######## block 1 ########
File: src/rtl/product_accumulator_pkg.sv
// Shared defaults, derived widths and state encoding for the product accumulator.
package product_accumulator_pkg;

  localparam int WIDTH_DEF  = 16;
  localparam int GUARD_DEF  = 8;
  localparam int CNT_W_DEF  = 8;
  localparam int PROD_W_DEF = 2 * WIDTH_DEF;
  localparam int ACC_W_DEF  = PROD_W_DEF + GUARD_DEF;

  typedef enum logic {
    ACC  = 1'b0,
    HOLD = 1'b1
  } state_t;

endpackage

File: src/rtl/product_accumulator.sv
// Sums unsigned product beats into one result per in_last; result valid 1 cycle after the last beat.
// Backpressure: in_ready drops while a result is held; in_ready returns the cycle after out_ready handoff.
module product_accumulator
  import product_accumulator_pkg::*;
#(
  parameter int WIDTH = WIDTH_DEF,
  parameter int GUARD = GUARD_DEF,
  parameter int CNT_W = CNT_W_DEF
) (
  input  logic                       clk,
  input  logic                       rst,
  input  logic                       in_valid,
  input  logic [2*WIDTH-1:0]         in_prod,
  input  logic                       in_last,
  output logic                       in_ready,
  output logic                       out_valid,
  input  logic                       out_ready,
  output logic [2*WIDTH+GUARD-1:0]   out_sum,
  output logic                       out_ovf,
  output logic [CNT_W-1:0]           out_count
);

  localparam int PW = 2 * WIDTH;
  localparam int AW = PW + GUARD;

  state_t           state;
  logic [AW-1:0]    acc;
  logic             ovf;
  logic [CNT_W-1:0] cnt;
  logic [AW:0]      sum_ext;
  logic             accept;
  logic             handoff;

  assign accept  = in_valid & in_ready;
  assign handoff = out_valid & out_ready;

  // acc is zero after reset/handoff, so the first beat's add is effectively a load
  always_comb begin
    sum_ext = {1'b0, acc} + {{(GUARD + 1){1'b0}}, in_prod};
  end

  always_ff @(posedge clk or posedge rst) begin
    if (rst) begin
      state     <= ACC;
      in_ready  <= 1'b1;
      out_valid <= 1'b0;
    end else begin
      case (state)
        ACC: begin
          if (accept && in_last) begin
            state     <= HOLD;
            in_ready  <= 1'b0;
            out_valid <= 1'b1;
          end
        end
        HOLD: begin
          if (out_ready) begin
            state     <= ACC;
            in_ready  <= 1'b1;
            out_valid <= 1'b0;
          end
        end
        default: begin
          state     <= ACC;
          in_ready  <= 1'b1;
          out_valid <= 1'b0;
        end
      endcase
    end
  end

  always_ff @(posedge clk or posedge rst) begin
    if (rst) begin
      acc <= '0;
      ovf <= 1'b0;
    end else if (handoff) begin
      acc <= '0;
      ovf <= 1'b0;
    end else if (accept) begin
      acc <= sum_ext[AW-1:0];
      ovf <= ovf | sum_ext[AW];
    end
  end

  always_ff @(posedge clk or posedge rst) begin
    if (rst) begin
      cnt <= '0;
    end else if (handoff) begin
      cnt <= '0;
    end else if (accept && (cnt != {CNT_W{1'b1}})) begin
      cnt <= cnt + 1'b1;
    end
  end

  assign out_sum   = acc;
  assign out_ovf   = ovf;
  assign out_count = cnt;

endmodule

File: config.mk
export PLATFORM = sky130hd
export DESIGN_NAME = product_accumulator
export DESIGN_NICKNAME = d
export VERILOG_FILES = /design/src/rtl/product_accumulator_pkg.sv /design/src/rtl/product_accumulator.sv
export SDC_FILE = /design/constraint.sdc
export NUM_CORES = 1
export LEC_CHECK = 0
export ABC_AREA = 1
export CORE_AREA = 8 8 137 139
export CTS_CLUSTER_SIZE = 20
export DETAILED_ROUTE_END_ITERATION = 10
export DIE_AREA = 0 0 145 147
export SLEW_MARGIN = 20
export SYNTH_ARGS = -nofsm -noshare
export SYNTH_HDL_FRONTEND = slang
export SYNTH_SLANG_ARGS = --single-unit
File: constraint.sdc
create_clock -name clk -period 1.9 [get_ports clk]
set_input_delay 0.57 -clock clk [delete_from_list [all_inputs] [get_ports clk]]
set_output_delay 0.57 -clock clk [all_outputs]
set_load 0.005 [all_outputs]
######## block 2 ########
## src/rtl/ps2_quadrant_ctrl_pkg.sv

```systemverilog
// Shared PS/2 set-2 constants, decoder state type and quadrant key lookup.
package ps2_ctrl_pkg;

  localparam logic [7:0] KEY_BREAK = 8'hF0;
  localparam logic [7:0] KEY_EXT   = 8'hE0;

  localparam logic [7:0] KEY_Q0  = 8'h16;
  localparam logic [7:0] KEY_Q1  = 8'h1E;
  localparam logic [7:0] KEY_Q2  = 8'h26;
  localparam logic [7:0] KEY_Q3  = 8'h25;
  localparam logic [7:0] KEY_Q4  = 8'h2E;
  localparam logic [7:0] KEY_Q5  = 8'h36;
  localparam logic [7:0] KEY_Q6  = 8'h3D;
  localparam logic [7:0] KEY_Q7  = 8'h3E;
  localparam logic [7:0] KEY_Q8  = 8'h46;
  localparam logic [7:0] KEY_Q9  = 8'h15;
  localparam logic [7:0] KEY_Q10 = 8'h1D;
  localparam logic [7:0] KEY_Q11 = 8'h24;
  localparam logic [7:0] KEY_Q12 = 8'h2D;
  localparam logic [7:0] KEY_Q13 = 8'h2C;
  localparam logic [7:0] KEY_Q14 = 8'h35;
  localparam logic [7:0] KEY_Q15 = 8'h3C;

  typedef enum logic [1:0] {IDLE, BREAK, EXT, EXT_BREAK} ps2_state_t;

  // Returns {hit, idx}; hit=0 for any code outside the quadrant key set.
  function automatic logic [4:0] code_to_quadrant(input logic [7:0] code);
    logic [4:0] r;
    r = 5'd0;
    case (code)
      KEY_Q0:  r = {1'b1, 4'd0};
      KEY_Q1:  r = {1'b1, 4'd1};
      KEY_Q2:  r = {1'b1, 4'd2};
      KEY_Q3:  r = {1'b1, 4'd3};
      KEY_Q4:  r = {1'b1, 4'd4};
      KEY_Q5:  r = {1'b1, 4'd5};
      KEY_Q6:  r = {1'b1, 4'd6};
      KEY_Q7:  r = {1'b1, 4'd7};
      KEY_Q8:  r = {1'b1, 4'd8};
      KEY_Q9:  r = {1'b1, 4'd9};
      KEY_Q10: r = {1'b1, 4'd10};
      KEY_Q11: r = {1'b1, 4'd11};
      KEY_Q12: r = {1'b1, 4'd12};
      KEY_Q13: r = {1'b1, 4'd13};
      KEY_Q14: r = {1'b1, 4'd14};
      KEY_Q15: r = {1'b1, 4'd15};
      default: r = 5'd0;
    endcase
    return r;
  endfunction

endpackage

```

## src/rtl/ps2_quadrant_ctrl_if.sv

```systemverilog
// Byte-receiver input and quadrant-event output bundle of ps2_quadrant_ctrl.
interface ps2_quadrant_ctrl_if;
  // rx_valid is a one-cycle strobe qualifying rx_byte/rx_error (no back-pressure).
  // sel_*: an entry transfers on any clock edge where sel_valid && sel_ready;
  // sel_valid/sel_quadrant hold steady until that transfer.
  logic       rx_valid;
  logic [7:0] rx_byte;
  logic       rx_error;
  logic       sel_valid;
  logic       sel_ready;
  logic [3:0] sel_quadrant;

  modport master (output rx_valid, rx_byte, rx_error, sel_ready,
                  input  sel_valid, sel_quadrant);
  modport slave  (input  rx_valid, rx_byte, rx_error, sel_ready,
                  output sel_valid, sel_quadrant);
endinterface

```

## src/rtl/ps2_quadrant_ctrl_event_fifo.sv

```systemverilog
// First-word-fall-through event queue; a push into a full queue is accepted only with a same-cycle pop.
module ps2_event_fifo #(
  parameter int DEPTH = 4,
  parameter int WIDTH = 4
) (
  input  logic                       clk,
  input  logic                       rst_n,
  input  logic                       push_i,
  input  logic [WIDTH-1:0]           din_i,
  input  logic                       pop_i,
  output logic [WIDTH-1:0]           dout_o,
  output logic                       full_o,
  output logic                       empty_o,
  output logic [$clog2(DEPTH+1)-1:0] count_o
);
  localparam int AW = $clog2(DEPTH);
  localparam int CW = $clog2(DEPTH+1);

  logic [WIDTH-1:0] mem_q [DEPTH];
  logic [AW-1:0]    wr_q, rd_q;
  logic [CW-1:0]    count_q;
  logic             push_ok, pop_ok;

  assign full_o  = (count_q == CW'(DEPTH));
  assign empty_o = (count_q == '0);
  assign push_ok = push_i & (~full_o | pop_i);
  assign pop_ok  = pop_i & ~empty_o;
  assign dout_o  = mem_q[rd_q];
  assign count_o = count_q;

  always_ff @(posedge clk or negedge rst_n) begin
    if (!rst_n) begin
      for (int i = 0; i < DEPTH; i++) mem_q[i] <= '0;
      wr_q    <= '0;
      rd_q    <= '0;
      count_q <= '0;
    end else begin
      // When full, the write lands in the slot being popped this same cycle.
      if (push_ok) begin
        mem_q[wr_q] <= din_i;
        wr_q        <= wr_q + AW'(1);
      end
      if (pop_ok) rd_q <= rd_q + AW'(1);
      case ({push_ok, pop_ok})
        2'b10:   count_q <= count_q + CW'(1);
        2'b01:   count_q <= count_q - CW'(1);
        default: count_q <= count_q;
      endcase
    end
  end
endmodule

```

## src/rtl/ps2_quadrant_ctrl.sv

```systemverilog
// PS/2 set-2 quadrant key decoder with event FIFO and LED hold timer.
// Build option: TYPEMATIC_FILTER_EN suppresses pushes for makes of already-held keys.
module ps2_quadrant_ctrl
  import ps2_ctrl_pkg::*;
#(
  parameter int FIFO_DEPTH  = 4,
  parameter int HOLD_CYCLES = 10000000
) (
  input  logic                            clk,
  input  logic                            rst_n,
  ps2_quadrant_ctrl_if.slave              bus,
  output logic [15:0]                     led,
  output logic [15:0]                     held,
  output logic                            overflow,
  input  logic                            overflow_clr,
  output logic [$clog2(FIFO_DEPTH+1)-1:0] fifo_count,
  output ps2_state_t                      dbg_state
);
  localparam int TW = $clog2(HOLD_CYCLES+1);

  ps2_state_t    state_q;
  logic [15:0]   held_q, led_q;
  logic          push_q, overflow_q;
  logic [3:0]    push_idx_q, head;
  logic [TW-1:0] timer_q;
  logic [4:0]    hit_idx;
  logic          make_ok, full, empty, pop;

  assign hit_idx = code_to_quadrant(bus.rx_byte);
`ifdef TYPEMATIC_FILTER_EN
  assign make_ok = ~held_q[hit_idx[3:0]];
`else
  assign make_ok = 1'b1;
`endif

  always_ff @(posedge clk or negedge rst_n) begin
    if (!rst_n) begin
      state_q    <= IDLE;
      held_q     <= '0;
      push_q     <= 1'b0;
      push_idx_q <= '0;
    end else begin
      push_q <= 1'b0;
      if (bus.rx_valid) begin
        if (bus.rx_error) begin
          state_q <= IDLE;
        end else begin
          case (state_q)
            IDLE: begin
              if (bus.rx_byte == KEY_BREAK)     state_q <= BREAK;
              else if (bus.rx_byte == KEY_EXT)  state_q <= EXT;
              else if (hit_idx[4]) begin
                held_q[hit_idx[3:0]] <= 1'b1;
                push_q               <= make_ok;
                push_idx_q           <= hit_idx[3:0];
              end
            end
            BREAK: begin
              if (hit_idx[4]) held_q[hit_idx[3:0]] <= 1'b0;
              state_q <= IDLE;
            end
            EXT:       state_q <= (bus.rx_byte == KEY_BREAK) ? EXT_BREAK : IDLE;
            EXT_BREAK: state_q <= IDLE;
            default:   state_q <= IDLE;
          endcase
        end
      end
    end
  end

  ps2_event_fifo #(.DEPTH(FIFO_DEPTH), .WIDTH(4)) u_fifo (
    .clk     (clk),
    .rst_n   (rst_n),
    .push_i  (push_q),
    .din_i   (push_idx_q),
    .pop_i   (pop),
    .dout_o  (head),
    .full_o  (full),
    .empty_o (empty),
    .count_o (fifo_count)
  );

  assign pop              = bus.sel_valid & bus.sel_ready;
  assign bus.sel_valid    = ~empty;
  assign bus.sel_quadrant = empty ? 4'd0 : head;

  always_ff @(posedge clk or negedge rst_n) begin
    if (!rst_n) begin
      led_q      <= '0;
      timer_q    <= '0;
      overflow_q <= 1'b0;
    end else begin
      if (pop) begin
        led_q   <= 16'(1) << head;
        timer_q <= TW'(HOLD_CYCLES);
      end else if (timer_q != '0) begin
        timer_q <= timer_q - TW'(1);
        if (timer_q == TW'(1)) led_q <= '0;
      end
      // A drop in the same cycle as a clear leaves the flag set.
      if (push_q & full & ~pop) overflow_q <= 1'b1;
      else if (overflow_clr)    overflow_q <= 1'b0;
    end
  end

  assign led       = led_q;
  assign held      = held_q;
  assign overflow  = overflow_q;
  assign dbg_state = state_q;
endmodule

```

## src/flat_wrapper.sv

```systemverilog
// flat-port wrapper written by rule: the top's interface ports become plain ports
module ps2_quadrant_ctrl_flat import ps2_ctrl_pkg::*;
#(
  parameter int FIFO_DEPTH  = 4,
  parameter int HOLD_CYCLES = 10000000
)
  (clk, rst_n, led, held, overflow, overflow_clr, fifo_count, dbg_state, bus_rx_valid, bus_rx_byte, bus_rx_error, bus_sel_ready, bus_sel_valid, bus_sel_quadrant);
  ps2_quadrant_ctrl_if bus_i ();
  input  logic clk;
  input  logic rst_n;
  output logic [15:0] led;
  output logic [15:0] held;
  output logic overflow;
  input  logic overflow_clr;
  output logic [$clog2(FIFO_DEPTH+1)-1:0] fifo_count;
  output ps2_state_t dbg_state;
  input wire logic [$bits(bus_i.rx_valid)-1:0] bus_rx_valid;
  input wire logic [$bits(bus_i.rx_byte)-1:0] bus_rx_byte;
  input wire logic [$bits(bus_i.rx_error)-1:0] bus_rx_error;
  input wire logic [$bits(bus_i.sel_ready)-1:0] bus_sel_ready;
  output wire logic [$bits(bus_i.sel_valid)-1:0] bus_sel_valid;
  output wire logic [$bits(bus_i.sel_quadrant)-1:0] bus_sel_quadrant;
  assign bus_i.rx_valid = bus_rx_valid;
  assign bus_i.rx_byte = bus_rx_byte;
  assign bus_i.rx_error = bus_rx_error;
  assign bus_i.sel_ready = bus_sel_ready;
  assign bus_sel_valid = bus_i.sel_valid;
  assign bus_sel_quadrant = bus_i.sel_quadrant;
  ps2_quadrant_ctrl #(.FIFO_DEPTH(FIFO_DEPTH), .HOLD_CYCLES(HOLD_CYCLES)) u_core (.clk(clk), .rst_n(rst_n), .bus(bus_i), .led(led), .held(held), .overflow(overflow), .overflow_clr(overflow_clr), .fifo_count(fifo_count), .dbg_state(dbg_state));
endmodule
```

## config.mk

```make
export PLATFORM = sky130hd
export DESIGN_NAME = ps2_quadrant_ctrl_flat
export DESIGN_NICKNAME = d
export VERILOG_FILES = /design/src/rtl/ps2_quadrant_ctrl_pkg.sv /design/src/rtl/ps2_quadrant_ctrl_if.sv /design/src/rtl/ps2_quadrant_ctrl_event_fifo.sv /design/src/rtl/ps2_quadrant_ctrl.sv /design/src/flat_wrapper.sv
export SDC_FILE = /design/constraint.sdc
export NUM_CORES = 1
export LEC_CHECK = 0
export CAP_MARGIN = 20
export CORE_MARGIN = 2
export CORE_UTILIZATION = 50
export CTS_CLUSTER_SIZE = 12
export DETAILED_ROUTE_END_ITERATION = 12
export PLACE_DENSITY = 0.79
export SLEW_MARGIN = 30
export SYNTH_ARGS = -nofsm -noshare
export SYNTH_HDL_FRONTEND = slang
export SYNTH_SLANG_ARGS = --single-unit
```

## constraint.sdc

```tcl
create_clock -name clk -period 4.82 [get_ports clk]
set_input_delay 0.723 -clock clk [delete_from_list [all_inputs] [get_ports clk]]
set_output_delay 0.723 -clock clk [all_outputs]
set_load 0.02 [all_outputs]
```


## Gallery

Cell density map.
shot_01.png
10 x 10 tiles, from black (low) to pale yellow (high), 0 to 100% covered.
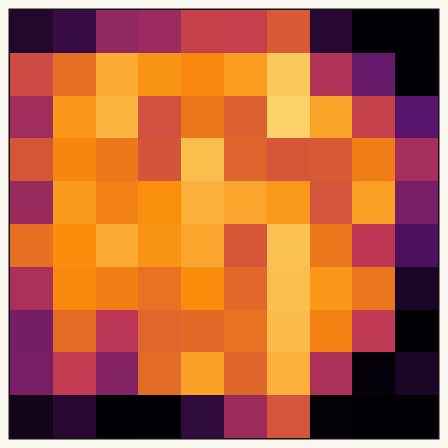
shot_02.png
14 x 15 tiles, from black (low) to pale yellow (high), 0 to 100% covered.
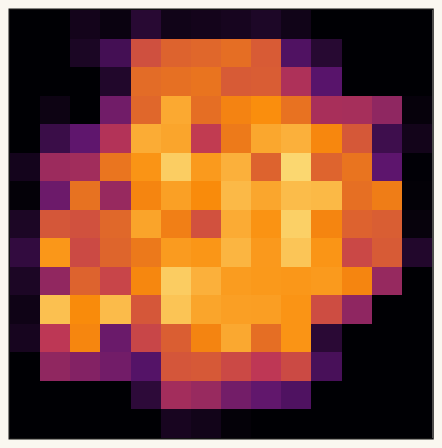
shot_02.png: block 1
shot_01.png: block 2

Figure 1. Gate-type map (block 1).
Bar = 50 µm.
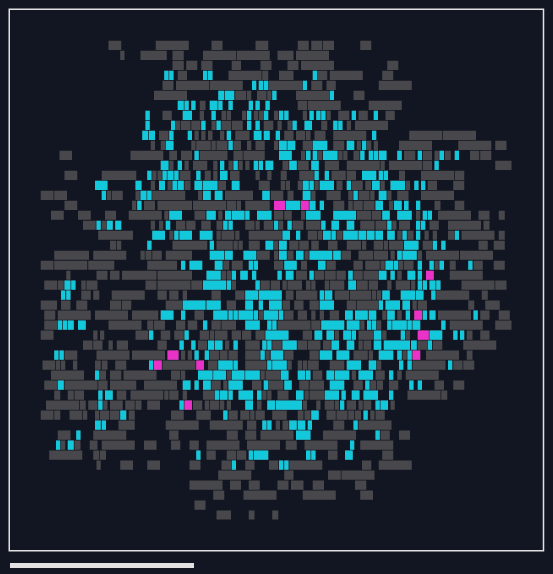
magenta -> and/or cells  # cells 10
cyan -> nand cells  # cells 391, most used nand2_1
Non-Filler Instances: 1269
highest-count logic cell in the final layout: nand2_1

==> ci_impl_report.md, block 1 <==
## Synthesis and layout report

| Metric | Value |
|---|---|
| # Post-CTS Setup Buffers | `7` |
| Core ar. | `0.0168 mm²` |
| Filler cells | `between 1500 and 2000` |
| ClkCell Share | `under 10%` |
| Critical path origin | `out_sum[0]$_DFFE_PP0P_` |
| Buffering overhead | `approximately a quarter` |
| Antenna-violating nets left | `0` |
| Clock H-tree levels | `2` |
| Combinational share of power | `about three quarters` |
| Share of post-route cells with drive strength above 1 | `about 45%` |
| Synth Flop Type | `dfrtp_1` |
| Chip Height | `~150 µm` |
| Status | `complete, but fails checks` |
| Cell Count Post-Placement | `1233` |
| Setup TNS | `-0.641 ns` |
| Routed wl met2 | `about 9000 µm` |
| Critical path class | `register to register` |
| Hold endpoint | `out_count[0]$_DFFE_PP0P_` |
| Failing checks | `setup timing` |
| Arr. time, crit path | `between 2 and 2.5 ns` |
| Yosys simple share | `~44%` |
| Setup violations, final | `17` |
| Largest cell class | `multi-input combinational cells` |
| Dominant cell area share | `26.3%` |
| Final nets | `approximately 1100` |
| Mux frac, synth | `0%` |
| Avg Inst Size Synth | `between 6 and 7 µm²` |
| Clock network power | `a little over 1000 µW` |
| Crit path cell chain | `ha_4 > fa_2 > nand3_2 > nand3_4 > nand2_4 > nand3_4 > nand2_2 > nand2_4 > or2_1 > nand3_1 > nand2_1` |
| Relative slew slack | `between 70% and 80%` |
| Input/output buffers | `~87` |
| Final instance area | `0.00872 mm²` |
| R2r startpoint | `out_sum[0]$_DFFE_PP0P_` |
| Tapcells | `225` |
| Setup ws final | `-0.0755 ns` |
| Mean number of vias per cell | `approximately 4.6` |
| Flop count | `52` |
| P_sw | `~5200 µW` |
| DRC | `0` |
| Most frequent cells after synthesis | `317 x nand2_1, 120 x inv_1, 70 x nor2_1` |
| Number of inserted diodes | `2` |
| Layout inverter count without the clock tree | `between 100 and 150` |
| Min Clock Period, post-route | `~2.0 ns` |
Figure 2. Cell placement (block 2).
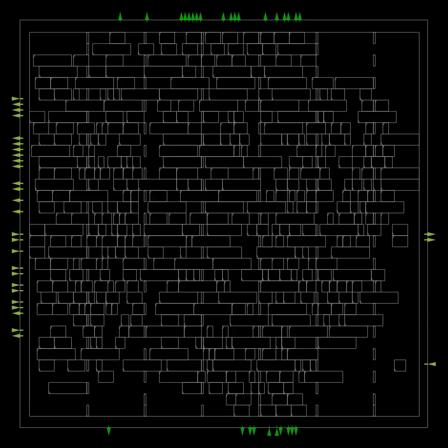
num rows: 34
flop count: 87
utilization after layout: 60.4%
Tapcells: 108

==> ci_impl_report.md, block 2 <==
## Synthesis and layout report

| Metric | Value |
|---|---|
| Syn. warnings | `0` |
| CP endpoint kind | `primary output` |
| Clock sink count | `between 80 and 90` |
| Hold-fix buffers at CTS | `0` |
| Final nets | `around 490` |
| Seq share, synth | `roughly 49%` |
| Dominant cells by area after synthesis | `dfrtp_1 49%, mux2_2 7.9%, a22o_1 3.4%, nand2_1 3.3%, xor2_1 2.8%` |
| Crit share post-route | `62.5%` |
| Setup ws final | `1.81 ns` |
| R2r startpoint | `u_core.u_fifo.count_o[0]$_DFFE_PN0P_` |
| Synth Instances | `~420` |
| Status | `complete, no violations` |
| Met2 Track Usage GR | `36.0%` |
| Filler cells | `~760` |
| Die width | `approximately 98 µm` |
| Combinational share of power | `between 20% and 30%` |
| Total tool warning count | `31` |
| Syn_nets | `442` |
| Share of power burned in registers | `about 47%` |
| CP max FO | `6` |
| DR WL/cell | `16.3 µm` |
| Yosys simple share | `between 20% and 30%` |
| Met3 Routed Length | `457 µm` |

######## block 3 ########
Figure 3. Met3 routing (block 3).
Bar = 50 µm.
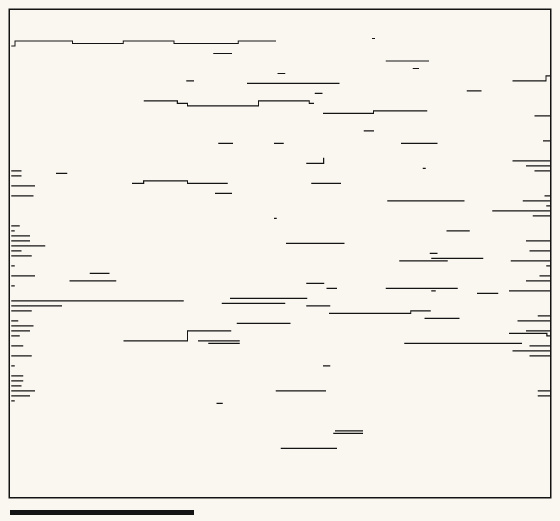

$ cat config.mk
export PLATFORM = sky130hd
export DESIGN_NAME = fetch_controller
export DESIGN_NICKNAME = d
export VERILOG_FILES = /design/src/rtl/fetch_controller_pkg.sv /design/src/rtl/fetch_fifo.sv /design/src/rtl/fetch_controller.sv
export SDC_FILE = /design/constraint.sdc
export NUM_CORES = 1
export LEC_CHECK = 0
export ABC_AREA = 1
export CORE_ASPECT_RATIO = 0.9
export CORE_MARGIN = 1.5
export CORE_UTILIZATION = 45
export CTS_BUF_LIST = sky130_fd_sc_hd__clkbuf_16
export CTS_CLUSTER_DIAMETER = 80
export DETAILED_ROUTE_END_ITERATION = 7
export PLACE_DENSITY = 0.66
export SETUP_SLACK_MARGIN = 0.05
export SYNTH_ARGS = -nofsm -noshare
export SYNTH_HDL_FRONTEND = slang
export SYNTH_HIERARCHICAL = 1
export SYNTH_SLANG_ARGS = --single-unit
$ cat constraint.sdc
create_clock -name clk -period 12.7 [get_ports clk]
set_clock_uncertainty 0.05 [all_clocks]
set_input_delay 2.54 -clock clk [delete_from_list [all_inputs] [get_ports clk]]
set_output_delay 2.54 -clock clk [all_outputs]
set_load 0.01 [all_outputs]
$ cat src/rtl/fetch_controller_pkg.sv
// Shared definitions for the instruction fetch controller and its buffer.
// Holds default widths, the end-of-trace word and the FSM state encoding.
package fetch_controller_pkg;

    localparam int ADDR_W_DEF = 8;
    localparam int DATA_W_DEF = 32;

    // A ROM word of all zeros marks the end of the instruction trace.
    localparam logic [31:0] EOT_WORD = 32'h0;

    typedef enum logic {
        ST_FETCH = 1'b0,
        ST_DONE  = 1'b1
    } fetch_state_e;

endpackage

$ cat src/rtl/fetch_fifo.sv
// Fetch buffer: circular store of {pc, instr} pairs with sync push/pop/flush.
// The head is read straight from the storage registers, never from the inputs.
module fetch_fifo #(
    parameter int DEPTH  = 4,
    parameter int ADDR_W = 8,
    parameter int DATA_W = 32
) (
    input  logic                     clk,
    input  logic                     rst,
    input  logic                     push_i,
    input  logic                     pop_i,
    input  logic                     flush_i,
    input  logic [ADDR_W-1:0]        push_pc_i,
    input  logic [DATA_W-1:0]        push_instr_i,
    output logic [ADDR_W-1:0]        head_pc_o,
    output logic [DATA_W-1:0]        head_instr_o,
    output logic [$clog2(DEPTH):0]   count_o
);

    localparam int PW = $clog2(DEPTH);
    localparam int CW = PW + 1;

    logic [ADDR_W-1:0] mem_pc_q    [DEPTH];
    logic [DATA_W-1:0] mem_instr_q [DEPTH];
    logic [PW-1:0]     wr_ptr_q;
    logic [PW-1:0]     rd_ptr_q;
    logic [CW-1:0]     count_q;

    logic do_pop;
    logic do_push;

    // A push into a full buffer is only legal when the head leaves in the same cycle.
    assign do_pop  = pop_i && (count_q != '0);
    assign do_push = push_i && ((count_q != CW'(DEPTH)) || do_pop);

    always_ff @(posedge clk) begin
        if (rst) begin
            wr_ptr_q <= '0;
            rd_ptr_q <= '0;
            count_q  <= '0;
            for (int i = 0; i < DEPTH; i++) begin
                mem_pc_q[i]    <= '0;
                mem_instr_q[i] <= '0;
            end
        end else if (flush_i) begin
            wr_ptr_q <= '0;
            rd_ptr_q <= '0;
            count_q  <= '0;
        end else begin
            if (do_push) begin
                mem_pc_q[wr_ptr_q]    <= push_pc_i;
                mem_instr_q[wr_ptr_q] <= push_instr_i;
                wr_ptr_q              <= wr_ptr_q + PW'(1);
            end
            if (do_pop) begin
                rd_ptr_q <= rd_ptr_q + PW'(1);
            end
            unique case ({do_push, do_pop})
                2'b10:   count_q <= count_q + CW'(1);
                2'b01:   count_q <= count_q - CW'(1);
                default: count_q <= count_q;
            endcase
        end
    end

    assign head_pc_o    = mem_pc_q[rd_ptr_q];
    assign head_instr_o = mem_instr_q[rd_ptr_q];
    assign count_o      = count_q;

endmodule

$ cat src/rtl/fetch_controller.sv
// Instruction fetch controller: walks a combinational ROM by word address and
// queues {pc, instr} pairs for decode until end-of-trace or the top address.
//
//   state    | meaning
//   ---------+-----------------------------------------------------------
//   ST_FETCH | reading ROM at pc, pushing into the buffer when space allows
//   ST_DONE  | trace finished; no pushes, buffer drains until redirect
module fetch_controller
    import fetch_controller_pkg::*;
#(
    parameter int DEPTH  = 4,
    parameter int ADDR_W = ADDR_W_DEF,
    parameter int DATA_W = DATA_W_DEF
) (
    input  logic                     clk,
    input  logic                     rst,
    output logic [ADDR_W-1:0]        rom_addr,
    input  logic [DATA_W-1:0]        rom_data,
    input  logic                     redirect_valid,
    input  logic [ADDR_W-1:0]        redirect_pc,
    output logic                     out_valid,
    input  logic                     out_ready,
    output logic [DATA_W-1:0]        out_instr,
    output logic [ADDR_W-1:0]        out_pc,
    output logic                     fetch_done,
    output logic [$clog2(DEPTH):0]   buf_count
);

    localparam int CW = $clog2(DEPTH) + 1;

    fetch_state_e      state_q;
    logic [ADDR_W-1:0] pc_q;
    logic              done_q;

    logic eot;
    logic buf_full;
    logic pop;
    logic push;
    logic pc_last;

    assign eot      = (rom_data == DATA_W'(EOT_WORD));
    assign buf_full = (buf_count == CW'(DEPTH));
    assign pc_last  = &pc_q;

    // A redirect discards everything in flight, so it masks both push and pop.
    assign pop  = out_valid && out_ready && !redirect_valid;
    assign push = (state_q == ST_FETCH) && !redirect_valid && !eot && (!buf_full || pop);

    always_ff @(posedge clk) begin
        if (rst) begin
            state_q <= ST_FETCH;
            pc_q    <= '0;
            done_q  <= 1'b0;
        end else if (redirect_valid) begin
            state_q <= ST_FETCH;
            pc_q    <= redirect_pc;
            done_q  <= 1'b0;
        end else begin
            unique case (state_q)
                ST_FETCH: begin
                    if (eot) begin
                        state_q <= ST_DONE;
                        done_q  <= 1'b1;
                    end else if (push) begin
                        // The top word is fetched but pc never wraps back to zero.
                        if (pc_last) begin
                            state_q <= ST_DONE;
                            done_q  <= 1'b1;
                        end else begin
                            pc_q <= pc_q + ADDR_W'(1);
                        end
                    end
                end
                ST_DONE: begin
                    state_q <= ST_DONE;
                    done_q  <= 1'b1;
                end
                default: begin
                    state_q <= ST_FETCH;
                    done_q  <= 1'b0;
                end
            endcase
        end
    end

    fetch_fifo #(
        .DEPTH  (DEPTH),
        .ADDR_W (ADDR_W),
        .DATA_W (DATA_W)
    ) u_fifo (
        .clk          (clk),
        .rst          (rst),
        .push_i       (push),
        .pop_i        (pop),
        .flush_i      (redirect_valid),
        .push_pc_i    (pc_q),
        .push_instr_i (rom_data),
        .head_pc_o    (out_pc),
        .head_instr_o (out_instr),
        .count_o      (buf_count)
    );

    assign rom_addr   = pc_q;
    assign out_valid  = (buf_count != '0);
    assign fetch_done = done_q;

endmodule

######## block 4 ########
$ cat config.mk
export PLATFORM = sky130hd
export DESIGN_NAME = rf_sequencer
export DESIGN_NICKNAME = d
export VERILOG_FILES = /design/src/rtl/rf_sequencer_pkg.sv /design/src/rtl/rf_scoreboard.sv /design/src/rtl/rf_sequencer.sv
export SDC_FILE = /design/constraint.sdc
export NUM_CORES = 1
export LEC_CHECK = 0
export CAP_MARGIN = 20
export CELL_PAD_IN_SITES_DETAIL_PLACEMENT = 0
export CELL_PAD_IN_SITES_GLOBAL_PLACEMENT = 2
export CORE_UTILIZATION = 27
export CTS_CLUSTER_SIZE = 30
export DETAILED_ROUTE_END_ITERATION = 8
export PLACE_DENSITY_LB_ADDON = 0.1
export SETUP_SLACK_MARGIN = 0.5
export SLEW_MARGIN = 20
export SYNTH_ARGS = -nofsm -noshare
export SYNTH_HDL_FRONTEND = slang
export SYNTH_SLANG_ARGS = --single-unit
export TNS_END_PERCENT = 30
$ cat constraint.sdc
create_clock -name clk -period 9.55 [get_ports clk]
set_input_delay 0.955 -clock clk [delete_from_list [all_inputs] [get_ports clk]]
set_output_delay 0.955 -clock clk [all_outputs]
set_load 0.02 [all_outputs]
$ cat src/rtl/rf_sequencer_pkg.sv
// Shared register-file sequencer definitions: register count, FSM states, zero-register index
// and a population-count helper.
package rf_sequencer_pkg;

    localparam int NUM_REGS = 32;
    localparam int REG_ZERO = 0;

    typedef enum logic [0:0] {
        ST_INIT = 1'b0,
        ST_RUN  = 1'b1
    } state_t;

    function automatic int unsigned popcount32(input logic [NUM_REGS-1:0] v);
        int unsigned n;
        n = 0;
        for (int i = 0; i < NUM_REGS; i++) begin
            n = n + {31'd0, v[i]};
        end
        return n;
    endfunction

endpackage

$ cat src/rtl/rf_scoreboard.sv
// Load scoreboard: one pending bit per register, combinational hazard, registered pend_cnt.
// Set at load-accept edge, clear at writeback edge; hazard uses registered bits, so the stall ends one cycle after writeback.
module rf_scoreboard
    import rf_sequencer_pkg::*;
#(
    parameter int AWIDTH = 5
) (
    input  logic              clk,
    input  logic              rst,
    input  logic              run_i,
    input  logic              id_valid_i,
    input  logic [AWIDTH-1:0] id_rs1_i,
    input  logic [AWIDTH-1:0] id_rs2_i,
    input  logic              id_use_rs1_i,
    input  logic              id_use_rs2_i,
    input  logic [AWIDTH-1:0] id_rd_i,
    input  logic              id_load_i,
    input  logic              wb_we_i,
    input  logic [AWIDTH-1:0] wb_rd_i,
    output logic              haz_o,
    output logic [AWIDTH:0]   pend_cnt_o
);

    logic [NUM_REGS-1:0] pend_q, pend_d;
    logic [AWIDTH:0]     pend_cnt_q, pend_cnt_d;
    logic                set_en;

    assign haz_o = id_valid_i & ((id_use_rs1_i & pend_q[id_rs1_i]) |
                                 (id_use_rs2_i & pend_q[id_rs2_i]));

    // A load is only accepted when decode is not held, i.e. out of INIT and free of hazards.
    assign set_en = id_valid_i & id_load_i & run_i & ~haz_o &
                    (id_rd_i != AWIDTH'(REG_ZERO));

    always_comb begin
        pend_d = pend_q;
        if (wb_we_i) begin
            pend_d[wb_rd_i] = 1'b0;
        end
        if (set_en) begin
            pend_d[id_rd_i] = 1'b1;
        end
        pend_d[REG_ZERO] = 1'b0;
    end

    assign pend_cnt_d = (AWIDTH+1)'(popcount32(pend_d));

    always_ff @(posedge clk or posedge rst) begin
        if (rst) begin
            pend_q     <= '0;
            pend_cnt_q <= '0;
        end else begin
            pend_q     <= pend_d;
            pend_cnt_q <= pend_cnt_d;
        end
    end

    assign pend_cnt_o = pend_cnt_q;

endmodule

$ cat src/rtl/rf_sequencer.sv
// Register-file write-port owner: zero sweep after reset, then writeback-over-debug arbitration and load stall.
// Write outputs are combinational; debug is held off while writeback writes a non-zero register.
module rf_sequencer
    import rf_sequencer_pkg::*;
#(
    parameter int AWIDTH = 5,
    parameter int DWIDTH = 32
) (
    input  logic              clk,
    input  logic              rst,
    input  logic              id_valid,
    input  logic [AWIDTH-1:0] id_rs1,
    input  logic [AWIDTH-1:0] id_rs2,
    input  logic              id_use_rs1,
    input  logic              id_use_rs2,
    input  logic [AWIDTH-1:0] id_rd,
    input  logic              id_load,
    input  logic              wb_we,
    input  logic [AWIDTH-1:0] wb_rd,
    input  logic [DWIDTH-1:0] wb_data,
    input  logic              dbg_req,
    input  logic [AWIDTH-1:0] dbg_addr,
    input  logic [DWIDTH-1:0] dbg_data,
    output logic              dbg_gnt,
    output logic              rf_we,
    output logic [AWIDTH-1:0] rf_wa,
    output logic [DWIDTH-1:0] rf_wd,
    output logic              stall_id,
    output logic              init_done,
    output logic [AWIDTH:0]   pend_cnt
);

    state_t            state_q, state_d;
    logic [AWIDTH-1:0] cnt_q, cnt_d;
    logic              init_done_q, init_done_d;
    logic              run;
    logic              haz;
    logic              wb_win;
    logic              dbg_win;

    assign run = (state_q == ST_RUN);

    always_comb begin
        state_d     = state_q;
        cnt_d       = cnt_q;
        init_done_d = init_done_q;
        if (state_q == ST_INIT) begin
            cnt_d = cnt_q + AWIDTH'(1);
            if (cnt_q == AWIDTH'(NUM_REGS - 1)) begin
                state_d     = ST_RUN;
                init_done_d = 1'b1;
            end
        end
    end

    always_ff @(posedge clk or posedge rst) begin
        if (rst) begin
            state_q     <= ST_INIT;
            cnt_q       <= '0;
            init_done_q <= 1'b0;
        end else begin
            state_q     <= state_d;
            cnt_q       <= cnt_d;
            init_done_q <= init_done_d;
        end
    end

    // Writeback to x0 does not claim the port, so a waiting debug request may use that cycle.
    assign wb_win  = run & wb_we & (wb_rd != AWIDTH'(REG_ZERO));
    assign dbg_win = run & ~wb_win & dbg_req;

    always_comb begin
        rf_we   = 1'b0;
        rf_wa   = '0;
        rf_wd   = '0;
        dbg_gnt = 1'b0;
        if (!run) begin
            rf_we = 1'b1;
            rf_wa = cnt_q;
        end else if (wb_win) begin
            rf_we = 1'b1;
            rf_wa = wb_rd;
            rf_wd = wb_data;
        end else if (dbg_win) begin
            dbg_gnt = 1'b1;
            rf_we   = (dbg_addr != AWIDTH'(REG_ZERO));
            rf_wa   = dbg_addr;
            rf_wd   = dbg_data;
        end
    end

    rf_scoreboard #(
        .AWIDTH(AWIDTH)
    ) u_scoreboard (
        .clk          (clk),
        .rst          (rst),
        .run_i        (run),
        .id_valid_i   (id_valid),
        .id_rs1_i     (id_rs1),
        .id_rs2_i     (id_rs2),
        .id_use_rs1_i (id_use_rs1),
        .id_use_rs2_i (id_use_rs2),
        .id_rd_i      (id_rd),
        .id_load_i    (id_load),
        .wb_we_i      (wb_we),
        .wb_rd_i      (wb_rd),
        .haz_o        (haz),
        .pend_cnt_o   (pend_cnt)
    );

    assign stall_id  = ~run | haz;
    assign init_done = init_done_q;

endmodule
Figure 4. Gate-type map (block 3).
Bar = 50 µm.
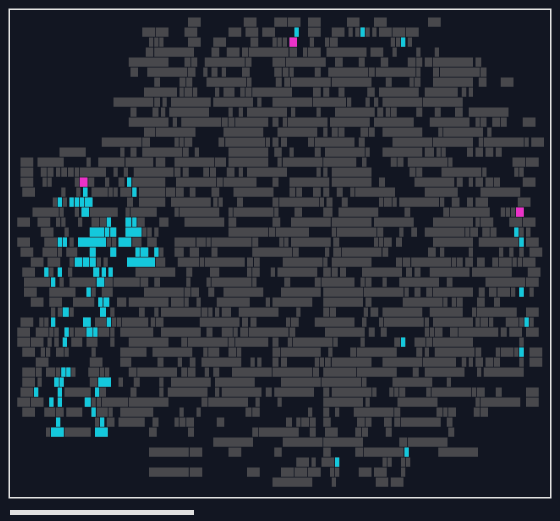
magenta -> and/or cells  # cells 3, most used and2_1
cyan -> nand cells  # cells 75, most used nand2_1
Non-Filler Instances: 1168
multi-input combinational area share: 26.1%
highest-count logic cell in the final layout: nor2_1

Notes on Figure 3 above:
wire length on this layer = 944 µm
share of all routed wire = 4.9%
longest straight run = 46.7 µm
Total Wirelength: 19400 µm
vias: 6129
M3 GR Usage: 4.86%

==> ci_impl_report.md, block 3 <==
## Synthesis and layout report

| Metric | Value |
|---|---|
| Clock H-tree levels | `4` |
| R2r startpoint | `u_fifo/count_o[0]$_SDFFE_PP0P_` |
| Yosys simple share | `a little over a fifth` |
| Status | `complete, no violations` |
| DRC | `0` |
| Filler cells | `roughly 1600` |
| Max power group | `registers` |
| Syn. warnings | `6` |
| GPL Wtd Cong | `about 0.79` |
| Setup TNS | `0 ns` |
| CP endpoint kind | `primary output` |
| Post-synth regs | `around 180` |
| Share of post-route cells with drive strength above 1 | `12.6%` |
| Avg Inst Size Synth | `10.0 µm²` |
| Syn-to-layout area delta | `20.1%` |
| Core ar. | `0.0183 mm²` |
| First-pass GRT wire length | `31100 µm` |
| Asr flop ratio synth | `0%` |
| Cell Area, Placed | `about 0.0095 mm²` |
| Clock sink count | `179` |
| Total tool warning count | `26` |
| Hold Crit Depth | `2` |
| Max Cap Viol | `0` |
| Unique masters post-synth | `37` |
| Pre-Place Util | `around 46%` |
| Setup ws final | `about 7.1 ns` |
Figure 5. Port wiring (block 4).
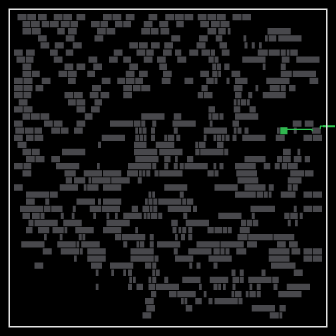
green -> stall_id  # bits 1, direction output, end cells 1, wire 12.9 µm
input/output buffers: 143
number of top-level pins: 144

==> ci_impl_report.md, block 4 <==
## Synthesis and layout report

| Metric | Value |
|---|---|
| Vias | `~3600` |
| Buffering overhead | `26.7%` |
| Avg Inst Size Synth | `between 9 and 10 µm²` |
| Total GRT Usage | `19.4%` |
| Setup ws final | `1.27 ns` |
| ClkCell Share | `under 10%` |
| Pre-Place Util | `between 20 and 30%` |
| Status | `complete, no violations` |
| Resized Gates After CTS | `0` |
| Yosys simple share | `roughly an eighth` |
| Total Wirelength | `about 14000 µm` |
| Max Cap Viol | `0` |
| Core ar. | `0.0138 mm²` |
| Hold Crit Depth | `1` |
| Syn. warnings | `0` |
| Total tool warning count | `26` |
| Met1 wire length | `just over 6000 µm` |
| Final instance area | `0.00554 mm²` |
| DRT Pass-1 Iters | `4` |
| First-pass GRT wire length | `~21000 µm` |
| Arr. time, crit path | `8.50 ns` |
| GRT Max-Usage Layer | `met2` |
| Share of power burned in registers | `roughly 28%` |
| Crit path cell chain | `clkdlybuf4s50_1 > mux4_1 > mux2i_1 > mux2i_1 > o2111ai_1 > nand3_2 > o21ai_0 > ha_1 > fa_1 > fa_1 > fa_1 > fa_1 > inv_1 > fa_1 > fa_1 > inv_1 > ha_1 > fa_1 > a21o_1 > a21oi_1 > xnor2_1` |
| Combinational gate power | `approximately 390 µW` |
| Largest net degree at the start of global routing | `45` |
| Setup violations, final | `0` |
| Starting DRT DRC Count | `approximately 220` |
| Launching element type of the critical path | `input pin` |
| Critical Path Stages | `21` |
| EDFF count, synth | `0` |
| Max Clock Skew | `approximately 0.0039 ns` |
| FF/Latch Area | `~0.0011 mm²` |
| Plain + repair buffers | `between 100 and 150` |
| Detailed placement HPWL | `between 10000 and 15000 µm` |
| Power Density | `143 mW/mm²` |
| CLK BUF | `7` |
| Buf/Inv on CP | `3` |
| Multi-input gates | `~300` |
| Clock H-tree levels | `2` |
| CTS buffer count | `5` |
| Min Hold Slack | `between 0.4 and 0.5 ns` |
| Total power | `793 µW` |

==> layout pictures side by side <==
Cell placement.
panel A
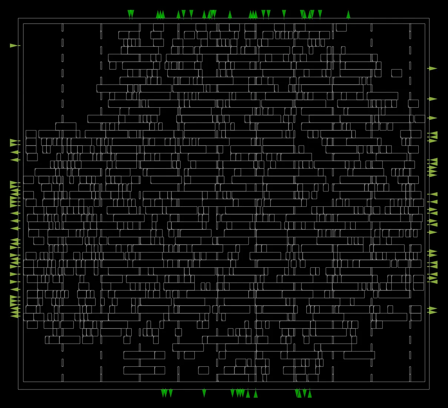
panel B
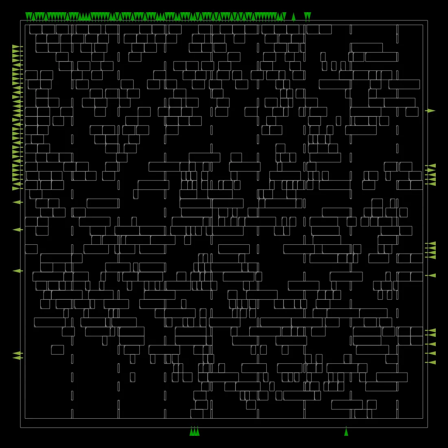
- most cells: panel A
- highest utilization: panel A
block 4 -> panel B
block 3 -> panel A


######## block 5 ########
Figure 6. Gate-type map (block 5).
Bar = 20 µm.
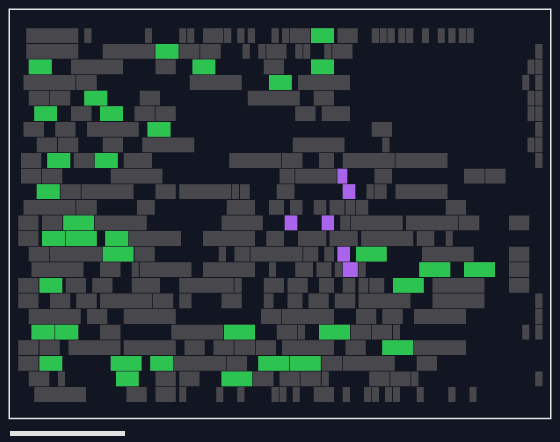

`src/rtl/irq_controller_if.sv`:
```
// Core <-> interrupt controller bundle: exception/IRQ inputs, mask writes, redirect and EPC/Cause.
// No latency of its own; pure wiring between core and controller.
// No backpressure: every signal is a per-cycle level or strobe.
interface irq_controller_if #(
    parameter int NIRQ = 3
);
    logic [31:0]     PC;
    logic            ErrInst;
    logic            Ovf;
    logic [NIRQ-1:0] Irq;
    logic            Eret;
    logic            MaskWr;
    logic [NIRQ-1:0] MaskIn;
    logic            Take;
    logic [31:0]     TakePC;
    logic [31:0]     EPC;
    logic [31:0]     Cause;
    logic [NIRQ-1:0] Pending;
    logic [NIRQ-1:0] Mask;
    logic            InService;

    // Core side drives execution status and consumes the redirect.
    modport master (
        output PC, ErrInst, Ovf, Irq, Eret, MaskWr, MaskIn,
        input  Take, TakePC, EPC, Cause, Pending, Mask, InService
    );

    // Controller side.
    modport slave (
        input  PC, ErrInst, Ovf, Irq, Eret, MaskWr, MaskIn,
        output Take, TakePC, EPC, Cause, Pending, Mask, InService
    );
endinterface

```
`src/rtl/irq_controller.sv`:
```
// Interrupt/exception scheduler: latches IRQ edges, masks, prioritises, redirects PC to VECTOR.
// Take is combinational (zero latency); EPC/Cause/Pending/Mask update on the following edge.
// No backpressure; nesting is blocked in SERVICE until Eret returns the controller to IDLE.
module irq_controller #(
    parameter int          NIRQ    = 3,
    parameter logic [31:0] VECTOR  = 32'h8000_0008,
    parameter logic [31:0] EPC_RST = 32'h8000_0000
) (
    input  logic C,
    input  logic R,
    irq_controller_if.slave bus
);
    typedef enum logic {IDLE, SERVICE} state_t;

    state_t          state_q, state_d;
    logic [NIRQ-1:0] pending_q, pending_d;
    logic [NIRQ-1:0] mask_q, mask_d;
    logic [NIRQ-1:0] irq_prev_q;
    logic [31:0]     epc_q, epc_d;
    logic [31:0]     cause_q, cause_d;
    logic [NIRQ-1:0] irq_edge;
    logic [NIRQ-1:0] elig;
    logic [NIRQ-1:0] pend_clr;
    logic [31:0]     win_cause;
    logic            take;

    assign irq_edge = bus.Irq & ~irq_prev_q;
    assign elig     = pending_q & ~mask_q;
    assign mask_d   = bus.MaskWr ? bus.MaskIn : mask_q;

    // Winner select: exceptions first, then lowest-numbered eligible IRQ (loop runs high to low so the lowest index wins).
    always_comb begin
        win_cause = '0;
        pend_clr  = '0;
        if (bus.ErrInst) begin
            win_cause[0] = 1'b1;
        end else if (bus.Ovf) begin
            win_cause[1] = 1'b1;
        end else begin
            for (int i = NIRQ - 1; i >= 0; i--) begin
                if (elig[i]) begin
                    win_cause        = '0;
                    win_cause[2 + i] = 1'b1;
                    pend_clr         = '0;
                    pend_clr[i]      = 1'b1;
                end
            end
        end
    end

    // Next-state and redirect: new edges always set Pending, and a set beats the winner's clear.
    always_comb begin
        state_d   = state_q;
        take      = 1'b0;
        epc_d     = epc_q;
        cause_d   = cause_q;
        pending_d = pending_q | irq_edge;
        case (state_q)
            IDLE: begin
                take = ~bus.PC[31] & (bus.ErrInst | bus.Ovf | (|elig));
                if (take) begin
                    state_d   = SERVICE;
                    epc_d     = bus.PC;
                    cause_d   = win_cause;
                    pending_d = (pending_q & ~pend_clr) | irq_edge;
                end
            end
            SERVICE: begin
                // Fault inside the handler: flag it stickily, never redirect.
                if (bus.ErrInst | bus.Ovf) begin
                    cause_d[31] = 1'b1;
                end
                if (bus.Eret) begin
                    state_d = IDLE;
                end
            end
            default: state_d = IDLE;
        endcase
    end

    // State registers; reset discards pending events and restores EPC/Cause.
    always_ff @(posedge C or posedge R) begin
        if (R) begin
            state_q    <= IDLE;
            pending_q  <= '0;
            mask_q     <= '0;
            irq_prev_q <= '0;
            epc_q      <= EPC_RST;
            cause_q    <= '0;
        end else begin
            state_q    <= state_d;
            pending_q  <= pending_d;
            mask_q     <= mask_d;
            irq_prev_q <= bus.Irq;
            epc_q      <= epc_d;
            cause_q    <= cause_d;
        end
    end

    assign bus.Take      = take;
    assign bus.TakePC    = VECTOR;
    assign bus.EPC       = epc_q;
    assign bus.Cause     = cause_q;
    assign bus.Pending   = pending_q;
    assign bus.Mask      = mask_q;
    assign bus.InService = (state_q == SERVICE);
endmodule

```
`src/flat_wrapper.sv`:
```
// flat-port wrapper written by rule: the top's interface ports become plain ports
module irq_controller_flat 
#(
    parameter int          NIRQ    = 3,
    parameter logic [31:0] VECTOR  = 32'h8000_0008,
    parameter logic [31:0] EPC_RST = 32'h8000_0000
)
  (C, R, bus_PC, bus_ErrInst, bus_Ovf, bus_Irq, bus_Eret, bus_MaskWr, bus_MaskIn, bus_Take, bus_TakePC, bus_EPC, bus_Cause, bus_Pending, bus_Mask, bus_InService);
  irq_controller_if #(.NIRQ(NIRQ)) bus_i ();
  input  logic C;
  input  logic R;
  input wire logic [$bits(bus_i.PC)-1:0] bus_PC;
  input wire logic [$bits(bus_i.ErrInst)-1:0] bus_ErrInst;
  input wire logic [$bits(bus_i.Ovf)-1:0] bus_Ovf;
  input wire logic [$bits(bus_i.Irq)-1:0] bus_Irq;
  input wire logic [$bits(bus_i.Eret)-1:0] bus_Eret;
  input wire logic [$bits(bus_i.MaskWr)-1:0] bus_MaskWr;
  input wire logic [$bits(bus_i.MaskIn)-1:0] bus_MaskIn;
  output wire logic [$bits(bus_i.Take)-1:0] bus_Take;
  output wire logic [$bits(bus_i.TakePC)-1:0] bus_TakePC;
  output wire logic [$bits(bus_i.EPC)-1:0] bus_EPC;
  output wire logic [$bits(bus_i.Cause)-1:0] bus_Cause;
  output wire logic [$bits(bus_i.Pending)-1:0] bus_Pending;
  output wire logic [$bits(bus_i.Mask)-1:0] bus_Mask;
  output wire logic [$bits(bus_i.InService)-1:0] bus_InService;
  assign bus_i.PC = bus_PC;
  assign bus_i.ErrInst = bus_ErrInst;
  assign bus_i.Ovf = bus_Ovf;
  assign bus_i.Irq = bus_Irq;
  assign bus_i.Eret = bus_Eret;
  assign bus_i.MaskWr = bus_MaskWr;
  assign bus_i.MaskIn = bus_MaskIn;
  assign bus_Take = bus_i.Take;
  assign bus_TakePC = bus_i.TakePC;
  assign bus_EPC = bus_i.EPC;
  assign bus_Cause = bus_i.Cause;
  assign bus_Pending = bus_i.Pending;
  assign bus_Mask = bus_i.Mask;
  assign bus_InService = bus_i.InService;
  irq_controller #(.NIRQ(NIRQ), .VECTOR(VECTOR), .EPC_RST(EPC_RST)) u_core (.C(C), .R(R), .bus(bus_i));
endmodule
```
`config.mk`:
```
export PLATFORM = sky130hd
export DESIGN_NAME = irq_controller_flat
export DESIGN_NICKNAME = d
export VERILOG_FILES = /design/src/rtl/irq_controller_if.sv /design/src/rtl/irq_controller.sv /design/src/flat_wrapper.sv
export SDC_FILE = /design/constraint.sdc
export NUM_CORES = 1
export LEC_CHECK = 0
export CAP_MARGIN = 5
export CORE_ASPECT_RATIO = 0.75
export CORE_UTILIZATION = 37
export CTS_CLUSTER_DIAMETER = 100
export DETAILED_ROUTE_END_ITERATION = 16
export PLACE_DENSITY = 0.81
export RECOVER_POWER = 50
export SLEW_MARGIN = 20
export SYNTH_ARGS = -nofsm -noshare
export SYNTH_HDL_FRONTEND = slang
export SYNTH_SLANG_ARGS = --single-unit
```
`constraint.sdc`:
```
create_clock -name C -period 2.4 [get_ports C]
set_clock_uncertainty 0.2 [all_clocks]
set_input_delay 0.36 -clock C [delete_from_list [all_inputs] [get_ports C]]
set_output_delay 0.36 -clock C [all_outputs]
set_load 0.01 [all_outputs]
```
######## block 6 ########
$ cat config.mk
export PLATFORM = sky130hd
export DESIGN_NAME = fetch_unit
export DESIGN_NICKNAME = d
export VERILOG_FILES = /design/src/rtl/fetch_unit_pkg.sv /design/src/rtl/fetch_queue.sv /design/src/rtl/fetch_unit.sv
export SDC_FILE = /design/constraint.sdc
export NUM_CORES = 1
export LEC_CHECK = 0
export ABC_AREA = 1
export CORE_UTILIZATION = 50
export CTS_CLUSTER_SIZE = 24
export DETAILED_ROUTE_END_ITERATION = 8
export PLACE_DENSITY_LB_ADDON = 0.2
export SLEW_MARGIN = 20
export SYNTH_ARGS = -nofsm -noshare
export SYNTH_HDL_FRONTEND = slang
export SYNTH_SLANG_ARGS = --single-unit
$ cat constraint.sdc
create_clock -name clk -period 11.9 [get_ports clk]
set_input_delay 3.57 -clock clk [delete_from_list [all_inputs] [get_ports clk]]
set_output_delay 3.57 -clock clk [all_outputs]
set_load 0.03 [all_outputs]
$ cat src/rtl/fetch_unit_pkg.sv
// Shared types and constants for the instruction fetch stage.
package fetch_unit_pkg;

   localparam int          INSTR_W          = 32;
   localparam logic [31:0] PC_INC           = 32'd4;
   localparam logic [31:0] DEFAULT_RESET_PC = 32'h0000_0000;

   typedef enum logic [1:0] {
      ST_IDLE,
      ST_REQ,
      ST_WAIT,
      ST_DROP
   } fetch_state_t;

   typedef struct packed {
      logic [INSTR_W-1:0] pc;
      logic [INSTR_W-1:0] word;
   } fetch_entry_t;

endpackage

$ cat src/rtl/fetch_queue.sv
// Synchronous prefetch FIFO: power-of-two depth, flush has priority over push/pop.
module fetch_queue #(
   parameter  int DEPTH = 2,
   parameter  int WIDTH = 64,
   localparam int PTR_W = $clog2(DEPTH),
   localparam int CNT_W = PTR_W + 1
) (
   input  logic             clk,
   input  logic             rst,
   input  logic             push,
   input  logic [WIDTH-1:0] push_data,
   input  logic             pop,
   input  logic             flush,
   output logic [WIDTH-1:0] head,
   output logic [CNT_W-1:0] count,
   output logic             full,
   output logic             empty
);

   logic [WIDTH-1:0] mem [DEPTH];
   logic [PTR_W-1:0] rd_ptr;
   logic [PTR_W-1:0] wr_ptr;
   logic             do_push;
   logic             do_pop;

   assign empty   = (count == '0);
   assign full    = (count == CNT_W'(DEPTH));
   assign do_pop  = pop & ~empty;
   assign do_push = push & (~full | do_pop);

   // NOTE: storage is deliberately not reset; the head is forced to zero while
   // empty, so stale or uninitialised entries are never observable.
   always_ff @(posedge clk) begin
      if (do_push && !flush) mem[wr_ptr] <= push_data;
   end

   always_ff @(posedge clk or posedge rst) begin
      if (rst) begin
         rd_ptr <= '0;
         wr_ptr <= '0;
         count  <= '0;
      end else if (flush) begin
         rd_ptr <= '0;
         wr_ptr <= '0;
         count  <= '0;
      end else begin
         if (do_push) wr_ptr <= wr_ptr + 1'b1;
         if (do_pop)  rd_ptr <= rd_ptr + 1'b1;
         count <= count + CNT_W'(do_push) - CNT_W'(do_pop);
      end
   end

   assign head = empty ? '0 : mem[rd_ptr];

endmodule

$ cat src/rtl/fetch_unit.sv
// Instruction fetch stage: sequential PC generation, one outstanding imem request,
// prefetch queue toward the datapath, redirect flush/squash.
module fetch_unit
   import fetch_unit_pkg::*;
#(
   parameter logic [31:0] RESET_PC = DEFAULT_RESET_PC,
   parameter int          QDEPTH   = 2
) (
   input  logic               clk,
   input  logic               rst,
   output logic               imem_req,
   output logic [31:0]        imem_addr,
   input  logic               imem_gnt,
   input  logic               imem_rvalid,
   input  logic [INSTR_W-1:0] imem_rdata,
   output logic               instr_valid,
   output logic [INSTR_W-1:0] instr,
   output logic [31:0]        instr_pc,
   input  logic               instr_ready,
   input  logic               redirect,
   input  logic [31:0]        redirect_pc
);

   localparam int CNT_W = $clog2(QDEPTH) + 1;

   fetch_state_t     state;
   logic [31:0]      fetch_pc;
   fetch_entry_t     q_head;
   fetch_entry_t     q_push_data;
   logic [CNT_W-1:0] q_count;
   logic             q_full;
   logic             q_empty;
   logic             q_push;
   logic             pop_ok;
   logic             can_issue;
   logic [CNT_W:0]   fill_after_push;
   logic             room_after_push;

   assign pop_ok    = instr_ready & ~q_empty;
   assign can_issue = ~q_full | pop_ok;

   // WAIT always has a slot reserved, so this sum never exceeds QDEPTH.
   assign fill_after_push = (CNT_W+1)'(q_count) + (CNT_W+1)'(1) - (CNT_W+1)'(pop_ok);
   assign room_after_push = fill_after_push < (CNT_W+1)'(QDEPTH);

   // fetch_pc already advanced at grant, so the in-flight address is one step back.
   assign q_push      = (state == ST_WAIT) & imem_rvalid & ~redirect;
   assign q_push_data = '{pc: fetch_pc - PC_INC, word: imem_rdata};

   fetch_queue #(
      .DEPTH (QDEPTH),
      .WIDTH (2 * INSTR_W)
   ) u_queue (
      .clk       (clk),
      .rst       (rst),
      .push      (q_push),
      .push_data (q_push_data),
      .pop       (instr_ready),
      .flush     (redirect),
      .head      (q_head),
      .count     (q_count),
      .full      (q_full),
      .empty     (q_empty)
   );

   // NOTE: all state here uses non-blocking assignments so every branch sees
   // the pre-edge values of state and fetch_pc.
   always_ff @(posedge clk or posedge rst) begin
      if (rst) begin
         state    <= ST_IDLE;
         fetch_pc <= RESET_PC;
      end else if (redirect) begin
         fetch_pc <= redirect_pc;
         unique case (state)
            ST_REQ:          state <= imem_gnt    ? ST_DROP : ST_REQ;
            ST_WAIT, ST_DROP: state <= imem_rvalid ? ST_REQ  : ST_DROP;
            default:         state <= ST_REQ;
         endcase
      end else begin
         unique case (state)
            ST_IDLE: if (can_issue) state <= ST_REQ;
            ST_REQ: begin
               if (imem_gnt) begin
                  fetch_pc <= fetch_pc + PC_INC;
                  state    <= ST_WAIT;
               end
            end
            ST_WAIT: if (imem_rvalid) state <= room_after_push ? ST_REQ : ST_IDLE;
            ST_DROP: if (imem_rvalid) state <= ST_REQ;
            default: state <= ST_IDLE;
         endcase
      end
   end

   assign imem_req    = (state == ST_REQ);
   assign imem_addr   = fetch_pc;
   assign instr_valid = ~q_empty;
   assign instr       = q_head.word;
   assign instr_pc    = q_head.pc;

endmodule

######## block 7 ########
`config.mk`:
```
export PLATFORM = sky130hd
export DESIGN_NAME = bank_arbiter
export DESIGN_NICKNAME = d
export VERILOG_FILES = /design/src/rtl/bank_arbiter.sv
export SDC_FILE = /design/constraint.sdc
export NUM_CORES = 1
export LEC_CHECK = 0
export CORE_MARGIN = 3
export CORE_UTILIZATION = 49
export CTS_CLUSTER_DIAMETER = 80
export DETAILED_ROUTE_END_ITERATION = 16
export GPL_TIMING_DRIVEN = 0
export MAX_ROUTING_LAYER = met4
export PLACE_DENSITY = 0.76
export SETUP_SLACK_MARGIN = 0.02
export SLEW_MARGIN = 30
export SYNTH_ARGS = -nofsm -noshare
export SYNTH_HDL_FRONTEND = slang
export SYNTH_SLANG_ARGS = --single-unit
```
`constraint.sdc`:
```
create_clock -name clk -period 1.85 [get_ports clk]
set_input_delay 0.2775 -clock clk [delete_from_list [all_inputs] [get_ports clk]]
set_output_delay 0.2775 -clock clk [all_outputs]
set_load 0.02 [all_outputs]
```
`src/rtl/bank_arbiter.sv`:
```
// Ping-pong bank arbiter: fills one bank from acquisition while the other drains to readout.
// Optional macro BANK_ARB_DROP_CNT_EN adds an 8-bit saturating drop_count output.
module bank_arbiter #(
    parameter int IDX_W = 8
) (
    input  logic             clk,
    input  logic             reset,
    input  logic             wr_req,
    input  logic             event_end,
    input  logic             rd_req,
    output logic             we,
    output logic [IDX_W:0]   addr_in,
    output logic             re,
    output logic [IDX_W:0]   addr_out,
    output logic             rd_valid,
    output logic [1:0]       bank_full,
    output logic [IDX_W-1:0] idx_final,
    output logic             sending_data,
    output logic             overflow
`ifdef BANK_ARB_DROP_CNT_EN
    ,
    output logic [7:0]       drop_count
`endif
);

    localparam logic [IDX_W-1:0] IDX_MAX = '1;
    localparam logic [IDX_W-1:0] IDX_ONE = 1;

    typedef enum logic [1:0] {IDLE, SELECT, READ, RELEASE} state_t;

    state_t           state, state_nxt;
    logic             wbank, rbank, order;
    logic [IDX_W-1:0] widx, ridx;
    logic [IDX_W-1:0] last_idx [2];
    logic             write_ok, drop, close_bank, release_bank, sel_bank;
    logic [1:0]       full_nxt;

    assign write_ok     = wr_req & ~bank_full[wbank];
    assign drop         = wr_req & bank_full[wbank];
    // A same-cycle write at index 0 still lets event_end close the bank.
    assign close_bank   = (write_ok & (widx == IDX_MAX)) |
                          (event_end & ((widx != '0) | write_ok));
    assign release_bank = (state == RELEASE);
    assign sel_bank     = (bank_full == 2'b11) ? order : bank_full[1];

    assign we           = reset & write_ok;
    assign addr_in      = {wbank, widx};
    assign re           = reset & (state == READ) & rd_req;
    assign addr_out     = {rbank, ridx};
    assign sending_data = (state != IDLE);

    // Close and release always hit different banks, so both updates merge safely.
    always_comb begin
        full_nxt = bank_full;
        if (close_bank)
            full_nxt[wbank] = 1'b1;
        if (release_bank)
            full_nxt[rbank] = 1'b0;
    end

    always_ff @(posedge clk or negedge reset) begin
        if (!reset)
            state <= IDLE;
        else
            state <= state_nxt;
    end

    always_comb begin
        state_nxt = state;
        case (state)
            IDLE:    if (|bank_full) state_nxt = SELECT;
            SELECT:  state_nxt = READ;
            READ:    if (rd_req && (ridx == idx_final)) state_nxt = RELEASE;
            RELEASE: state_nxt = full_nxt[~rbank] ? SELECT : IDLE;
            default: state_nxt = IDLE;
        endcase
    end

    // Writer side: index, bank toggling, full flags and close ordering
    always_ff @(posedge clk or negedge reset) begin
        if (!reset) begin
            wbank       <= 1'b0;
            widx        <= '0;
            bank_full   <= 2'b00;
            last_idx[0] <= '0;
            last_idx[1] <= '0;
            order       <= 1'b0;
            overflow    <= 1'b0;
        end else begin
            bank_full <= full_nxt;
            if (drop)
                overflow <= 1'b1;
            if (close_bank) begin
                last_idx[wbank] <= write_ok ? widx : widx - IDX_ONE;
                widx            <= '0;
                wbank           <= ~wbank;
                // Only the first of two full banks becomes the oldest.
                if (!full_nxt[~wbank])
                    order <= wbank;
            end else if (write_ok) begin
                widx <= widx + IDX_ONE;
            end
        end
    end

    // Reader side: bank selection, read index, data-valid pipeline
    always_ff @(posedge clk or negedge reset) begin
        if (!reset) begin
            rbank     <= 1'b0;
            ridx      <= '0;
            idx_final <= '0;
            rd_valid  <= 1'b0;
        end else begin
            rd_valid <= re;
            if (state == SELECT) begin
                rbank     <= sel_bank;
                ridx      <= '0;
                idx_final <= last_idx[sel_bank];
            end else if (re) begin
                ridx <= ridx + IDX_ONE;
            end
        end
    end

`ifdef BANK_ARB_DROP_CNT_EN
    function automatic logic [7:0] sat_inc(input logic [7:0] v);
        return (v == 8'hFF) ? v : v + 8'd1;
    endfunction

    always_ff @(posedge clk or negedge reset) begin
        if (!reset)
            drop_count <= 8'd0;
        else if (drop)
            drop_count <= sat_inc(drop_count);
    end
`endif

endmodule
```
Figure 7. Cell density map (block 7).
8 x 8 tiles, from black (low) to pale yellow (high), 0 to 100% covered.
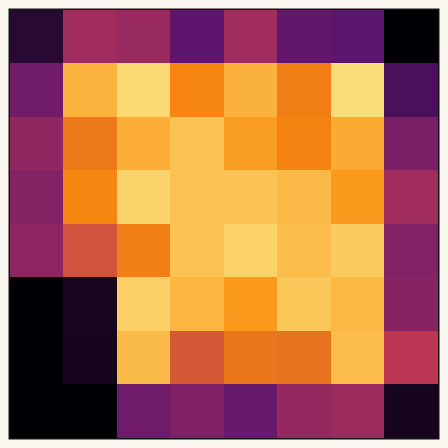
mean over tiles = 55%
fullest tile = 93%
emptiest ninth of the die = bottom left
tiles over 75% full = 38%
densest ninth of the die = middle
nearly empty tiles = 7.8%
utilization after layout: 71.1%
Pre-Place Util: 53.0%
Core ar.: 0.00491 mm²

Figure 8. Port wiring (block 7).
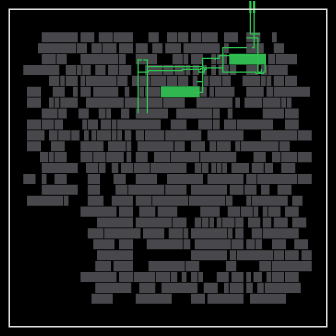
green -> bank_full  # bits 2, direction output, end cells 2, wire 150 µm
input/output buffers: 37
number of top-level pins: 38

==> ci_impl_report.md, block 7 <==
## Synthesis and layout report

| Metric | Value |
|---|---|
| Dominant cell area share | `between 40% and 50%` |
| CTS buffer count | `5` |
| Syn. warnings | `0` |
| Critical path origin | `wbank$_DFFE_PN0N_` |
| R2r worst-path depth | `7` |
| Seq area share | `a little over a third` |
| Chip Height | `approximately 80 µm` |
| Yosys top cell by instances | `dfrtp_1` |
| Antenna-violating nets left | `0` |
| Min Hold Slack | `-0.0691 ns` |
| DP Worst Slack | `-0.266 ns` |
| Arr. time, crit path | `between 2 and 2.5 ns` |
| Failing checks | `hold timing, setup timing` |
| Status | `complete, but fails checks` |
| Routing usage on met1 | `between 20 and 25%` |
| Hold Violations, Final | `between 40 and 50` |
| Setup ws final | `-0.154 ns` |
| CP max FO | `5` |
| Relative slew slack | `around three quarters` |
| Setup violations, final | `18` |
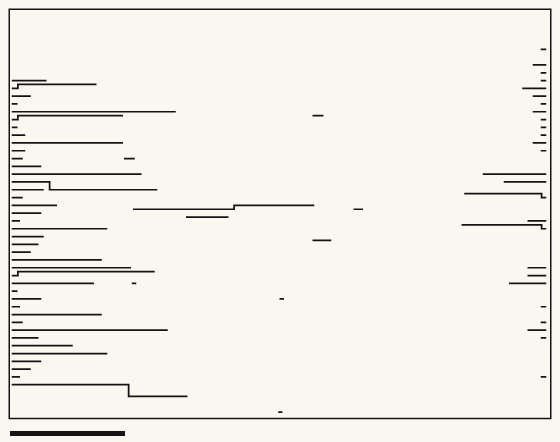
Figure 9: block 5, met3 routing.
Bar = 20 µm.
longest straight run = 28.3 µm
wire length on this layer = 533 µm
share of all routed wire = 11%
main direction = horizontal
nets with wire on the layer = 69
M3 GR Usage: 7.96%
Total Wirelength: 4770 µm
vias: 1497

Figure 10. Port wiring (block 5).
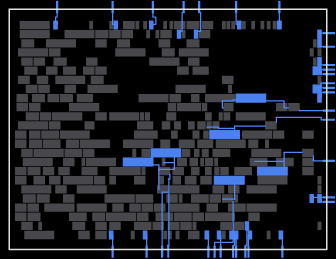
blue -> bus_Cause  # bits 32, direction output, end cells 32, wire 286 µm
number of top-level pins: 148
input/output buffers: 89

## Picture notes: Figure 6
purple -> nand cells  # cells 6, most used nand2b_1
green -> mux cells  # cells 35, most used mux2_2, where all over the die
multi-input combinational area share: 26.1%
Non-Filler Instances: 362
highest-count logic cell in the final layout: clkdlybuf4s50_1

==> ci_impl_report.md, block 5 <==
## Synthesis and layout report

| Metric | Value |
|---|---|
| DP Worst Slack | `-0.0117 ns` |
| LEAKAGE | `~0.0015 µW` |
| CLK BUF | `7` |
| Mapped Area | `roughly 0.0024 mm²` |
| Total power | `about 2400 µW` |
| Critical path's top delay family | `buffers and inverters` |
| Yosys top cell by instances | `buf_4` |
| P_sw | `slightly below 700 µW` |
| Total tool warning count | `26` |
| Xor+xnor area frac | `0%` |
| Num rows | `24` |
| Asr flop ratio synth | `100%` |
| CTS buffer count | `5` |
| Number of inserted diodes | `0` |
| Utilization after layout | `54.4%` |
| Status | `complete, no violations` |
| Share of power burned in registers | `about 44%` |
| Met2 Track Usage GR | `between 20 and 25%` |
| Antenna-violating nets left | `0` |
| Slew at the pin closest to its max-slew limit | `about 0.89 ns` |
Figure 11. Cell density map (block 6).
13 x 13 tiles, from black (low) to pale yellow (high), 0 to 100% covered.
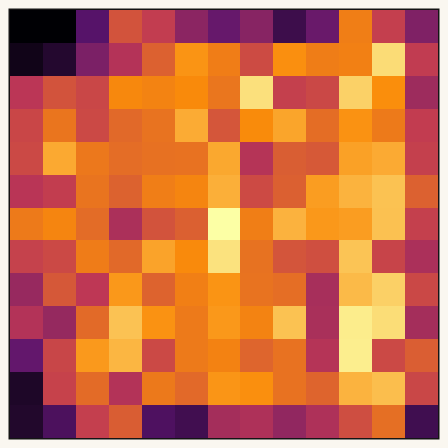
fullest tile = 100%
emptiest ninth of the die = top left
nearly empty tiles = 1.2%
Core ar.: 0.0160 mm²
utilization after layout: 66.6%
Pre-Place Util: 51.5%

Figure 12. Port wiring (block 6).
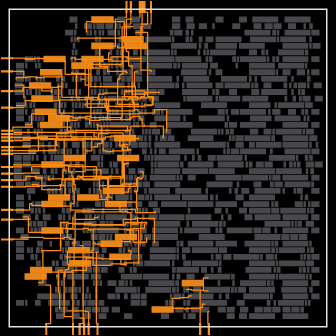
orange -> imem_addr  # bits 32, direction output, end cells 32, wire 2710 µm
input/output buffers: 167
number of top-level pins: 168

==> ci_impl_report.md, block 6 <==
## Synthesis and layout report

| Metric | Value |
|---|---|
| Arr. time, crit path | `2.88 ns` |
| Critical Path Stages | `6` |
| Mapped Area | `around 0.0082 mm²` |
| Max FFs per register | `~130` |
| Num rows | `roughly 46` |
| Yosys top cell by instances | `nand2_1` |
| FF/Latch Area | `0.00480 mm²` |
| Seq area share | `between 40% and 50%` |
| CTS tree | `built` |
| Share of power burned in registers | `around a third` |
| Largest net degree at the start of global routing | `68` |
| CTS clock-pin slew for the worst setup and hold paths | `~0.070 ns` |
| RSZ-0062 raised after global routing | `false` |
| Total gr overflow | `0` |
| DP Worst Slack | `roughly 5.8 ns` |
| Initial antenna violation count | `0` |
| Vias in the first global route | `between 6000 and 7000` |
| Chip Height | `approximately 130 µm` |
| Detailed placement HPWL | `roughly 13000 µm` |
| Status | `complete, no violations` |
| Hold Crit Depth | `0` |
| R2r worst-path depth | `8` |
| Combinational share of power | `between 40% and 50%` |
| Share of post-route cells with drive strength above 1 | `~6.5%` |
| Multi-input gates | `653` |
| Setup ws final | `~5.5 ns` |
| Hold-fix buffers at CTS | `0` |
| Slowest cell on crit path | `clkdlybuf4s50_1` |
| Cell type with the largest total area | `edfxtp_1` |
| M3 GR Usage | `~4%` |
| Top logic cells by instance count in the layout | `320 x nand2_1, 167 x clkdlybuf4s50_1, 128 x edfxtp_1` |

## Gallery

Cell placement.
picture 1
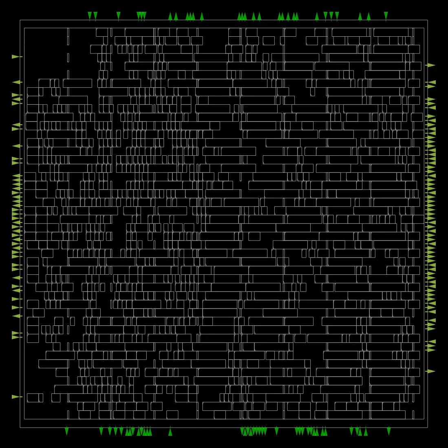
picture 2
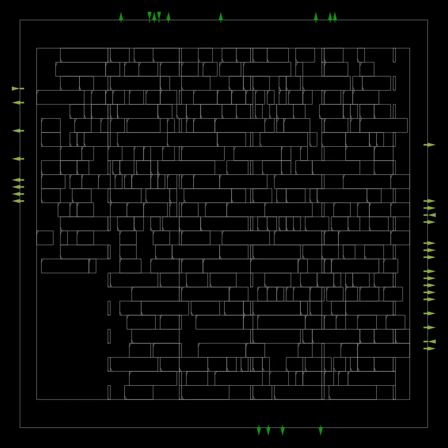
picture 3
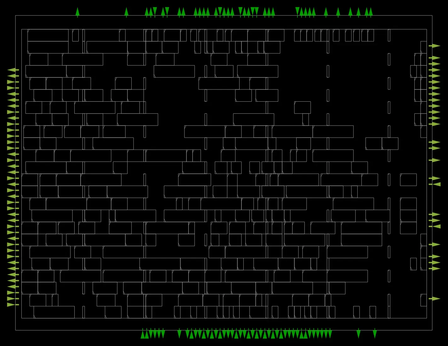
picture 2: block 7
picture 1: block 6
picture 3: block 5
- lowest utilization: picture 3
- most sequential cells: picture 1


######## block 8 ########
Figure 13. Gate-type map (block 8).
Bar = 100 µm.
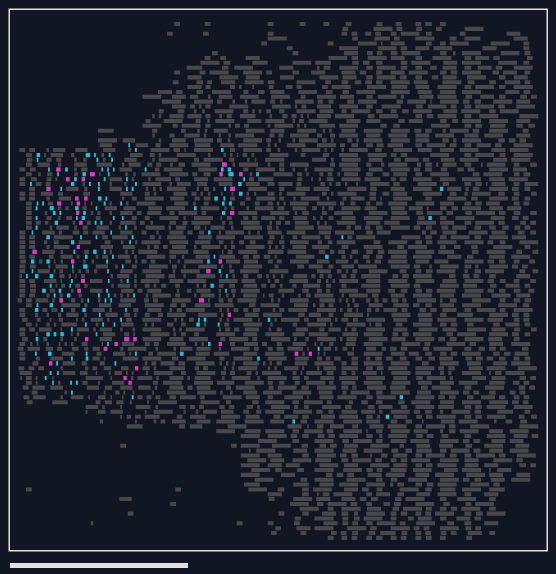

`config.mk`:
```
export PLATFORM = sky130hd
export DESIGN_NAME = fetch_queue
export DESIGN_NICKNAME = d
export VERILOG_FILES = /design/src/rtl/fetch_queue_pkg.sv /design/src/rtl/fetch_queue_fifo.sv /design/src/rtl/fetch_queue.sv
export SDC_FILE = /design/constraint.sdc
export NUM_CORES = 1
export LEC_CHECK = 0
export CAP_MARGIN = 25
export CELL_PAD_IN_SITES_DETAIL_PLACEMENT = 2
export CELL_PAD_IN_SITES_GLOBAL_PLACEMENT = 2
export CORE_AREA = 4 4 297 299
export DETAILED_ROUTE_END_ITERATION = 8
export DIE_AREA = 0 0 301 303
export PLACE_DENSITY = 0.87
export SYNTH_ARGS = -nofsm -noshare
export SYNTH_HDL_FRONTEND = slang
export SYNTH_SLANG_ARGS = --single-unit
export TNS_END_PERCENT = 100
```
`constraint.sdc`:
```
create_clock -name clk -period 23 [get_ports clk]
set_input_delay 4.6 -clock clk [delete_from_list [all_inputs] [get_ports clk]]
set_output_delay 4.6 -clock clk [all_outputs]
set_load 0.005 [all_outputs]
```
`src/rtl/fetch_queue_pkg.sv`:
```
// Shared widths, end-of-program marker and queue entry layout for the fetch queue.
package fetch_queue_pkg;
  localparam int          INST_W      = 32;
  localparam int          FETCH_BYTES = 8;
  localparam logic [31:0] END_MARKER  = 32'd0;

  typedef struct packed {
    logic [INST_W-1:0] inst;
    logic [31:0]       pc;
  } fq_entry_t;
endpackage

```
`src/rtl/fetch_queue_fifo.sv`:
```
// fq_fifo: dual-push/dual-pop circular buffer of {inst, pc}; pushes land next cycle,
// head slots are combinational reads; caller guarantees free space (asserted).
module fq_fifo
  import fetch_queue_pkg::*;
#(
  parameter int DEPTH = 8
) (
  input  logic                         clk_i,
  input  logic                         rst_i,
  input  logic                         clear_i,
  input  logic                         push0_i,
  input  logic                         push1_i,
  input  logic [INST_W-1:0]            push_inst0_i,
  input  logic [31:0]                  push_pc0_i,
  input  logic [INST_W-1:0]            push_inst1_i,
  input  logic [31:0]                  push_pc1_i,
  input  logic [1:0]                   pop_cnt_i,
  output logic [INST_W-1:0]            head_inst0_o,
  output logic [31:0]                  head_pc0_o,
  output logic [INST_W-1:0]            head_inst1_o,
  output logic [31:0]                  head_pc1_o,
  output logic [$clog2(DEPTH):0]       count_o
);
  localparam int PTR_W = $clog2(DEPTH);
  localparam int CNT_W = PTR_W + 1;

  fq_entry_t          mem_q [DEPTH];
  logic [PTR_W-1:0]   head_q, head_d, tail_q, tail_d;
  logic [PTR_W-1:0]   head1, tail1;
  logic [CNT_W-1:0]   count_q, count_d;
  logic [1:0]         push_n;

  assign push_n = {1'b0, push0_i} + {1'b0, push1_i};
  assign head1  = head_q + PTR_W'(1);
  assign tail1  = tail_q + PTR_W'(1);

  // Pointer arithmetic relies on PTR_W-bit wrap, hence the power-of-two depth.
  always_comb begin
    head_d  = head_q + PTR_W'(pop_cnt_i);
    tail_d  = tail_q + PTR_W'(push_n);
    count_d = count_q + CNT_W'(push_n) - CNT_W'(pop_cnt_i);
    if (clear_i) begin
      head_d  = '0;
      tail_d  = '0;
      count_d = '0;
    end
  end

  always_ff @(posedge clk_i) begin
    if (rst_i) begin
      head_q  <= '0;
      tail_q  <= '0;
      count_q <= '0;
    end else begin
      head_q  <= head_d;
      tail_q  <= tail_d;
      count_q <= count_d;
    end
  end

  always_ff @(posedge clk_i) begin
    if (!rst_i && !clear_i) begin
      if (push0_i) mem_q[tail_q] <= '{inst: push_inst0_i, pc: push_pc0_i};
      if (push1_i) mem_q[tail1]  <= '{inst: push_inst1_i, pc: push_pc1_i};
    end
  end

  always_ff @(posedge clk_i) begin
    if (!rst_i && !clear_i) begin
      assert (int'(count_q) + int'(push_n) - int'(pop_cnt_i) <= DEPTH);
      assert (int'(pop_cnt_i) <= int'(count_q));
    end
  end

  assign head_inst0_o = mem_q[head_q].inst;
  assign head_pc0_o   = mem_q[head_q].pc;
  assign head_inst1_o = mem_q[head1].inst;
  assign head_pc1_o   = mem_q[head1].pc;
  assign count_o      = count_q;
endmodule

```
`src/rtl/fetch_queue.sv`:
```
// Instruction fetch queue: issues 8-byte fetches, buffers pairs, dispatches up to two per cycle;
// 1-cycle fetch latency, issue stalls when free space minus in-flight reservation drops below 2.
module fetch_queue
  import fetch_queue_pkg::*;
#(
  parameter logic [31:0] RESET_PC = 32'd0,
  parameter int          DEPTH    = 8
) (
  input  logic               clk,
  input  logic               rst,
  output logic [31:0]        pc,
  input  logic [INST_W-1:0]  inst1,
  input  logic [INST_W-1:0]  inst2,
  input  logic               redirect,
  input  logic [31:0]        redirect_pc,
  output logic               deq_valid0,
  output logic               deq_valid1,
  output logic [INST_W-1:0]  deq_inst0,
  output logic [INST_W-1:0]  deq_inst1,
  output logic [31:0]        deq_pc0,
  output logic [31:0]        deq_pc1,
  input  logic               deq_ready,
  output logic               done
);
  localparam int CNT_W = $clog2(DEPTH) + 1;

  logic [31:0]      pc_q, pc_d;
  logic [31:0]      inflight_pc_q, inflight_pc_d;
  logic             inflight_v_q, inflight_v_d;
  logic             halted_q, halted_d;
  logic             done_q, done_d;
  logic [CNT_W-1:0] count;
  logic             issue, resp_ok, push0, push1, halt_set;
  logic [1:0]       pop_cnt;

  // An outstanding fetch reserves two slots; same-cycle pops are deliberately not credited.
  always_comb begin
    issue = 1'b0;
    if (!halted_q && !redirect &&
        (DEPTH - int'(count) - (inflight_v_q ? 2 : 0)) >= 2)
      issue = 1'b1;
  end

  // Responses after the halting group are beyond the end of program and are dropped.
  assign resp_ok  = inflight_v_q && !halted_q && !redirect;
  assign push0    = resp_ok && (inst1 != END_MARKER);
  assign push1    = push0 && (inst2 != END_MARKER);
  assign halt_set = resp_ok && ((inst1 == END_MARKER) || (inst2 == END_MARKER));

  always_comb begin
    pop_cnt = 2'd0;
    if (deq_ready && !redirect) begin
      if (count >= CNT_W'(2))      pop_cnt = 2'd2;
      else if (count == CNT_W'(1)) pop_cnt = 2'd1;
    end
  end

  always_comb begin
    pc_d          = pc_q;
    inflight_v_d  = issue;
    inflight_pc_d = inflight_pc_q;
    halted_d      = halted_q | halt_set;
    done_d        = halted_q && (count == '0) && !inflight_v_q;
    if (issue) begin
      pc_d          = pc_q + 32'(FETCH_BYTES);
      inflight_pc_d = pc_q;
    end
    if (redirect) begin
      pc_d         = redirect_pc;
      inflight_v_d = 1'b0;
      halted_d     = 1'b0;
      done_d       = 1'b0;
    end
  end

  always_ff @(posedge clk) begin
    if (rst) begin
      pc_q          <= RESET_PC;
      inflight_pc_q <= RESET_PC;
      inflight_v_q  <= 1'b0;
      halted_q      <= 1'b0;
      done_q        <= 1'b0;
    end else begin
      pc_q          <= pc_d;
      inflight_pc_q <= inflight_pc_d;
      inflight_v_q  <= inflight_v_d;
      halted_q      <= halted_d;
      done_q        <= done_d;
    end
  end

  fq_fifo #(.DEPTH(DEPTH)) u_fifo (
    .clk_i        (clk),
    .rst_i        (rst),
    .clear_i      (redirect),
    .push0_i      (push0),
    .push1_i      (push1),
    .push_inst0_i (inst1),
    .push_pc0_i   (inflight_pc_q),
    .push_inst1_i (inst2),
    .push_pc1_i   (inflight_pc_q + 32'd4),
    .pop_cnt_i    (pop_cnt),
    .head_inst0_o (deq_inst0),
    .head_pc0_o   (deq_pc0),
    .head_inst1_o (deq_inst1),
    .head_pc1_o   (deq_pc1),
    .count_o      (count)
  );

  assign pc         = pc_q;
  assign deq_valid0 = (count != '0);
  assign deq_valid1 = (count >= CNT_W'(2));
  assign done       = done_q;
endmodule

```
######## block 9 ########
**src/rtl/bus_pkg.sv**
```systemverilog
`default_nettype none
// ============================================================================
//  Module      : bus_pkg
//  Description : Shared definitions for the bus_fifo_port register window:
//                register offsets, STATUS/CTRL bit positions, bus word type.
//  Revision    : 1.0 - initial release
// ============================================================================
package bus_pkg;

  localparam int BUS_W = 16;
  typedef logic [BUS_W-1:0] word_t;

  // Register offsets from BASE
  localparam logic [1:0] OFF_DATA   = 2'd0;
  localparam logic [1:0] OFF_STATUS = 2'd1;
  localparam logic [1:0] OFF_CTRL   = 2'd2;
  localparam logic [1:0] OFF_CLEAR  = 2'd3;

  // STATUS bit positions (CLEAR uses the same positions for the sticky flags)
  localparam int ST_RX_NONEMPTY = 0;
  localparam int ST_TX_FULL     = 1;
  localparam int ST_RX_OVERRUN  = 2;
  localparam int ST_TX_OVERFLOW = 3;

  // CTRL bit positions
  localparam int CTRL_ENABLE   = 0;
  localparam int CTRL_LOOPBACK = 1;

endpackage
`default_nettype wire

```
**src/rtl/port_fifo.sv**
```systemverilog
`default_nettype none
// ============================================================================
//  Module      : port_fifo
//  Description : Synchronous FIFO with extra-MSB pointers. Pushes into a full
//                FIFO and pops from an empty FIFO are ignored; the full/empty
//                state before the edge decides, so a pop never makes room for
//                a same-edge push.
//  Revision    : 1.0 - initial release
// ============================================================================
module port_fifo #(
  parameter int N     = 16,
  parameter int DEPTH = 8
) (
  input  logic         clk,
  input  logic         reset,
  input  logic         push,
  input  logic         pop,
  input  logic [N-1:0] wdata,
  output logic [N-1:0] rdata,
  output logic         full,
  output logic         empty
);

  localparam int AW = $clog2(DEPTH);

  logic [AW:0]  wr_ptr;
  logic [AW:0]  rd_ptr;
  logic [N-1:0] mem [DEPTH];
  logic         do_push;
  logic         do_pop;

  assign empty   = (wr_ptr == rd_ptr);
  assign full    = (wr_ptr[AW] != rd_ptr[AW]) && (wr_ptr[AW-1:0] == rd_ptr[AW-1:0]);
  assign do_push = push && !full;
  assign do_pop  = pop && !empty;
  assign rdata   = mem[rd_ptr[AW-1:0]];

  // Pointer advance; reset empties the FIFO
  always_ff @(posedge clk or negedge reset) begin
    if (!reset) begin
      wr_ptr <= '0;
      rd_ptr <= '0;
    end else begin
      if (do_push) wr_ptr <= wr_ptr + 1'b1;
      if (do_pop)  rd_ptr <= rd_ptr + 1'b1;
    end
  end

  // Storage write; contents need no reset since pointers define validity
  always_ff @(posedge clk) begin
    if (do_push) mem[wr_ptr[AW-1:0]] <= wdata;
  end

endmodule
`default_nettype wire

```
**src/rtl/bus_fifo_port.sv**
```systemverilog
`default_nettype none
// ============================================================================
//  Module      : bus_fifo_port
//  Description : Memory-mapped CPU bus responder bridging stores into a TX
//                FIFO and an external RX stream into an RX FIFO. Register
//                window BASE..BASE+3: DATA, STATUS, CTRL, CLEAR.
//                Optional macro LOOPBACK_EN adds CTRL.loopback (TX -> RX).
//  Revision    : 1.0 - initial release
// ============================================================================
module bus_fifo_port
  import bus_pkg::*;
#(
  parameter int          N     = 16,
  parameter logic [15:0] BASE  = 16'hFF00,
  parameter int          DEPTH = 8
) (
  input  logic         clk,
  input  logic         reset,
  input  logic [15:0]  Address,
  input  logic         RW,
  input  logic [N-1:0] Din,
  output logic [N-1:0] Dout,
  output logic         Sel,
  output logic [N-1:0] tx_data,
  output logic         tx_valid,
  input  logic         tx_ready,
  input  logic [N-1:0] rx_data,
  input  logic         rx_valid,
  output logic         rx_ready
);

  // ---------------- address decode and access-start detection -------------
  logic [15:0] offset;
  logic [1:0]  reg_sel;
  logic [16:0] key;
  logic [16:0] prev_key;
  logic        prev_sel;
  logic        prev_valid;
  logic        start;
  logic        wr_start;
  logic        rd_start;

  assign offset  = Address - BASE;
  assign Sel     = (offset < 16'd4);
  assign reg_sel = offset[1:0];
  assign key     = {Address, RW};

  // prev_sel resets high and prev_valid low, so an access still held when
  // reset releases is not treated as new; only a change or a deselect re-arms.
  assign start    = Sel && (!prev_sel || (prev_valid && (key != prev_key)));
  assign wr_start = start && !RW;
  assign rd_start = start && RW;

  // Track previous bus cycle for start detection
  always_ff @(posedge clk or negedge reset) begin
    if (!reset) begin
      prev_key   <= '0;
      prev_sel   <= 1'b1;
      prev_valid <= 1'b0;
    end else begin
      prev_key   <= key;
      prev_sel   <= Sel;
      prev_valid <= 1'b1;
    end
  end

  // ---------------- control and sticky flags ------------------------------
  logic enable;
  logic rx_overrun;
  logic tx_overflow;
  logic lb_on;

`ifdef LOOPBACK_EN
  logic loopback;
  assign lb_on = loopback;
`else
  assign lb_on = 1'b0;
`endif

  // ---------------- FIFOs -------------------------------------------------
  logic [N-1:0] tx_head;
  logic [N-1:0] rx_head;
  logic [N-1:0] rx_wdata;
  logic         tx_full, tx_empty, rx_full, rx_empty;
  logic         tx_push, tx_pop, rx_push, rx_pop;
  logic         store_data;
  logic         lb_move;
  logic         tx_ovf_set, rx_ovr_set;
  logic         clr_ovr, clr_ovf;

  assign store_data = wr_start && (reg_sel == OFF_DATA) && enable;
  assign tx_push    = store_data && !tx_full;
  assign tx_ovf_set = store_data && tx_full;

  assign lb_move  = lb_on && !tx_empty && !rx_full;
  assign tx_valid = !tx_empty && !lb_on;
  assign tx_data  = tx_head;
  assign tx_pop   = (tx_valid && tx_ready) || lb_move;

  assign rx_ready   = !rx_full && enable && !lb_on;
  assign rx_push    = (rx_valid && rx_ready) || lb_move;
  assign rx_wdata   = lb_move ? tx_head : rx_data;
  assign rx_ovr_set = rx_valid && rx_full && enable && !lb_on;
  assign rx_pop     = rd_start && (reg_sel == OFF_DATA) && !rx_empty;

  assign clr_ovr = wr_start && (reg_sel == OFF_CLEAR) && Din[ST_RX_OVERRUN];
  assign clr_ovf = wr_start && (reg_sel == OFF_CLEAR) && Din[ST_TX_OVERFLOW];

  port_fifo #(.N(N), .DEPTH(DEPTH)) u_tx_fifo (
    .clk   (clk),
    .reset (reset),
    .push  (tx_push),
    .pop   (tx_pop),
    .wdata (Din),
    .rdata (tx_head),
    .full  (tx_full),
    .empty (tx_empty)
  );

  port_fifo #(.N(N), .DEPTH(DEPTH)) u_rx_fifo (
    .clk   (clk),
    .reset (reset),
    .push  (rx_push),
    .pop   (rx_pop),
    .wdata (rx_wdata),
    .rdata (rx_head),
    .full  (rx_full),
    .empty (rx_empty)
  );

  // CTRL write and sticky flags; a set on the same edge as a clear wins
  always_ff @(posedge clk or negedge reset) begin
    if (!reset) begin
      enable      <= 1'b0;
      rx_overrun  <= 1'b0;
      tx_overflow <= 1'b0;
`ifdef LOOPBACK_EN
      loopback    <= 1'b0;
`endif
    end else begin
      if (wr_start && (reg_sel == OFF_CTRL)) begin
        enable   <= Din[CTRL_ENABLE];
`ifdef LOOPBACK_EN
        loopback <= Din[CTRL_LOOPBACK];
`endif
      end
      rx_overrun  <= rx_ovr_set || (rx_overrun && !clr_ovr);
      tx_overflow <= tx_ovf_set || (tx_overflow && !clr_ovf);
    end
  end

  // ---------------- read path ---------------------------------------------
  logic [N-1:0] rd_word;

  // Select the register image addressed by the current bus cycle
  always_comb begin
    rd_word = '0;
    case (reg_sel)
      OFF_DATA: rd_word = rx_empty ? '0 : rx_head;
      OFF_STATUS: begin
        rd_word[ST_RX_NONEMPTY] = !rx_empty;
        rd_word[ST_TX_FULL]     = tx_full;
        rd_word[ST_RX_OVERRUN]  = rx_overrun;
        rd_word[ST_TX_OVERFLOW] = tx_overflow;
      end
      OFF_CTRL: begin
        rd_word[CTRL_ENABLE] = enable;
`ifdef LOOPBACK_EN
        rd_word[CTRL_LOOPBACK] = loopback;
`endif
      end
      default: rd_word = '0;
    endcase
  end

  // Registered load data. DATA is captured only on the start edge so a held
  // load keeps showing the word it popped instead of the next head.
  always_ff @(posedge clk or negedge reset) begin
    if (!reset) begin
      Dout <= '0;
    end else if (Sel && RW && ((reg_sel != OFF_DATA) || start)) begin
      Dout <= rd_word;
    end
  end

endmodule
`default_nettype wire

```
**config.mk**
```make
export PLATFORM = sky130hd
export DESIGN_NAME = bus_fifo_port
export DESIGN_NICKNAME = d
export VERILOG_FILES = /design/src/rtl/bus_pkg.sv /design/src/rtl/port_fifo.sv /design/src/rtl/bus_fifo_port.sv
export SDC_FILE = /design/constraint.sdc
export NUM_CORES = 1
export LEC_CHECK = 0
export ABC_CLOCK_PERIOD_IN_PS = 4200
export CAP_MARGIN = 20
export CORE_MARGIN = 8
export CORE_UTILIZATION = 45
export CTS_BUF_LIST = sky130_fd_sc_hd__clkbuf_16
export DETAILED_ROUTE_END_ITERATION = 10
export GPL_TIMING_DRIVEN = 0
export PLACE_DENSITY = 0.74
export REMOVE_ABC_BUFFERS = 1
export SLEW_MARGIN = 15
export SYNTH_ARGS = -nofsm -noshare
export SYNTH_HDL_FRONTEND = slang
export SYNTH_SLANG_ARGS = --single-unit
```
**constraint.sdc**
```tcl
create_clock -name clk -period 4.2 [get_ports clk]
set_input_delay 0.84 -clock clk [delete_from_list [all_inputs] [get_ports clk]]
set_output_delay 0.84 -clock clk [all_outputs]
set_load 0.02 [all_outputs]
```
Figure 14. Port wiring (block 8).
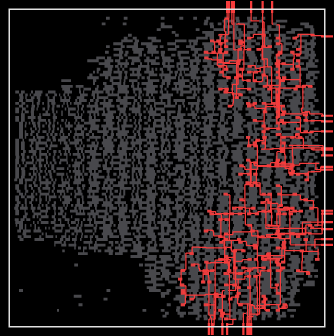
red -> inst2  # bits 32, direction input, end cells 264, wire 4770 µm
number of top-level pins: 263
input/output buffers: 262

## Picture notes: Figure 13
magenta -> and/or cells  # cells 38, most used and3_1, where left middle
cyan -> nand cells  # cells 165, most used nand2_1, where left middle
Non-Filler Instances: 3741
multi-input combinational area share: 40.6%

==> ci_impl_report.md, block 8 <==
## Synthesis and layout report

| Metric | Value |
|---|---|
| DP Worst Slack | `13.46 ns` |
| Multi-input gates | `~1500` |
| Critical Path Stages | `6` |
| Yosys Chip Area | `~0.034 mm²` |
| Arr. time, crit path | `between 5 and 6 ns` |
| Max Cap Viol | `0` |
| DR WL/cell | `between 30 and 40 µm` |
| Largest logic family | `multiplexers` |
| Hold endpoint | `inflight_pc_q[2]$_SDFFE_PP0P_` |
| Mean number of vias per cell | `roughly 6.4` |
| GPL Wtd Cong | `between 0.7 and 0.8` |
| Met3 Routed Length | `around 8600 µm` |
| Most repeated library cell on the critical path | `buf_4` |
| Slew at the pin closest to its max-slew limit | `1.13 ns` |
| Seq area share | `~42%` |
| Max power group | `registers` |
| Power Density | `71.6 mW/mm²` |
| M3 GR Usage | `roughly 4.6%` |
| Fmax | `0.103 GHz` |
| Status | `complete, no violations` |
| Min Clock Period, post-route | `roughly 10 ns` |
| Flop count | `about 590` |
| Largest cell class | `flip-flops and latches` |
| Total Wirelength | `between 100000 and 150000 µm` |
| CTS buffer count | `70` |
| AND-OR/OR-AND share of the synthesized area | `2.61%` |
| Clock share of power | `41.0%` |
| Setup TNS | `0 ns` |
| CTS tree | `built` |
| Vias in the first global route | `between 20000 and 30000` |
| Avg Inst Size Synth | `between 10 and 15 µm²` |
| Register-to-register setup slack | `roughly 19 ns` |
| Die width | `approximately 300 µm` |
| Synth Flop Type | `edfxtp_1` |
| Hold Violations, Final | `0` |
| Resized Gates After CTS | `0` |
Figure 15. Cell placement (block 9).
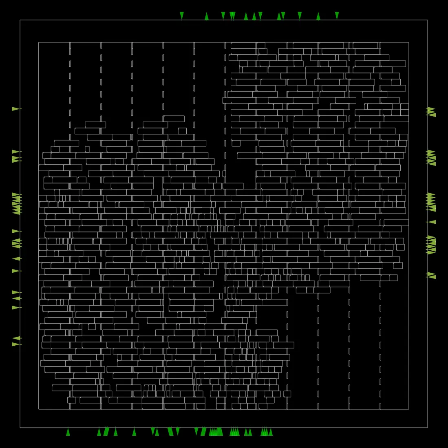
utilization after layout: 56.0%
flop count: 310
Tapcells: 341
Filler cells: 1955

==> ci_impl_report.md, block 9 <==
## Synthesis and layout report

| Metric | Value |
|---|---|
| Critical path origin | `Address[6]` |
| Asr flop ratio synth | `17.4%` |
| Status | `complete, no violations` |
| Min Hold Slack | `about 0.37 ns` |
| Unique masters post-synth | `48` |
| Cell type with the largest total area | `edfxtp_1` |
| ClkCell Share | `about 7%` |
| Total Wirelength | `between 20000 and 30000 µm` |
| CLK BUF | `34` |
| Resized Gates After CTS | `3` |
| Slowest cell on crit path | `clkdlybuf4s50_1` |
| CTS tree | `built` |
| Clock H-tree levels | `2` |
| DR WL/cell | `between 20 and 25 µm` |
| Buffering overhead | `under 10%` |
| Number of top-level pins | `between 80 and 90` |
| P_sw | `roughly 1400 µW` |
| Input/output buffers | `~87` |
| Crit share post-route | `between 90% and 100%` |
| GPL Wtd Cong | `between 0.7 and 0.8` |
| GRT Max-Usage Layer | `met2` |
| Clock Tree Root | `clkbuf_16` |
| Largest cell class | `flip-flops and latches` |
| Dominant cells by area after synthesis | `edfxtp_1 63%, mux4_2 12%, dfrtp_1 11%, mux2_2 3.2%, xnor2_1 1.7%` |
| Starting DRT DRC Count | `between 400 and 500` |
| CTS buffer count | `34` |
| Routing usage on met1 | `around 20%` |
| Detailed placement HPWL | `approximately 18000 µm` |

######## block 10 ########
Figure 16. Gate-type map (block 10).
Bar = 100 µm.
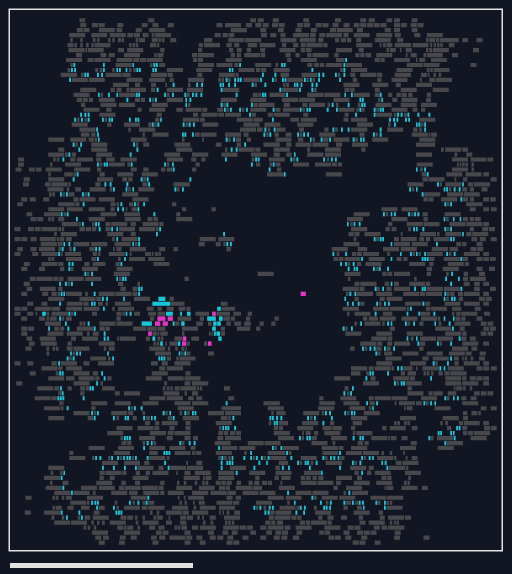

<file path="config.mk">
export PLATFORM = sky130hd
export DESIGN_NAME = sipo_dbuf_flat
export DESIGN_NICKNAME = d
export VERILOG_FILES = /design/src/rtl/sipo_dbuf_if.sv /design/src/rtl/sipo_dbuf.sv /design/src/flat_wrapper.sv
export SDC_FILE = /design/constraint.sdc
export NUM_CORES = 1
export LEC_CHECK = 0
export ABC_CLOCK_PERIOD_IN_PS = 20900
export CORE_ASPECT_RATIO = 1.1
export CORE_MARGIN = 2
export CORE_UTILIZATION = 30
export DETAILED_ROUTE_END_ITERATION = 16
export PLACE_DENSITY_LB_ADDON = 0.25
export SLEW_MARGIN = 20
export SYNTH_ARGS = -nofsm -noshare
export SYNTH_HDL_FRONTEND = slang
export SYNTH_SLANG_ARGS = --single-unit
</file>
<file path="constraint.sdc">
create_clock -name clk -period 20.9 [get_ports clk]
set_input_delay 4.18 -clock clk [delete_from_list [all_inputs] [get_ports clk]]
set_output_delay 4.18 -clock clk [all_outputs]
set_load 0.02 [all_outputs]
</file>
<file path="src/rtl/sipo_dbuf_if.sv">
// Handshake bundle for sipo_dbuf. The serial side is s_*, the parallel frame side is p_*.
// master = upstream/downstream environment, slave = the converter.
interface sipo_dbuf_if #(
    parameter int W  = 32,
    parameter int N  = 8,
    parameter int CW = $clog2(N + 1)
);
    logic [W-1:0]   s_in;
    logic           s_valid;
    logic           s_last;
    logic           s_ready;
    logic [N*W-1:0] p_out;
    logic [CW-1:0]  p_count;
    logic           p_valid;
    logic           p_ready;

    modport master (
        output s_in, s_valid, s_last, p_ready,
        input  s_ready, p_out, p_count, p_valid
    );

    modport slave (
        input  s_in, s_valid, s_last, p_ready,
        output s_ready, p_out, p_count, p_valid
    );
endinterface

</file>
<file path="src/rtl/sipo_dbuf.sv">
// Serial-in / parallel-out converter with one frame of buffering behind the output register.
// Completed frames go straight to the output when it is free, otherwise they park in the fill buffer.
//
// state   | meaning
// --------+-------------------------------------------------------------
// ST_FILL | collecting words into the fill buffer, s_ready high
// ST_HELD | fill buffer holds a complete frame waiting for the output
module sipo_dbuf #(
    parameter int W  = 32,
    parameter int N  = 8,
    parameter int CW = $clog2(N + 1)
) (
    input  logic          clk,
    input  logic          rst,
    sipo_dbuf_if.slave    bus
);
    localparam int IW = $clog2(N);

    typedef enum logic {
        ST_FILL = 1'b0,
        ST_HELD = 1'b1
    } state_t;

    state_t         r_state;
    state_t         w_state_nxt;

    logic [IW-1:0]  r_idx;
    logic [N*W-1:0] r_fill;
    logic [CW-1:0]  r_hold_cnt;
    logic [N*W-1:0] r_p_out;
    logic [CW-1:0]  r_p_count;
    logic           r_p_valid;

    logic [N*W-1:0] w_frame;
    logic [CW-1:0]  w_cnt;
    logic           w_s_ready;
    logic           w_accept;
    logic           w_free;
    logic           w_complete;
    logic           w_load_direct;
    logic           w_load_held;
    logic           w_store;

    assign w_s_ready  = (r_state == ST_FILL) && !rst;
    assign w_accept   = bus.s_valid && w_s_ready;
    assign w_free     = !r_p_valid || bus.p_ready;
    assign w_complete = w_accept && ((r_idx == IW'(N - 1)) || bus.s_last);
    assign w_cnt      = CW'(r_idx) + CW'(1);

    // Lanes at and above idx are always zero in the fill buffer, so merging the
    // current word gives the finished frame with its unused lanes already cleared.
    always_comb begin
        w_frame = r_fill;
        for (int i = 0; i < N; i++) begin
            if (r_idx == IW'(i)) begin
                w_frame[i*W +: W] = bus.s_in;
            end
        end
    end

    always_comb begin
        w_state_nxt   = r_state;
        w_load_direct = 1'b0;
        w_load_held   = 1'b0;
        w_store       = 1'b0;
        case (r_state)
            ST_FILL: begin
                if (w_complete) begin
                    if (w_free) begin
                        w_load_direct = 1'b1;
                    end else begin
                        w_store     = 1'b1;
                        w_state_nxt = ST_HELD;
                    end
                end
            end
            ST_HELD: begin
                if (w_free) begin
                    w_load_held = 1'b1;
                    w_state_nxt = ST_FILL;
                end
            end
            default: w_state_nxt = ST_FILL;
        endcase
    end

    always_ff @(posedge clk or posedge rst) begin
        if (rst) begin
            r_state <= ST_FILL;
        end else begin
            r_state <= w_state_nxt;
        end
    end

    always_ff @(posedge clk or posedge rst) begin
        if (rst) begin
            r_idx <= '0;
        end else if (w_accept) begin
            r_idx <= w_complete ? '0 : r_idx + 1'b1;
        end
    end

    always_ff @(posedge clk or posedge rst) begin
        if (rst) begin
            r_fill     <= '0;
            r_hold_cnt <= '0;
        end else begin
            if (w_load_direct || w_load_held) begin
                r_fill <= '0;
            end else if (w_accept) begin
                r_fill <= w_frame;
            end
            if (w_store) begin
                r_hold_cnt <= w_cnt;
            end
        end
    end

    always_ff @(posedge clk or posedge rst) begin
        if (rst) begin
            r_p_out   <= '0;
            r_p_count <= '0;
            r_p_valid <= 1'b0;
        end else if (w_load_direct) begin
            r_p_out   <= w_frame;
            r_p_count <= w_cnt;
            r_p_valid <= 1'b1;
        end else if (w_load_held) begin
            r_p_out   <= r_fill;
            r_p_count <= r_hold_cnt;
            r_p_valid <= 1'b1;
        end else if (r_p_valid && bus.p_ready) begin
            r_p_valid <= 1'b0;
        end
    end

    assign bus.s_ready = w_s_ready;
    assign bus.p_out   = r_p_out;
    assign bus.p_count = r_p_count;
    assign bus.p_valid = r_p_valid;
endmodule

</file>
<file path="src/flat_wrapper.sv">
// flat-port wrapper written by rule: the top's interface ports become plain ports
module sipo_dbuf_flat 
#(
    parameter int W  = 32,
    parameter int N  = 8,
    parameter int CW = $clog2(N + 1)
)
  (clk, rst, bus_s_in, bus_s_valid, bus_s_last, bus_p_ready, bus_s_ready, bus_p_out, bus_p_count, bus_p_valid);
  sipo_dbuf_if #(.W(W), .N(N), .CW(CW)) bus_i ();
  input  logic clk;
  input  logic rst;
  input wire logic [$bits(bus_i.s_in)-1:0] bus_s_in;
  input wire logic [$bits(bus_i.s_valid)-1:0] bus_s_valid;
  input wire logic [$bits(bus_i.s_last)-1:0] bus_s_last;
  input wire logic [$bits(bus_i.p_ready)-1:0] bus_p_ready;
  output wire logic [$bits(bus_i.s_ready)-1:0] bus_s_ready;
  output wire logic [$bits(bus_i.p_out)-1:0] bus_p_out;
  output wire logic [$bits(bus_i.p_count)-1:0] bus_p_count;
  output wire logic [$bits(bus_i.p_valid)-1:0] bus_p_valid;
  assign bus_i.s_in = bus_s_in;
  assign bus_i.s_valid = bus_s_valid;
  assign bus_i.s_last = bus_s_last;
  assign bus_i.p_ready = bus_p_ready;
  assign bus_s_ready = bus_i.s_ready;
  assign bus_p_out = bus_i.p_out;
  assign bus_p_count = bus_i.p_count;
  assign bus_p_valid = bus_i.p_valid;
  sipo_dbuf #(.W(W), .N(N), .CW(CW)) u_core (.clk(clk), .rst(rst), .bus(bus_i));
endmodule
</file>
######## block 11 ########
[config.mk]
export PLATFORM = sky130hd
export DESIGN_NAME = run_ctrl
export DESIGN_NICKNAME = d
export VERILOG_FILES = /design/src/rtl/run_ctrl.sv
export SDC_FILE = /design/constraint.sdc
export NUM_CORES = 1
export LEC_CHECK = 0
export CAP_MARGIN = 20
export CORE_ASPECT_RATIO = 0.5
export CORE_MARGIN = 5
export CORE_UTILIZATION = 35
export DETAILED_ROUTE_END_ITERATION = 16
export REMOVE_ABC_BUFFERS = 1
export SKIP_CTS_REPAIR_TIMING = 1
export SLEW_MARGIN = 20
export SYNTH_ARGS = -nofsm -noshare
export SYNTH_HDL_FRONTEND = slang
export SYNTH_SLANG_ARGS = --single-unit
[constraint.sdc]
create_clock -name clk -period 2.8 [get_ports clk]
set_clock_uncertainty 0.1 [all_clocks]
set_input_delay 0.84 -clock clk [delete_from_list [all_inputs] [get_ports clk]]
set_output_delay 0.84 -clock clk [all_outputs]
set_load 0.005 [all_outputs]
[src/rtl/run_ctrl.sv]
// Host-side run controller: preloads data memory while the core is held in
// reset, then releases it, asserts req and times the run until done or timeout.
module run_ctrl #(
    parameter int unsigned AW      = 8,
    parameter int unsigned CW      = 16,
    parameter int unsigned TIMEOUT = 4095,
    parameter int unsigned RST_CYC = 2
) (
    input  logic          clk,
    input  logic          reset,
    input  logic          start,
    input  logic          ld_valid,
    input  logic [7:0]    ld_data,
    input  logic          ld_last,
    output logic          ld_ready,
    input  logic          core_done,
    output logic          core_reset,
    output logic          core_req,
    output logic          mem_wr_en,
    output logic [AW-1:0] mem_addr,
    output logic [7:0]    mem_dat,
    output logic          busy,
    output logic          finished,
    output logic          timed_out,
    output logic [CW-1:0] cycles
);

    localparam logic [2:0] ST_IDLE = 3'd0;
    localparam logic [2:0] ST_LOAD = 3'd1;
    localparam logic [2:0] ST_RST  = 3'd2;
    localparam logic [2:0] ST_RUN  = 3'd3;
    localparam logic [2:0] ST_DONE = 3'd4;

    localparam int unsigned    RW       = (RST_CYC > 1) ? $clog2(RST_CYC) : 1;
    localparam logic [RW-1:0]  RST_LAST = RW'(RST_CYC - 1);
    localparam logic [CW-1:0]  TO_VAL   = CW'(TIMEOUT);

    logic [2:0]    state;
    logic [AW-1:0] ptr;
    logic [RW-1:0] rst_cnt;
    logic [CW-1:0] cyc_inc;

    assign cyc_inc    = cycles + CW'(1);
    assign ld_ready   = (state == ST_LOAD);
    assign core_req   = (state == ST_RUN);
    assign core_reset = (state != ST_RUN);
    assign busy       = (state == ST_LOAD) || (state == ST_RST) || (state == ST_RUN);

    always_ff @(posedge clk) begin
        if (reset) begin
            state     <= ST_IDLE;
            ptr       <= '0;
            rst_cnt   <= '0;
            cycles    <= '0;
            timed_out <= 1'b0;
            finished  <= 1'b0;
            mem_wr_en <= 1'b0;
            mem_addr  <= '0;
            mem_dat   <= '0;
        end else begin
            mem_wr_en <= 1'b0;
            finished  <= 1'b0;
            case (state)
                ST_IDLE, ST_DONE: begin
                    if (start) begin
                        state     <= ST_LOAD;
                        ptr       <= '0;
                        cycles    <= '0;
                        timed_out <= 1'b0;
                    end
                end
                ST_LOAD: begin
                    // Pointer wraps naturally at 2^AW; later bytes overwrite.
                    if (ld_valid) begin
                        mem_wr_en <= 1'b1;
                        mem_addr  <= ptr;
                        mem_dat   <= ld_data;
                        ptr       <= ptr + AW'(1);
                        if (ld_last) begin
                            state   <= ST_RST;
                            rst_cnt <= '0;
                        end
                    end
                end
                ST_RST: begin
                    if (rst_cnt == RST_LAST) begin
                        state <= ST_RUN;
                    end else begin
                        rst_cnt <= rst_cnt + RW'(1);
                    end
                end
                ST_RUN: begin
                    // core_done wins over a timeout landing in the same cycle.
                    if (core_done) begin
                        state    <= ST_DONE;
                        finished <= 1'b1;
                    end else begin
                        cycles <= cyc_inc;
                        if (cyc_inc == TO_VAL) begin
                            state     <= ST_DONE;
                            timed_out <= 1'b1;
                            finished  <= 1'b1;
                        end
                    end
                end
                default: state <= ST_IDLE;
            endcase
        end
    end

endmodule

Figure 17. Cell placement (block 11).
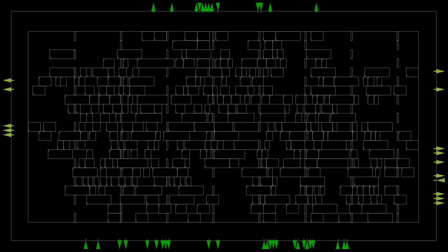
Tapcells: 92
Core ar.: 0.00667 mm²
num rows: 21
Filler cells: 660
Seq area share: 29.3%

Figure 18. Gate-type map (block 11).
Bar = 50 µm.
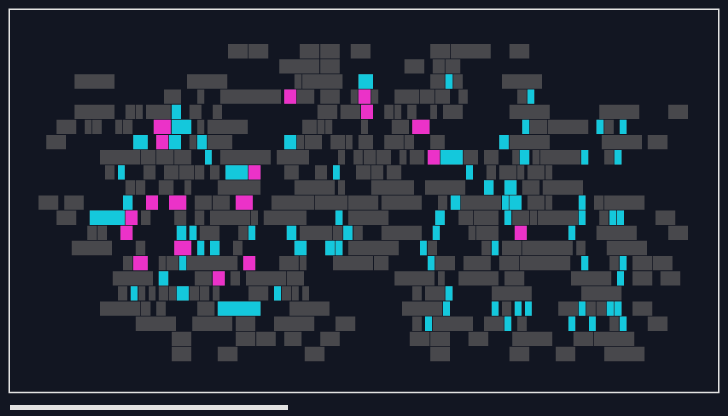
magenta -> and/or cells  # cells 18, most used and3_1
cyan -> nand cells  # cells 73, most used nand2_1
Non-Filler Instances: 439
highest-count logic cell in the final layout: clkdlybuf4s50_1
multi-input combinational area share: 42.3%

==> ci_impl_report.md, block 11 <==
## Synthesis and layout report

| Metric | Value |
|---|---|
| Status | `complete, no violations` |
| Syn. warnings | `0` |
| DRT Pass-1 Iters | `4` |
| Total tool warning count | `26` |
| Crit share post-route | `between 90% and 100%` |
| Total Wirelength | `approximately 6000 µm` |
| Die Outline Area | `about 0.0087 mm²` |
| Die width | `approximately 130 µm` |
| Setup violations, final | `0` |
| DP Worst Slack | `0.181 ns` |
| Int Power | `between 1000 and 1500 µW` |
| DR WL/cell | `~14 µm` |
| Max Root-Sink Buffers | `2` |
| Vias | `roughly 2200` |
| Min Hold Slack | `0.355 ns` |
| Peak VDD IR | `approximately 0.00041 V` |
| Final nets | `around 360` |
| R2r worst-path depth | `6` |
| Min Clock Period, post-route | `roughly 2.7 ns` |
| AND-OR/OR-AND share of the synthesized area | `18.1%` |
| Max Used Layer | `met4` |
| CP max FO | `11` |
| Setup ws final | `about 0.10 ns` |
Figure 19. Port wiring (block 10).
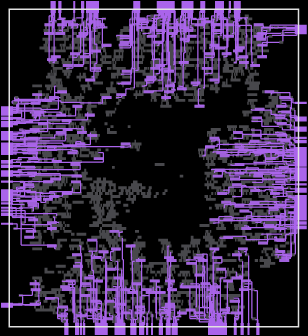
purple -> bus_p_out  # bits 256, direction output, end cells 256, wire 13400 µm
input/output buffers: 298
number of top-level pins: 299

Figure 20. Met3 routing (block 10).
Bar = 100 µm.
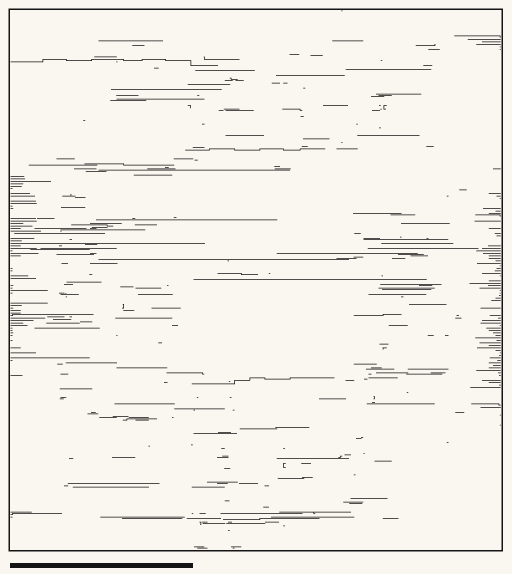
nets with wire on the layer = 242
wire length on this layer = 4940 µm
Total Wirelength: 80800 µm
M3 GR Usage: 3.34%

Notes on Figure 16 above:
cyan -> nand cells  # cells 667, most used nand2_1, where all over the die
magenta -> and/or cells  # cells 10
Non-Filler Instances: 3554
highest-count logic cell in the final layout: nand2_1
multi-input combinational area share: 31.3%

==> ci_impl_report.md, block 10 <==
## Synthesis and layout report

| Metric | Value |
|---|---|
| R2r startpoint | `u_core.r_idx[0]$_DFFE_PP0P_` |
| Reg-to-Reg End | `u_core.bus.p_out[230]$_DFFE_PP0P_` |
| CP endpoint | `bus_s_ready` |
| Final instance area | `0.0286 mm²` |
| Hold-fix buffers at CTS | `0` |
| DR WL/cell | `between 20 and 25 µm` |
| R2r worst-path depth | `8` |
| Total gr overflow | `0` |
| Routed wl met2 | `38700 µm` |
| Status | `complete, no violations` |
| Xor+xnor area frac | `0%` |
| Layout inverter count without the clock tree | `4` |
| Share of power burned in registers | `between 40 and 50%` |
| Largest cell class | `flip-flops and latches` |
| Hold Violations, Final | `0` |

######## block 12 ########
Figure 21. Met3 routing (block 12).
Bar = 20 µm.
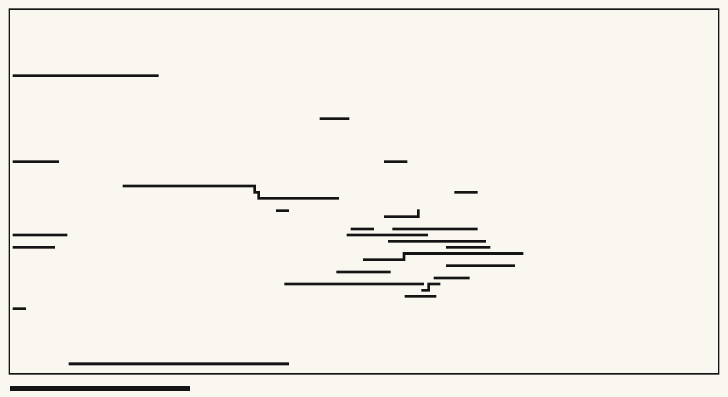

**src/rtl/uart_char_rx.sv**
```systemverilog
`default_nettype none
// ============================================================================
// Module   : uart_char_rx
// Purpose  : Oversampling UART byte receiver, 8 data bits LSB first, 1 stop
//            bit. i_rx is sampled on i_baud ticks (OSR ticks per bit). Each
//            bit is decided by a 3-sample majority vote around mid-bit. A good
//            byte appears on o_char together with a 1-cycle o_finished strobe.
// Optional : UART_CHAR_RX_PARITY_EN adds a parity bit between data and stop
//            (PARITY_ODD selects odd parity) plus the o_parity_err strobe.
// Ports    : i_clk        system clock
//            i_rst        asynchronous active-low reset
//            i_baud       oversample tick, one i_clk wide, OSR x bit rate
//            i_rx         asynchronous serial line, idle high
//            o_char       last good byte, held until the next good frame
//            o_finished   1-cycle strobe, o_char updated this cycle
//            o_frame_err  1-cycle strobe, stop bit sampled low
//            o_busy       high whenever the receiver is not idle
//            o_parity_err 1-cycle strobe with o_finished (parity build only)
// Revision : 1.0  initial release
// ============================================================================
module uart_char_rx #(
    parameter int OSR        = 16
`ifdef UART_CHAR_RX_PARITY_EN
    ,
    parameter bit PARITY_ODD = 1'b0
`endif
) (
    input  wire logic       i_clk,
    input  wire logic       i_rst,
    input  wire logic       i_baud,
    input  wire logic       i_rx,
    output logic [7:0]      o_char,
    output logic            o_finished,
    output logic            o_frame_err,
`ifdef UART_CHAR_RX_PARITY_EN
    output logic            o_parity_err,
`endif
    output logic            o_busy
);

    localparam int PW = $clog2(OSR);

    // Sample points: the two early votes are stored, the third is taken live
    // on the decision tick.
    localparam logic [PW-1:0] c_PH_A    = PW'(OSR / 2 - 1);
    localparam logic [PW-1:0] c_PH_B    = PW'(OSR / 2);
    localparam logic [PW-1:0] c_PH_DEC  = PW'(OSR / 2 + 1);
    localparam logic [PW-1:0] c_PH_LAST = PW'(OSR - 1);

    generate
        if ((OSR < 8) || ((OSR % 2) != 0)) begin : g_osr_check
            $error("uart_char_rx: OSR must be even and at least 8");
        end
    endgenerate

    typedef enum logic [2:0] {
        S_IDLE      = 3'd0,
        S_START     = 3'd1,
        S_DATA      = 3'd2,
        S_STOP      = 3'd3,
        S_WAIT_HIGH = 3'd4
`ifdef UART_CHAR_RX_PARITY_EN
        ,
        S_PARITY    = 3'd5
`endif
    } state_t;

    state_t          state_q, state_d;
    logic            rx_meta_q, rx_s_q;
    logic [PW-1:0]   phase_q, phase_d;
    logic [2:0]      bit_q, bit_d;
    logic [7:0]      shift_q, shift_d;
    logic            samp_a_q, samp_a_d;
    logic            samp_b_q, samp_b_d;
    logic [7:0]      char_q, char_d;
    logic            fin_q, fin_d;
    logic            ferr_q, ferr_d;
`ifdef UART_CHAR_RX_PARITY_EN
    logic            par_q, par_d;
    logic            perr_q, perr_d;
`endif

    logic            w_maj;
    logic            w_dec;
    logic            w_wrap;

    assign w_maj  = (samp_a_q & samp_b_q) | (samp_a_q & rx_s_q) | (samp_b_q & rx_s_q);
    assign w_dec  = (phase_q == c_PH_DEC);
    assign w_wrap = (phase_q == c_PH_LAST);

    // phase_q holds the phase number of the tick currently being processed.
    always_comb begin
        state_d  = state_q;
        phase_d  = phase_q;
        bit_d    = bit_q;
        shift_d  = shift_q;
        samp_a_d = samp_a_q;
        samp_b_d = samp_b_q;
        char_d   = char_q;
        fin_d    = 1'b0;
        ferr_d   = 1'b0;
`ifdef UART_CHAR_RX_PARITY_EN
        par_d    = par_q;
        perr_d   = 1'b0;
`endif
        if (i_baud) begin
            if ((state_q != S_IDLE) && (state_q != S_WAIT_HIGH)) begin
                phase_d = w_wrap ? '0 : phase_q + PW'(1);
                if (phase_q == c_PH_A) begin
                    samp_a_d = rx_s_q;
                end
                if (phase_q == c_PH_B) begin
                    samp_b_d = rx_s_q;
                end
            end
            case (state_q)
                S_IDLE: begin
                    // The detecting tick is phase 0, so the next one is 1.
                    if (!rx_s_q) begin
                        state_d = S_START;
                        phase_d = PW'(1);
                        bit_d   = 3'd0;
                    end
                end
                S_START: begin
                    if (w_dec && w_maj) begin
                        state_d = S_IDLE;
                        phase_d = '0;
                    end else if (w_wrap) begin
                        state_d = S_DATA;
                        bit_d   = 3'd0;
                    end
                end
                S_DATA: begin
                    if (w_dec) begin
                        shift_d = {w_maj, shift_q[7:1]};
                    end
                    if (w_wrap) begin
                        if (bit_q == 3'd7) begin
`ifdef UART_CHAR_RX_PARITY_EN
                            state_d = S_PARITY;
`else
                            state_d = S_STOP;
`endif
                            bit_d   = 3'd0;
                        end else begin
                            bit_d = bit_q + 3'd1;
                        end
                    end
                end
`ifdef UART_CHAR_RX_PARITY_EN
                S_PARITY: begin
                    if (w_dec) begin
                        par_d = w_maj;
                    end
                    if (w_wrap) begin
                        state_d = S_STOP;
                    end
                end
`endif
                S_STOP: begin
                    // Return to IDLE at the decision tick so the remainder of
                    // the stop bit is absorbed there and a back-to-back start
                    // edge is caught on time.
                    if (w_dec) begin
                        phase_d = '0;
                        if (w_maj) begin
                            char_d  = shift_q;
                            fin_d   = 1'b1;
`ifdef UART_CHAR_RX_PARITY_EN
                            perr_d  = ((^shift_q) ^ par_q) != PARITY_ODD;
`endif
                            state_d = S_IDLE;
                        end else begin
                            ferr_d  = 1'b1;
                            state_d = S_WAIT_HIGH;
                        end
                    end
                end
                S_WAIT_HIGH: begin
                    // A stuck-low line must not look like a new start bit.
                    if (rx_s_q) begin
                        state_d = S_IDLE;
                    end
                end
                default: begin
                    state_d = S_IDLE;
                    phase_d = '0;
                end
            endcase
        end
    end

    always_ff @(posedge i_clk or negedge i_rst) begin
        if (!i_rst) begin
            rx_meta_q <= 1'b1;
            rx_s_q    <= 1'b1;
            state_q   <= S_IDLE;
            phase_q   <= '0;
            bit_q     <= 3'd0;
            shift_q   <= 8'd0;
            samp_a_q  <= 1'b0;
            samp_b_q  <= 1'b0;
            char_q    <= 8'd0;
            fin_q     <= 1'b0;
            ferr_q    <= 1'b0;
`ifdef UART_CHAR_RX_PARITY_EN
            par_q     <= 1'b0;
            perr_q    <= 1'b0;
`endif
        end else begin
            rx_meta_q <= i_rx;
            rx_s_q    <= rx_meta_q;
            state_q   <= state_d;
            phase_q   <= phase_d;
            bit_q     <= bit_d;
            shift_q   <= shift_d;
            samp_a_q  <= samp_a_d;
            samp_b_q  <= samp_b_d;
            char_q    <= char_d;
            fin_q     <= fin_d;
            ferr_q    <= ferr_d;
`ifdef UART_CHAR_RX_PARITY_EN
            par_q     <= par_d;
            perr_q    <= perr_d;
`endif
        end
    end

    assign o_char       = char_q;
    assign o_finished   = fin_q;
    assign o_frame_err  = ferr_q;
    assign o_busy       = (state_q != S_IDLE);
`ifdef UART_CHAR_RX_PARITY_EN
    assign o_parity_err = perr_q;
`endif

endmodule
`default_nettype wire
```
**config.mk**
```make
export PLATFORM = sky130hd
export DESIGN_NAME = uart_char_rx
export DESIGN_NICKNAME = d
export VERILOG_FILES = /design/src/rtl/uart_char_rx.sv
export SDC_FILE = /design/constraint.sdc
export NUM_CORES = 1
export LEC_CHECK = 0
export ABC_AREA = 0
export CAP_MARGIN = 20
export CORE_ASPECT_RATIO = 0.5
export CORE_UTILIZATION = 55
export CTS_CLUSTER_DIAMETER = 40
export CTS_CLUSTER_SIZE = 16
export DETAILED_ROUTE_END_ITERATION = 7
export PLACE_DENSITY = 0.88
export SYNTH_ARGS = -nofsm -noshare
export SYNTH_HDL_FRONTEND = slang
export SYNTH_SLANG_ARGS = --single-unit
```
**constraint.sdc**
```tcl
create_clock -name i_clk -period 3.7 [get_ports i_clk]
set_clock_uncertainty 0.15 [all_clocks]
set_input_delay 0.74 -clock i_clk [delete_from_list [all_inputs] [get_ports i_clk]]
set_output_delay 0.74 -clock i_clk [all_outputs]
set_load 0.03 [all_outputs]
```
######## block 13 ########
--- config.mk ---
export PLATFORM = sky130hd
export DESIGN_NAME = reflet_pwm_multi
export DESIGN_NICKNAME = d
export VERILOG_FILES = /design/src/rtl/reflet_pwm_pkg.sv /design/src/rtl/reflet_pwm_multi_deadtime.sv /design/src/rtl/reflet_pwm_multi.sv
export SDC_FILE = /design/constraint.sdc
export NUM_CORES = 1
export LEC_CHECK = 0
export CORE_MARGIN = 10
export CORE_UTILIZATION = 55
export CTS_CLUSTER_DIAMETER = 150
export DETAILED_ROUTE_END_ITERATION = 10
export GPL_ROUTABILITY_DRIVEN = 0
export PLACE_DENSITY = 0.83
export SETUP_SLACK_MARGIN = 0.4
export SYNTH_ARGS = -nofsm -noshare
export SYNTH_HDL_FRONTEND = slang
export SYNTH_SLANG_ARGS = --single-unit
--- constraint.sdc ---
create_clock -name clk -period 6.4 [get_ports clk]
set_clock_uncertainty 0.05 [all_clocks]
set_input_delay 0.64 -clock clk [delete_from_list [all_inputs] [get_ports clk]]
set_output_delay 0.64 -clock clk [all_outputs]
set_load 0.02 [all_outputs]
--- src/rtl/reflet_pwm_pkg.sv ---
// Shared definitions for the Reflet multi-channel PWM.
//
// Contents:
//   PWM_MODE_EDGE / PWM_MODE_CENTER : encodings of the 1-bit mode input.
//   pwm_dir_e                       : counting direction of the shared counter.
//   pwm_period_ticks()              : period length in ticks for a given mode/max.
//
// Optional build macro used by the top level: REFLET_PWM_MULTI_DEADTIME_EN.
package reflet_pwm_pkg;

   localparam logic PWM_MODE_EDGE   = 1'b0;
   localparam logic PWM_MODE_CENTER = 1'b1;

   typedef enum logic {
      DIR_UP   = 1'b0,
      DIR_DOWN = 1'b1
   } pwm_dir_e;

   // Number of ticks in one PWM period. A zero top count collapses every
   // period to a single tick in both modes.
   function automatic int unsigned pwm_period_ticks(input logic mode, input int unsigned max_count);
      if (max_count == 0) begin
         return 1;
      end else if (mode == PWM_MODE_CENTER) begin
         return 2 * max_count;
      end else begin
         return max_count + 1;
      end
   endfunction

endpackage

--- src/rtl/reflet_pwm_multi_deadtime.sv ---
// Dead-time insertion for one PWM channel.
//
// Delays every rising edge of the true output (out_o) and of the
// complementary output (out_n_o) by dead_time_i clock cycles. Falling edges
// are immediate, so the two outputs are never high at the same time. A
// level that lasts fewer than dead_time_i cycles never reaches either pin.
//
// Ports:
//   clk         : system clock
//   reset       : synchronous active-high reset, clears both outputs
//   pwm_i       : next-cycle raw PWM level (already polarity-adjusted)
//   dead_time_i : rising-edge delay in clk cycles, 0 = pure complement
//   out_o       : delayed true output, registered
//   out_n_o     : delayed complementary output, registered
module reflet_pwm_multi_deadtime #(
   parameter int WIDTH = 8
) (
   input  logic             clk,
   input  logic             reset,
   input  logic             pwm_i,
   input  logic [WIDTH-1:0] dead_time_i,
   output logic             out_o,
   output logic             out_n_o
);

   logic             level_q, level_d;
   logic [WIDTH-1:0] cnt_q, cnt_d;
   logic             out_q, out_d;
   logic             out_n_q, out_n_d;

   always_comb begin
      level_d = level_q;
      cnt_d   = cnt_q;
      out_d   = out_q;
      out_n_d = out_n_q;
      if (pwm_i != level_q) begin
         // Level change: the side that was high drops now; the side that
         // becomes high waits out the dead time (restarting on every change,
         // which is what swallows short pulses).
         level_d = pwm_i;
         if (dead_time_i == '0) begin
            cnt_d   = '0;
            out_d   = pwm_i;
            out_n_d = ~pwm_i;
         end else begin
            cnt_d   = dead_time_i;
            out_d   = 1'b0;
            out_n_d = 1'b0;
         end
      end else if (cnt_q != '0) begin
         cnt_d = cnt_q - 1'b1;
         if (cnt_q == WIDTH'(1)) begin
            out_d   = level_q;
            out_n_d = ~level_q;
         end
      end else begin
         out_d   = level_q;
         out_n_d = ~level_q;
      end
   end

   always_ff @(posedge clk) begin
      if (reset) begin
         level_q <= 1'b0;
         cnt_q   <= '0;
         out_q   <= 1'b0;
         out_n_q <= 1'b0;
      end else begin
         level_q <= level_d;
         cnt_q   <= cnt_d;
         out_q   <= out_d;
         out_n_q <= out_n_d;
      end
   end

   assign out_o   = out_q;
   assign out_n_o = out_n_q;

endmodule

--- src/rtl/reflet_pwm_multi.sv ---
// Multi-channel PWM generator.
//
// All channels share one prescaled counter, one top count (max) and one
// counting mode; each channel has its own duty cycle and polarity. Mode, max
// and duty are shadowed: they are copied into the active registers only at a
// period boundary (counter 0, counting up) and only when an update has been
// requested, so an output never glitches mid-period. Polarity is applied
// directly on the next tick.
//
// Ports:
//   clk        : system clock
//   reset      : synchronous active-high reset
//   enable     : 1 = counter runs, 0 = everything frozen
//   mode       : 0 = edge-aligned, 1 = center-aligned (shadowed)
//   prescale   : counter advances once every prescale+1 enabled clocks
//   max        : top count (shadowed)
//   duty_cycle : channel i duty at [i*WIDTH +: WIDTH] (shadowed)
//   polarity   : per-channel output inversion
//   update     : request to load the shadowed inputs at the next boundary
//   out        : PWM outputs, registered
//   period_end : one-cycle pulse for the tick that completes a period
//   dead_time  : (REFLET_PWM_MULTI_DEADTIME_EN only) rising-edge delay
//   out_n      : (REFLET_PWM_MULTI_DEADTIME_EN only) complementary outputs
//
// Build option: define REFLET_PWM_MULTI_DEADTIME_EN to add complementary
// outputs with dead-time insertion.
module reflet_pwm_multi
   import reflet_pwm_pkg::*;
#(
   parameter int WIDTH          = 8,
   parameter int CHANNELS       = 4,
   parameter int PRESCALE_WIDTH = 8
) (
   input  logic                      clk,
   input  logic                      reset,
   input  logic                      enable,
   input  logic                      mode,
   input  logic [PRESCALE_WIDTH-1:0] prescale,
   input  logic [WIDTH-1:0]          max,
   input  logic [CHANNELS*WIDTH-1:0] duty_cycle,
   input  logic [CHANNELS-1:0]       polarity,
   input  logic                      update,
   output logic [CHANNELS-1:0]       out,
   output logic                      period_end
`ifdef REFLET_PWM_MULTI_DEADTIME_EN
   ,
   input  logic [WIDTH-1:0]          dead_time,
   output logic [CHANNELS-1:0]       out_n
`endif
);

   // Prescaler and shared counter
   logic [PRESCALE_WIDTH-1:0] presc_q, presc_d;
   logic [WIDTH-1:0]          cnt_q, cnt_d;
   pwm_dir_e                  dir_q, dir_d;

   // Active (post-shadow) configuration
   logic                      mode_q, mode_d;
   logic [WIDTH-1:0]          max_q, max_d;
   logic [CHANNELS*WIDTH-1:0] duty_q, duty_d;
   logic                      pending_q, pending_d;

   // Outputs
   logic [CHANNELS-1:0]       pwm_q, pwm_d;
   logic                      period_end_q, period_end_d;

   // Per-cycle control
   logic                      tick;
   logic                      boundary;
   logic                      load;
   logic                      wrap;
   logic                      mode_eff;
   logic [WIDTH-1:0]          max_eff;
   logic [CHANNELS*WIDTH-1:0] duty_eff;

   always_comb begin
      // ">=" rather than "==" so that lowering prescale below the running
      // count wraps on the next enabled cycle instead of after 2^N clocks.
      tick = enable && (presc_q >= prescale);

      presc_d = presc_q;
      if (enable) begin
         presc_d = tick ? '0 : presc_q + 1'b1;
      end

      boundary = tick && (cnt_q == '0) && (dir_q == DIR_UP);
      load     = boundary && (pending_q || update);

      // On a loading tick the new values are used straight away.
      mode_eff = load ? mode       : mode_q;
      max_eff  = load ? max        : max_q;
      duty_eff = load ? duty_cycle : duty_q;

      mode_d = mode_eff;
      max_d  = max_eff;
      duty_d = duty_eff;

      if (load) begin
         pending_d = 1'b0;
      end else if (update) begin
         pending_d = 1'b1;
      end else begin
         pending_d = pending_q;
      end

      // Counter sequencing. wrap marks the tick whose successor is the
      // next boundary, i.e. the last tick of the period.
      cnt_d = cnt_q;
      dir_d = dir_q;
      wrap  = 1'b0;
      if (tick) begin
         if (max_eff == '0) begin
            cnt_d = '0;
            dir_d = DIR_UP;
            wrap  = 1'b1;
         end else if (mode_eff == PWM_MODE_EDGE) begin
            dir_d = DIR_UP;
            if (cnt_q >= max_eff) begin
               cnt_d = '0;
               wrap  = 1'b1;
            end else begin
               cnt_d = cnt_q + 1'b1;
            end
         end else begin
            if ((dir_q == DIR_UP) && (cnt_q < max_eff)) begin
               cnt_d = cnt_q + 1'b1;
            end else begin
               // Turning at the top or descending; cnt_q >= 1 here because
               // the bottom of the slope always flips back to counting up.
               cnt_d = cnt_q - 1'b1;
               if (cnt_q == WIDTH'(1)) begin
                  dir_d = DIR_UP;
                  wrap  = 1'b1;
               end else begin
                  dir_d = DIR_DOWN;
               end
            end
         end
      end

      period_end_d = wrap;

      // Compare against the count before it advances: one clk from counter
      // value to pin.
      pwm_d = pwm_q;
      if (tick) begin
         for (int i = 0; i < CHANNELS; i++) begin
            pwm_d[i] = (cnt_q < duty_eff[i*WIDTH +: WIDTH]) ^ polarity[i];
         end
      end
   end

   always_ff @(posedge clk) begin
      if (reset) begin
         presc_q      <= '0;
         cnt_q        <= '0;
         dir_q        <= DIR_UP;
         mode_q       <= PWM_MODE_EDGE;
         max_q        <= '0;
         duty_q       <= '0;
         pending_q    <= 1'b1;
         pwm_q        <= '0;
         period_end_q <= 1'b0;
      end else begin
         presc_q      <= presc_d;
         cnt_q        <= cnt_d;
         dir_q        <= dir_d;
         mode_q       <= mode_d;
         max_q        <= max_d;
         duty_q       <= duty_d;
         pending_q    <= pending_d;
         pwm_q        <= pwm_d;
         period_end_q <= period_end_d;
      end
   end

   assign period_end = period_end_q;

`ifdef REFLET_PWM_MULTI_DEADTIME_EN
   // The dead-time stage registers its own outputs from the next-cycle
   // level, so with dead_time = 0 out keeps the same timing as without it.
   for (genvar g = 0; g < CHANNELS; g++) begin : g_deadtime
      reflet_pwm_multi_deadtime #(
         .WIDTH(WIDTH)
      ) u_deadtime (
         .clk        (clk),
         .reset      (reset),
         .pwm_i      (pwm_d[g]),
         .dead_time_i(dead_time),
         .out_o      (out[g]),
         .out_n_o    (out_n[g])
      );
   end
`else
   assign out = pwm_q;
`endif

endmodule

Figure 22. Cell placement (block 13).
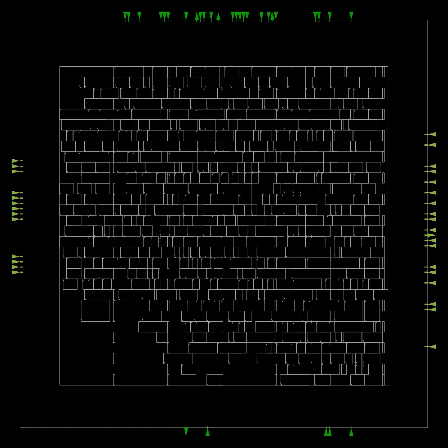
Tapcells: 96
Non-Filler Instances: 585
Seq area share: 26.8%
Core ar.: 0.00687 mm²

==> ci_impl_report.md, block 13 <==
## Synthesis and layout report

| Metric | Value |
|---|---|
| CTS buffer count | `9` |
| Largest cell class | `multi-input combinational cells` |
| Mux frac, synth | `10.1%` |
| AND-OR/OR-AND share of the synthesized area | `about 17%` |
| Cell type with the largest total area | `dfxtp_1` |
| Yosys simple share | `between 10% and 20%` |
| Syn-to-layout area delta | `21.9%` |
| Sw Ratio | `between 20% and 30%` |
| Crit path DRT | `6.63 ns` |
| Die width | `104 µm` |
| Max Root-Sink Buffers | `2` |
| P_sw | `roughly 220 µW` |
| Slowest cell on crit path | `nor3_4` |
| Hold endpoint | `dir_q$_SDFFE_PP0P_` |
| Asr flop ratio synth | `0%` |
| CTS clock-pin slew for the worst setup and hold paths | `around 0.070 ns` |
| EDFF count, synth | `0` |
| Multi-input combinational area share | `between 50% and 60%` |
| Int Power | `approximately 650 µW` |
| Dominant cell area share | `roughly a third` |
| Top logic cells by instance count in the layout | `70 x nor2_1, 64 x dfxtp_1, 61 x clkdlybuf4s50_1` |
| # Post-CTS Setup Buffers | `0` |
| Mean number of vias per cell | `between 5 and 6` |
| Status | `complete, no violations` |
| Max FFs per register | `32` |
| Slew at the pin closest to its max-slew limit | `approximately 0.7 ns` |
| Layout inverter count without the clock tree | `12` |
| Met1 wire length | `4290 µm` |
Figure 23. Gate-type map (block 12).
Bar = 20 µm.
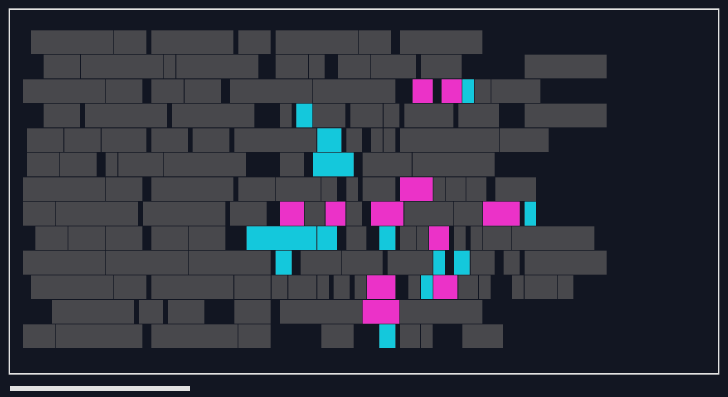
magenta -> and/or cells  # cells 11
cyan -> nand cells  # cells 13, most used nand3_1
Non-Filler Instances: 185
highest-count logic cell in the final layout: dfrtp_1

Notes on Figure 21 above:
share of all routed wire = 6.3%
main direction = horizontal
nets with wire on the layer = 18
vias: 1076
Total Wirelength: 2950 µm
M3 GR Usage: 7.27%

==> ci_impl_report.md, block 12 <==
## Synthesis and layout report

| Metric | Value |
|---|---|
| P_sw | `333 µW` |
| Arr. time, crit path | `around 1.9 ns` |
| Min Hold Slack | `0.206 ns` |
| Yosys top cell by instances | `dfrtp_1` |
| R2r startpoint | `state_q[1]$_DFFE_PN0P_` |
| Top logic cells by instance count in the layout | `30 x dfrtp_1, 18 x mux2_2, 14 x clkdlybuf4s50_1` |
| Setup TNS | `0 ns` |
| LEAKAGE | `0.000921 µW` |
| Avg Inst Size Synth | `12.1 µm²` |
| Layout inverter count without the clock tree | `5` |
| RSZ-0062 raised after global routing | `false` |
| Mapped Area | `around 0.0016 mm²` |
| Multi-input gates | `between 80 and 90` |
| Combinational gate power | `between 200 and 300 µW` |
| Total gr overflow | `0` |
| Status | `complete, no violations` |
| Power Density | `between 500 and 600 mW/mm²` |
| Power Sequential | `443 µW` |
| Tapcells | `37` |
| Setup ws final | `~0.87 ns` |
| Hold Crit Depth | `0` |
| Dominant cell area share | `between 40% and 50%` |
| CLK BUF | `6` |
| Met2 Track Usage GR | `between 30% and 40%` |
| Min Clock Period, post-route | `about 2.8 ns` |
| Filler cells | `173` |
| Met1 wire length | `~1400 µm` |
| Peak VDD IR | `approximately 0.00031 V` |
| Routing usage on met1 | `about a quarter` |
| Hold path start | `rx_meta_q$_DFF_PN1_` |
| Num rows | `13` |
| Max Slew Vio Count | `0` |

######## block 14 ########
Figure 24. Gate-type map (block 14).
Bar = 50 µm.
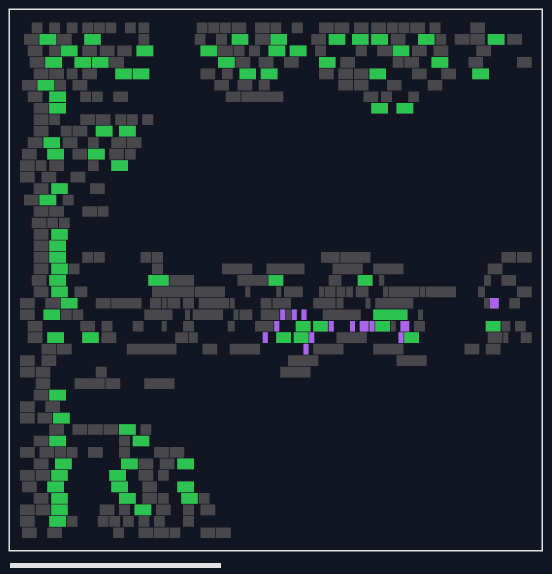

<file path="config.mk">
export PLATFORM = sky130hd
export DESIGN_NAME = veri_yolu_hakem
export DESIGN_NICKNAME = d
export VERILOG_FILES = /design/src/rtl/veri_yolu_hakem.sv
export SDC_FILE = /design/constraint.sdc
export NUM_CORES = 1
export LEC_CHECK = 0
export ABC_CLOCK_PERIOD_IN_PS = 3300
export CAP_MARGIN = 20
export CORE_AREA = 2 2 124 126
export DETAILED_ROUTE_END_ITERATION = 12
export DIE_AREA = 0 0 126 128
export PLACE_DENSITY = 0.63
export SETUP_SLACK_MARGIN = 0.15
export SLEW_MARGIN = 25
export SYNTH_ARGS = -nofsm -noshare
export SYNTH_HDL_FRONTEND = slang
export SYNTH_SLANG_ARGS = --single-unit
export TNS_END_PERCENT = 10
</file>
<file path="constraint.sdc">
create_clock -name clk_i -period 3.3 [get_ports clk_i]
set_clock_uncertainty 0.15 [all_clocks]
set_input_delay 0.66 -clock clk_i [delete_from_list [all_inputs] [get_ports clk_i]]
set_output_delay 0.66 -clock clk_i [all_outputs]
set_load 0.05 [all_outputs]
</file>
<file path="src/rtl/veri_yolu_hakem.sv">
// Two-requester arbiter sharing the L1 data-cache port; responses return in order via an ID FIFO.
// Optional round-robin priority: define HAKEM_DONUSUMLU_EN (default build is fixed priority, port 0 wins).
module veri_yolu_hakem #(
  parameter int unsigned ADRES_BIT         = 32,
  parameter int unsigned VERI_BIT          = 32,
  parameter int unsigned MASKE_BIT         = 4,
  parameter int unsigned BEKLEYEN_DERINLIK = 4
) (
  input  logic                                   clk_i,
  input  logic                                   rstn_i,
  input  logic                                   istek0_gecerli_i,
  output logic                                   istek0_hazir_o,
  input  logic [ADRES_BIT-1:0]                   istek0_adres_i,
  input  logic                                   istek0_yaz_i,
  input  logic [VERI_BIT-1:0]                    istek0_veri_i,
  input  logic [MASKE_BIT-1:0]                   istek0_maske_i,
  input  logic                                   istek1_gecerli_i,
  output logic                                   istek1_hazir_o,
  input  logic [ADRES_BIT-1:0]                   istek1_adres_i,
  input  logic                                   istek1_yaz_i,
  input  logic [VERI_BIT-1:0]                    istek1_veri_i,
  input  logic [MASKE_BIT-1:0]                   istek1_maske_i,
  output logic                                   yanit0_gecerli_o,
  output logic [VERI_BIT-1:0]                    yanit0_veri_o,
  input  logic                                   yanit0_hazir_i,
  output logic                                   yanit1_gecerli_o,
  output logic [VERI_BIT-1:0]                    yanit1_veri_o,
  input  logic                                   yanit1_hazir_i,
  output logic                                   l1v_istek_gecerli_o,
  input  logic                                   l1v_istek_hazir_i,
  output logic [ADRES_BIT-1:0]                   l1v_istek_adres_o,
  output logic                                   l1v_istek_yaz_o,
  output logic [VERI_BIT-1:0]                    l1v_istek_veri_o,
  output logic [MASKE_BIT-1:0]                   l1v_istek_maske_o,
  input  logic [VERI_BIT-1:0]                    l1v_veri_i,
  input  logic                                   l1v_veri_gecerli_i,
  output logic                                   l1v_veri_hazir_o,
  output logic [$clog2(BEKLEYEN_DERINLIK):0]     bekleyen_sayi_o,
  output logic                                   hata_o
);

  localparam int unsigned PW = $clog2(BEKLEYEN_DERINLIK);
  localparam int unsigned SW = PW + 1;

  logic [BEKLEYEN_DERINLIK-1:0] id_fifo;
  logic [PW-1:0]                yaz_ptr;
  logic [PW-1:0]                oku_ptr;
  logic [SW-1:0]                sayi;
  logic                         kilit;
  logic                         kilit_id;
  logic                         hata;
`ifdef HAKEM_DONUSUMLU_EN
  logic                         oncelik;
`endif

  logic dolu;
  logic bos;
  logic izin_v;
  logic izin_id;
  logic istek_hs;
  logic bas_id;
  logic yanit_pop;

  // Grant selection: a stalled request keeps its grant; nothing is granted while full.
  always_comb begin
    dolu    = (sayi == SW'(BEKLEYEN_DERINLIK));
    bos     = (sayi == '0);
    izin_v  = 1'b0;
    izin_id = 1'b0;
    if (!dolu) begin
      if (kilit) begin
        izin_id = kilit_id;
        izin_v  = kilit_id ? istek1_gecerli_i : istek0_gecerli_i;
      end else if (istek0_gecerli_i && istek1_gecerli_i) begin
        izin_v  = 1'b1;
`ifdef HAKEM_DONUSUMLU_EN
        izin_id = oncelik;
`else
        izin_id = 1'b0;
`endif
      end else begin
        izin_v  = istek0_gecerli_i | istek1_gecerli_i;
        izin_id = ~istek0_gecerli_i;
      end
    end
  end

  // Downstream request mux and upstream ready.
  always_comb begin
    l1v_istek_gecerli_o = izin_v;
    l1v_istek_adres_o   = izin_id ? istek1_adres_i : istek0_adres_i;
    l1v_istek_yaz_o     = izin_id ? istek1_yaz_i   : istek0_yaz_i;
    l1v_istek_veri_o    = izin_id ? istek1_veri_i  : istek0_veri_i;
    l1v_istek_maske_o   = izin_id ? istek1_maske_i : istek0_maske_i;
    istek0_hazir_o      = izin_v & ~izin_id & l1v_istek_hazir_i;
    istek1_hazir_o      = izin_v &  izin_id & l1v_istek_hazir_i;
    istek_hs            = izin_v & l1v_istek_hazir_i;
  end

  // Response routing to the requester recorded at the FIFO head.
  always_comb begin
    bas_id           = id_fifo[oku_ptr];
    yanit0_gecerli_o = l1v_veri_gecerli_i & ~bos & ~bas_id;
    yanit1_gecerli_o = l1v_veri_gecerli_i & ~bos &  bas_id;
    yanit0_veri_o    = l1v_veri_i;
    yanit1_veri_o    = l1v_veri_i;
    l1v_veri_hazir_o = ~bos & (bas_id ? yanit1_hazir_i : yanit0_hazir_i);
    yanit_pop        = l1v_veri_gecerli_i & l1v_veri_hazir_o;
    bekleyen_sayi_o  = sayi;
    hata_o           = hata;
  end

  always_ff @(posedge clk_i) begin
    if (!rstn_i) begin
      id_fifo  <= '0;
      yaz_ptr  <= '0;
      oku_ptr  <= '0;
      sayi     <= '0;
      kilit    <= 1'b0;
      kilit_id <= 1'b0;
      hata     <= 1'b0;
`ifdef HAKEM_DONUSUMLU_EN
      oncelik  <= 1'b0;
`endif
    end else begin
      if (istek_hs) begin
        id_fifo[yaz_ptr] <= izin_id;
        yaz_ptr          <= yaz_ptr + PW'(1);
      end
      if (yanit_pop) begin
        oku_ptr <= oku_ptr + PW'(1);
      end
      if (istek_hs && !yanit_pop) begin
        sayi <= sayi + SW'(1);
      end else if (!istek_hs && yanit_pop) begin
        sayi <= sayi - SW'(1);
      end
      // Lock the grant while downstream stalls a presented request.
      if (istek_hs) begin
        kilit <= 1'b0;
      end else if (izin_v) begin
        kilit    <= 1'b1;
        kilit_id <= izin_id;
      end
      if (l1v_veri_gecerli_i && bos) begin
        hata <= 1'b1;
      end
`ifdef HAKEM_DONUSUMLU_EN
      if (istek_hs) begin
        oncelik <= ~izin_id;
      end
`endif
    end
  end

endmodule

</file>
######## block 15 ########
==> config.mk <==
export PLATFORM = sky130hd
export DESIGN_NAME = imem_fetch_ctrl
export DESIGN_NICKNAME = d
export VERILOG_FILES = /design/src/rtl/imem_fetch_ctrl.sv
export SDC_FILE = /design/constraint.sdc
export NUM_CORES = 1
export LEC_CHECK = 0
export ABC_CLOCK_PERIOD_IN_PS = 4790
export CAP_MARGIN = 20
export CORE_MARGIN = 1.5
export CORE_UTILIZATION = 30
export DETAILED_ROUTE_END_ITERATION = 16
export DONT_BUFFER_PORTS = 1
export GPL_TIMING_DRIVEN = 0
export PLACE_DENSITY_LB_ADDON = 0.1
export SKIP_LAST_GASP = 1
export SYNTH_ARGS = -nofsm -noshare
export SYNTH_HDL_FRONTEND = slang
export SYNTH_SLANG_ARGS = --single-unit
==> constraint.sdc <==
create_clock -name clk -period 4.79 [get_ports clk]
set_input_delay 0.958 -clock clk [delete_from_list [all_inputs] [get_ports clk]]
set_output_delay 0.958 -clock clk [all_outputs]
set_load 0.02 [all_outputs]
==> src/rtl/imem_fetch_ctrl.sv <==
// Fetch sequencer for the one-cycle-latency instruction RAM: owns the PC,
// tracks the in-flight read and hands instructions to decode through a skid buffer.
module imem_fetch_ctrl #(
  parameter int unsigned ADDR_W   = 16,
  parameter int unsigned MEM_SIZE = 1515,
  parameter int unsigned RESET_PC = 0
) (
  input  logic              clk,
  input  logic              rst,
  output logic [ADDR_W-1:0] imem_a,
  input  logic [31:0]       imem_rd,
  input  logic              redirect_valid,
  input  logic [ADDR_W-1:0] redirect_pc,
  output logic              id_valid,
  input  logic              id_ready,
  output logic [31:0]       id_instr,
  output logic [ADDR_W-1:0] id_pc,
  output logic              fetch_fault
);

  localparam int unsigned INSTR_W = 32;
  localparam int unsigned CMP_W   = ADDR_W + 1;

  typedef struct packed {
    logic [INSTR_W-1:0] instr;
    logic [ADDR_W-1:0]  pc;
  } entry_t;

  logic              out_valid_q, out_valid_d;
  entry_t            out_q, out_d;
  logic              skid_valid_q, skid_valid_d;
  entry_t            skid_q, skid_d;
  logic              inflight_q, inflight_d;
  logic [ADDR_W-1:0] inflight_pc_q, inflight_pc_d;
  logic [ADDR_W-1:0] pc_q, pc_d;
  logic              fault_q, fault_d;

  logic              addr_legal;
  logic              accept;
  logic              issue;
  entry_t            arrival;

  // Next-state: drain/accept first, then place the arriving word, then decide issue.
  always_comb begin
    imem_a        = redirect_valid ? redirect_pc : pc_q;
    addr_legal    = {1'b0, imem_a} < CMP_W'(MEM_SIZE);
    accept        = out_valid_q && id_ready;
    arrival.instr = imem_rd;
    arrival.pc    = inflight_pc_q;

    out_valid_d   = out_valid_q;
    out_d         = out_q;
    skid_valid_d  = skid_valid_q;
    skid_d        = skid_q;
    inflight_d    = 1'b0;
    inflight_pc_d = inflight_pc_q;
    pc_d          = pc_q;
    fault_d       = fault_q;
    issue         = 1'b0;

    if (accept) begin
      out_valid_d = skid_valid_q;
      if (skid_valid_q) begin
        out_d = skid_q;
      end
      skid_valid_d = 1'b0;
    end

    if (redirect_valid) begin
      out_valid_d  = 1'b0;
      skid_valid_d = 1'b0;
    end else if (inflight_q) begin
      if (!out_valid_d) begin
        out_valid_d = 1'b1;
        out_d       = arrival;
      end else begin
        skid_valid_d = 1'b1;
        skid_d       = arrival;
      end
    end

    // A pending fault blocks fetch unless this cycle's redirect clears it.
    issue   = addr_legal && (redirect_valid || !fault_q) && !skid_valid_d;
    fault_d = redirect_valid ? !addr_legal : (fault_q || !addr_legal);

    if (issue) begin
      inflight_d    = 1'b1;
      inflight_pc_d = imem_a;
      pc_d          = imem_a + ADDR_W'(1);
    end
  end

  always_ff @(posedge clk) begin
    if (rst) begin
      out_valid_q   <= 1'b0;
      out_q         <= '0;
      skid_valid_q  <= 1'b0;
      skid_q        <= '0;
      inflight_q    <= 1'b0;
      inflight_pc_q <= '0;
      pc_q          <= ADDR_W'(RESET_PC);
      fault_q       <= 1'b0;
    end else begin
      out_valid_q   <= out_valid_d;
      out_q         <= out_d;
      skid_valid_q  <= skid_valid_d;
      skid_q        <= skid_d;
      inflight_q    <= inflight_d;
      inflight_pc_q <= inflight_pc_d;
      pc_q          <= pc_d;
      fault_q       <= fault_d;
    end
  end

  assign id_valid    = out_valid_q;
  assign id_instr    = out_q.instr;
  assign id_pc       = out_q.pc;
  assign fetch_fault = fault_q;

endmodule


==> notes/layouts.md <==
Pictures saved along the way, in no particular order.

Cell density map.
(a)
14 x 14 tiles, from black (low) to pale yellow (high), 0 to 100% covered.
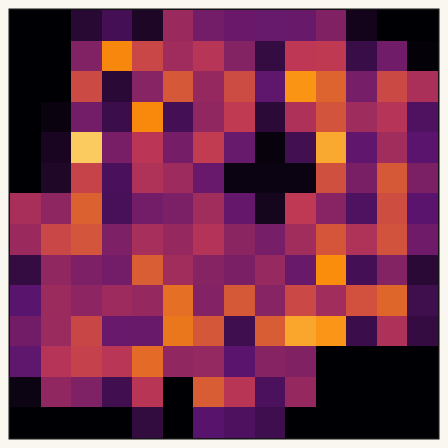
(b)
13 x 13 tiles, from black (low) to pale yellow (high), 0 to 100% covered.
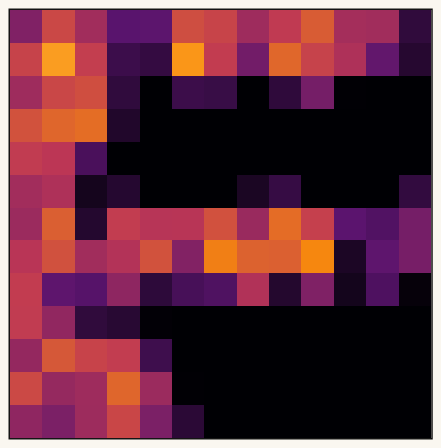
For block 15, see (a).
For block 14, see (b).
The one with the highest utilization is (a).

Key to (b):
emptiest ninth of the die = bottom right
nearly empty tiles = 37%
tiles over 75% full = 1.2%

Figure 25. Port wiring (block 14).
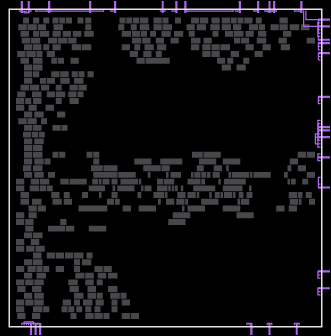
purple -> yanit0_veri_o  # bits 32, direction output, end cells 0, wire 228 µm
input/output buffers: 224
number of top-level pins: 321

Notes on Figure 24 above:
purple -> nand cells  # cells 14, most used nand2_1, where middle
green -> mux cells  # cells 80, most used mux2_2, where all over the die
multi-input combinational area share: 30.8%
highest-count logic cell in the final layout: clkdlybuf4s50_1
Non-Filler Instances: 581

==> ci_impl_report.md, block 14 <==
## Synthesis and layout report

| Metric | Value |
|---|---|
| Status | `complete, no violations` |
| Max Used Layer | `met4` |
| Largest net degree at the start of global routing | `24` |
| Crit share post-route | `between 90 and 100%` |
| Mapped Area | `~0.0021 mm²` |
| Setup ws final | `between 0.2 and 0.25 ns` |
| Min Clock Period, post-route | `approximately 3.1 ns` |
| Largest cell class | `buffers` |
| Reg-to-Reg End | `bekleyen_sayi_o[2]$_SDFFE_PN0P_` |
| DRC | `0` |
| Slew at the pin closest to its max-slew limit | `~0.57 ns` |
| Starting DRT DRC Count | `approximately 45` |
| Setup violations, final | `0` |
| Worst skew pair latency | `roughly 0.24 ns` |
| Peak VDD IR | `~0.00036 V` |
| Dominant cell area share | `a little under two fifths` |
| Routing usage on met1 | `between 10% and 20%` |
| CP max FO | `5` |
| Slowest cell on crit path | `mux2_2` |
| Setup TNS | `0 ns` |
| LEAKAGE | `0.00170 µW` |
| Min Hold Slack | `0.330 ns` |
| # Cells Yosys | `between 200 and 250` |
Figure 26. Gate-type map (block 15).
Bar = 50 µm.
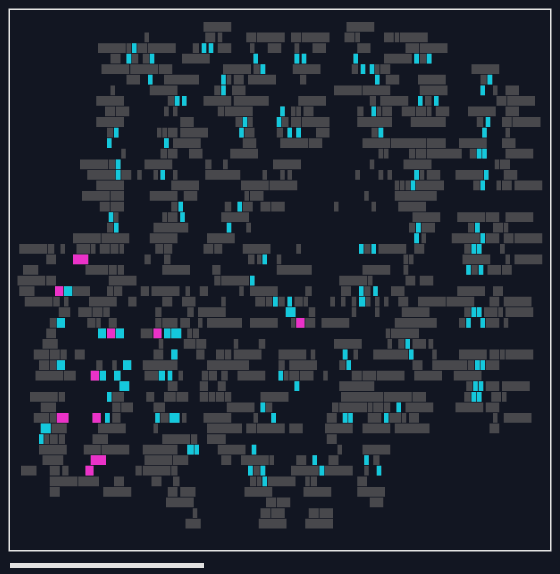
magenta -> and/or cells  # cells 10, most used and3_1
cyan -> nand cells  # cells 122, most used nand2_1, where all over the die
multi-input combinational area share: 41.0%
Non-Filler Instances: 889
highest-count logic cell in the final layout: dfxtp_1

==> ci_impl_report.md, block 15 <==
## Synthesis and layout report

| Metric | Value |
|---|---|
| Setup violations, final | `0` |
| Combinational share of power | `under 10%` |
| Clock share of power | `between 50% and 60%` |
| Min Hold Slack | `0.452 ns` |
| Most repeated library cell on the critical path | `buf_2` |
| Max power group | `the clock network` |
| Arr. time, crit path | `~2.7 ns` |
| DR WL/cell | `~19 µm` |
| Logic area | `about 0.0026 mm²` |
| Clock H-tree levels | `4` |
| Max Root-Sink Buffers | `2` |
| Dominant cells by area after synthesis | `dfxtp_1 48%, mux2i_1 9.0%, nand2_1 7.0%, a211oi_1 6.9%, a21oi_1 5.4%` |
| Total tool warning count | `26` |
| Num rows | `roughly 50` |
| Mux frac, synth | `11.8%` |
| Reg-to-Reg End | `pc_q[12]$_SDFFE_PP0P_` |
| Setup ws final | `roughly 1.1 ns` |
| Status | `complete, no violations` |
| RSZ-0062 raised after global routing | `false` |
| Yosys top cell by instances | `dfxtp_1` |
| Launching element type of the critical path | `input pin` |
| Unique masters post-synth | `between 40 and 50` |
| R2r worst-path depth | `9` |
| Total power | `between 2000 and 3000 µW` |
| Routed wl met2 | `7530 µm` |
| DRT Pass-1 Iters | `4` |
| Multi-input gates | `434` |
| Syn. warnings | `0` |
| Worst skew pair latency | `0.42 ns` |
| Starting DRT DRC Count | `approximately 280` |
| Peak VDD IR | `between 0.0002 and 0.00025 V` |
| Hold-fix buffers at CTS | `0` |
| Routing usage on met1 | `between 20% and 30%` |

######## block 16 ########
Figure 27. Port wiring (block 16).
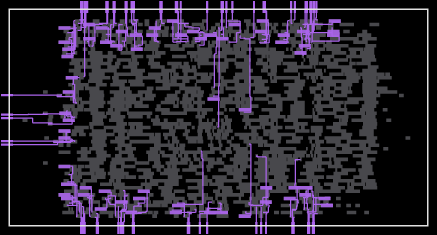

--- src/rtl/ni_br_tx_queue_if.sv ---
// rtl/ni_br_tx_queue_if.sv - BrLite service type plus the CPU config / BrLite send handshake interface
package ni_br_pkg;
  typedef struct packed {
    logic [1:0]  service;
    logic [7:0]  ksvc;
    logic [15:0] target;
    logic [15:0] producer;
    logic [31:0] payload;
  } brlite_out_t;
endpackage

interface ni_br_tx_queue_if #(
  parameter int ADDR_W = 5
);
  logic                      cfg_en_i;
  logic                      cfg_we_i;
  logic [ADDR_W-1:0]         cfg_addr_i;
  logic [31:0]               cfg_data_i;
  logic [31:0]               cfg_data_o;
  logic                      br_req_o;
  logic                      br_ack_i;
  ni_br_pkg::brlite_out_t    br_data_o;

  modport master (
    output cfg_en_i, cfg_we_i, cfg_addr_i, cfg_data_i, br_ack_i,
    input  cfg_data_o, br_req_o, br_data_o
  );

  modport slave (
    input  cfg_en_i, cfg_we_i, cfg_addr_i, cfg_data_i, br_ack_i,
    output cfg_data_o, br_req_o, br_data_o
  );
endinterface

--- src/rtl/ni_br_tx_queue.sv ---
// rtl/ni_br_tx_queue.sv - DMNI BrLite MMR block with send queue, monitor pointers and IRQ aggregator
// Optional send watchdog enabled by defining DMNI_BR_TX_TIMEOUT_EN.
module ni_br_tx_queue #(
  parameter int N_MON    = 2,
  parameter int TX_DEPTH = 4,
  parameter int ADDR_W   = 5
) (
  input  logic                   clk_i,
  input  logic                   rst_ni,
  ni_br_tx_queue_if.slave        bus,
  input  logic [1:0]             ext_irq_i,
  output logic                   irq_o,
  output logic [N_MON-1:0][31:0] br_mon_ptrs_o
);
  import ni_br_pkg::*;

  localparam int PW = $clog2(TX_DEPTH);

  typedef enum logic [1:0] {S_IDLE, S_REQ, S_GAP} state_e;

  state_e                state_q, state_d;
  brlite_out_t           mem [TX_DEPTH];
  brlite_out_t           stage_q;
  logic [PW-1:0]         wr_ptr_q, rd_ptr_q;
  logic [PW:0]           count_q;
  logic                  ovf_q, pending_q, timeout;
  logic [5:0]            irq_mask_q, irq_status;
  logic [N_MON-1:0][31:0] mon_q;
  logic [31:0]           rd_data;
  logic                  wr_en, rd_en, full, empty, pop, push_req, do_push, clr_ovf;

  assign wr_en    = bus.cfg_en_i & bus.cfg_we_i;
  assign rd_en    = bus.cfg_en_i & ~bus.cfg_we_i;
  assign full     = (count_q == (PW+1)'(TX_DEPTH));
  assign empty    = (count_q == '0);
  assign pop      = (state_q == S_REQ) & bus.br_ack_i;
  assign push_req = wr_en & (bus.cfg_addr_i == ADDR_W'(9)) & bus.cfg_data_i[0];
  // A push into a full queue survives only if the head leaves on the same edge.
  assign do_push  = push_req & (~full | pop);
  assign clr_ovf  = wr_en & (bus.cfg_addr_i == ADDR_W'(10)) & bus.cfg_data_i[0];

  always_comb begin
    state_d = state_q;
    case (state_q)
      S_IDLE:  if (!empty) state_d = S_REQ;
      S_REQ:   if (bus.br_ack_i) state_d = S_GAP;
      S_GAP:   state_d = S_IDLE;
      default: state_d = S_IDLE;
    endcase
  end

  always_ff @(posedge clk_i or negedge rst_ni) begin
    if (!rst_ni) state_q <= S_IDLE;
    else         state_q <= state_d;
  end

  assign bus.br_req_o  = (state_q == S_REQ);
  assign bus.br_data_o = mem[rd_ptr_q];

  always_ff @(posedge clk_i) begin
    if (do_push) mem[wr_ptr_q] <= stage_q;
  end

  always_ff @(posedge clk_i or negedge rst_ni) begin
    if (!rst_ni) begin
      wr_ptr_q <= '0;
      rd_ptr_q <= '0;
      count_q  <= '0;
      ovf_q    <= 1'b0;
    end else begin
      if (do_push) wr_ptr_q <= wr_ptr_q + PW'(1);
      if (pop)     rd_ptr_q <= rd_ptr_q + PW'(1);
      case ({do_push, pop})
        2'b10:   count_q <= count_q + (PW+1)'(1);
        2'b01:   count_q <= count_q - (PW+1)'(1);
        default: count_q <= count_q;
      endcase
      if (push_req && full && !pop) ovf_q <= 1'b1;
      else if (clr_ovf)             ovf_q <= 1'b0;
    end
  end

`ifdef DMNI_BR_TX_TIMEOUT_EN
  logic [15:0] tx_timeout_q, tmo_cnt_q;
  logic        timeout_q, tmo_hit, clr_tmo, in_wait;

  assign in_wait = (state_q == S_REQ) & ~bus.br_ack_i;
  assign tmo_hit = in_wait & (tx_timeout_q != 16'h0) & (tmo_cnt_q + 16'd1 == tx_timeout_q);
  assign clr_tmo = wr_en & (bus.cfg_addr_i == ADDR_W'(10)) & bus.cfg_data_i[1];
  assign timeout = timeout_q;

  always_ff @(posedge clk_i or negedge rst_ni) begin
    if (!rst_ni) begin
      tx_timeout_q <= 16'hFFFF;
      tmo_cnt_q    <= '0;
      timeout_q    <= 1'b0;
    end else begin
      if (wr_en && bus.cfg_addr_i == ADDR_W'(11)) tx_timeout_q <= bus.cfg_data_i[15:0];
      // Saturate so a long stall never wraps back into a false match.
      if (in_wait) tmo_cnt_q <= (tmo_cnt_q == 16'hFFFF) ? tmo_cnt_q : tmo_cnt_q + 16'd1;
      else         tmo_cnt_q <= '0;
      if (tmo_hit)      timeout_q <= 1'b1;
      else if (clr_tmo) timeout_q <= 1'b0;
    end
  end
`else
  assign timeout = 1'b0;
`endif

  always_ff @(posedge clk_i or negedge rst_ni) begin
    if (!rst_ni) begin
      irq_mask_q <= 6'h07;
      pending_q  <= 1'b0;
      stage_q    <= '0;
      mon_q      <= '0;
    end else if (wr_en) begin
      case (bus.cfg_addr_i)
        ADDR_W'(2): irq_mask_q       <= bus.cfg_data_i[5:0];
        ADDR_W'(3): pending_q        <= bus.cfg_data_i[0];
        ADDR_W'(4): stage_q.service  <= bus.cfg_data_i[1:0];
        ADDR_W'(5): stage_q.ksvc     <= bus.cfg_data_i[7:0];
        ADDR_W'(6): stage_q.target   <= bus.cfg_data_i[15:0];
        ADDR_W'(7): stage_q.producer <= bus.cfg_data_i[15:0];
        ADDR_W'(8): stage_q.payload  <= bus.cfg_data_i;
        default: ;
      endcase
      for (int i = 0; i < N_MON; i++)
        if (bus.cfg_addr_i == ADDR_W'(16 + i)) mon_q[i] <= bus.cfg_data_i;
    end
  end

  assign br_mon_ptrs_o = mon_q;
  assign irq_status    = {timeout, ovf_q, empty, pending_q, ext_irq_i};
  assign irq_o         = |(irq_status & irq_mask_q);

  always_comb begin
    rd_data = '0;
    case (bus.cfg_addr_i)
      ADDR_W'(0): rd_data[8:0]  = {5'(count_q), timeout, ovf_q, full, empty};
      ADDR_W'(1): rd_data[5:0]  = irq_status;
      ADDR_W'(2): rd_data[5:0]  = irq_mask_q;
      ADDR_W'(3): rd_data[0]    = pending_q;
      ADDR_W'(4): rd_data[1:0]  = stage_q.service;
      ADDR_W'(5): rd_data[7:0]  = stage_q.ksvc;
      ADDR_W'(6): rd_data[15:0] = stage_q.target;
      ADDR_W'(7): rd_data[15:0] = stage_q.producer;
      ADDR_W'(8): rd_data       = stage_q.payload;
`ifdef DMNI_BR_TX_TIMEOUT_EN
      ADDR_W'(11): rd_data[15:0] = tx_timeout_q;
`endif
      default: ;
    endcase
    for (int i = 0; i < N_MON; i++)
      if (bus.cfg_addr_i == ADDR_W'(16 + i)) rd_data = mon_q[i];
  end

  always_ff @(posedge clk_i or negedge rst_ni) begin
    if (!rst_ni)    bus.cfg_data_o <= '0;
    else if (rd_en) bus.cfg_data_o <= rd_data;
  end
endmodule
--- src/flat_wrapper.sv ---
// flat-port wrapper written by rule: the top's interface ports become plain ports
module ni_br_tx_queue_flat import ni_br_pkg::*;
#(
  parameter int N_MON    = 2,
  parameter int TX_DEPTH = 4,
  parameter int ADDR_W   = 5
)
  (clk_i, rst_ni, ext_irq_i, irq_o, br_mon_ptrs_o, bus_cfg_en_i, bus_cfg_we_i, bus_cfg_addr_i, bus_cfg_data_i, bus_br_ack_i, bus_cfg_data_o, bus_br_req_o, bus_br_data_o);
  ni_br_tx_queue_if #(.ADDR_W(ADDR_W)) bus_i ();
  input  logic clk_i;
  input  logic rst_ni;
  input  logic [1:0] ext_irq_i;
  output logic irq_o;
  output logic [N_MON-1:0][31:0] br_mon_ptrs_o;
  input wire logic [$bits(bus_i.cfg_en_i)-1:0] bus_cfg_en_i;
  input wire logic [$bits(bus_i.cfg_we_i)-1:0] bus_cfg_we_i;
  input wire logic [$bits(bus_i.cfg_addr_i)-1:0] bus_cfg_addr_i;
  input wire logic [$bits(bus_i.cfg_data_i)-1:0] bus_cfg_data_i;
  input wire logic [$bits(bus_i.br_ack_i)-1:0] bus_br_ack_i;
  output wire logic [$bits(bus_i.cfg_data_o)-1:0] bus_cfg_data_o;
  output wire logic [$bits(bus_i.br_req_o)-1:0] bus_br_req_o;
  output wire logic [$bits(bus_i.br_data_o)-1:0] bus_br_data_o;
  assign bus_i.cfg_en_i = bus_cfg_en_i;
  assign bus_i.cfg_we_i = bus_cfg_we_i;
  assign bus_i.cfg_addr_i = bus_cfg_addr_i;
  assign bus_i.cfg_data_i = bus_cfg_data_i;
  assign bus_i.br_ack_i = bus_br_ack_i;
  assign bus_cfg_data_o = bus_i.cfg_data_o;
  assign bus_br_req_o = bus_i.br_req_o;
  assign bus_br_data_o = bus_i.br_data_o;
  ni_br_tx_queue #(.N_MON(N_MON), .TX_DEPTH(TX_DEPTH), .ADDR_W(ADDR_W)) u_core (.clk_i(clk_i), .rst_ni(rst_ni), .bus(bus_i), .ext_irq_i(ext_irq_i), .irq_o(irq_o), .br_mon_ptrs_o(br_mon_ptrs_o));
endmodule
--- config.mk ---
export PLATFORM = sky130hd
export DESIGN_NAME = ni_br_tx_queue_flat
export DESIGN_NICKNAME = d
export VERILOG_FILES = /design/src/rtl/ni_br_tx_queue_if.sv /design/src/rtl/ni_br_tx_queue.sv /design/src/flat_wrapper.sv
export SDC_FILE = /design/constraint.sdc
export NUM_CORES = 1
export LEC_CHECK = 0
export CAP_MARGIN = 20
export CORE_ASPECT_RATIO = 0.5
export CORE_MARGIN = 5
export CORE_UTILIZATION = 40
export CTS_BUF_LIST = sky130_fd_sc_hd__clkbuf_8
export CTS_CLUSTER_SIZE = 20
export DETAILED_ROUTE_END_ITERATION = 12
export REMOVE_ABC_BUFFERS = 1
export SYNTH_ARGS = -nofsm -noshare
export SYNTH_HDL_FRONTEND = slang
export SYNTH_SLANG_ARGS = --single-unit
--- constraint.sdc ---
create_clock -name clk_i -period 8.6 [get_ports clk_i]
set_input_delay 1.72 -clock clk_i [delete_from_list [all_inputs] [get_ports clk_i]]
set_output_delay 1.72 -clock clk_i [all_outputs]
set_load 0.01 [all_outputs]
######## block 17 ########
===== src/rtl/shift_register_display.sv =====
// Button-loaded WIDTH x DEPTH register chain with shift/rotate/clear/hold modes,
// occupancy tracking and a time-multiplexed 8-digit hex display of the valid stages.
module shift_register_display #(
  parameter int WIDTH       = 4,
  parameter int DEPTH       = 8,
  parameter int SCAN_DIV    = 50000,
  parameter int SYNC_STAGES = 2,
  localparam int CW         = $clog2(DEPTH+1),
  localparam int SCW        = (SCAN_DIV > 1) ? $clog2(SCAN_DIV) : 1
) (
  input  logic             CLOCK_50_i,
  input  logic             rst_i,
  input  logic [WIDTH-1:0] data_i,
  input  logic [1:0]       mode_i,
  input  logic             nload_i,
  output logic [WIDTH-1:0] out_o,
  output logic [CW-1:0]    count_o,
  output logic             full_o,
  output logic [7:0]       an_o,
  output logic             ca_o,
  output logic             cb_o,
  output logic             cc_o,
  output logic             cd_o,
  output logic             ce_o,
  output logic             cf_o,
  output logic             cg_o
);

  localparam logic [1:0] M_SHIFT  = 2'b00;
  localparam logic [1:0] M_ROTATE = 2'b01;
  localparam logic [1:0] M_CLEAR  = 2'b10;
  localparam logic [1:0] M_HOLD   = 2'b11;

  logic [SYNC_STAGES-1:0]            r_nload_sync;
  logic [SYNC_STAGES-1:0][WIDTH-1:0] r_data_sync;
  logic [SYNC_STAGES-1:0][1:0]       r_mode_sync;
  logic                              r_prev;
  logic [SYNC_STAGES:0]              r_fill;
  logic                              w_load;
  logic [WIDTH-1:0]                  w_data;
  logic [1:0]                        w_mode;

  logic [DEPTH-1:0][WIDTH-1:0] r_stage;
  logic [CW-1:0]               r_count;
  logic                        w_full;

  logic [SCW-1:0] r_scan_cnt;
  logic [2:0]     r_digit;
  logic           w_digit_on;
  logic [3:0]     w_hex;
  logic [6:0]     w_seg;
  logic [7:0]     r_an;
  logic [6:0]     r_seg;

  // r_fill blanks the edge detector until the synchronisers and r_prev hold
  // real post-reset samples, so a button held through reset does not load.
  always_ff @(posedge CLOCK_50_i) begin
    if (rst_i) begin
      r_nload_sync <= '1;
      r_data_sync  <= '0;
      r_mode_sync  <= '0;
      r_prev       <= 1'b1;
      r_fill       <= '0;
    end else begin
      r_nload_sync <= {r_nload_sync[SYNC_STAGES-2:0], nload_i};
      r_data_sync  <= {r_data_sync[SYNC_STAGES-2:0], data_i};
      r_mode_sync  <= {r_mode_sync[SYNC_STAGES-2:0], mode_i};
      r_prev       <= r_nload_sync[SYNC_STAGES-1];
      r_fill       <= {r_fill[SYNC_STAGES-1:0], 1'b1};
    end
  end

  assign w_load = r_prev & ~r_nload_sync[SYNC_STAGES-1] & r_fill[SYNC_STAGES];
  assign w_data = r_data_sync[SYNC_STAGES-1];
  assign w_mode = r_mode_sync[SYNC_STAGES-1];
  assign w_full = (r_count == CW'(DEPTH));

  always_ff @(posedge CLOCK_50_i) begin
    if (rst_i) begin
      r_stage <= '0;
      r_count <= '0;
    end else if (w_load) begin
      case (w_mode)
        M_SHIFT: begin
          r_stage <= {r_stage[DEPTH-2:0], w_data};
          if (!w_full) r_count <= r_count + CW'(1);
        end
        M_ROTATE: r_stage <= {r_stage[DEPTH-2:0], r_stage[DEPTH-1]};
        M_CLEAR: begin
          r_stage <= '0;
          r_count <= '0;
        end
        M_HOLD: ;
        default: ;
      endcase
    end
  end

  always_ff @(posedge CLOCK_50_i) begin
    if (rst_i) begin
      r_scan_cnt <= '0;
      r_digit    <= '0;
    end else if (r_scan_cnt == SCW'(SCAN_DIV-1)) begin
      r_scan_cnt <= '0;
      r_digit    <= (r_digit == 3'(DEPTH-1)) ? 3'd0 : r_digit + 3'd1;
    end else begin
      r_scan_cnt <= r_scan_cnt + SCW'(1);
    end
  end

  assign w_digit_on = (int'(r_digit) < int'(r_count));
  assign w_hex      = 4'(r_stage[r_digit]);

  always_comb begin
    w_seg = 7'b1111111;
    case (w_hex)
      4'h0: w_seg = 7'b0000001;
      4'h1: w_seg = 7'b1001111;
      4'h2: w_seg = 7'b0010010;
      4'h3: w_seg = 7'b0000110;
      4'h4: w_seg = 7'b1001100;
      4'h5: w_seg = 7'b0100100;
      4'h6: w_seg = 7'b0100000;
      4'h7: w_seg = 7'b0001111;
      4'h8: w_seg = 7'b0000000;
      4'h9: w_seg = 7'b0000100;
      4'hA: w_seg = 7'b0001000;
      4'hB: w_seg = 7'b1100000;
      4'hC: w_seg = 7'b0110001;
      4'hD: w_seg = 7'b1000010;
      4'hE: w_seg = 7'b0110000;
      4'hF: w_seg = 7'b0111000;
      default: w_seg = 7'b1111111;
    endcase
  end

  always_ff @(posedge CLOCK_50_i) begin
    if (rst_i) begin
      r_an  <= 8'hFF;
      r_seg <= 7'b1111111;
    end else begin
      r_an  <= w_digit_on ? ~(8'b1 << r_digit) : 8'hFF;
      r_seg <= w_digit_on ? w_seg : 7'b1111111;
    end
  end

  assign out_o   = r_stage[DEPTH-1];
  assign count_o = r_count;
  assign full_o  = w_full;
  assign an_o    = r_an;
  assign {ca_o, cb_o, cc_o, cd_o, ce_o, cf_o, cg_o} = r_seg;

endmodule

===== config.mk =====
export PLATFORM = sky130hd
export DESIGN_NAME = shift_register_display
export DESIGN_NICKNAME = d
export VERILOG_FILES = /design/src/rtl/shift_register_display.sv
export SDC_FILE = /design/constraint.sdc
export NUM_CORES = 1
export LEC_CHECK = 0
export CAP_MARGIN = 15
export CORE_AREA = 10 10 111 113
export DETAILED_ROUTE_END_ITERATION = 8
export DIE_AREA = 0 0 121 123
export PLACE_DENSITY_LB_ADDON = 0.1
export RECOVER_POWER = 25
export SYNTH_ARGS = -nofsm -noshare
export SYNTH_HDL_FRONTEND = slang
export SYNTH_SLANG_ARGS = --single-unit

===== constraint.sdc =====
create_clock -name CLOCK_50_i -period 4.2 [get_ports CLOCK_50_i]
set_input_delay 0.84 -clock CLOCK_50_i [delete_from_list [all_inputs] [get_ports CLOCK_50_i]]
set_output_delay 0.84 -clock CLOCK_50_i [all_outputs]
set_load 0.1 [all_outputs]

######## block 18 ########
<file path="config.mk">
export PLATFORM = sky130hd
export DESIGN_NAME = cbus_arbiter
export DESIGN_NICKNAME = d
export VERILOG_FILES = /design/src/rtl/cbus_arbiter.sv
export SDC_FILE = /design/constraint.sdc
export NUM_CORES = 1
export LEC_CHECK = 0
export ABC_AREA = 1
export CAP_MARGIN = 15
export CORE_AREA = 2 2 135 137
export CTS_CLUSTER_SIZE = 20
export DETAILED_ROUTE_END_ITERATION = 10
export DIE_AREA = 0 0 137 139
export PLACE_DENSITY_LB_ADDON = 0.3
export SETUP_SLACK_MARGIN = 0.15
export SYNTH_ARGS = -nofsm -noshare
export SYNTH_HDL_FRONTEND = slang
export SYNTH_SLANG_ARGS = --single-unit
</file>
<file path="constraint.sdc">
create_clock -name clk -period 1.26 [get_ports clk]
set_clock_uncertainty 0.05 [all_clocks]
set_input_delay 0.378 -clock clk [delete_from_list [all_inputs] [get_ports clk]]
set_output_delay 0.378 -clock clk [all_outputs]
set_load 0.02 [all_outputs]
</file>
<file path="src/rtl/cbus_arbiter.sv">
// cbus_arbiter: round-robin arbiter merging NUM_INPUTS cbus masters onto one request stream, grant held through last beat
// Ports: clk, reset (sync, active-high); ireqs/iresps master side; oreq/oresp toward the PMP checker.
package cbus_pkg;
    typedef struct packed {
        logic        valid;
        logic        write;
        logic [31:0] addr;
        logic [31:0] wdata;
        logic [3:0]  strobe;
        logic [2:0]  size;
        logic [7:0]  len;
        logic [1:0]  burst;
    } cbus_req_t;
    typedef struct packed {
        logic        ready;
        logic        last;
        logic [31:0] data;
    } cbus_resp_t;
endpackage

module cbus_arbiter
    import cbus_pkg::*;
#(
    parameter int NUM_INPUTS = 2
) (
    input  logic       clk,
    input  logic       reset,
    input  cbus_req_t  ireqs  [NUM_INPUTS],
    output cbus_resp_t iresps [NUM_INPUTS],
    output cbus_req_t  oreq,
    input  cbus_resp_t oresp
);
    localparam int IW = $clog2(NUM_INPUTS);
    typedef enum logic {IDLE, BUSY} state_t;
    state_t        r_state, w_state;
    logic [IW-1:0] r_index, w_index, r_ptr, w_ptr, w_next;
    logic          w_found;
    assign w_next = (r_index == IW'(NUM_INPUTS - 1)) ? '0 : r_index + IW'(1);
    always_ff @(posedge clk) begin
        if (reset) begin
            r_state <= IDLE;
            r_index <= '0;
            r_ptr   <= '0;
        end else begin
            r_state <= w_state;
            r_index <= w_index;
            r_ptr   <= w_ptr;
        end
    end
    always_comb begin
        w_state = r_state;
        w_index = r_index;
        w_ptr   = r_ptr;
        w_found = 1'b0;
        oreq    = '0;
        for (int i = 0; i < NUM_INPUTS; i++) iresps[i] = '0;
        if (r_state == IDLE) begin
            // first valid master at or after ptr, wrapping
            for (int k = 0; k < NUM_INPUTS; k++) begin
                if (!w_found && ireqs[(int'(r_ptr) + k) % NUM_INPUTS].valid) begin
                    w_found = 1'b1;
                    w_index = IW'((int'(r_ptr) + k) % NUM_INPUTS);
                end
            end
            w_state = w_found ? BUSY : IDLE;
        end else begin
            oreq            = ireqs[r_index];
            iresps[r_index] = oresp;
            // a dropped valid releases the bus so a misbehaving master cannot deadlock it
            if (!ireqs[r_index].valid || (oresp.ready && oresp.last)) begin
                w_state = IDLE;
                w_ptr   = w_next;
            end
        end
    end
endmodule
</file>
######## block 19 ########
## src/rtl/lvds_pkg.sv

```systemverilog
// Shared types and width helpers for the multi-lane LVDS receive front end.
package lvds_pkg;

  typedef enum logic [1:0] {
    StIdle,
    StTrain,
    StAligned,
    StFail
  } align_state_e;

  // Bits needed to hold values 0..max_val (never less than one bit).
  function automatic int unsigned cnt_width(input int unsigned max_val);
    return (max_val < 1) ? 1 : $clog2(max_val + 1);
  endfunction

endpackage

```

## src/rtl/lvds_lane_aligner.sv

```systemverilog
// One serial lane: bit history, word extraction at the current slip, training
// counters and lock, plus sticky differential-pair sanity flag.
module lvds_lane_aligner
  import lvds_pkg::*;
#(
  parameter int unsigned                     PARALLEL_WIDTH = 8,
  parameter int unsigned                     MSB_FIRST      = 1,
  parameter logic [PARALLEL_WIDTH-1:0]       TRAIN_PATTERN  = 8'hA5,
  parameter int unsigned                     LOCK_MATCHES   = 4
) (
  input  logic                      clk_serial,
  input  logic                      reset,
  input  logic                      lvds_in_p,
  input  logic                      lvds_in_n,
  input  logic                      train_clear,
  input  logic                      train_en,
  input  logic                      word_done,
  output logic [PARALLEL_WIDTH-1:0] word,
  output logic                      lane_locked,
  output logic                      lock_next,
  output logic                      attempts_exhausted,
  output logic                      lane_diff_error
);

  localparam int unsigned W      = PARALLEL_WIDTH;
  localparam int unsigned HistW  = 2 * W;
  localparam int unsigned SlipW  = cnt_width(W - 1);
  localparam int unsigned MatchW = cnt_width(LOCK_MATCHES);
  localparam int unsigned AttW   = cnt_width(2 * W);

  localparam logic [SlipW-1:0]  SlipMax  = SlipW'(W - 1);
  localparam logic [MatchW-1:0] LockCnt  = MatchW'(LOCK_MATCHES);
  localparam logic [AttW-1:0]   AttMax   = AttW'(2 * W);

  logic [HistW-1:0]  hist_q, hist_d, hist_shifted;
  logic [W-1:0]      window;
  logic [SlipW-1:0]  slip_q, slip_d;
  logic [MatchW-1:0] match_cnt_q, match_cnt_d;
  logic [AttW-1:0]   attempts_q, attempts_d;
  logic              locked_q, locked_d;
  logic              diff_q;
  logic              match;

  // Newest bit at index 0; slip moves the window toward older bits.
  assign hist_d       = {hist_q[HistW-2:0], lvds_in_p};
  assign hist_shifted = hist_d >> slip_q;
  assign window       = hist_shifted[W-1:0];

  always_comb begin
    word = window;
    if (MSB_FIRST == 0) begin
      for (int i = 0; i < int'(W); i++) begin
        word[i] = window[W-1-i];
      end
    end
  end

  assign match = (word == TRAIN_PATTERN);

  always_comb begin
    slip_d      = slip_q;
    match_cnt_d = match_cnt_q;
    attempts_d  = attempts_q;
    locked_d    = locked_q;
    if (train_en && word_done && !locked_q) begin
      if (match) begin
        if (match_cnt_q < LockCnt) match_cnt_d = match_cnt_q + 1'b1;
        if (match_cnt_d == LockCnt) locked_d = 1'b1;
      end else begin
        match_cnt_d = '0;
        slip_d      = (slip_q == SlipMax) ? '0 : slip_q + 1'b1;
        if (attempts_q < AttMax) attempts_d = attempts_q + 1'b1;
      end
    end
  end

  assign lock_next          = locked_d;
  assign attempts_exhausted = !locked_d && (attempts_d == AttMax);
  assign lane_locked        = locked_q;
  assign lane_diff_error    = diff_q;

  always_ff @(posedge clk_serial) begin
    if (reset) begin
      hist_q <= '0;
      diff_q <= 1'b0;
    end else begin
      hist_q <= hist_d;
      if (lvds_in_p == lvds_in_n) diff_q <= 1'b1;
    end
  end

  always_ff @(posedge clk_serial) begin
    if (reset || train_clear) begin
      slip_q      <= '0;
      match_cnt_q <= '0;
      attempts_q  <= '0;
      locked_q    <= 1'b0;
    end else begin
      slip_q      <= slip_d;
      match_cnt_q <= match_cnt_d;
      attempts_q  <= attempts_d;
      locked_q    <= locked_d;
    end
  end

endmodule

```

## src/rtl/lvds_multilane_deserializer.sv

```systemverilog
// Multi-lane LVDS deserializer: shared word framing, training FSM driving
// per-lane bit-slip aligners, and gated word output.
module lvds_multilane_deserializer
  import lvds_pkg::*;
#(
  parameter int unsigned               NUM_LANES      = 4,
  parameter int unsigned               PARALLEL_WIDTH = 8,
  parameter int unsigned               MSB_FIRST      = 1,
  parameter logic [PARALLEL_WIDTH-1:0] TRAIN_PATTERN  = 8'hA5,
  parameter int unsigned               LOCK_MATCHES   = 4
) (
  input  logic                                clk_serial,
  input  logic                                reset,
  input  logic                                tx_frame_pulse,
  input  logic [NUM_LANES-1:0]                lvds_in_p,
  input  logic [NUM_LANES-1:0]                lvds_in_n,
  input  logic                                align_start,
  output logic [NUM_LANES*PARALLEL_WIDTH-1:0] deserialized_word,
  output logic                                rx_frame_pulse,
  output logic [NUM_LANES-1:0]                lane_locked,
  output logic                                align_done,
  output logic                                align_error,
  output logic [NUM_LANES-1:0]                lane_diff_error
);

  localparam int unsigned W       = PARALLEL_WIDTH;
  localparam int unsigned BitCntW = cnt_width(W);

  align_state_e state_q, state_d;

  logic [BitCntW-1:0]     bit_cnt_q, bit_cnt_d;
  logic                   busy, word_done, emit;
  logic [NUM_LANES*W-1:0] lane_words;
  logic [NUM_LANES*W-1:0] word_q;
  logic                   rx_q;
  logic [NUM_LANES-1:0]   lock_next;
  logic [NUM_LANES-1:0]   attempts_exhausted;

  // Counter holds the number of bits still to sample; 1 means this edge takes the last.
  assign busy      = (bit_cnt_q != '0);
  assign word_done = (bit_cnt_q == BitCntW'(1));

  always_comb begin
    bit_cnt_d = bit_cnt_q;
    if (busy) begin
      bit_cnt_d = bit_cnt_q - 1'b1;
    end else if (tx_frame_pulse) begin
      bit_cnt_d = BitCntW'(W);
    end
  end

  for (genvar l = 0; l < int'(NUM_LANES); l++) begin : g_lane
    lvds_lane_aligner #(
      .PARALLEL_WIDTH(PARALLEL_WIDTH),
      .MSB_FIRST     (MSB_FIRST),
      .TRAIN_PATTERN (TRAIN_PATTERN),
      .LOCK_MATCHES  (LOCK_MATCHES)
    ) u_aligner (
      .clk_serial        (clk_serial),
      .reset             (reset),
      .lvds_in_p         (lvds_in_p[l]),
      .lvds_in_n         (lvds_in_n[l]),
      .train_clear       (align_start),
      .train_en          (state_q == StTrain),
      .word_done         (word_done),
      .word              (lane_words[l*W +: W]),
      .lane_locked       (lane_locked[l]),
      .lock_next         (lock_next[l]),
      .attempts_exhausted(attempts_exhausted[l]),
      .lane_diff_error   (lane_diff_error[l])
    );
  end

  always_comb begin
    state_d = state_q;
    unique case (state_q)
      StTrain: begin
        if (&lock_next) begin
          state_d = StAligned;
        end else if (|attempts_exhausted) begin
          state_d = StFail;
        end
      end
      StIdle, StAligned, StFail: state_d = state_q;
      default: state_d = StIdle;
    endcase
    // A restart request overrides whatever the completing word decided.
    if (align_start) state_d = StTrain;
  end

  assign emit = word_done && (state_q != StTrain);

  always_ff @(posedge clk_serial) begin
    if (reset) begin
      state_q   <= StIdle;
      bit_cnt_q <= '0;
      rx_q      <= 1'b0;
      word_q    <= '0;
    end else begin
      state_q   <= state_d;
      bit_cnt_q <= bit_cnt_d;
      rx_q      <= emit;
      word_q    <= emit ? lane_words : '0;
    end
  end

  assign rx_frame_pulse    = rx_q;
  assign deserialized_word = word_q;
  assign align_done        = (state_q == StAligned);
  assign align_error       = (state_q == StFail);

endmodule
```

## config.mk

```make
export PLATFORM = sky130hd
export DESIGN_NAME = lvds_multilane_deserializer
export DESIGN_NICKNAME = d
export VERILOG_FILES = /design/src/rtl/lvds_pkg.sv /design/src/rtl/lvds_lane_aligner.sv /design/src/rtl/lvds_multilane_deserializer.sv
export SDC_FILE = /design/constraint.sdc
export NUM_CORES = 1
export LEC_CHECK = 0
export ABC_AREA = 0
export CORE_ASPECT_RATIO = 0.5
export CORE_MARGIN = 10
export CORE_UTILIZATION = 45
export DETAILED_ROUTE_END_ITERATION = 16
export SYNTH_ARGS = -nofsm -noshare
export SYNTH_HDL_FRONTEND = slang
export SYNTH_SLANG_ARGS = --single-unit
```

## constraint.sdc

```tcl
create_clock -name clk_serial -period 3.8 [get_ports clk_serial]
set_input_delay 0.76 -clock clk_serial [delete_from_list [all_inputs] [get_ports clk_serial]]
set_output_delay 0.76 -clock clk_serial [all_outputs]
set_load 0.05 [all_outputs]
```

Figure 28. Port wiring (block 17).
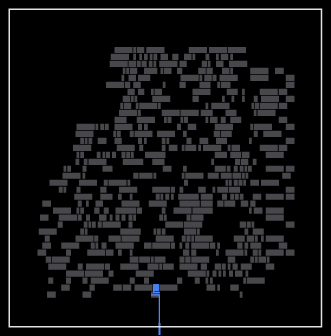
blue -> nload_i  # bits 1, direction input, end cells 1, wire 19.3 µm
number of top-level pins: 33
input/output buffers: 32

Figure 29. Gate-type map (block 17).
Bar = 20 µm.
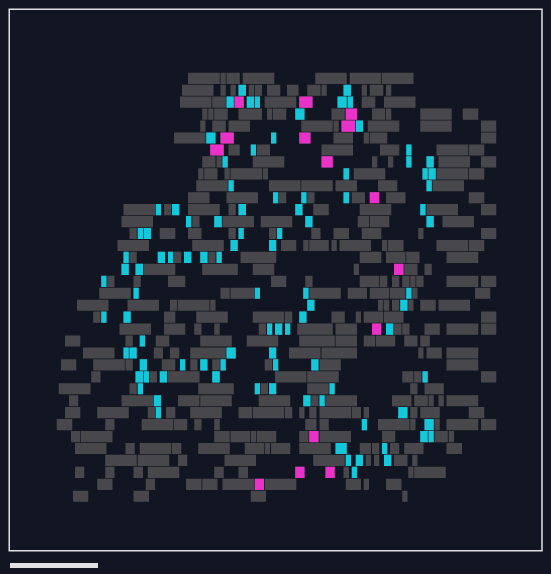
magenta -> and/or cells  # cells 15
cyan -> nand cells  # cells 96, most used nand2_1
multi-input combinational area share: 43.1%
Non-Filler Instances: 575
highest-count logic cell in the final layout: dfxtp_1

==> ci_impl_report.md, block 17 <==
## Synthesis and layout report

| Metric | Value |
|---|---|
| Yosys simple share | `22.2%` |
| Arr. time, crit path | `2.39 ns` |
| Chip Height | `123 µm` |
| Met3 Routed Length | `roughly 370 µm` |
| Most flop-heavy register | `r_stage` |
| Clock network power | `between 500 and 600 µW` |
| Crit share post-route | `76.9%` |
| Max Cap Viol | `1` |
| Clock sink count | `around 90` |
| Detailed placement HPWL | `between 5000 and 6000 µm` |
| M3 GR Usage | `2.73%` |
| Die width | `approximately 120 µm` |
| Syn_nets | `about 450` |
| CTS tree | `built` |
| Hold Crit Depth | `1` |
| Buf/Inv on CP | `3` |
| Max Slew Vio Count | `approximately 54` |
| ClkCell Share | `under 10%` |
| Pre-Place Util | `37.9%` |
| Plain + repair buffers | `34` |
| Int Power | `between 1000 and 1500 µW` |
| Failing checks | `capacitance limit, slew limit` |
| Dominant cells by area after synthesis | `dfxtp_1 46%, ha_1 6.8%, nand3_1 5.3%, nand2_1 4.7%, a21oi_1 4.2%` |
| Max Root-Sink Buffers | `2` |
| Share of power burned in registers | `about three fifths` |
| FF/Latch Area | `around 0.0018 mm²` |
| Mapped Area | `0.00384 mm²` |
| Mean number of vias per cell | `between 4 and 5` |
| Slowest cell on crit path | `clkdlybuf4s50_1` |
| RSZ-0062 raised after global routing | `false` |
| Setup ws final | `between 0.9 and 1 ns` |
| Total power | `about 1400 µW` |
| DRT Pass-1 Iters | `4` |
| Status | `complete, but fails checks` |
| Setup TNS | `0 ns` |
| Launching element type of the critical path | `register` |
| Num rows | `37` |
| Dominant cell area share | `between 40% and 50%` |
| Routing usage on met1 | `roughly 14%` |
| CLK BUF | `10` |
| Met1 wire length | `~4000 µm` |
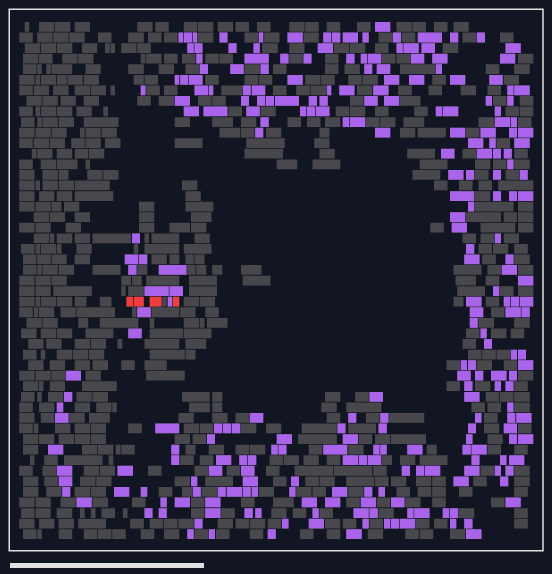
Figure 30: block 18, gate-type map.
Bar = 50 µm.
red -> aoi and oai cells  # cells 4, where left middle
purple -> nand cells  # cells 257, most used nand2_2, where all over the die
multi-input combinational area share: 32.1%
highest-count logic cell in the final layout: clkdlybuf4s50_1

Figure 31. Met3 routing (block 18).
Bar = 50 µm.
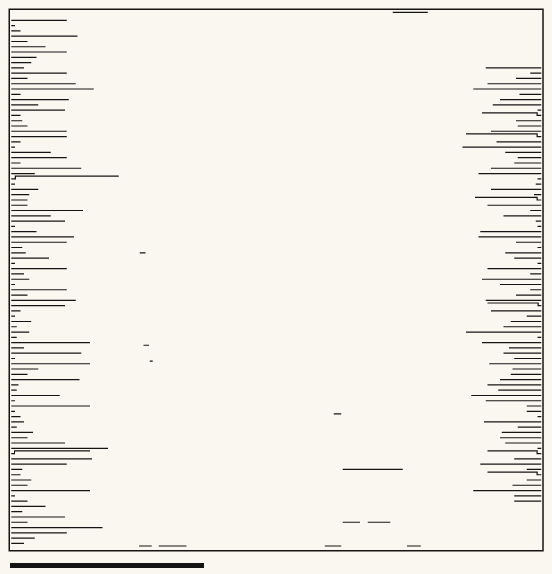
main direction = horizontal
nets with wire on the layer = 192
Total Wirelength: 16300 µm
M3 GR Usage: 4.24%
vias: 4337

==> ci_impl_report.md, block 18 <==
## Synthesis and layout report

| Metric | Value |
|---|---|
| Status | `complete, but fails checks` |
| Failing checks | `setup timing` |
| Setup violations, final | `between 150 and 200` |
| Resized Gates After CTS | `between 800 and 900` |
| Tapcells | `approximately 230` |
| Relative slew slack | `slightly above 80%` |
| GRT Max-Usage Layer | `met2` |
| Hold endpoint | `r_ptr$_SDFFE_PP0P_` |
| Reg-to-Reg End | `r_ptr$_SDFFE_PP0P_` |
| Clock sink count | `3` |
| DRT Pass-1 Iters | `4` |
| Setup ws final | `-0.799 ns` |
| Yosys Chip Area | `about 0.0018 mm²` |
| CTS clock-pin slew for the worst setup and hold paths | `0.03 ns` |
| R2r worst-path depth | `14` |
| GPL Wtd Cong | `approximately 0.76` |
| Power Density | `~530 mW/mm²` |
| CTS buffer count | `3` |
| Critical path's top delay family | `buffers and inverters` |
| Top Registers | `r_index: 1 flops, r_ptr: 1 flops, r_state: 1 flops` |
| Dominant cells by area after synthesis | `nand2_1 33%, nand3_1 24%, nor2_1 14%, inv_1 8.0%, buf_6 5.5%` |
| Setup TNS | `-93.98 ns` |
| Met1 wire length | `5660 µm` |
Figure 32. Met3 routing (block 19).
Bar = 50 µm.
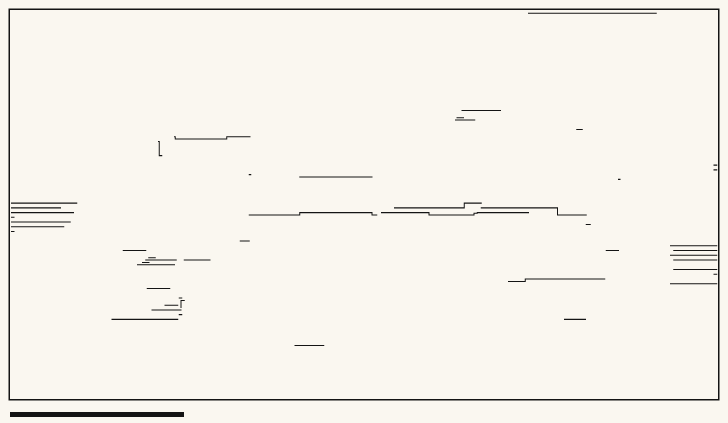
nets with wire on the layer = 37
main direction = horizontal
vias: 5564
M3 GR Usage: 3.73%

==> ci_impl_report.md, block 19 <==
## Synthesis and layout report

| Metric | Value |
|---|---|
| Cell type with the largest total area | `dfxtp_1` |
| Most frequent cells after synthesis | `147 x dfxtp_1, 102 x nor2_1, 65 x nor2b_1` |
| Resized Gates After CTS | `0` |
| Adder Area Share | `under 10%` |
| Critical path class | `register to register` |
| Max Root-Sink Buffers | `2` |
| Critical path's top delay family | `AND-OR/OR-AND gates` |
| Avg Inst Size Synth | `approximately 9.9 µm²` |
| Vias in the first global route | `between 5000 and 6000` |
| Syn-to-layout area delta | `15.5%` |
| Status | `complete, no violations` |
| Die Outline Area | `0.0226 mm²` |
| Cell Area, Placed | `between 0.008 and 0.009 mm²` |
| Total tool warning count | `26` |
| Total GRT Usage | `approximately 14%` |
| Max Used Layer | `met4` |
| Hold Crit Class | `register to register` |
| Initial antenna violation count | `0` |
| Num rows | `33` |
| CTS buffer count | `17` |
Figure 33. Gate-type map (block 16).
Bar = 100 µm.
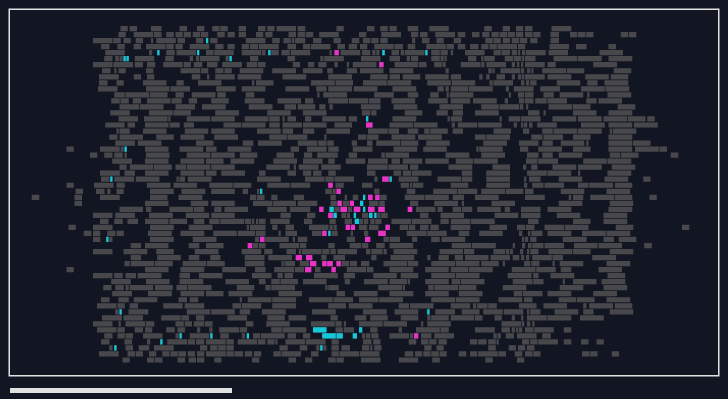
magenta -> and/or cells  # cells 34, most used and3_1, where middle
cyan -> nand cells  # cells 38, most used nand2_1
Non-Filler Instances: 1983
multi-input combinational area share: 22.2%

Notes on Figure 27 above:
purple -> br_mon_ptrs_o  # bits 64, direction output, end cells 64, wire 2940 µm
number of top-level pins: 216
input/output buffers: 215

==> ci_impl_report.md, block 16 <==
## Synthesis and layout report

| Metric | Value |
|---|---|
| Setup TNS | `0 ns` |
| # Cells Yosys | `1048` |
| Max Slew Vio Count | `0` |
| Starting DRT DRC Count | `just under 900` |
| CTS clock-pin slew for the worst setup and hold paths | `0.06 ns` |
| Routing usage on met1 | `roughly 22%` |
| Status | `complete, no violations` |
| Min Clock Period, post-route | `roughly 5.3 ns` |
| Mean number of vias per cell | `between 5 and 6` |
| DP Worst Slack | `roughly 3.2 ns` |
| Setup violations, final | `0` |
| Combinational share of power | `22.8%` |
| Relative slew slack | `22.5%` |
| CP endpoint kind | `primary output` |
| Xor+xnor area frac | `0.274%` |
| Power Sequential | `between 2000 and 3000 µW` |
| GRT Max-Usage Layer | `met2` |
| Dominant cell area share | `a little under half` |
| Logic area | `between 0.005 and 0.006 mm²` |
| Core ar. | `0.0471 mm²` |
| Top logic cells by instance count in the layout | `296 x edfxtp_1, 214 x clkdlybuf4s50_1, 182 x dfrtp_1` |

## Gallery

Cell density map.
image #1
12 x 12 tiles, from black (low) to pale yellow (high), 0 to 100% covered.
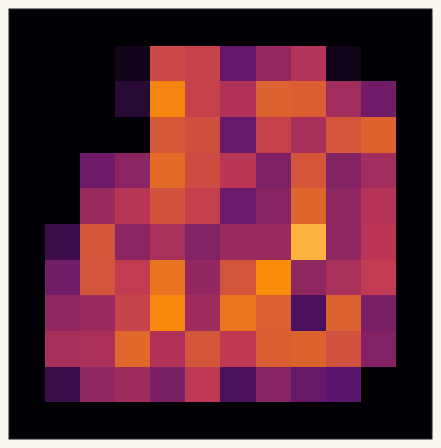
image #2
32 x 16 tiles, from black (low) to pale yellow (high), 0 to 100% covered.
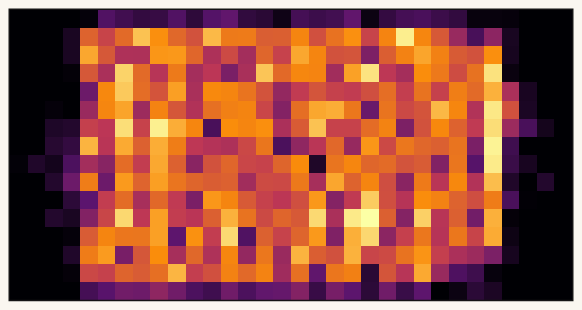
image #3
14 x 14 tiles, from black (low) to pale yellow (high), 0 to 100% covered.
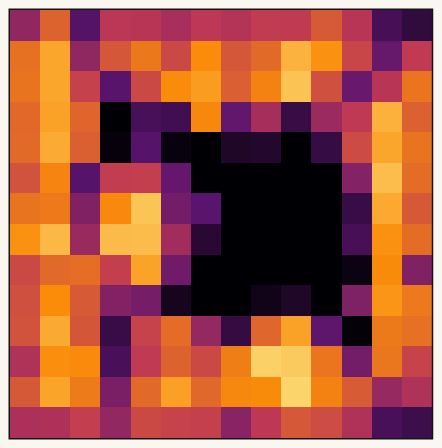
image #4
20 x 11 tiles, from black (low) to pale yellow (high), 0 to 100% covered.
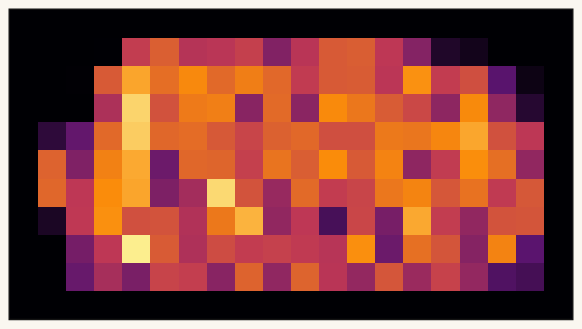
Block 19 is image #4.
Block 16 is image #2.
Block 17 is image #1.
Block 18 is image #3.



==> screenshots <==
Met3 routing.
Plate I
Bar = 20 µm.
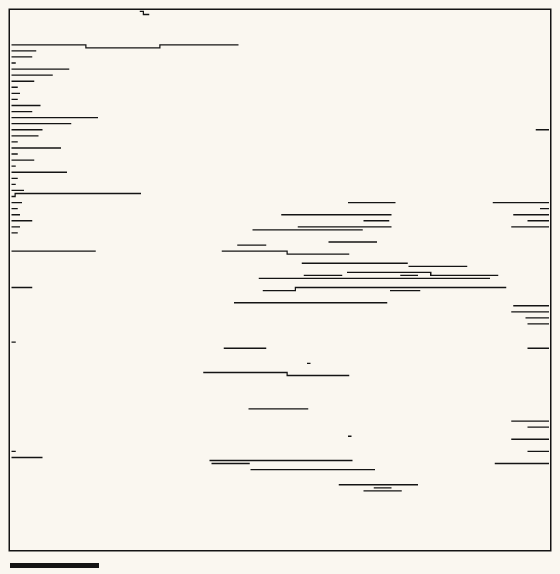
Plate II
Bar = 100 µm.
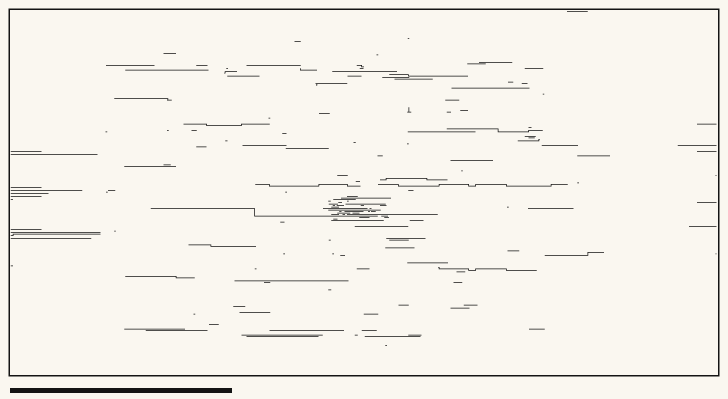
Plate III
Bar = 50 µm.
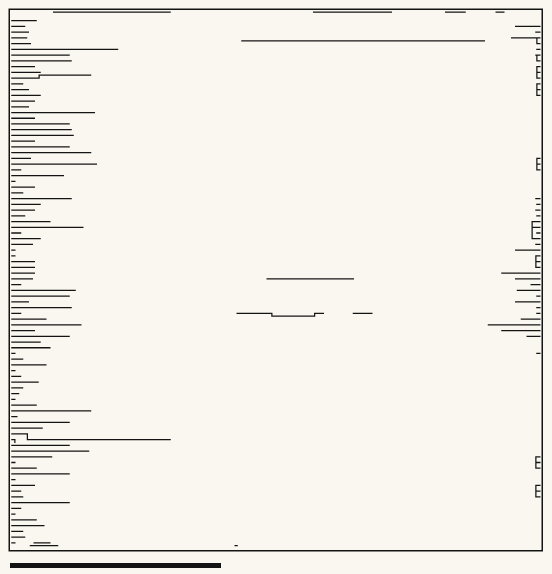
Plate IV
Bar = 50 µm.
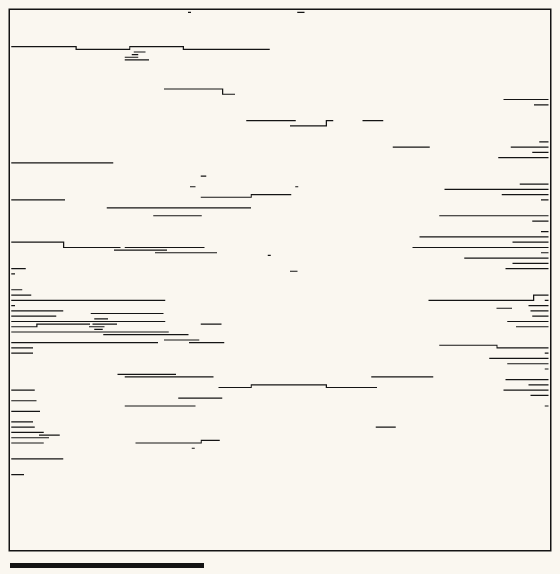
Plate V
Bar = 50 µm.
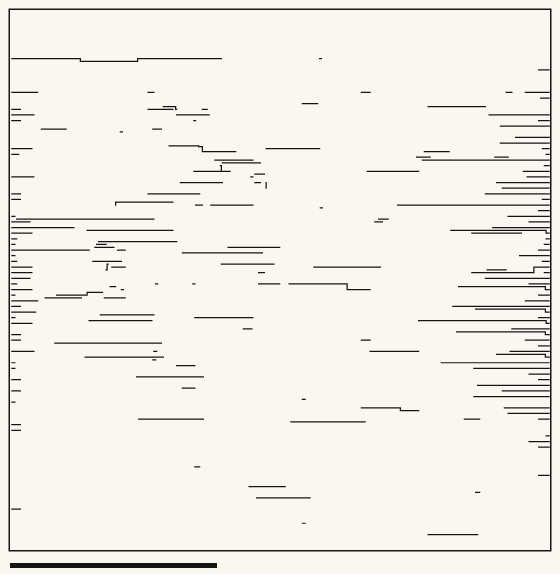
Plate VI
Bar = 50 µm.
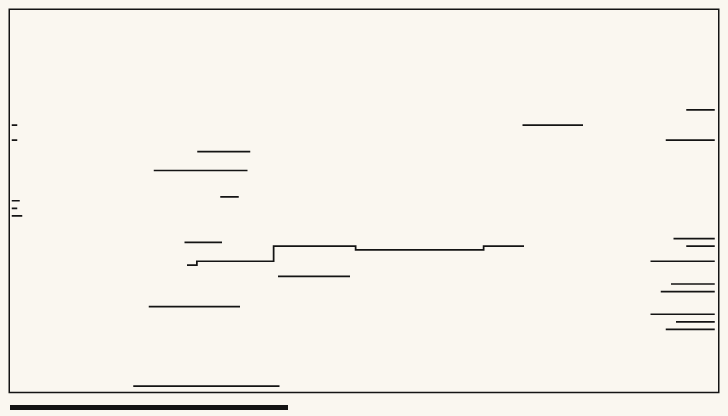
Of these, smallest die: Plate VI
Of these, largest die: Plate II
- Plate I = block 4
- Plate III = block 14
- Plate VI = block 11
- Plate II = block 16
- Plate V = block 6
- Plate IV = block 15


==> layout pictures side by side <==
Port wiring.
picture 1
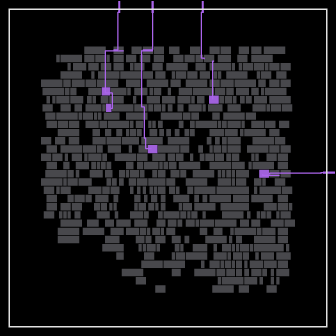
picture 2
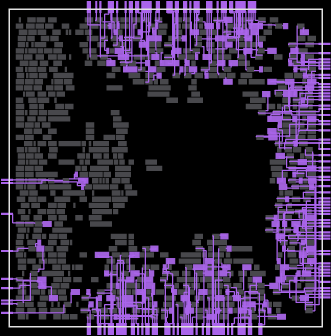
picture 3
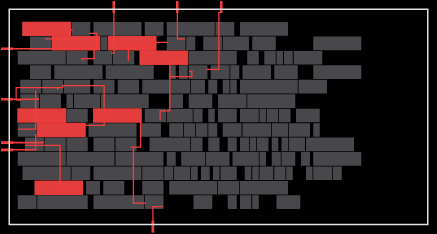
picture 4
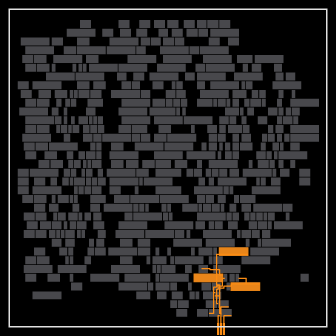
picture 5
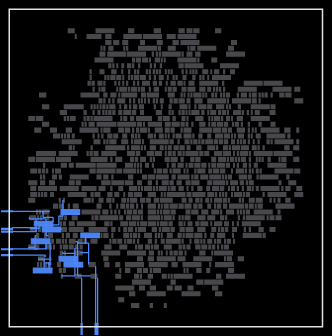
picture 6
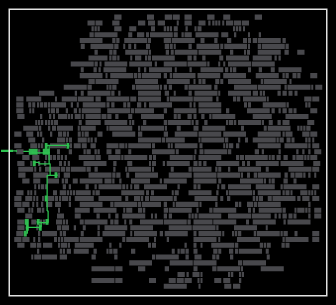
- block 18 = picture 2
- block 1 = picture 5
- block 12 = picture 3
- block 2 = picture 4
- block 3 = picture 6
- block 13 = picture 1
- fewest cells: picture 3

Power and IR drop assume default switching activity.
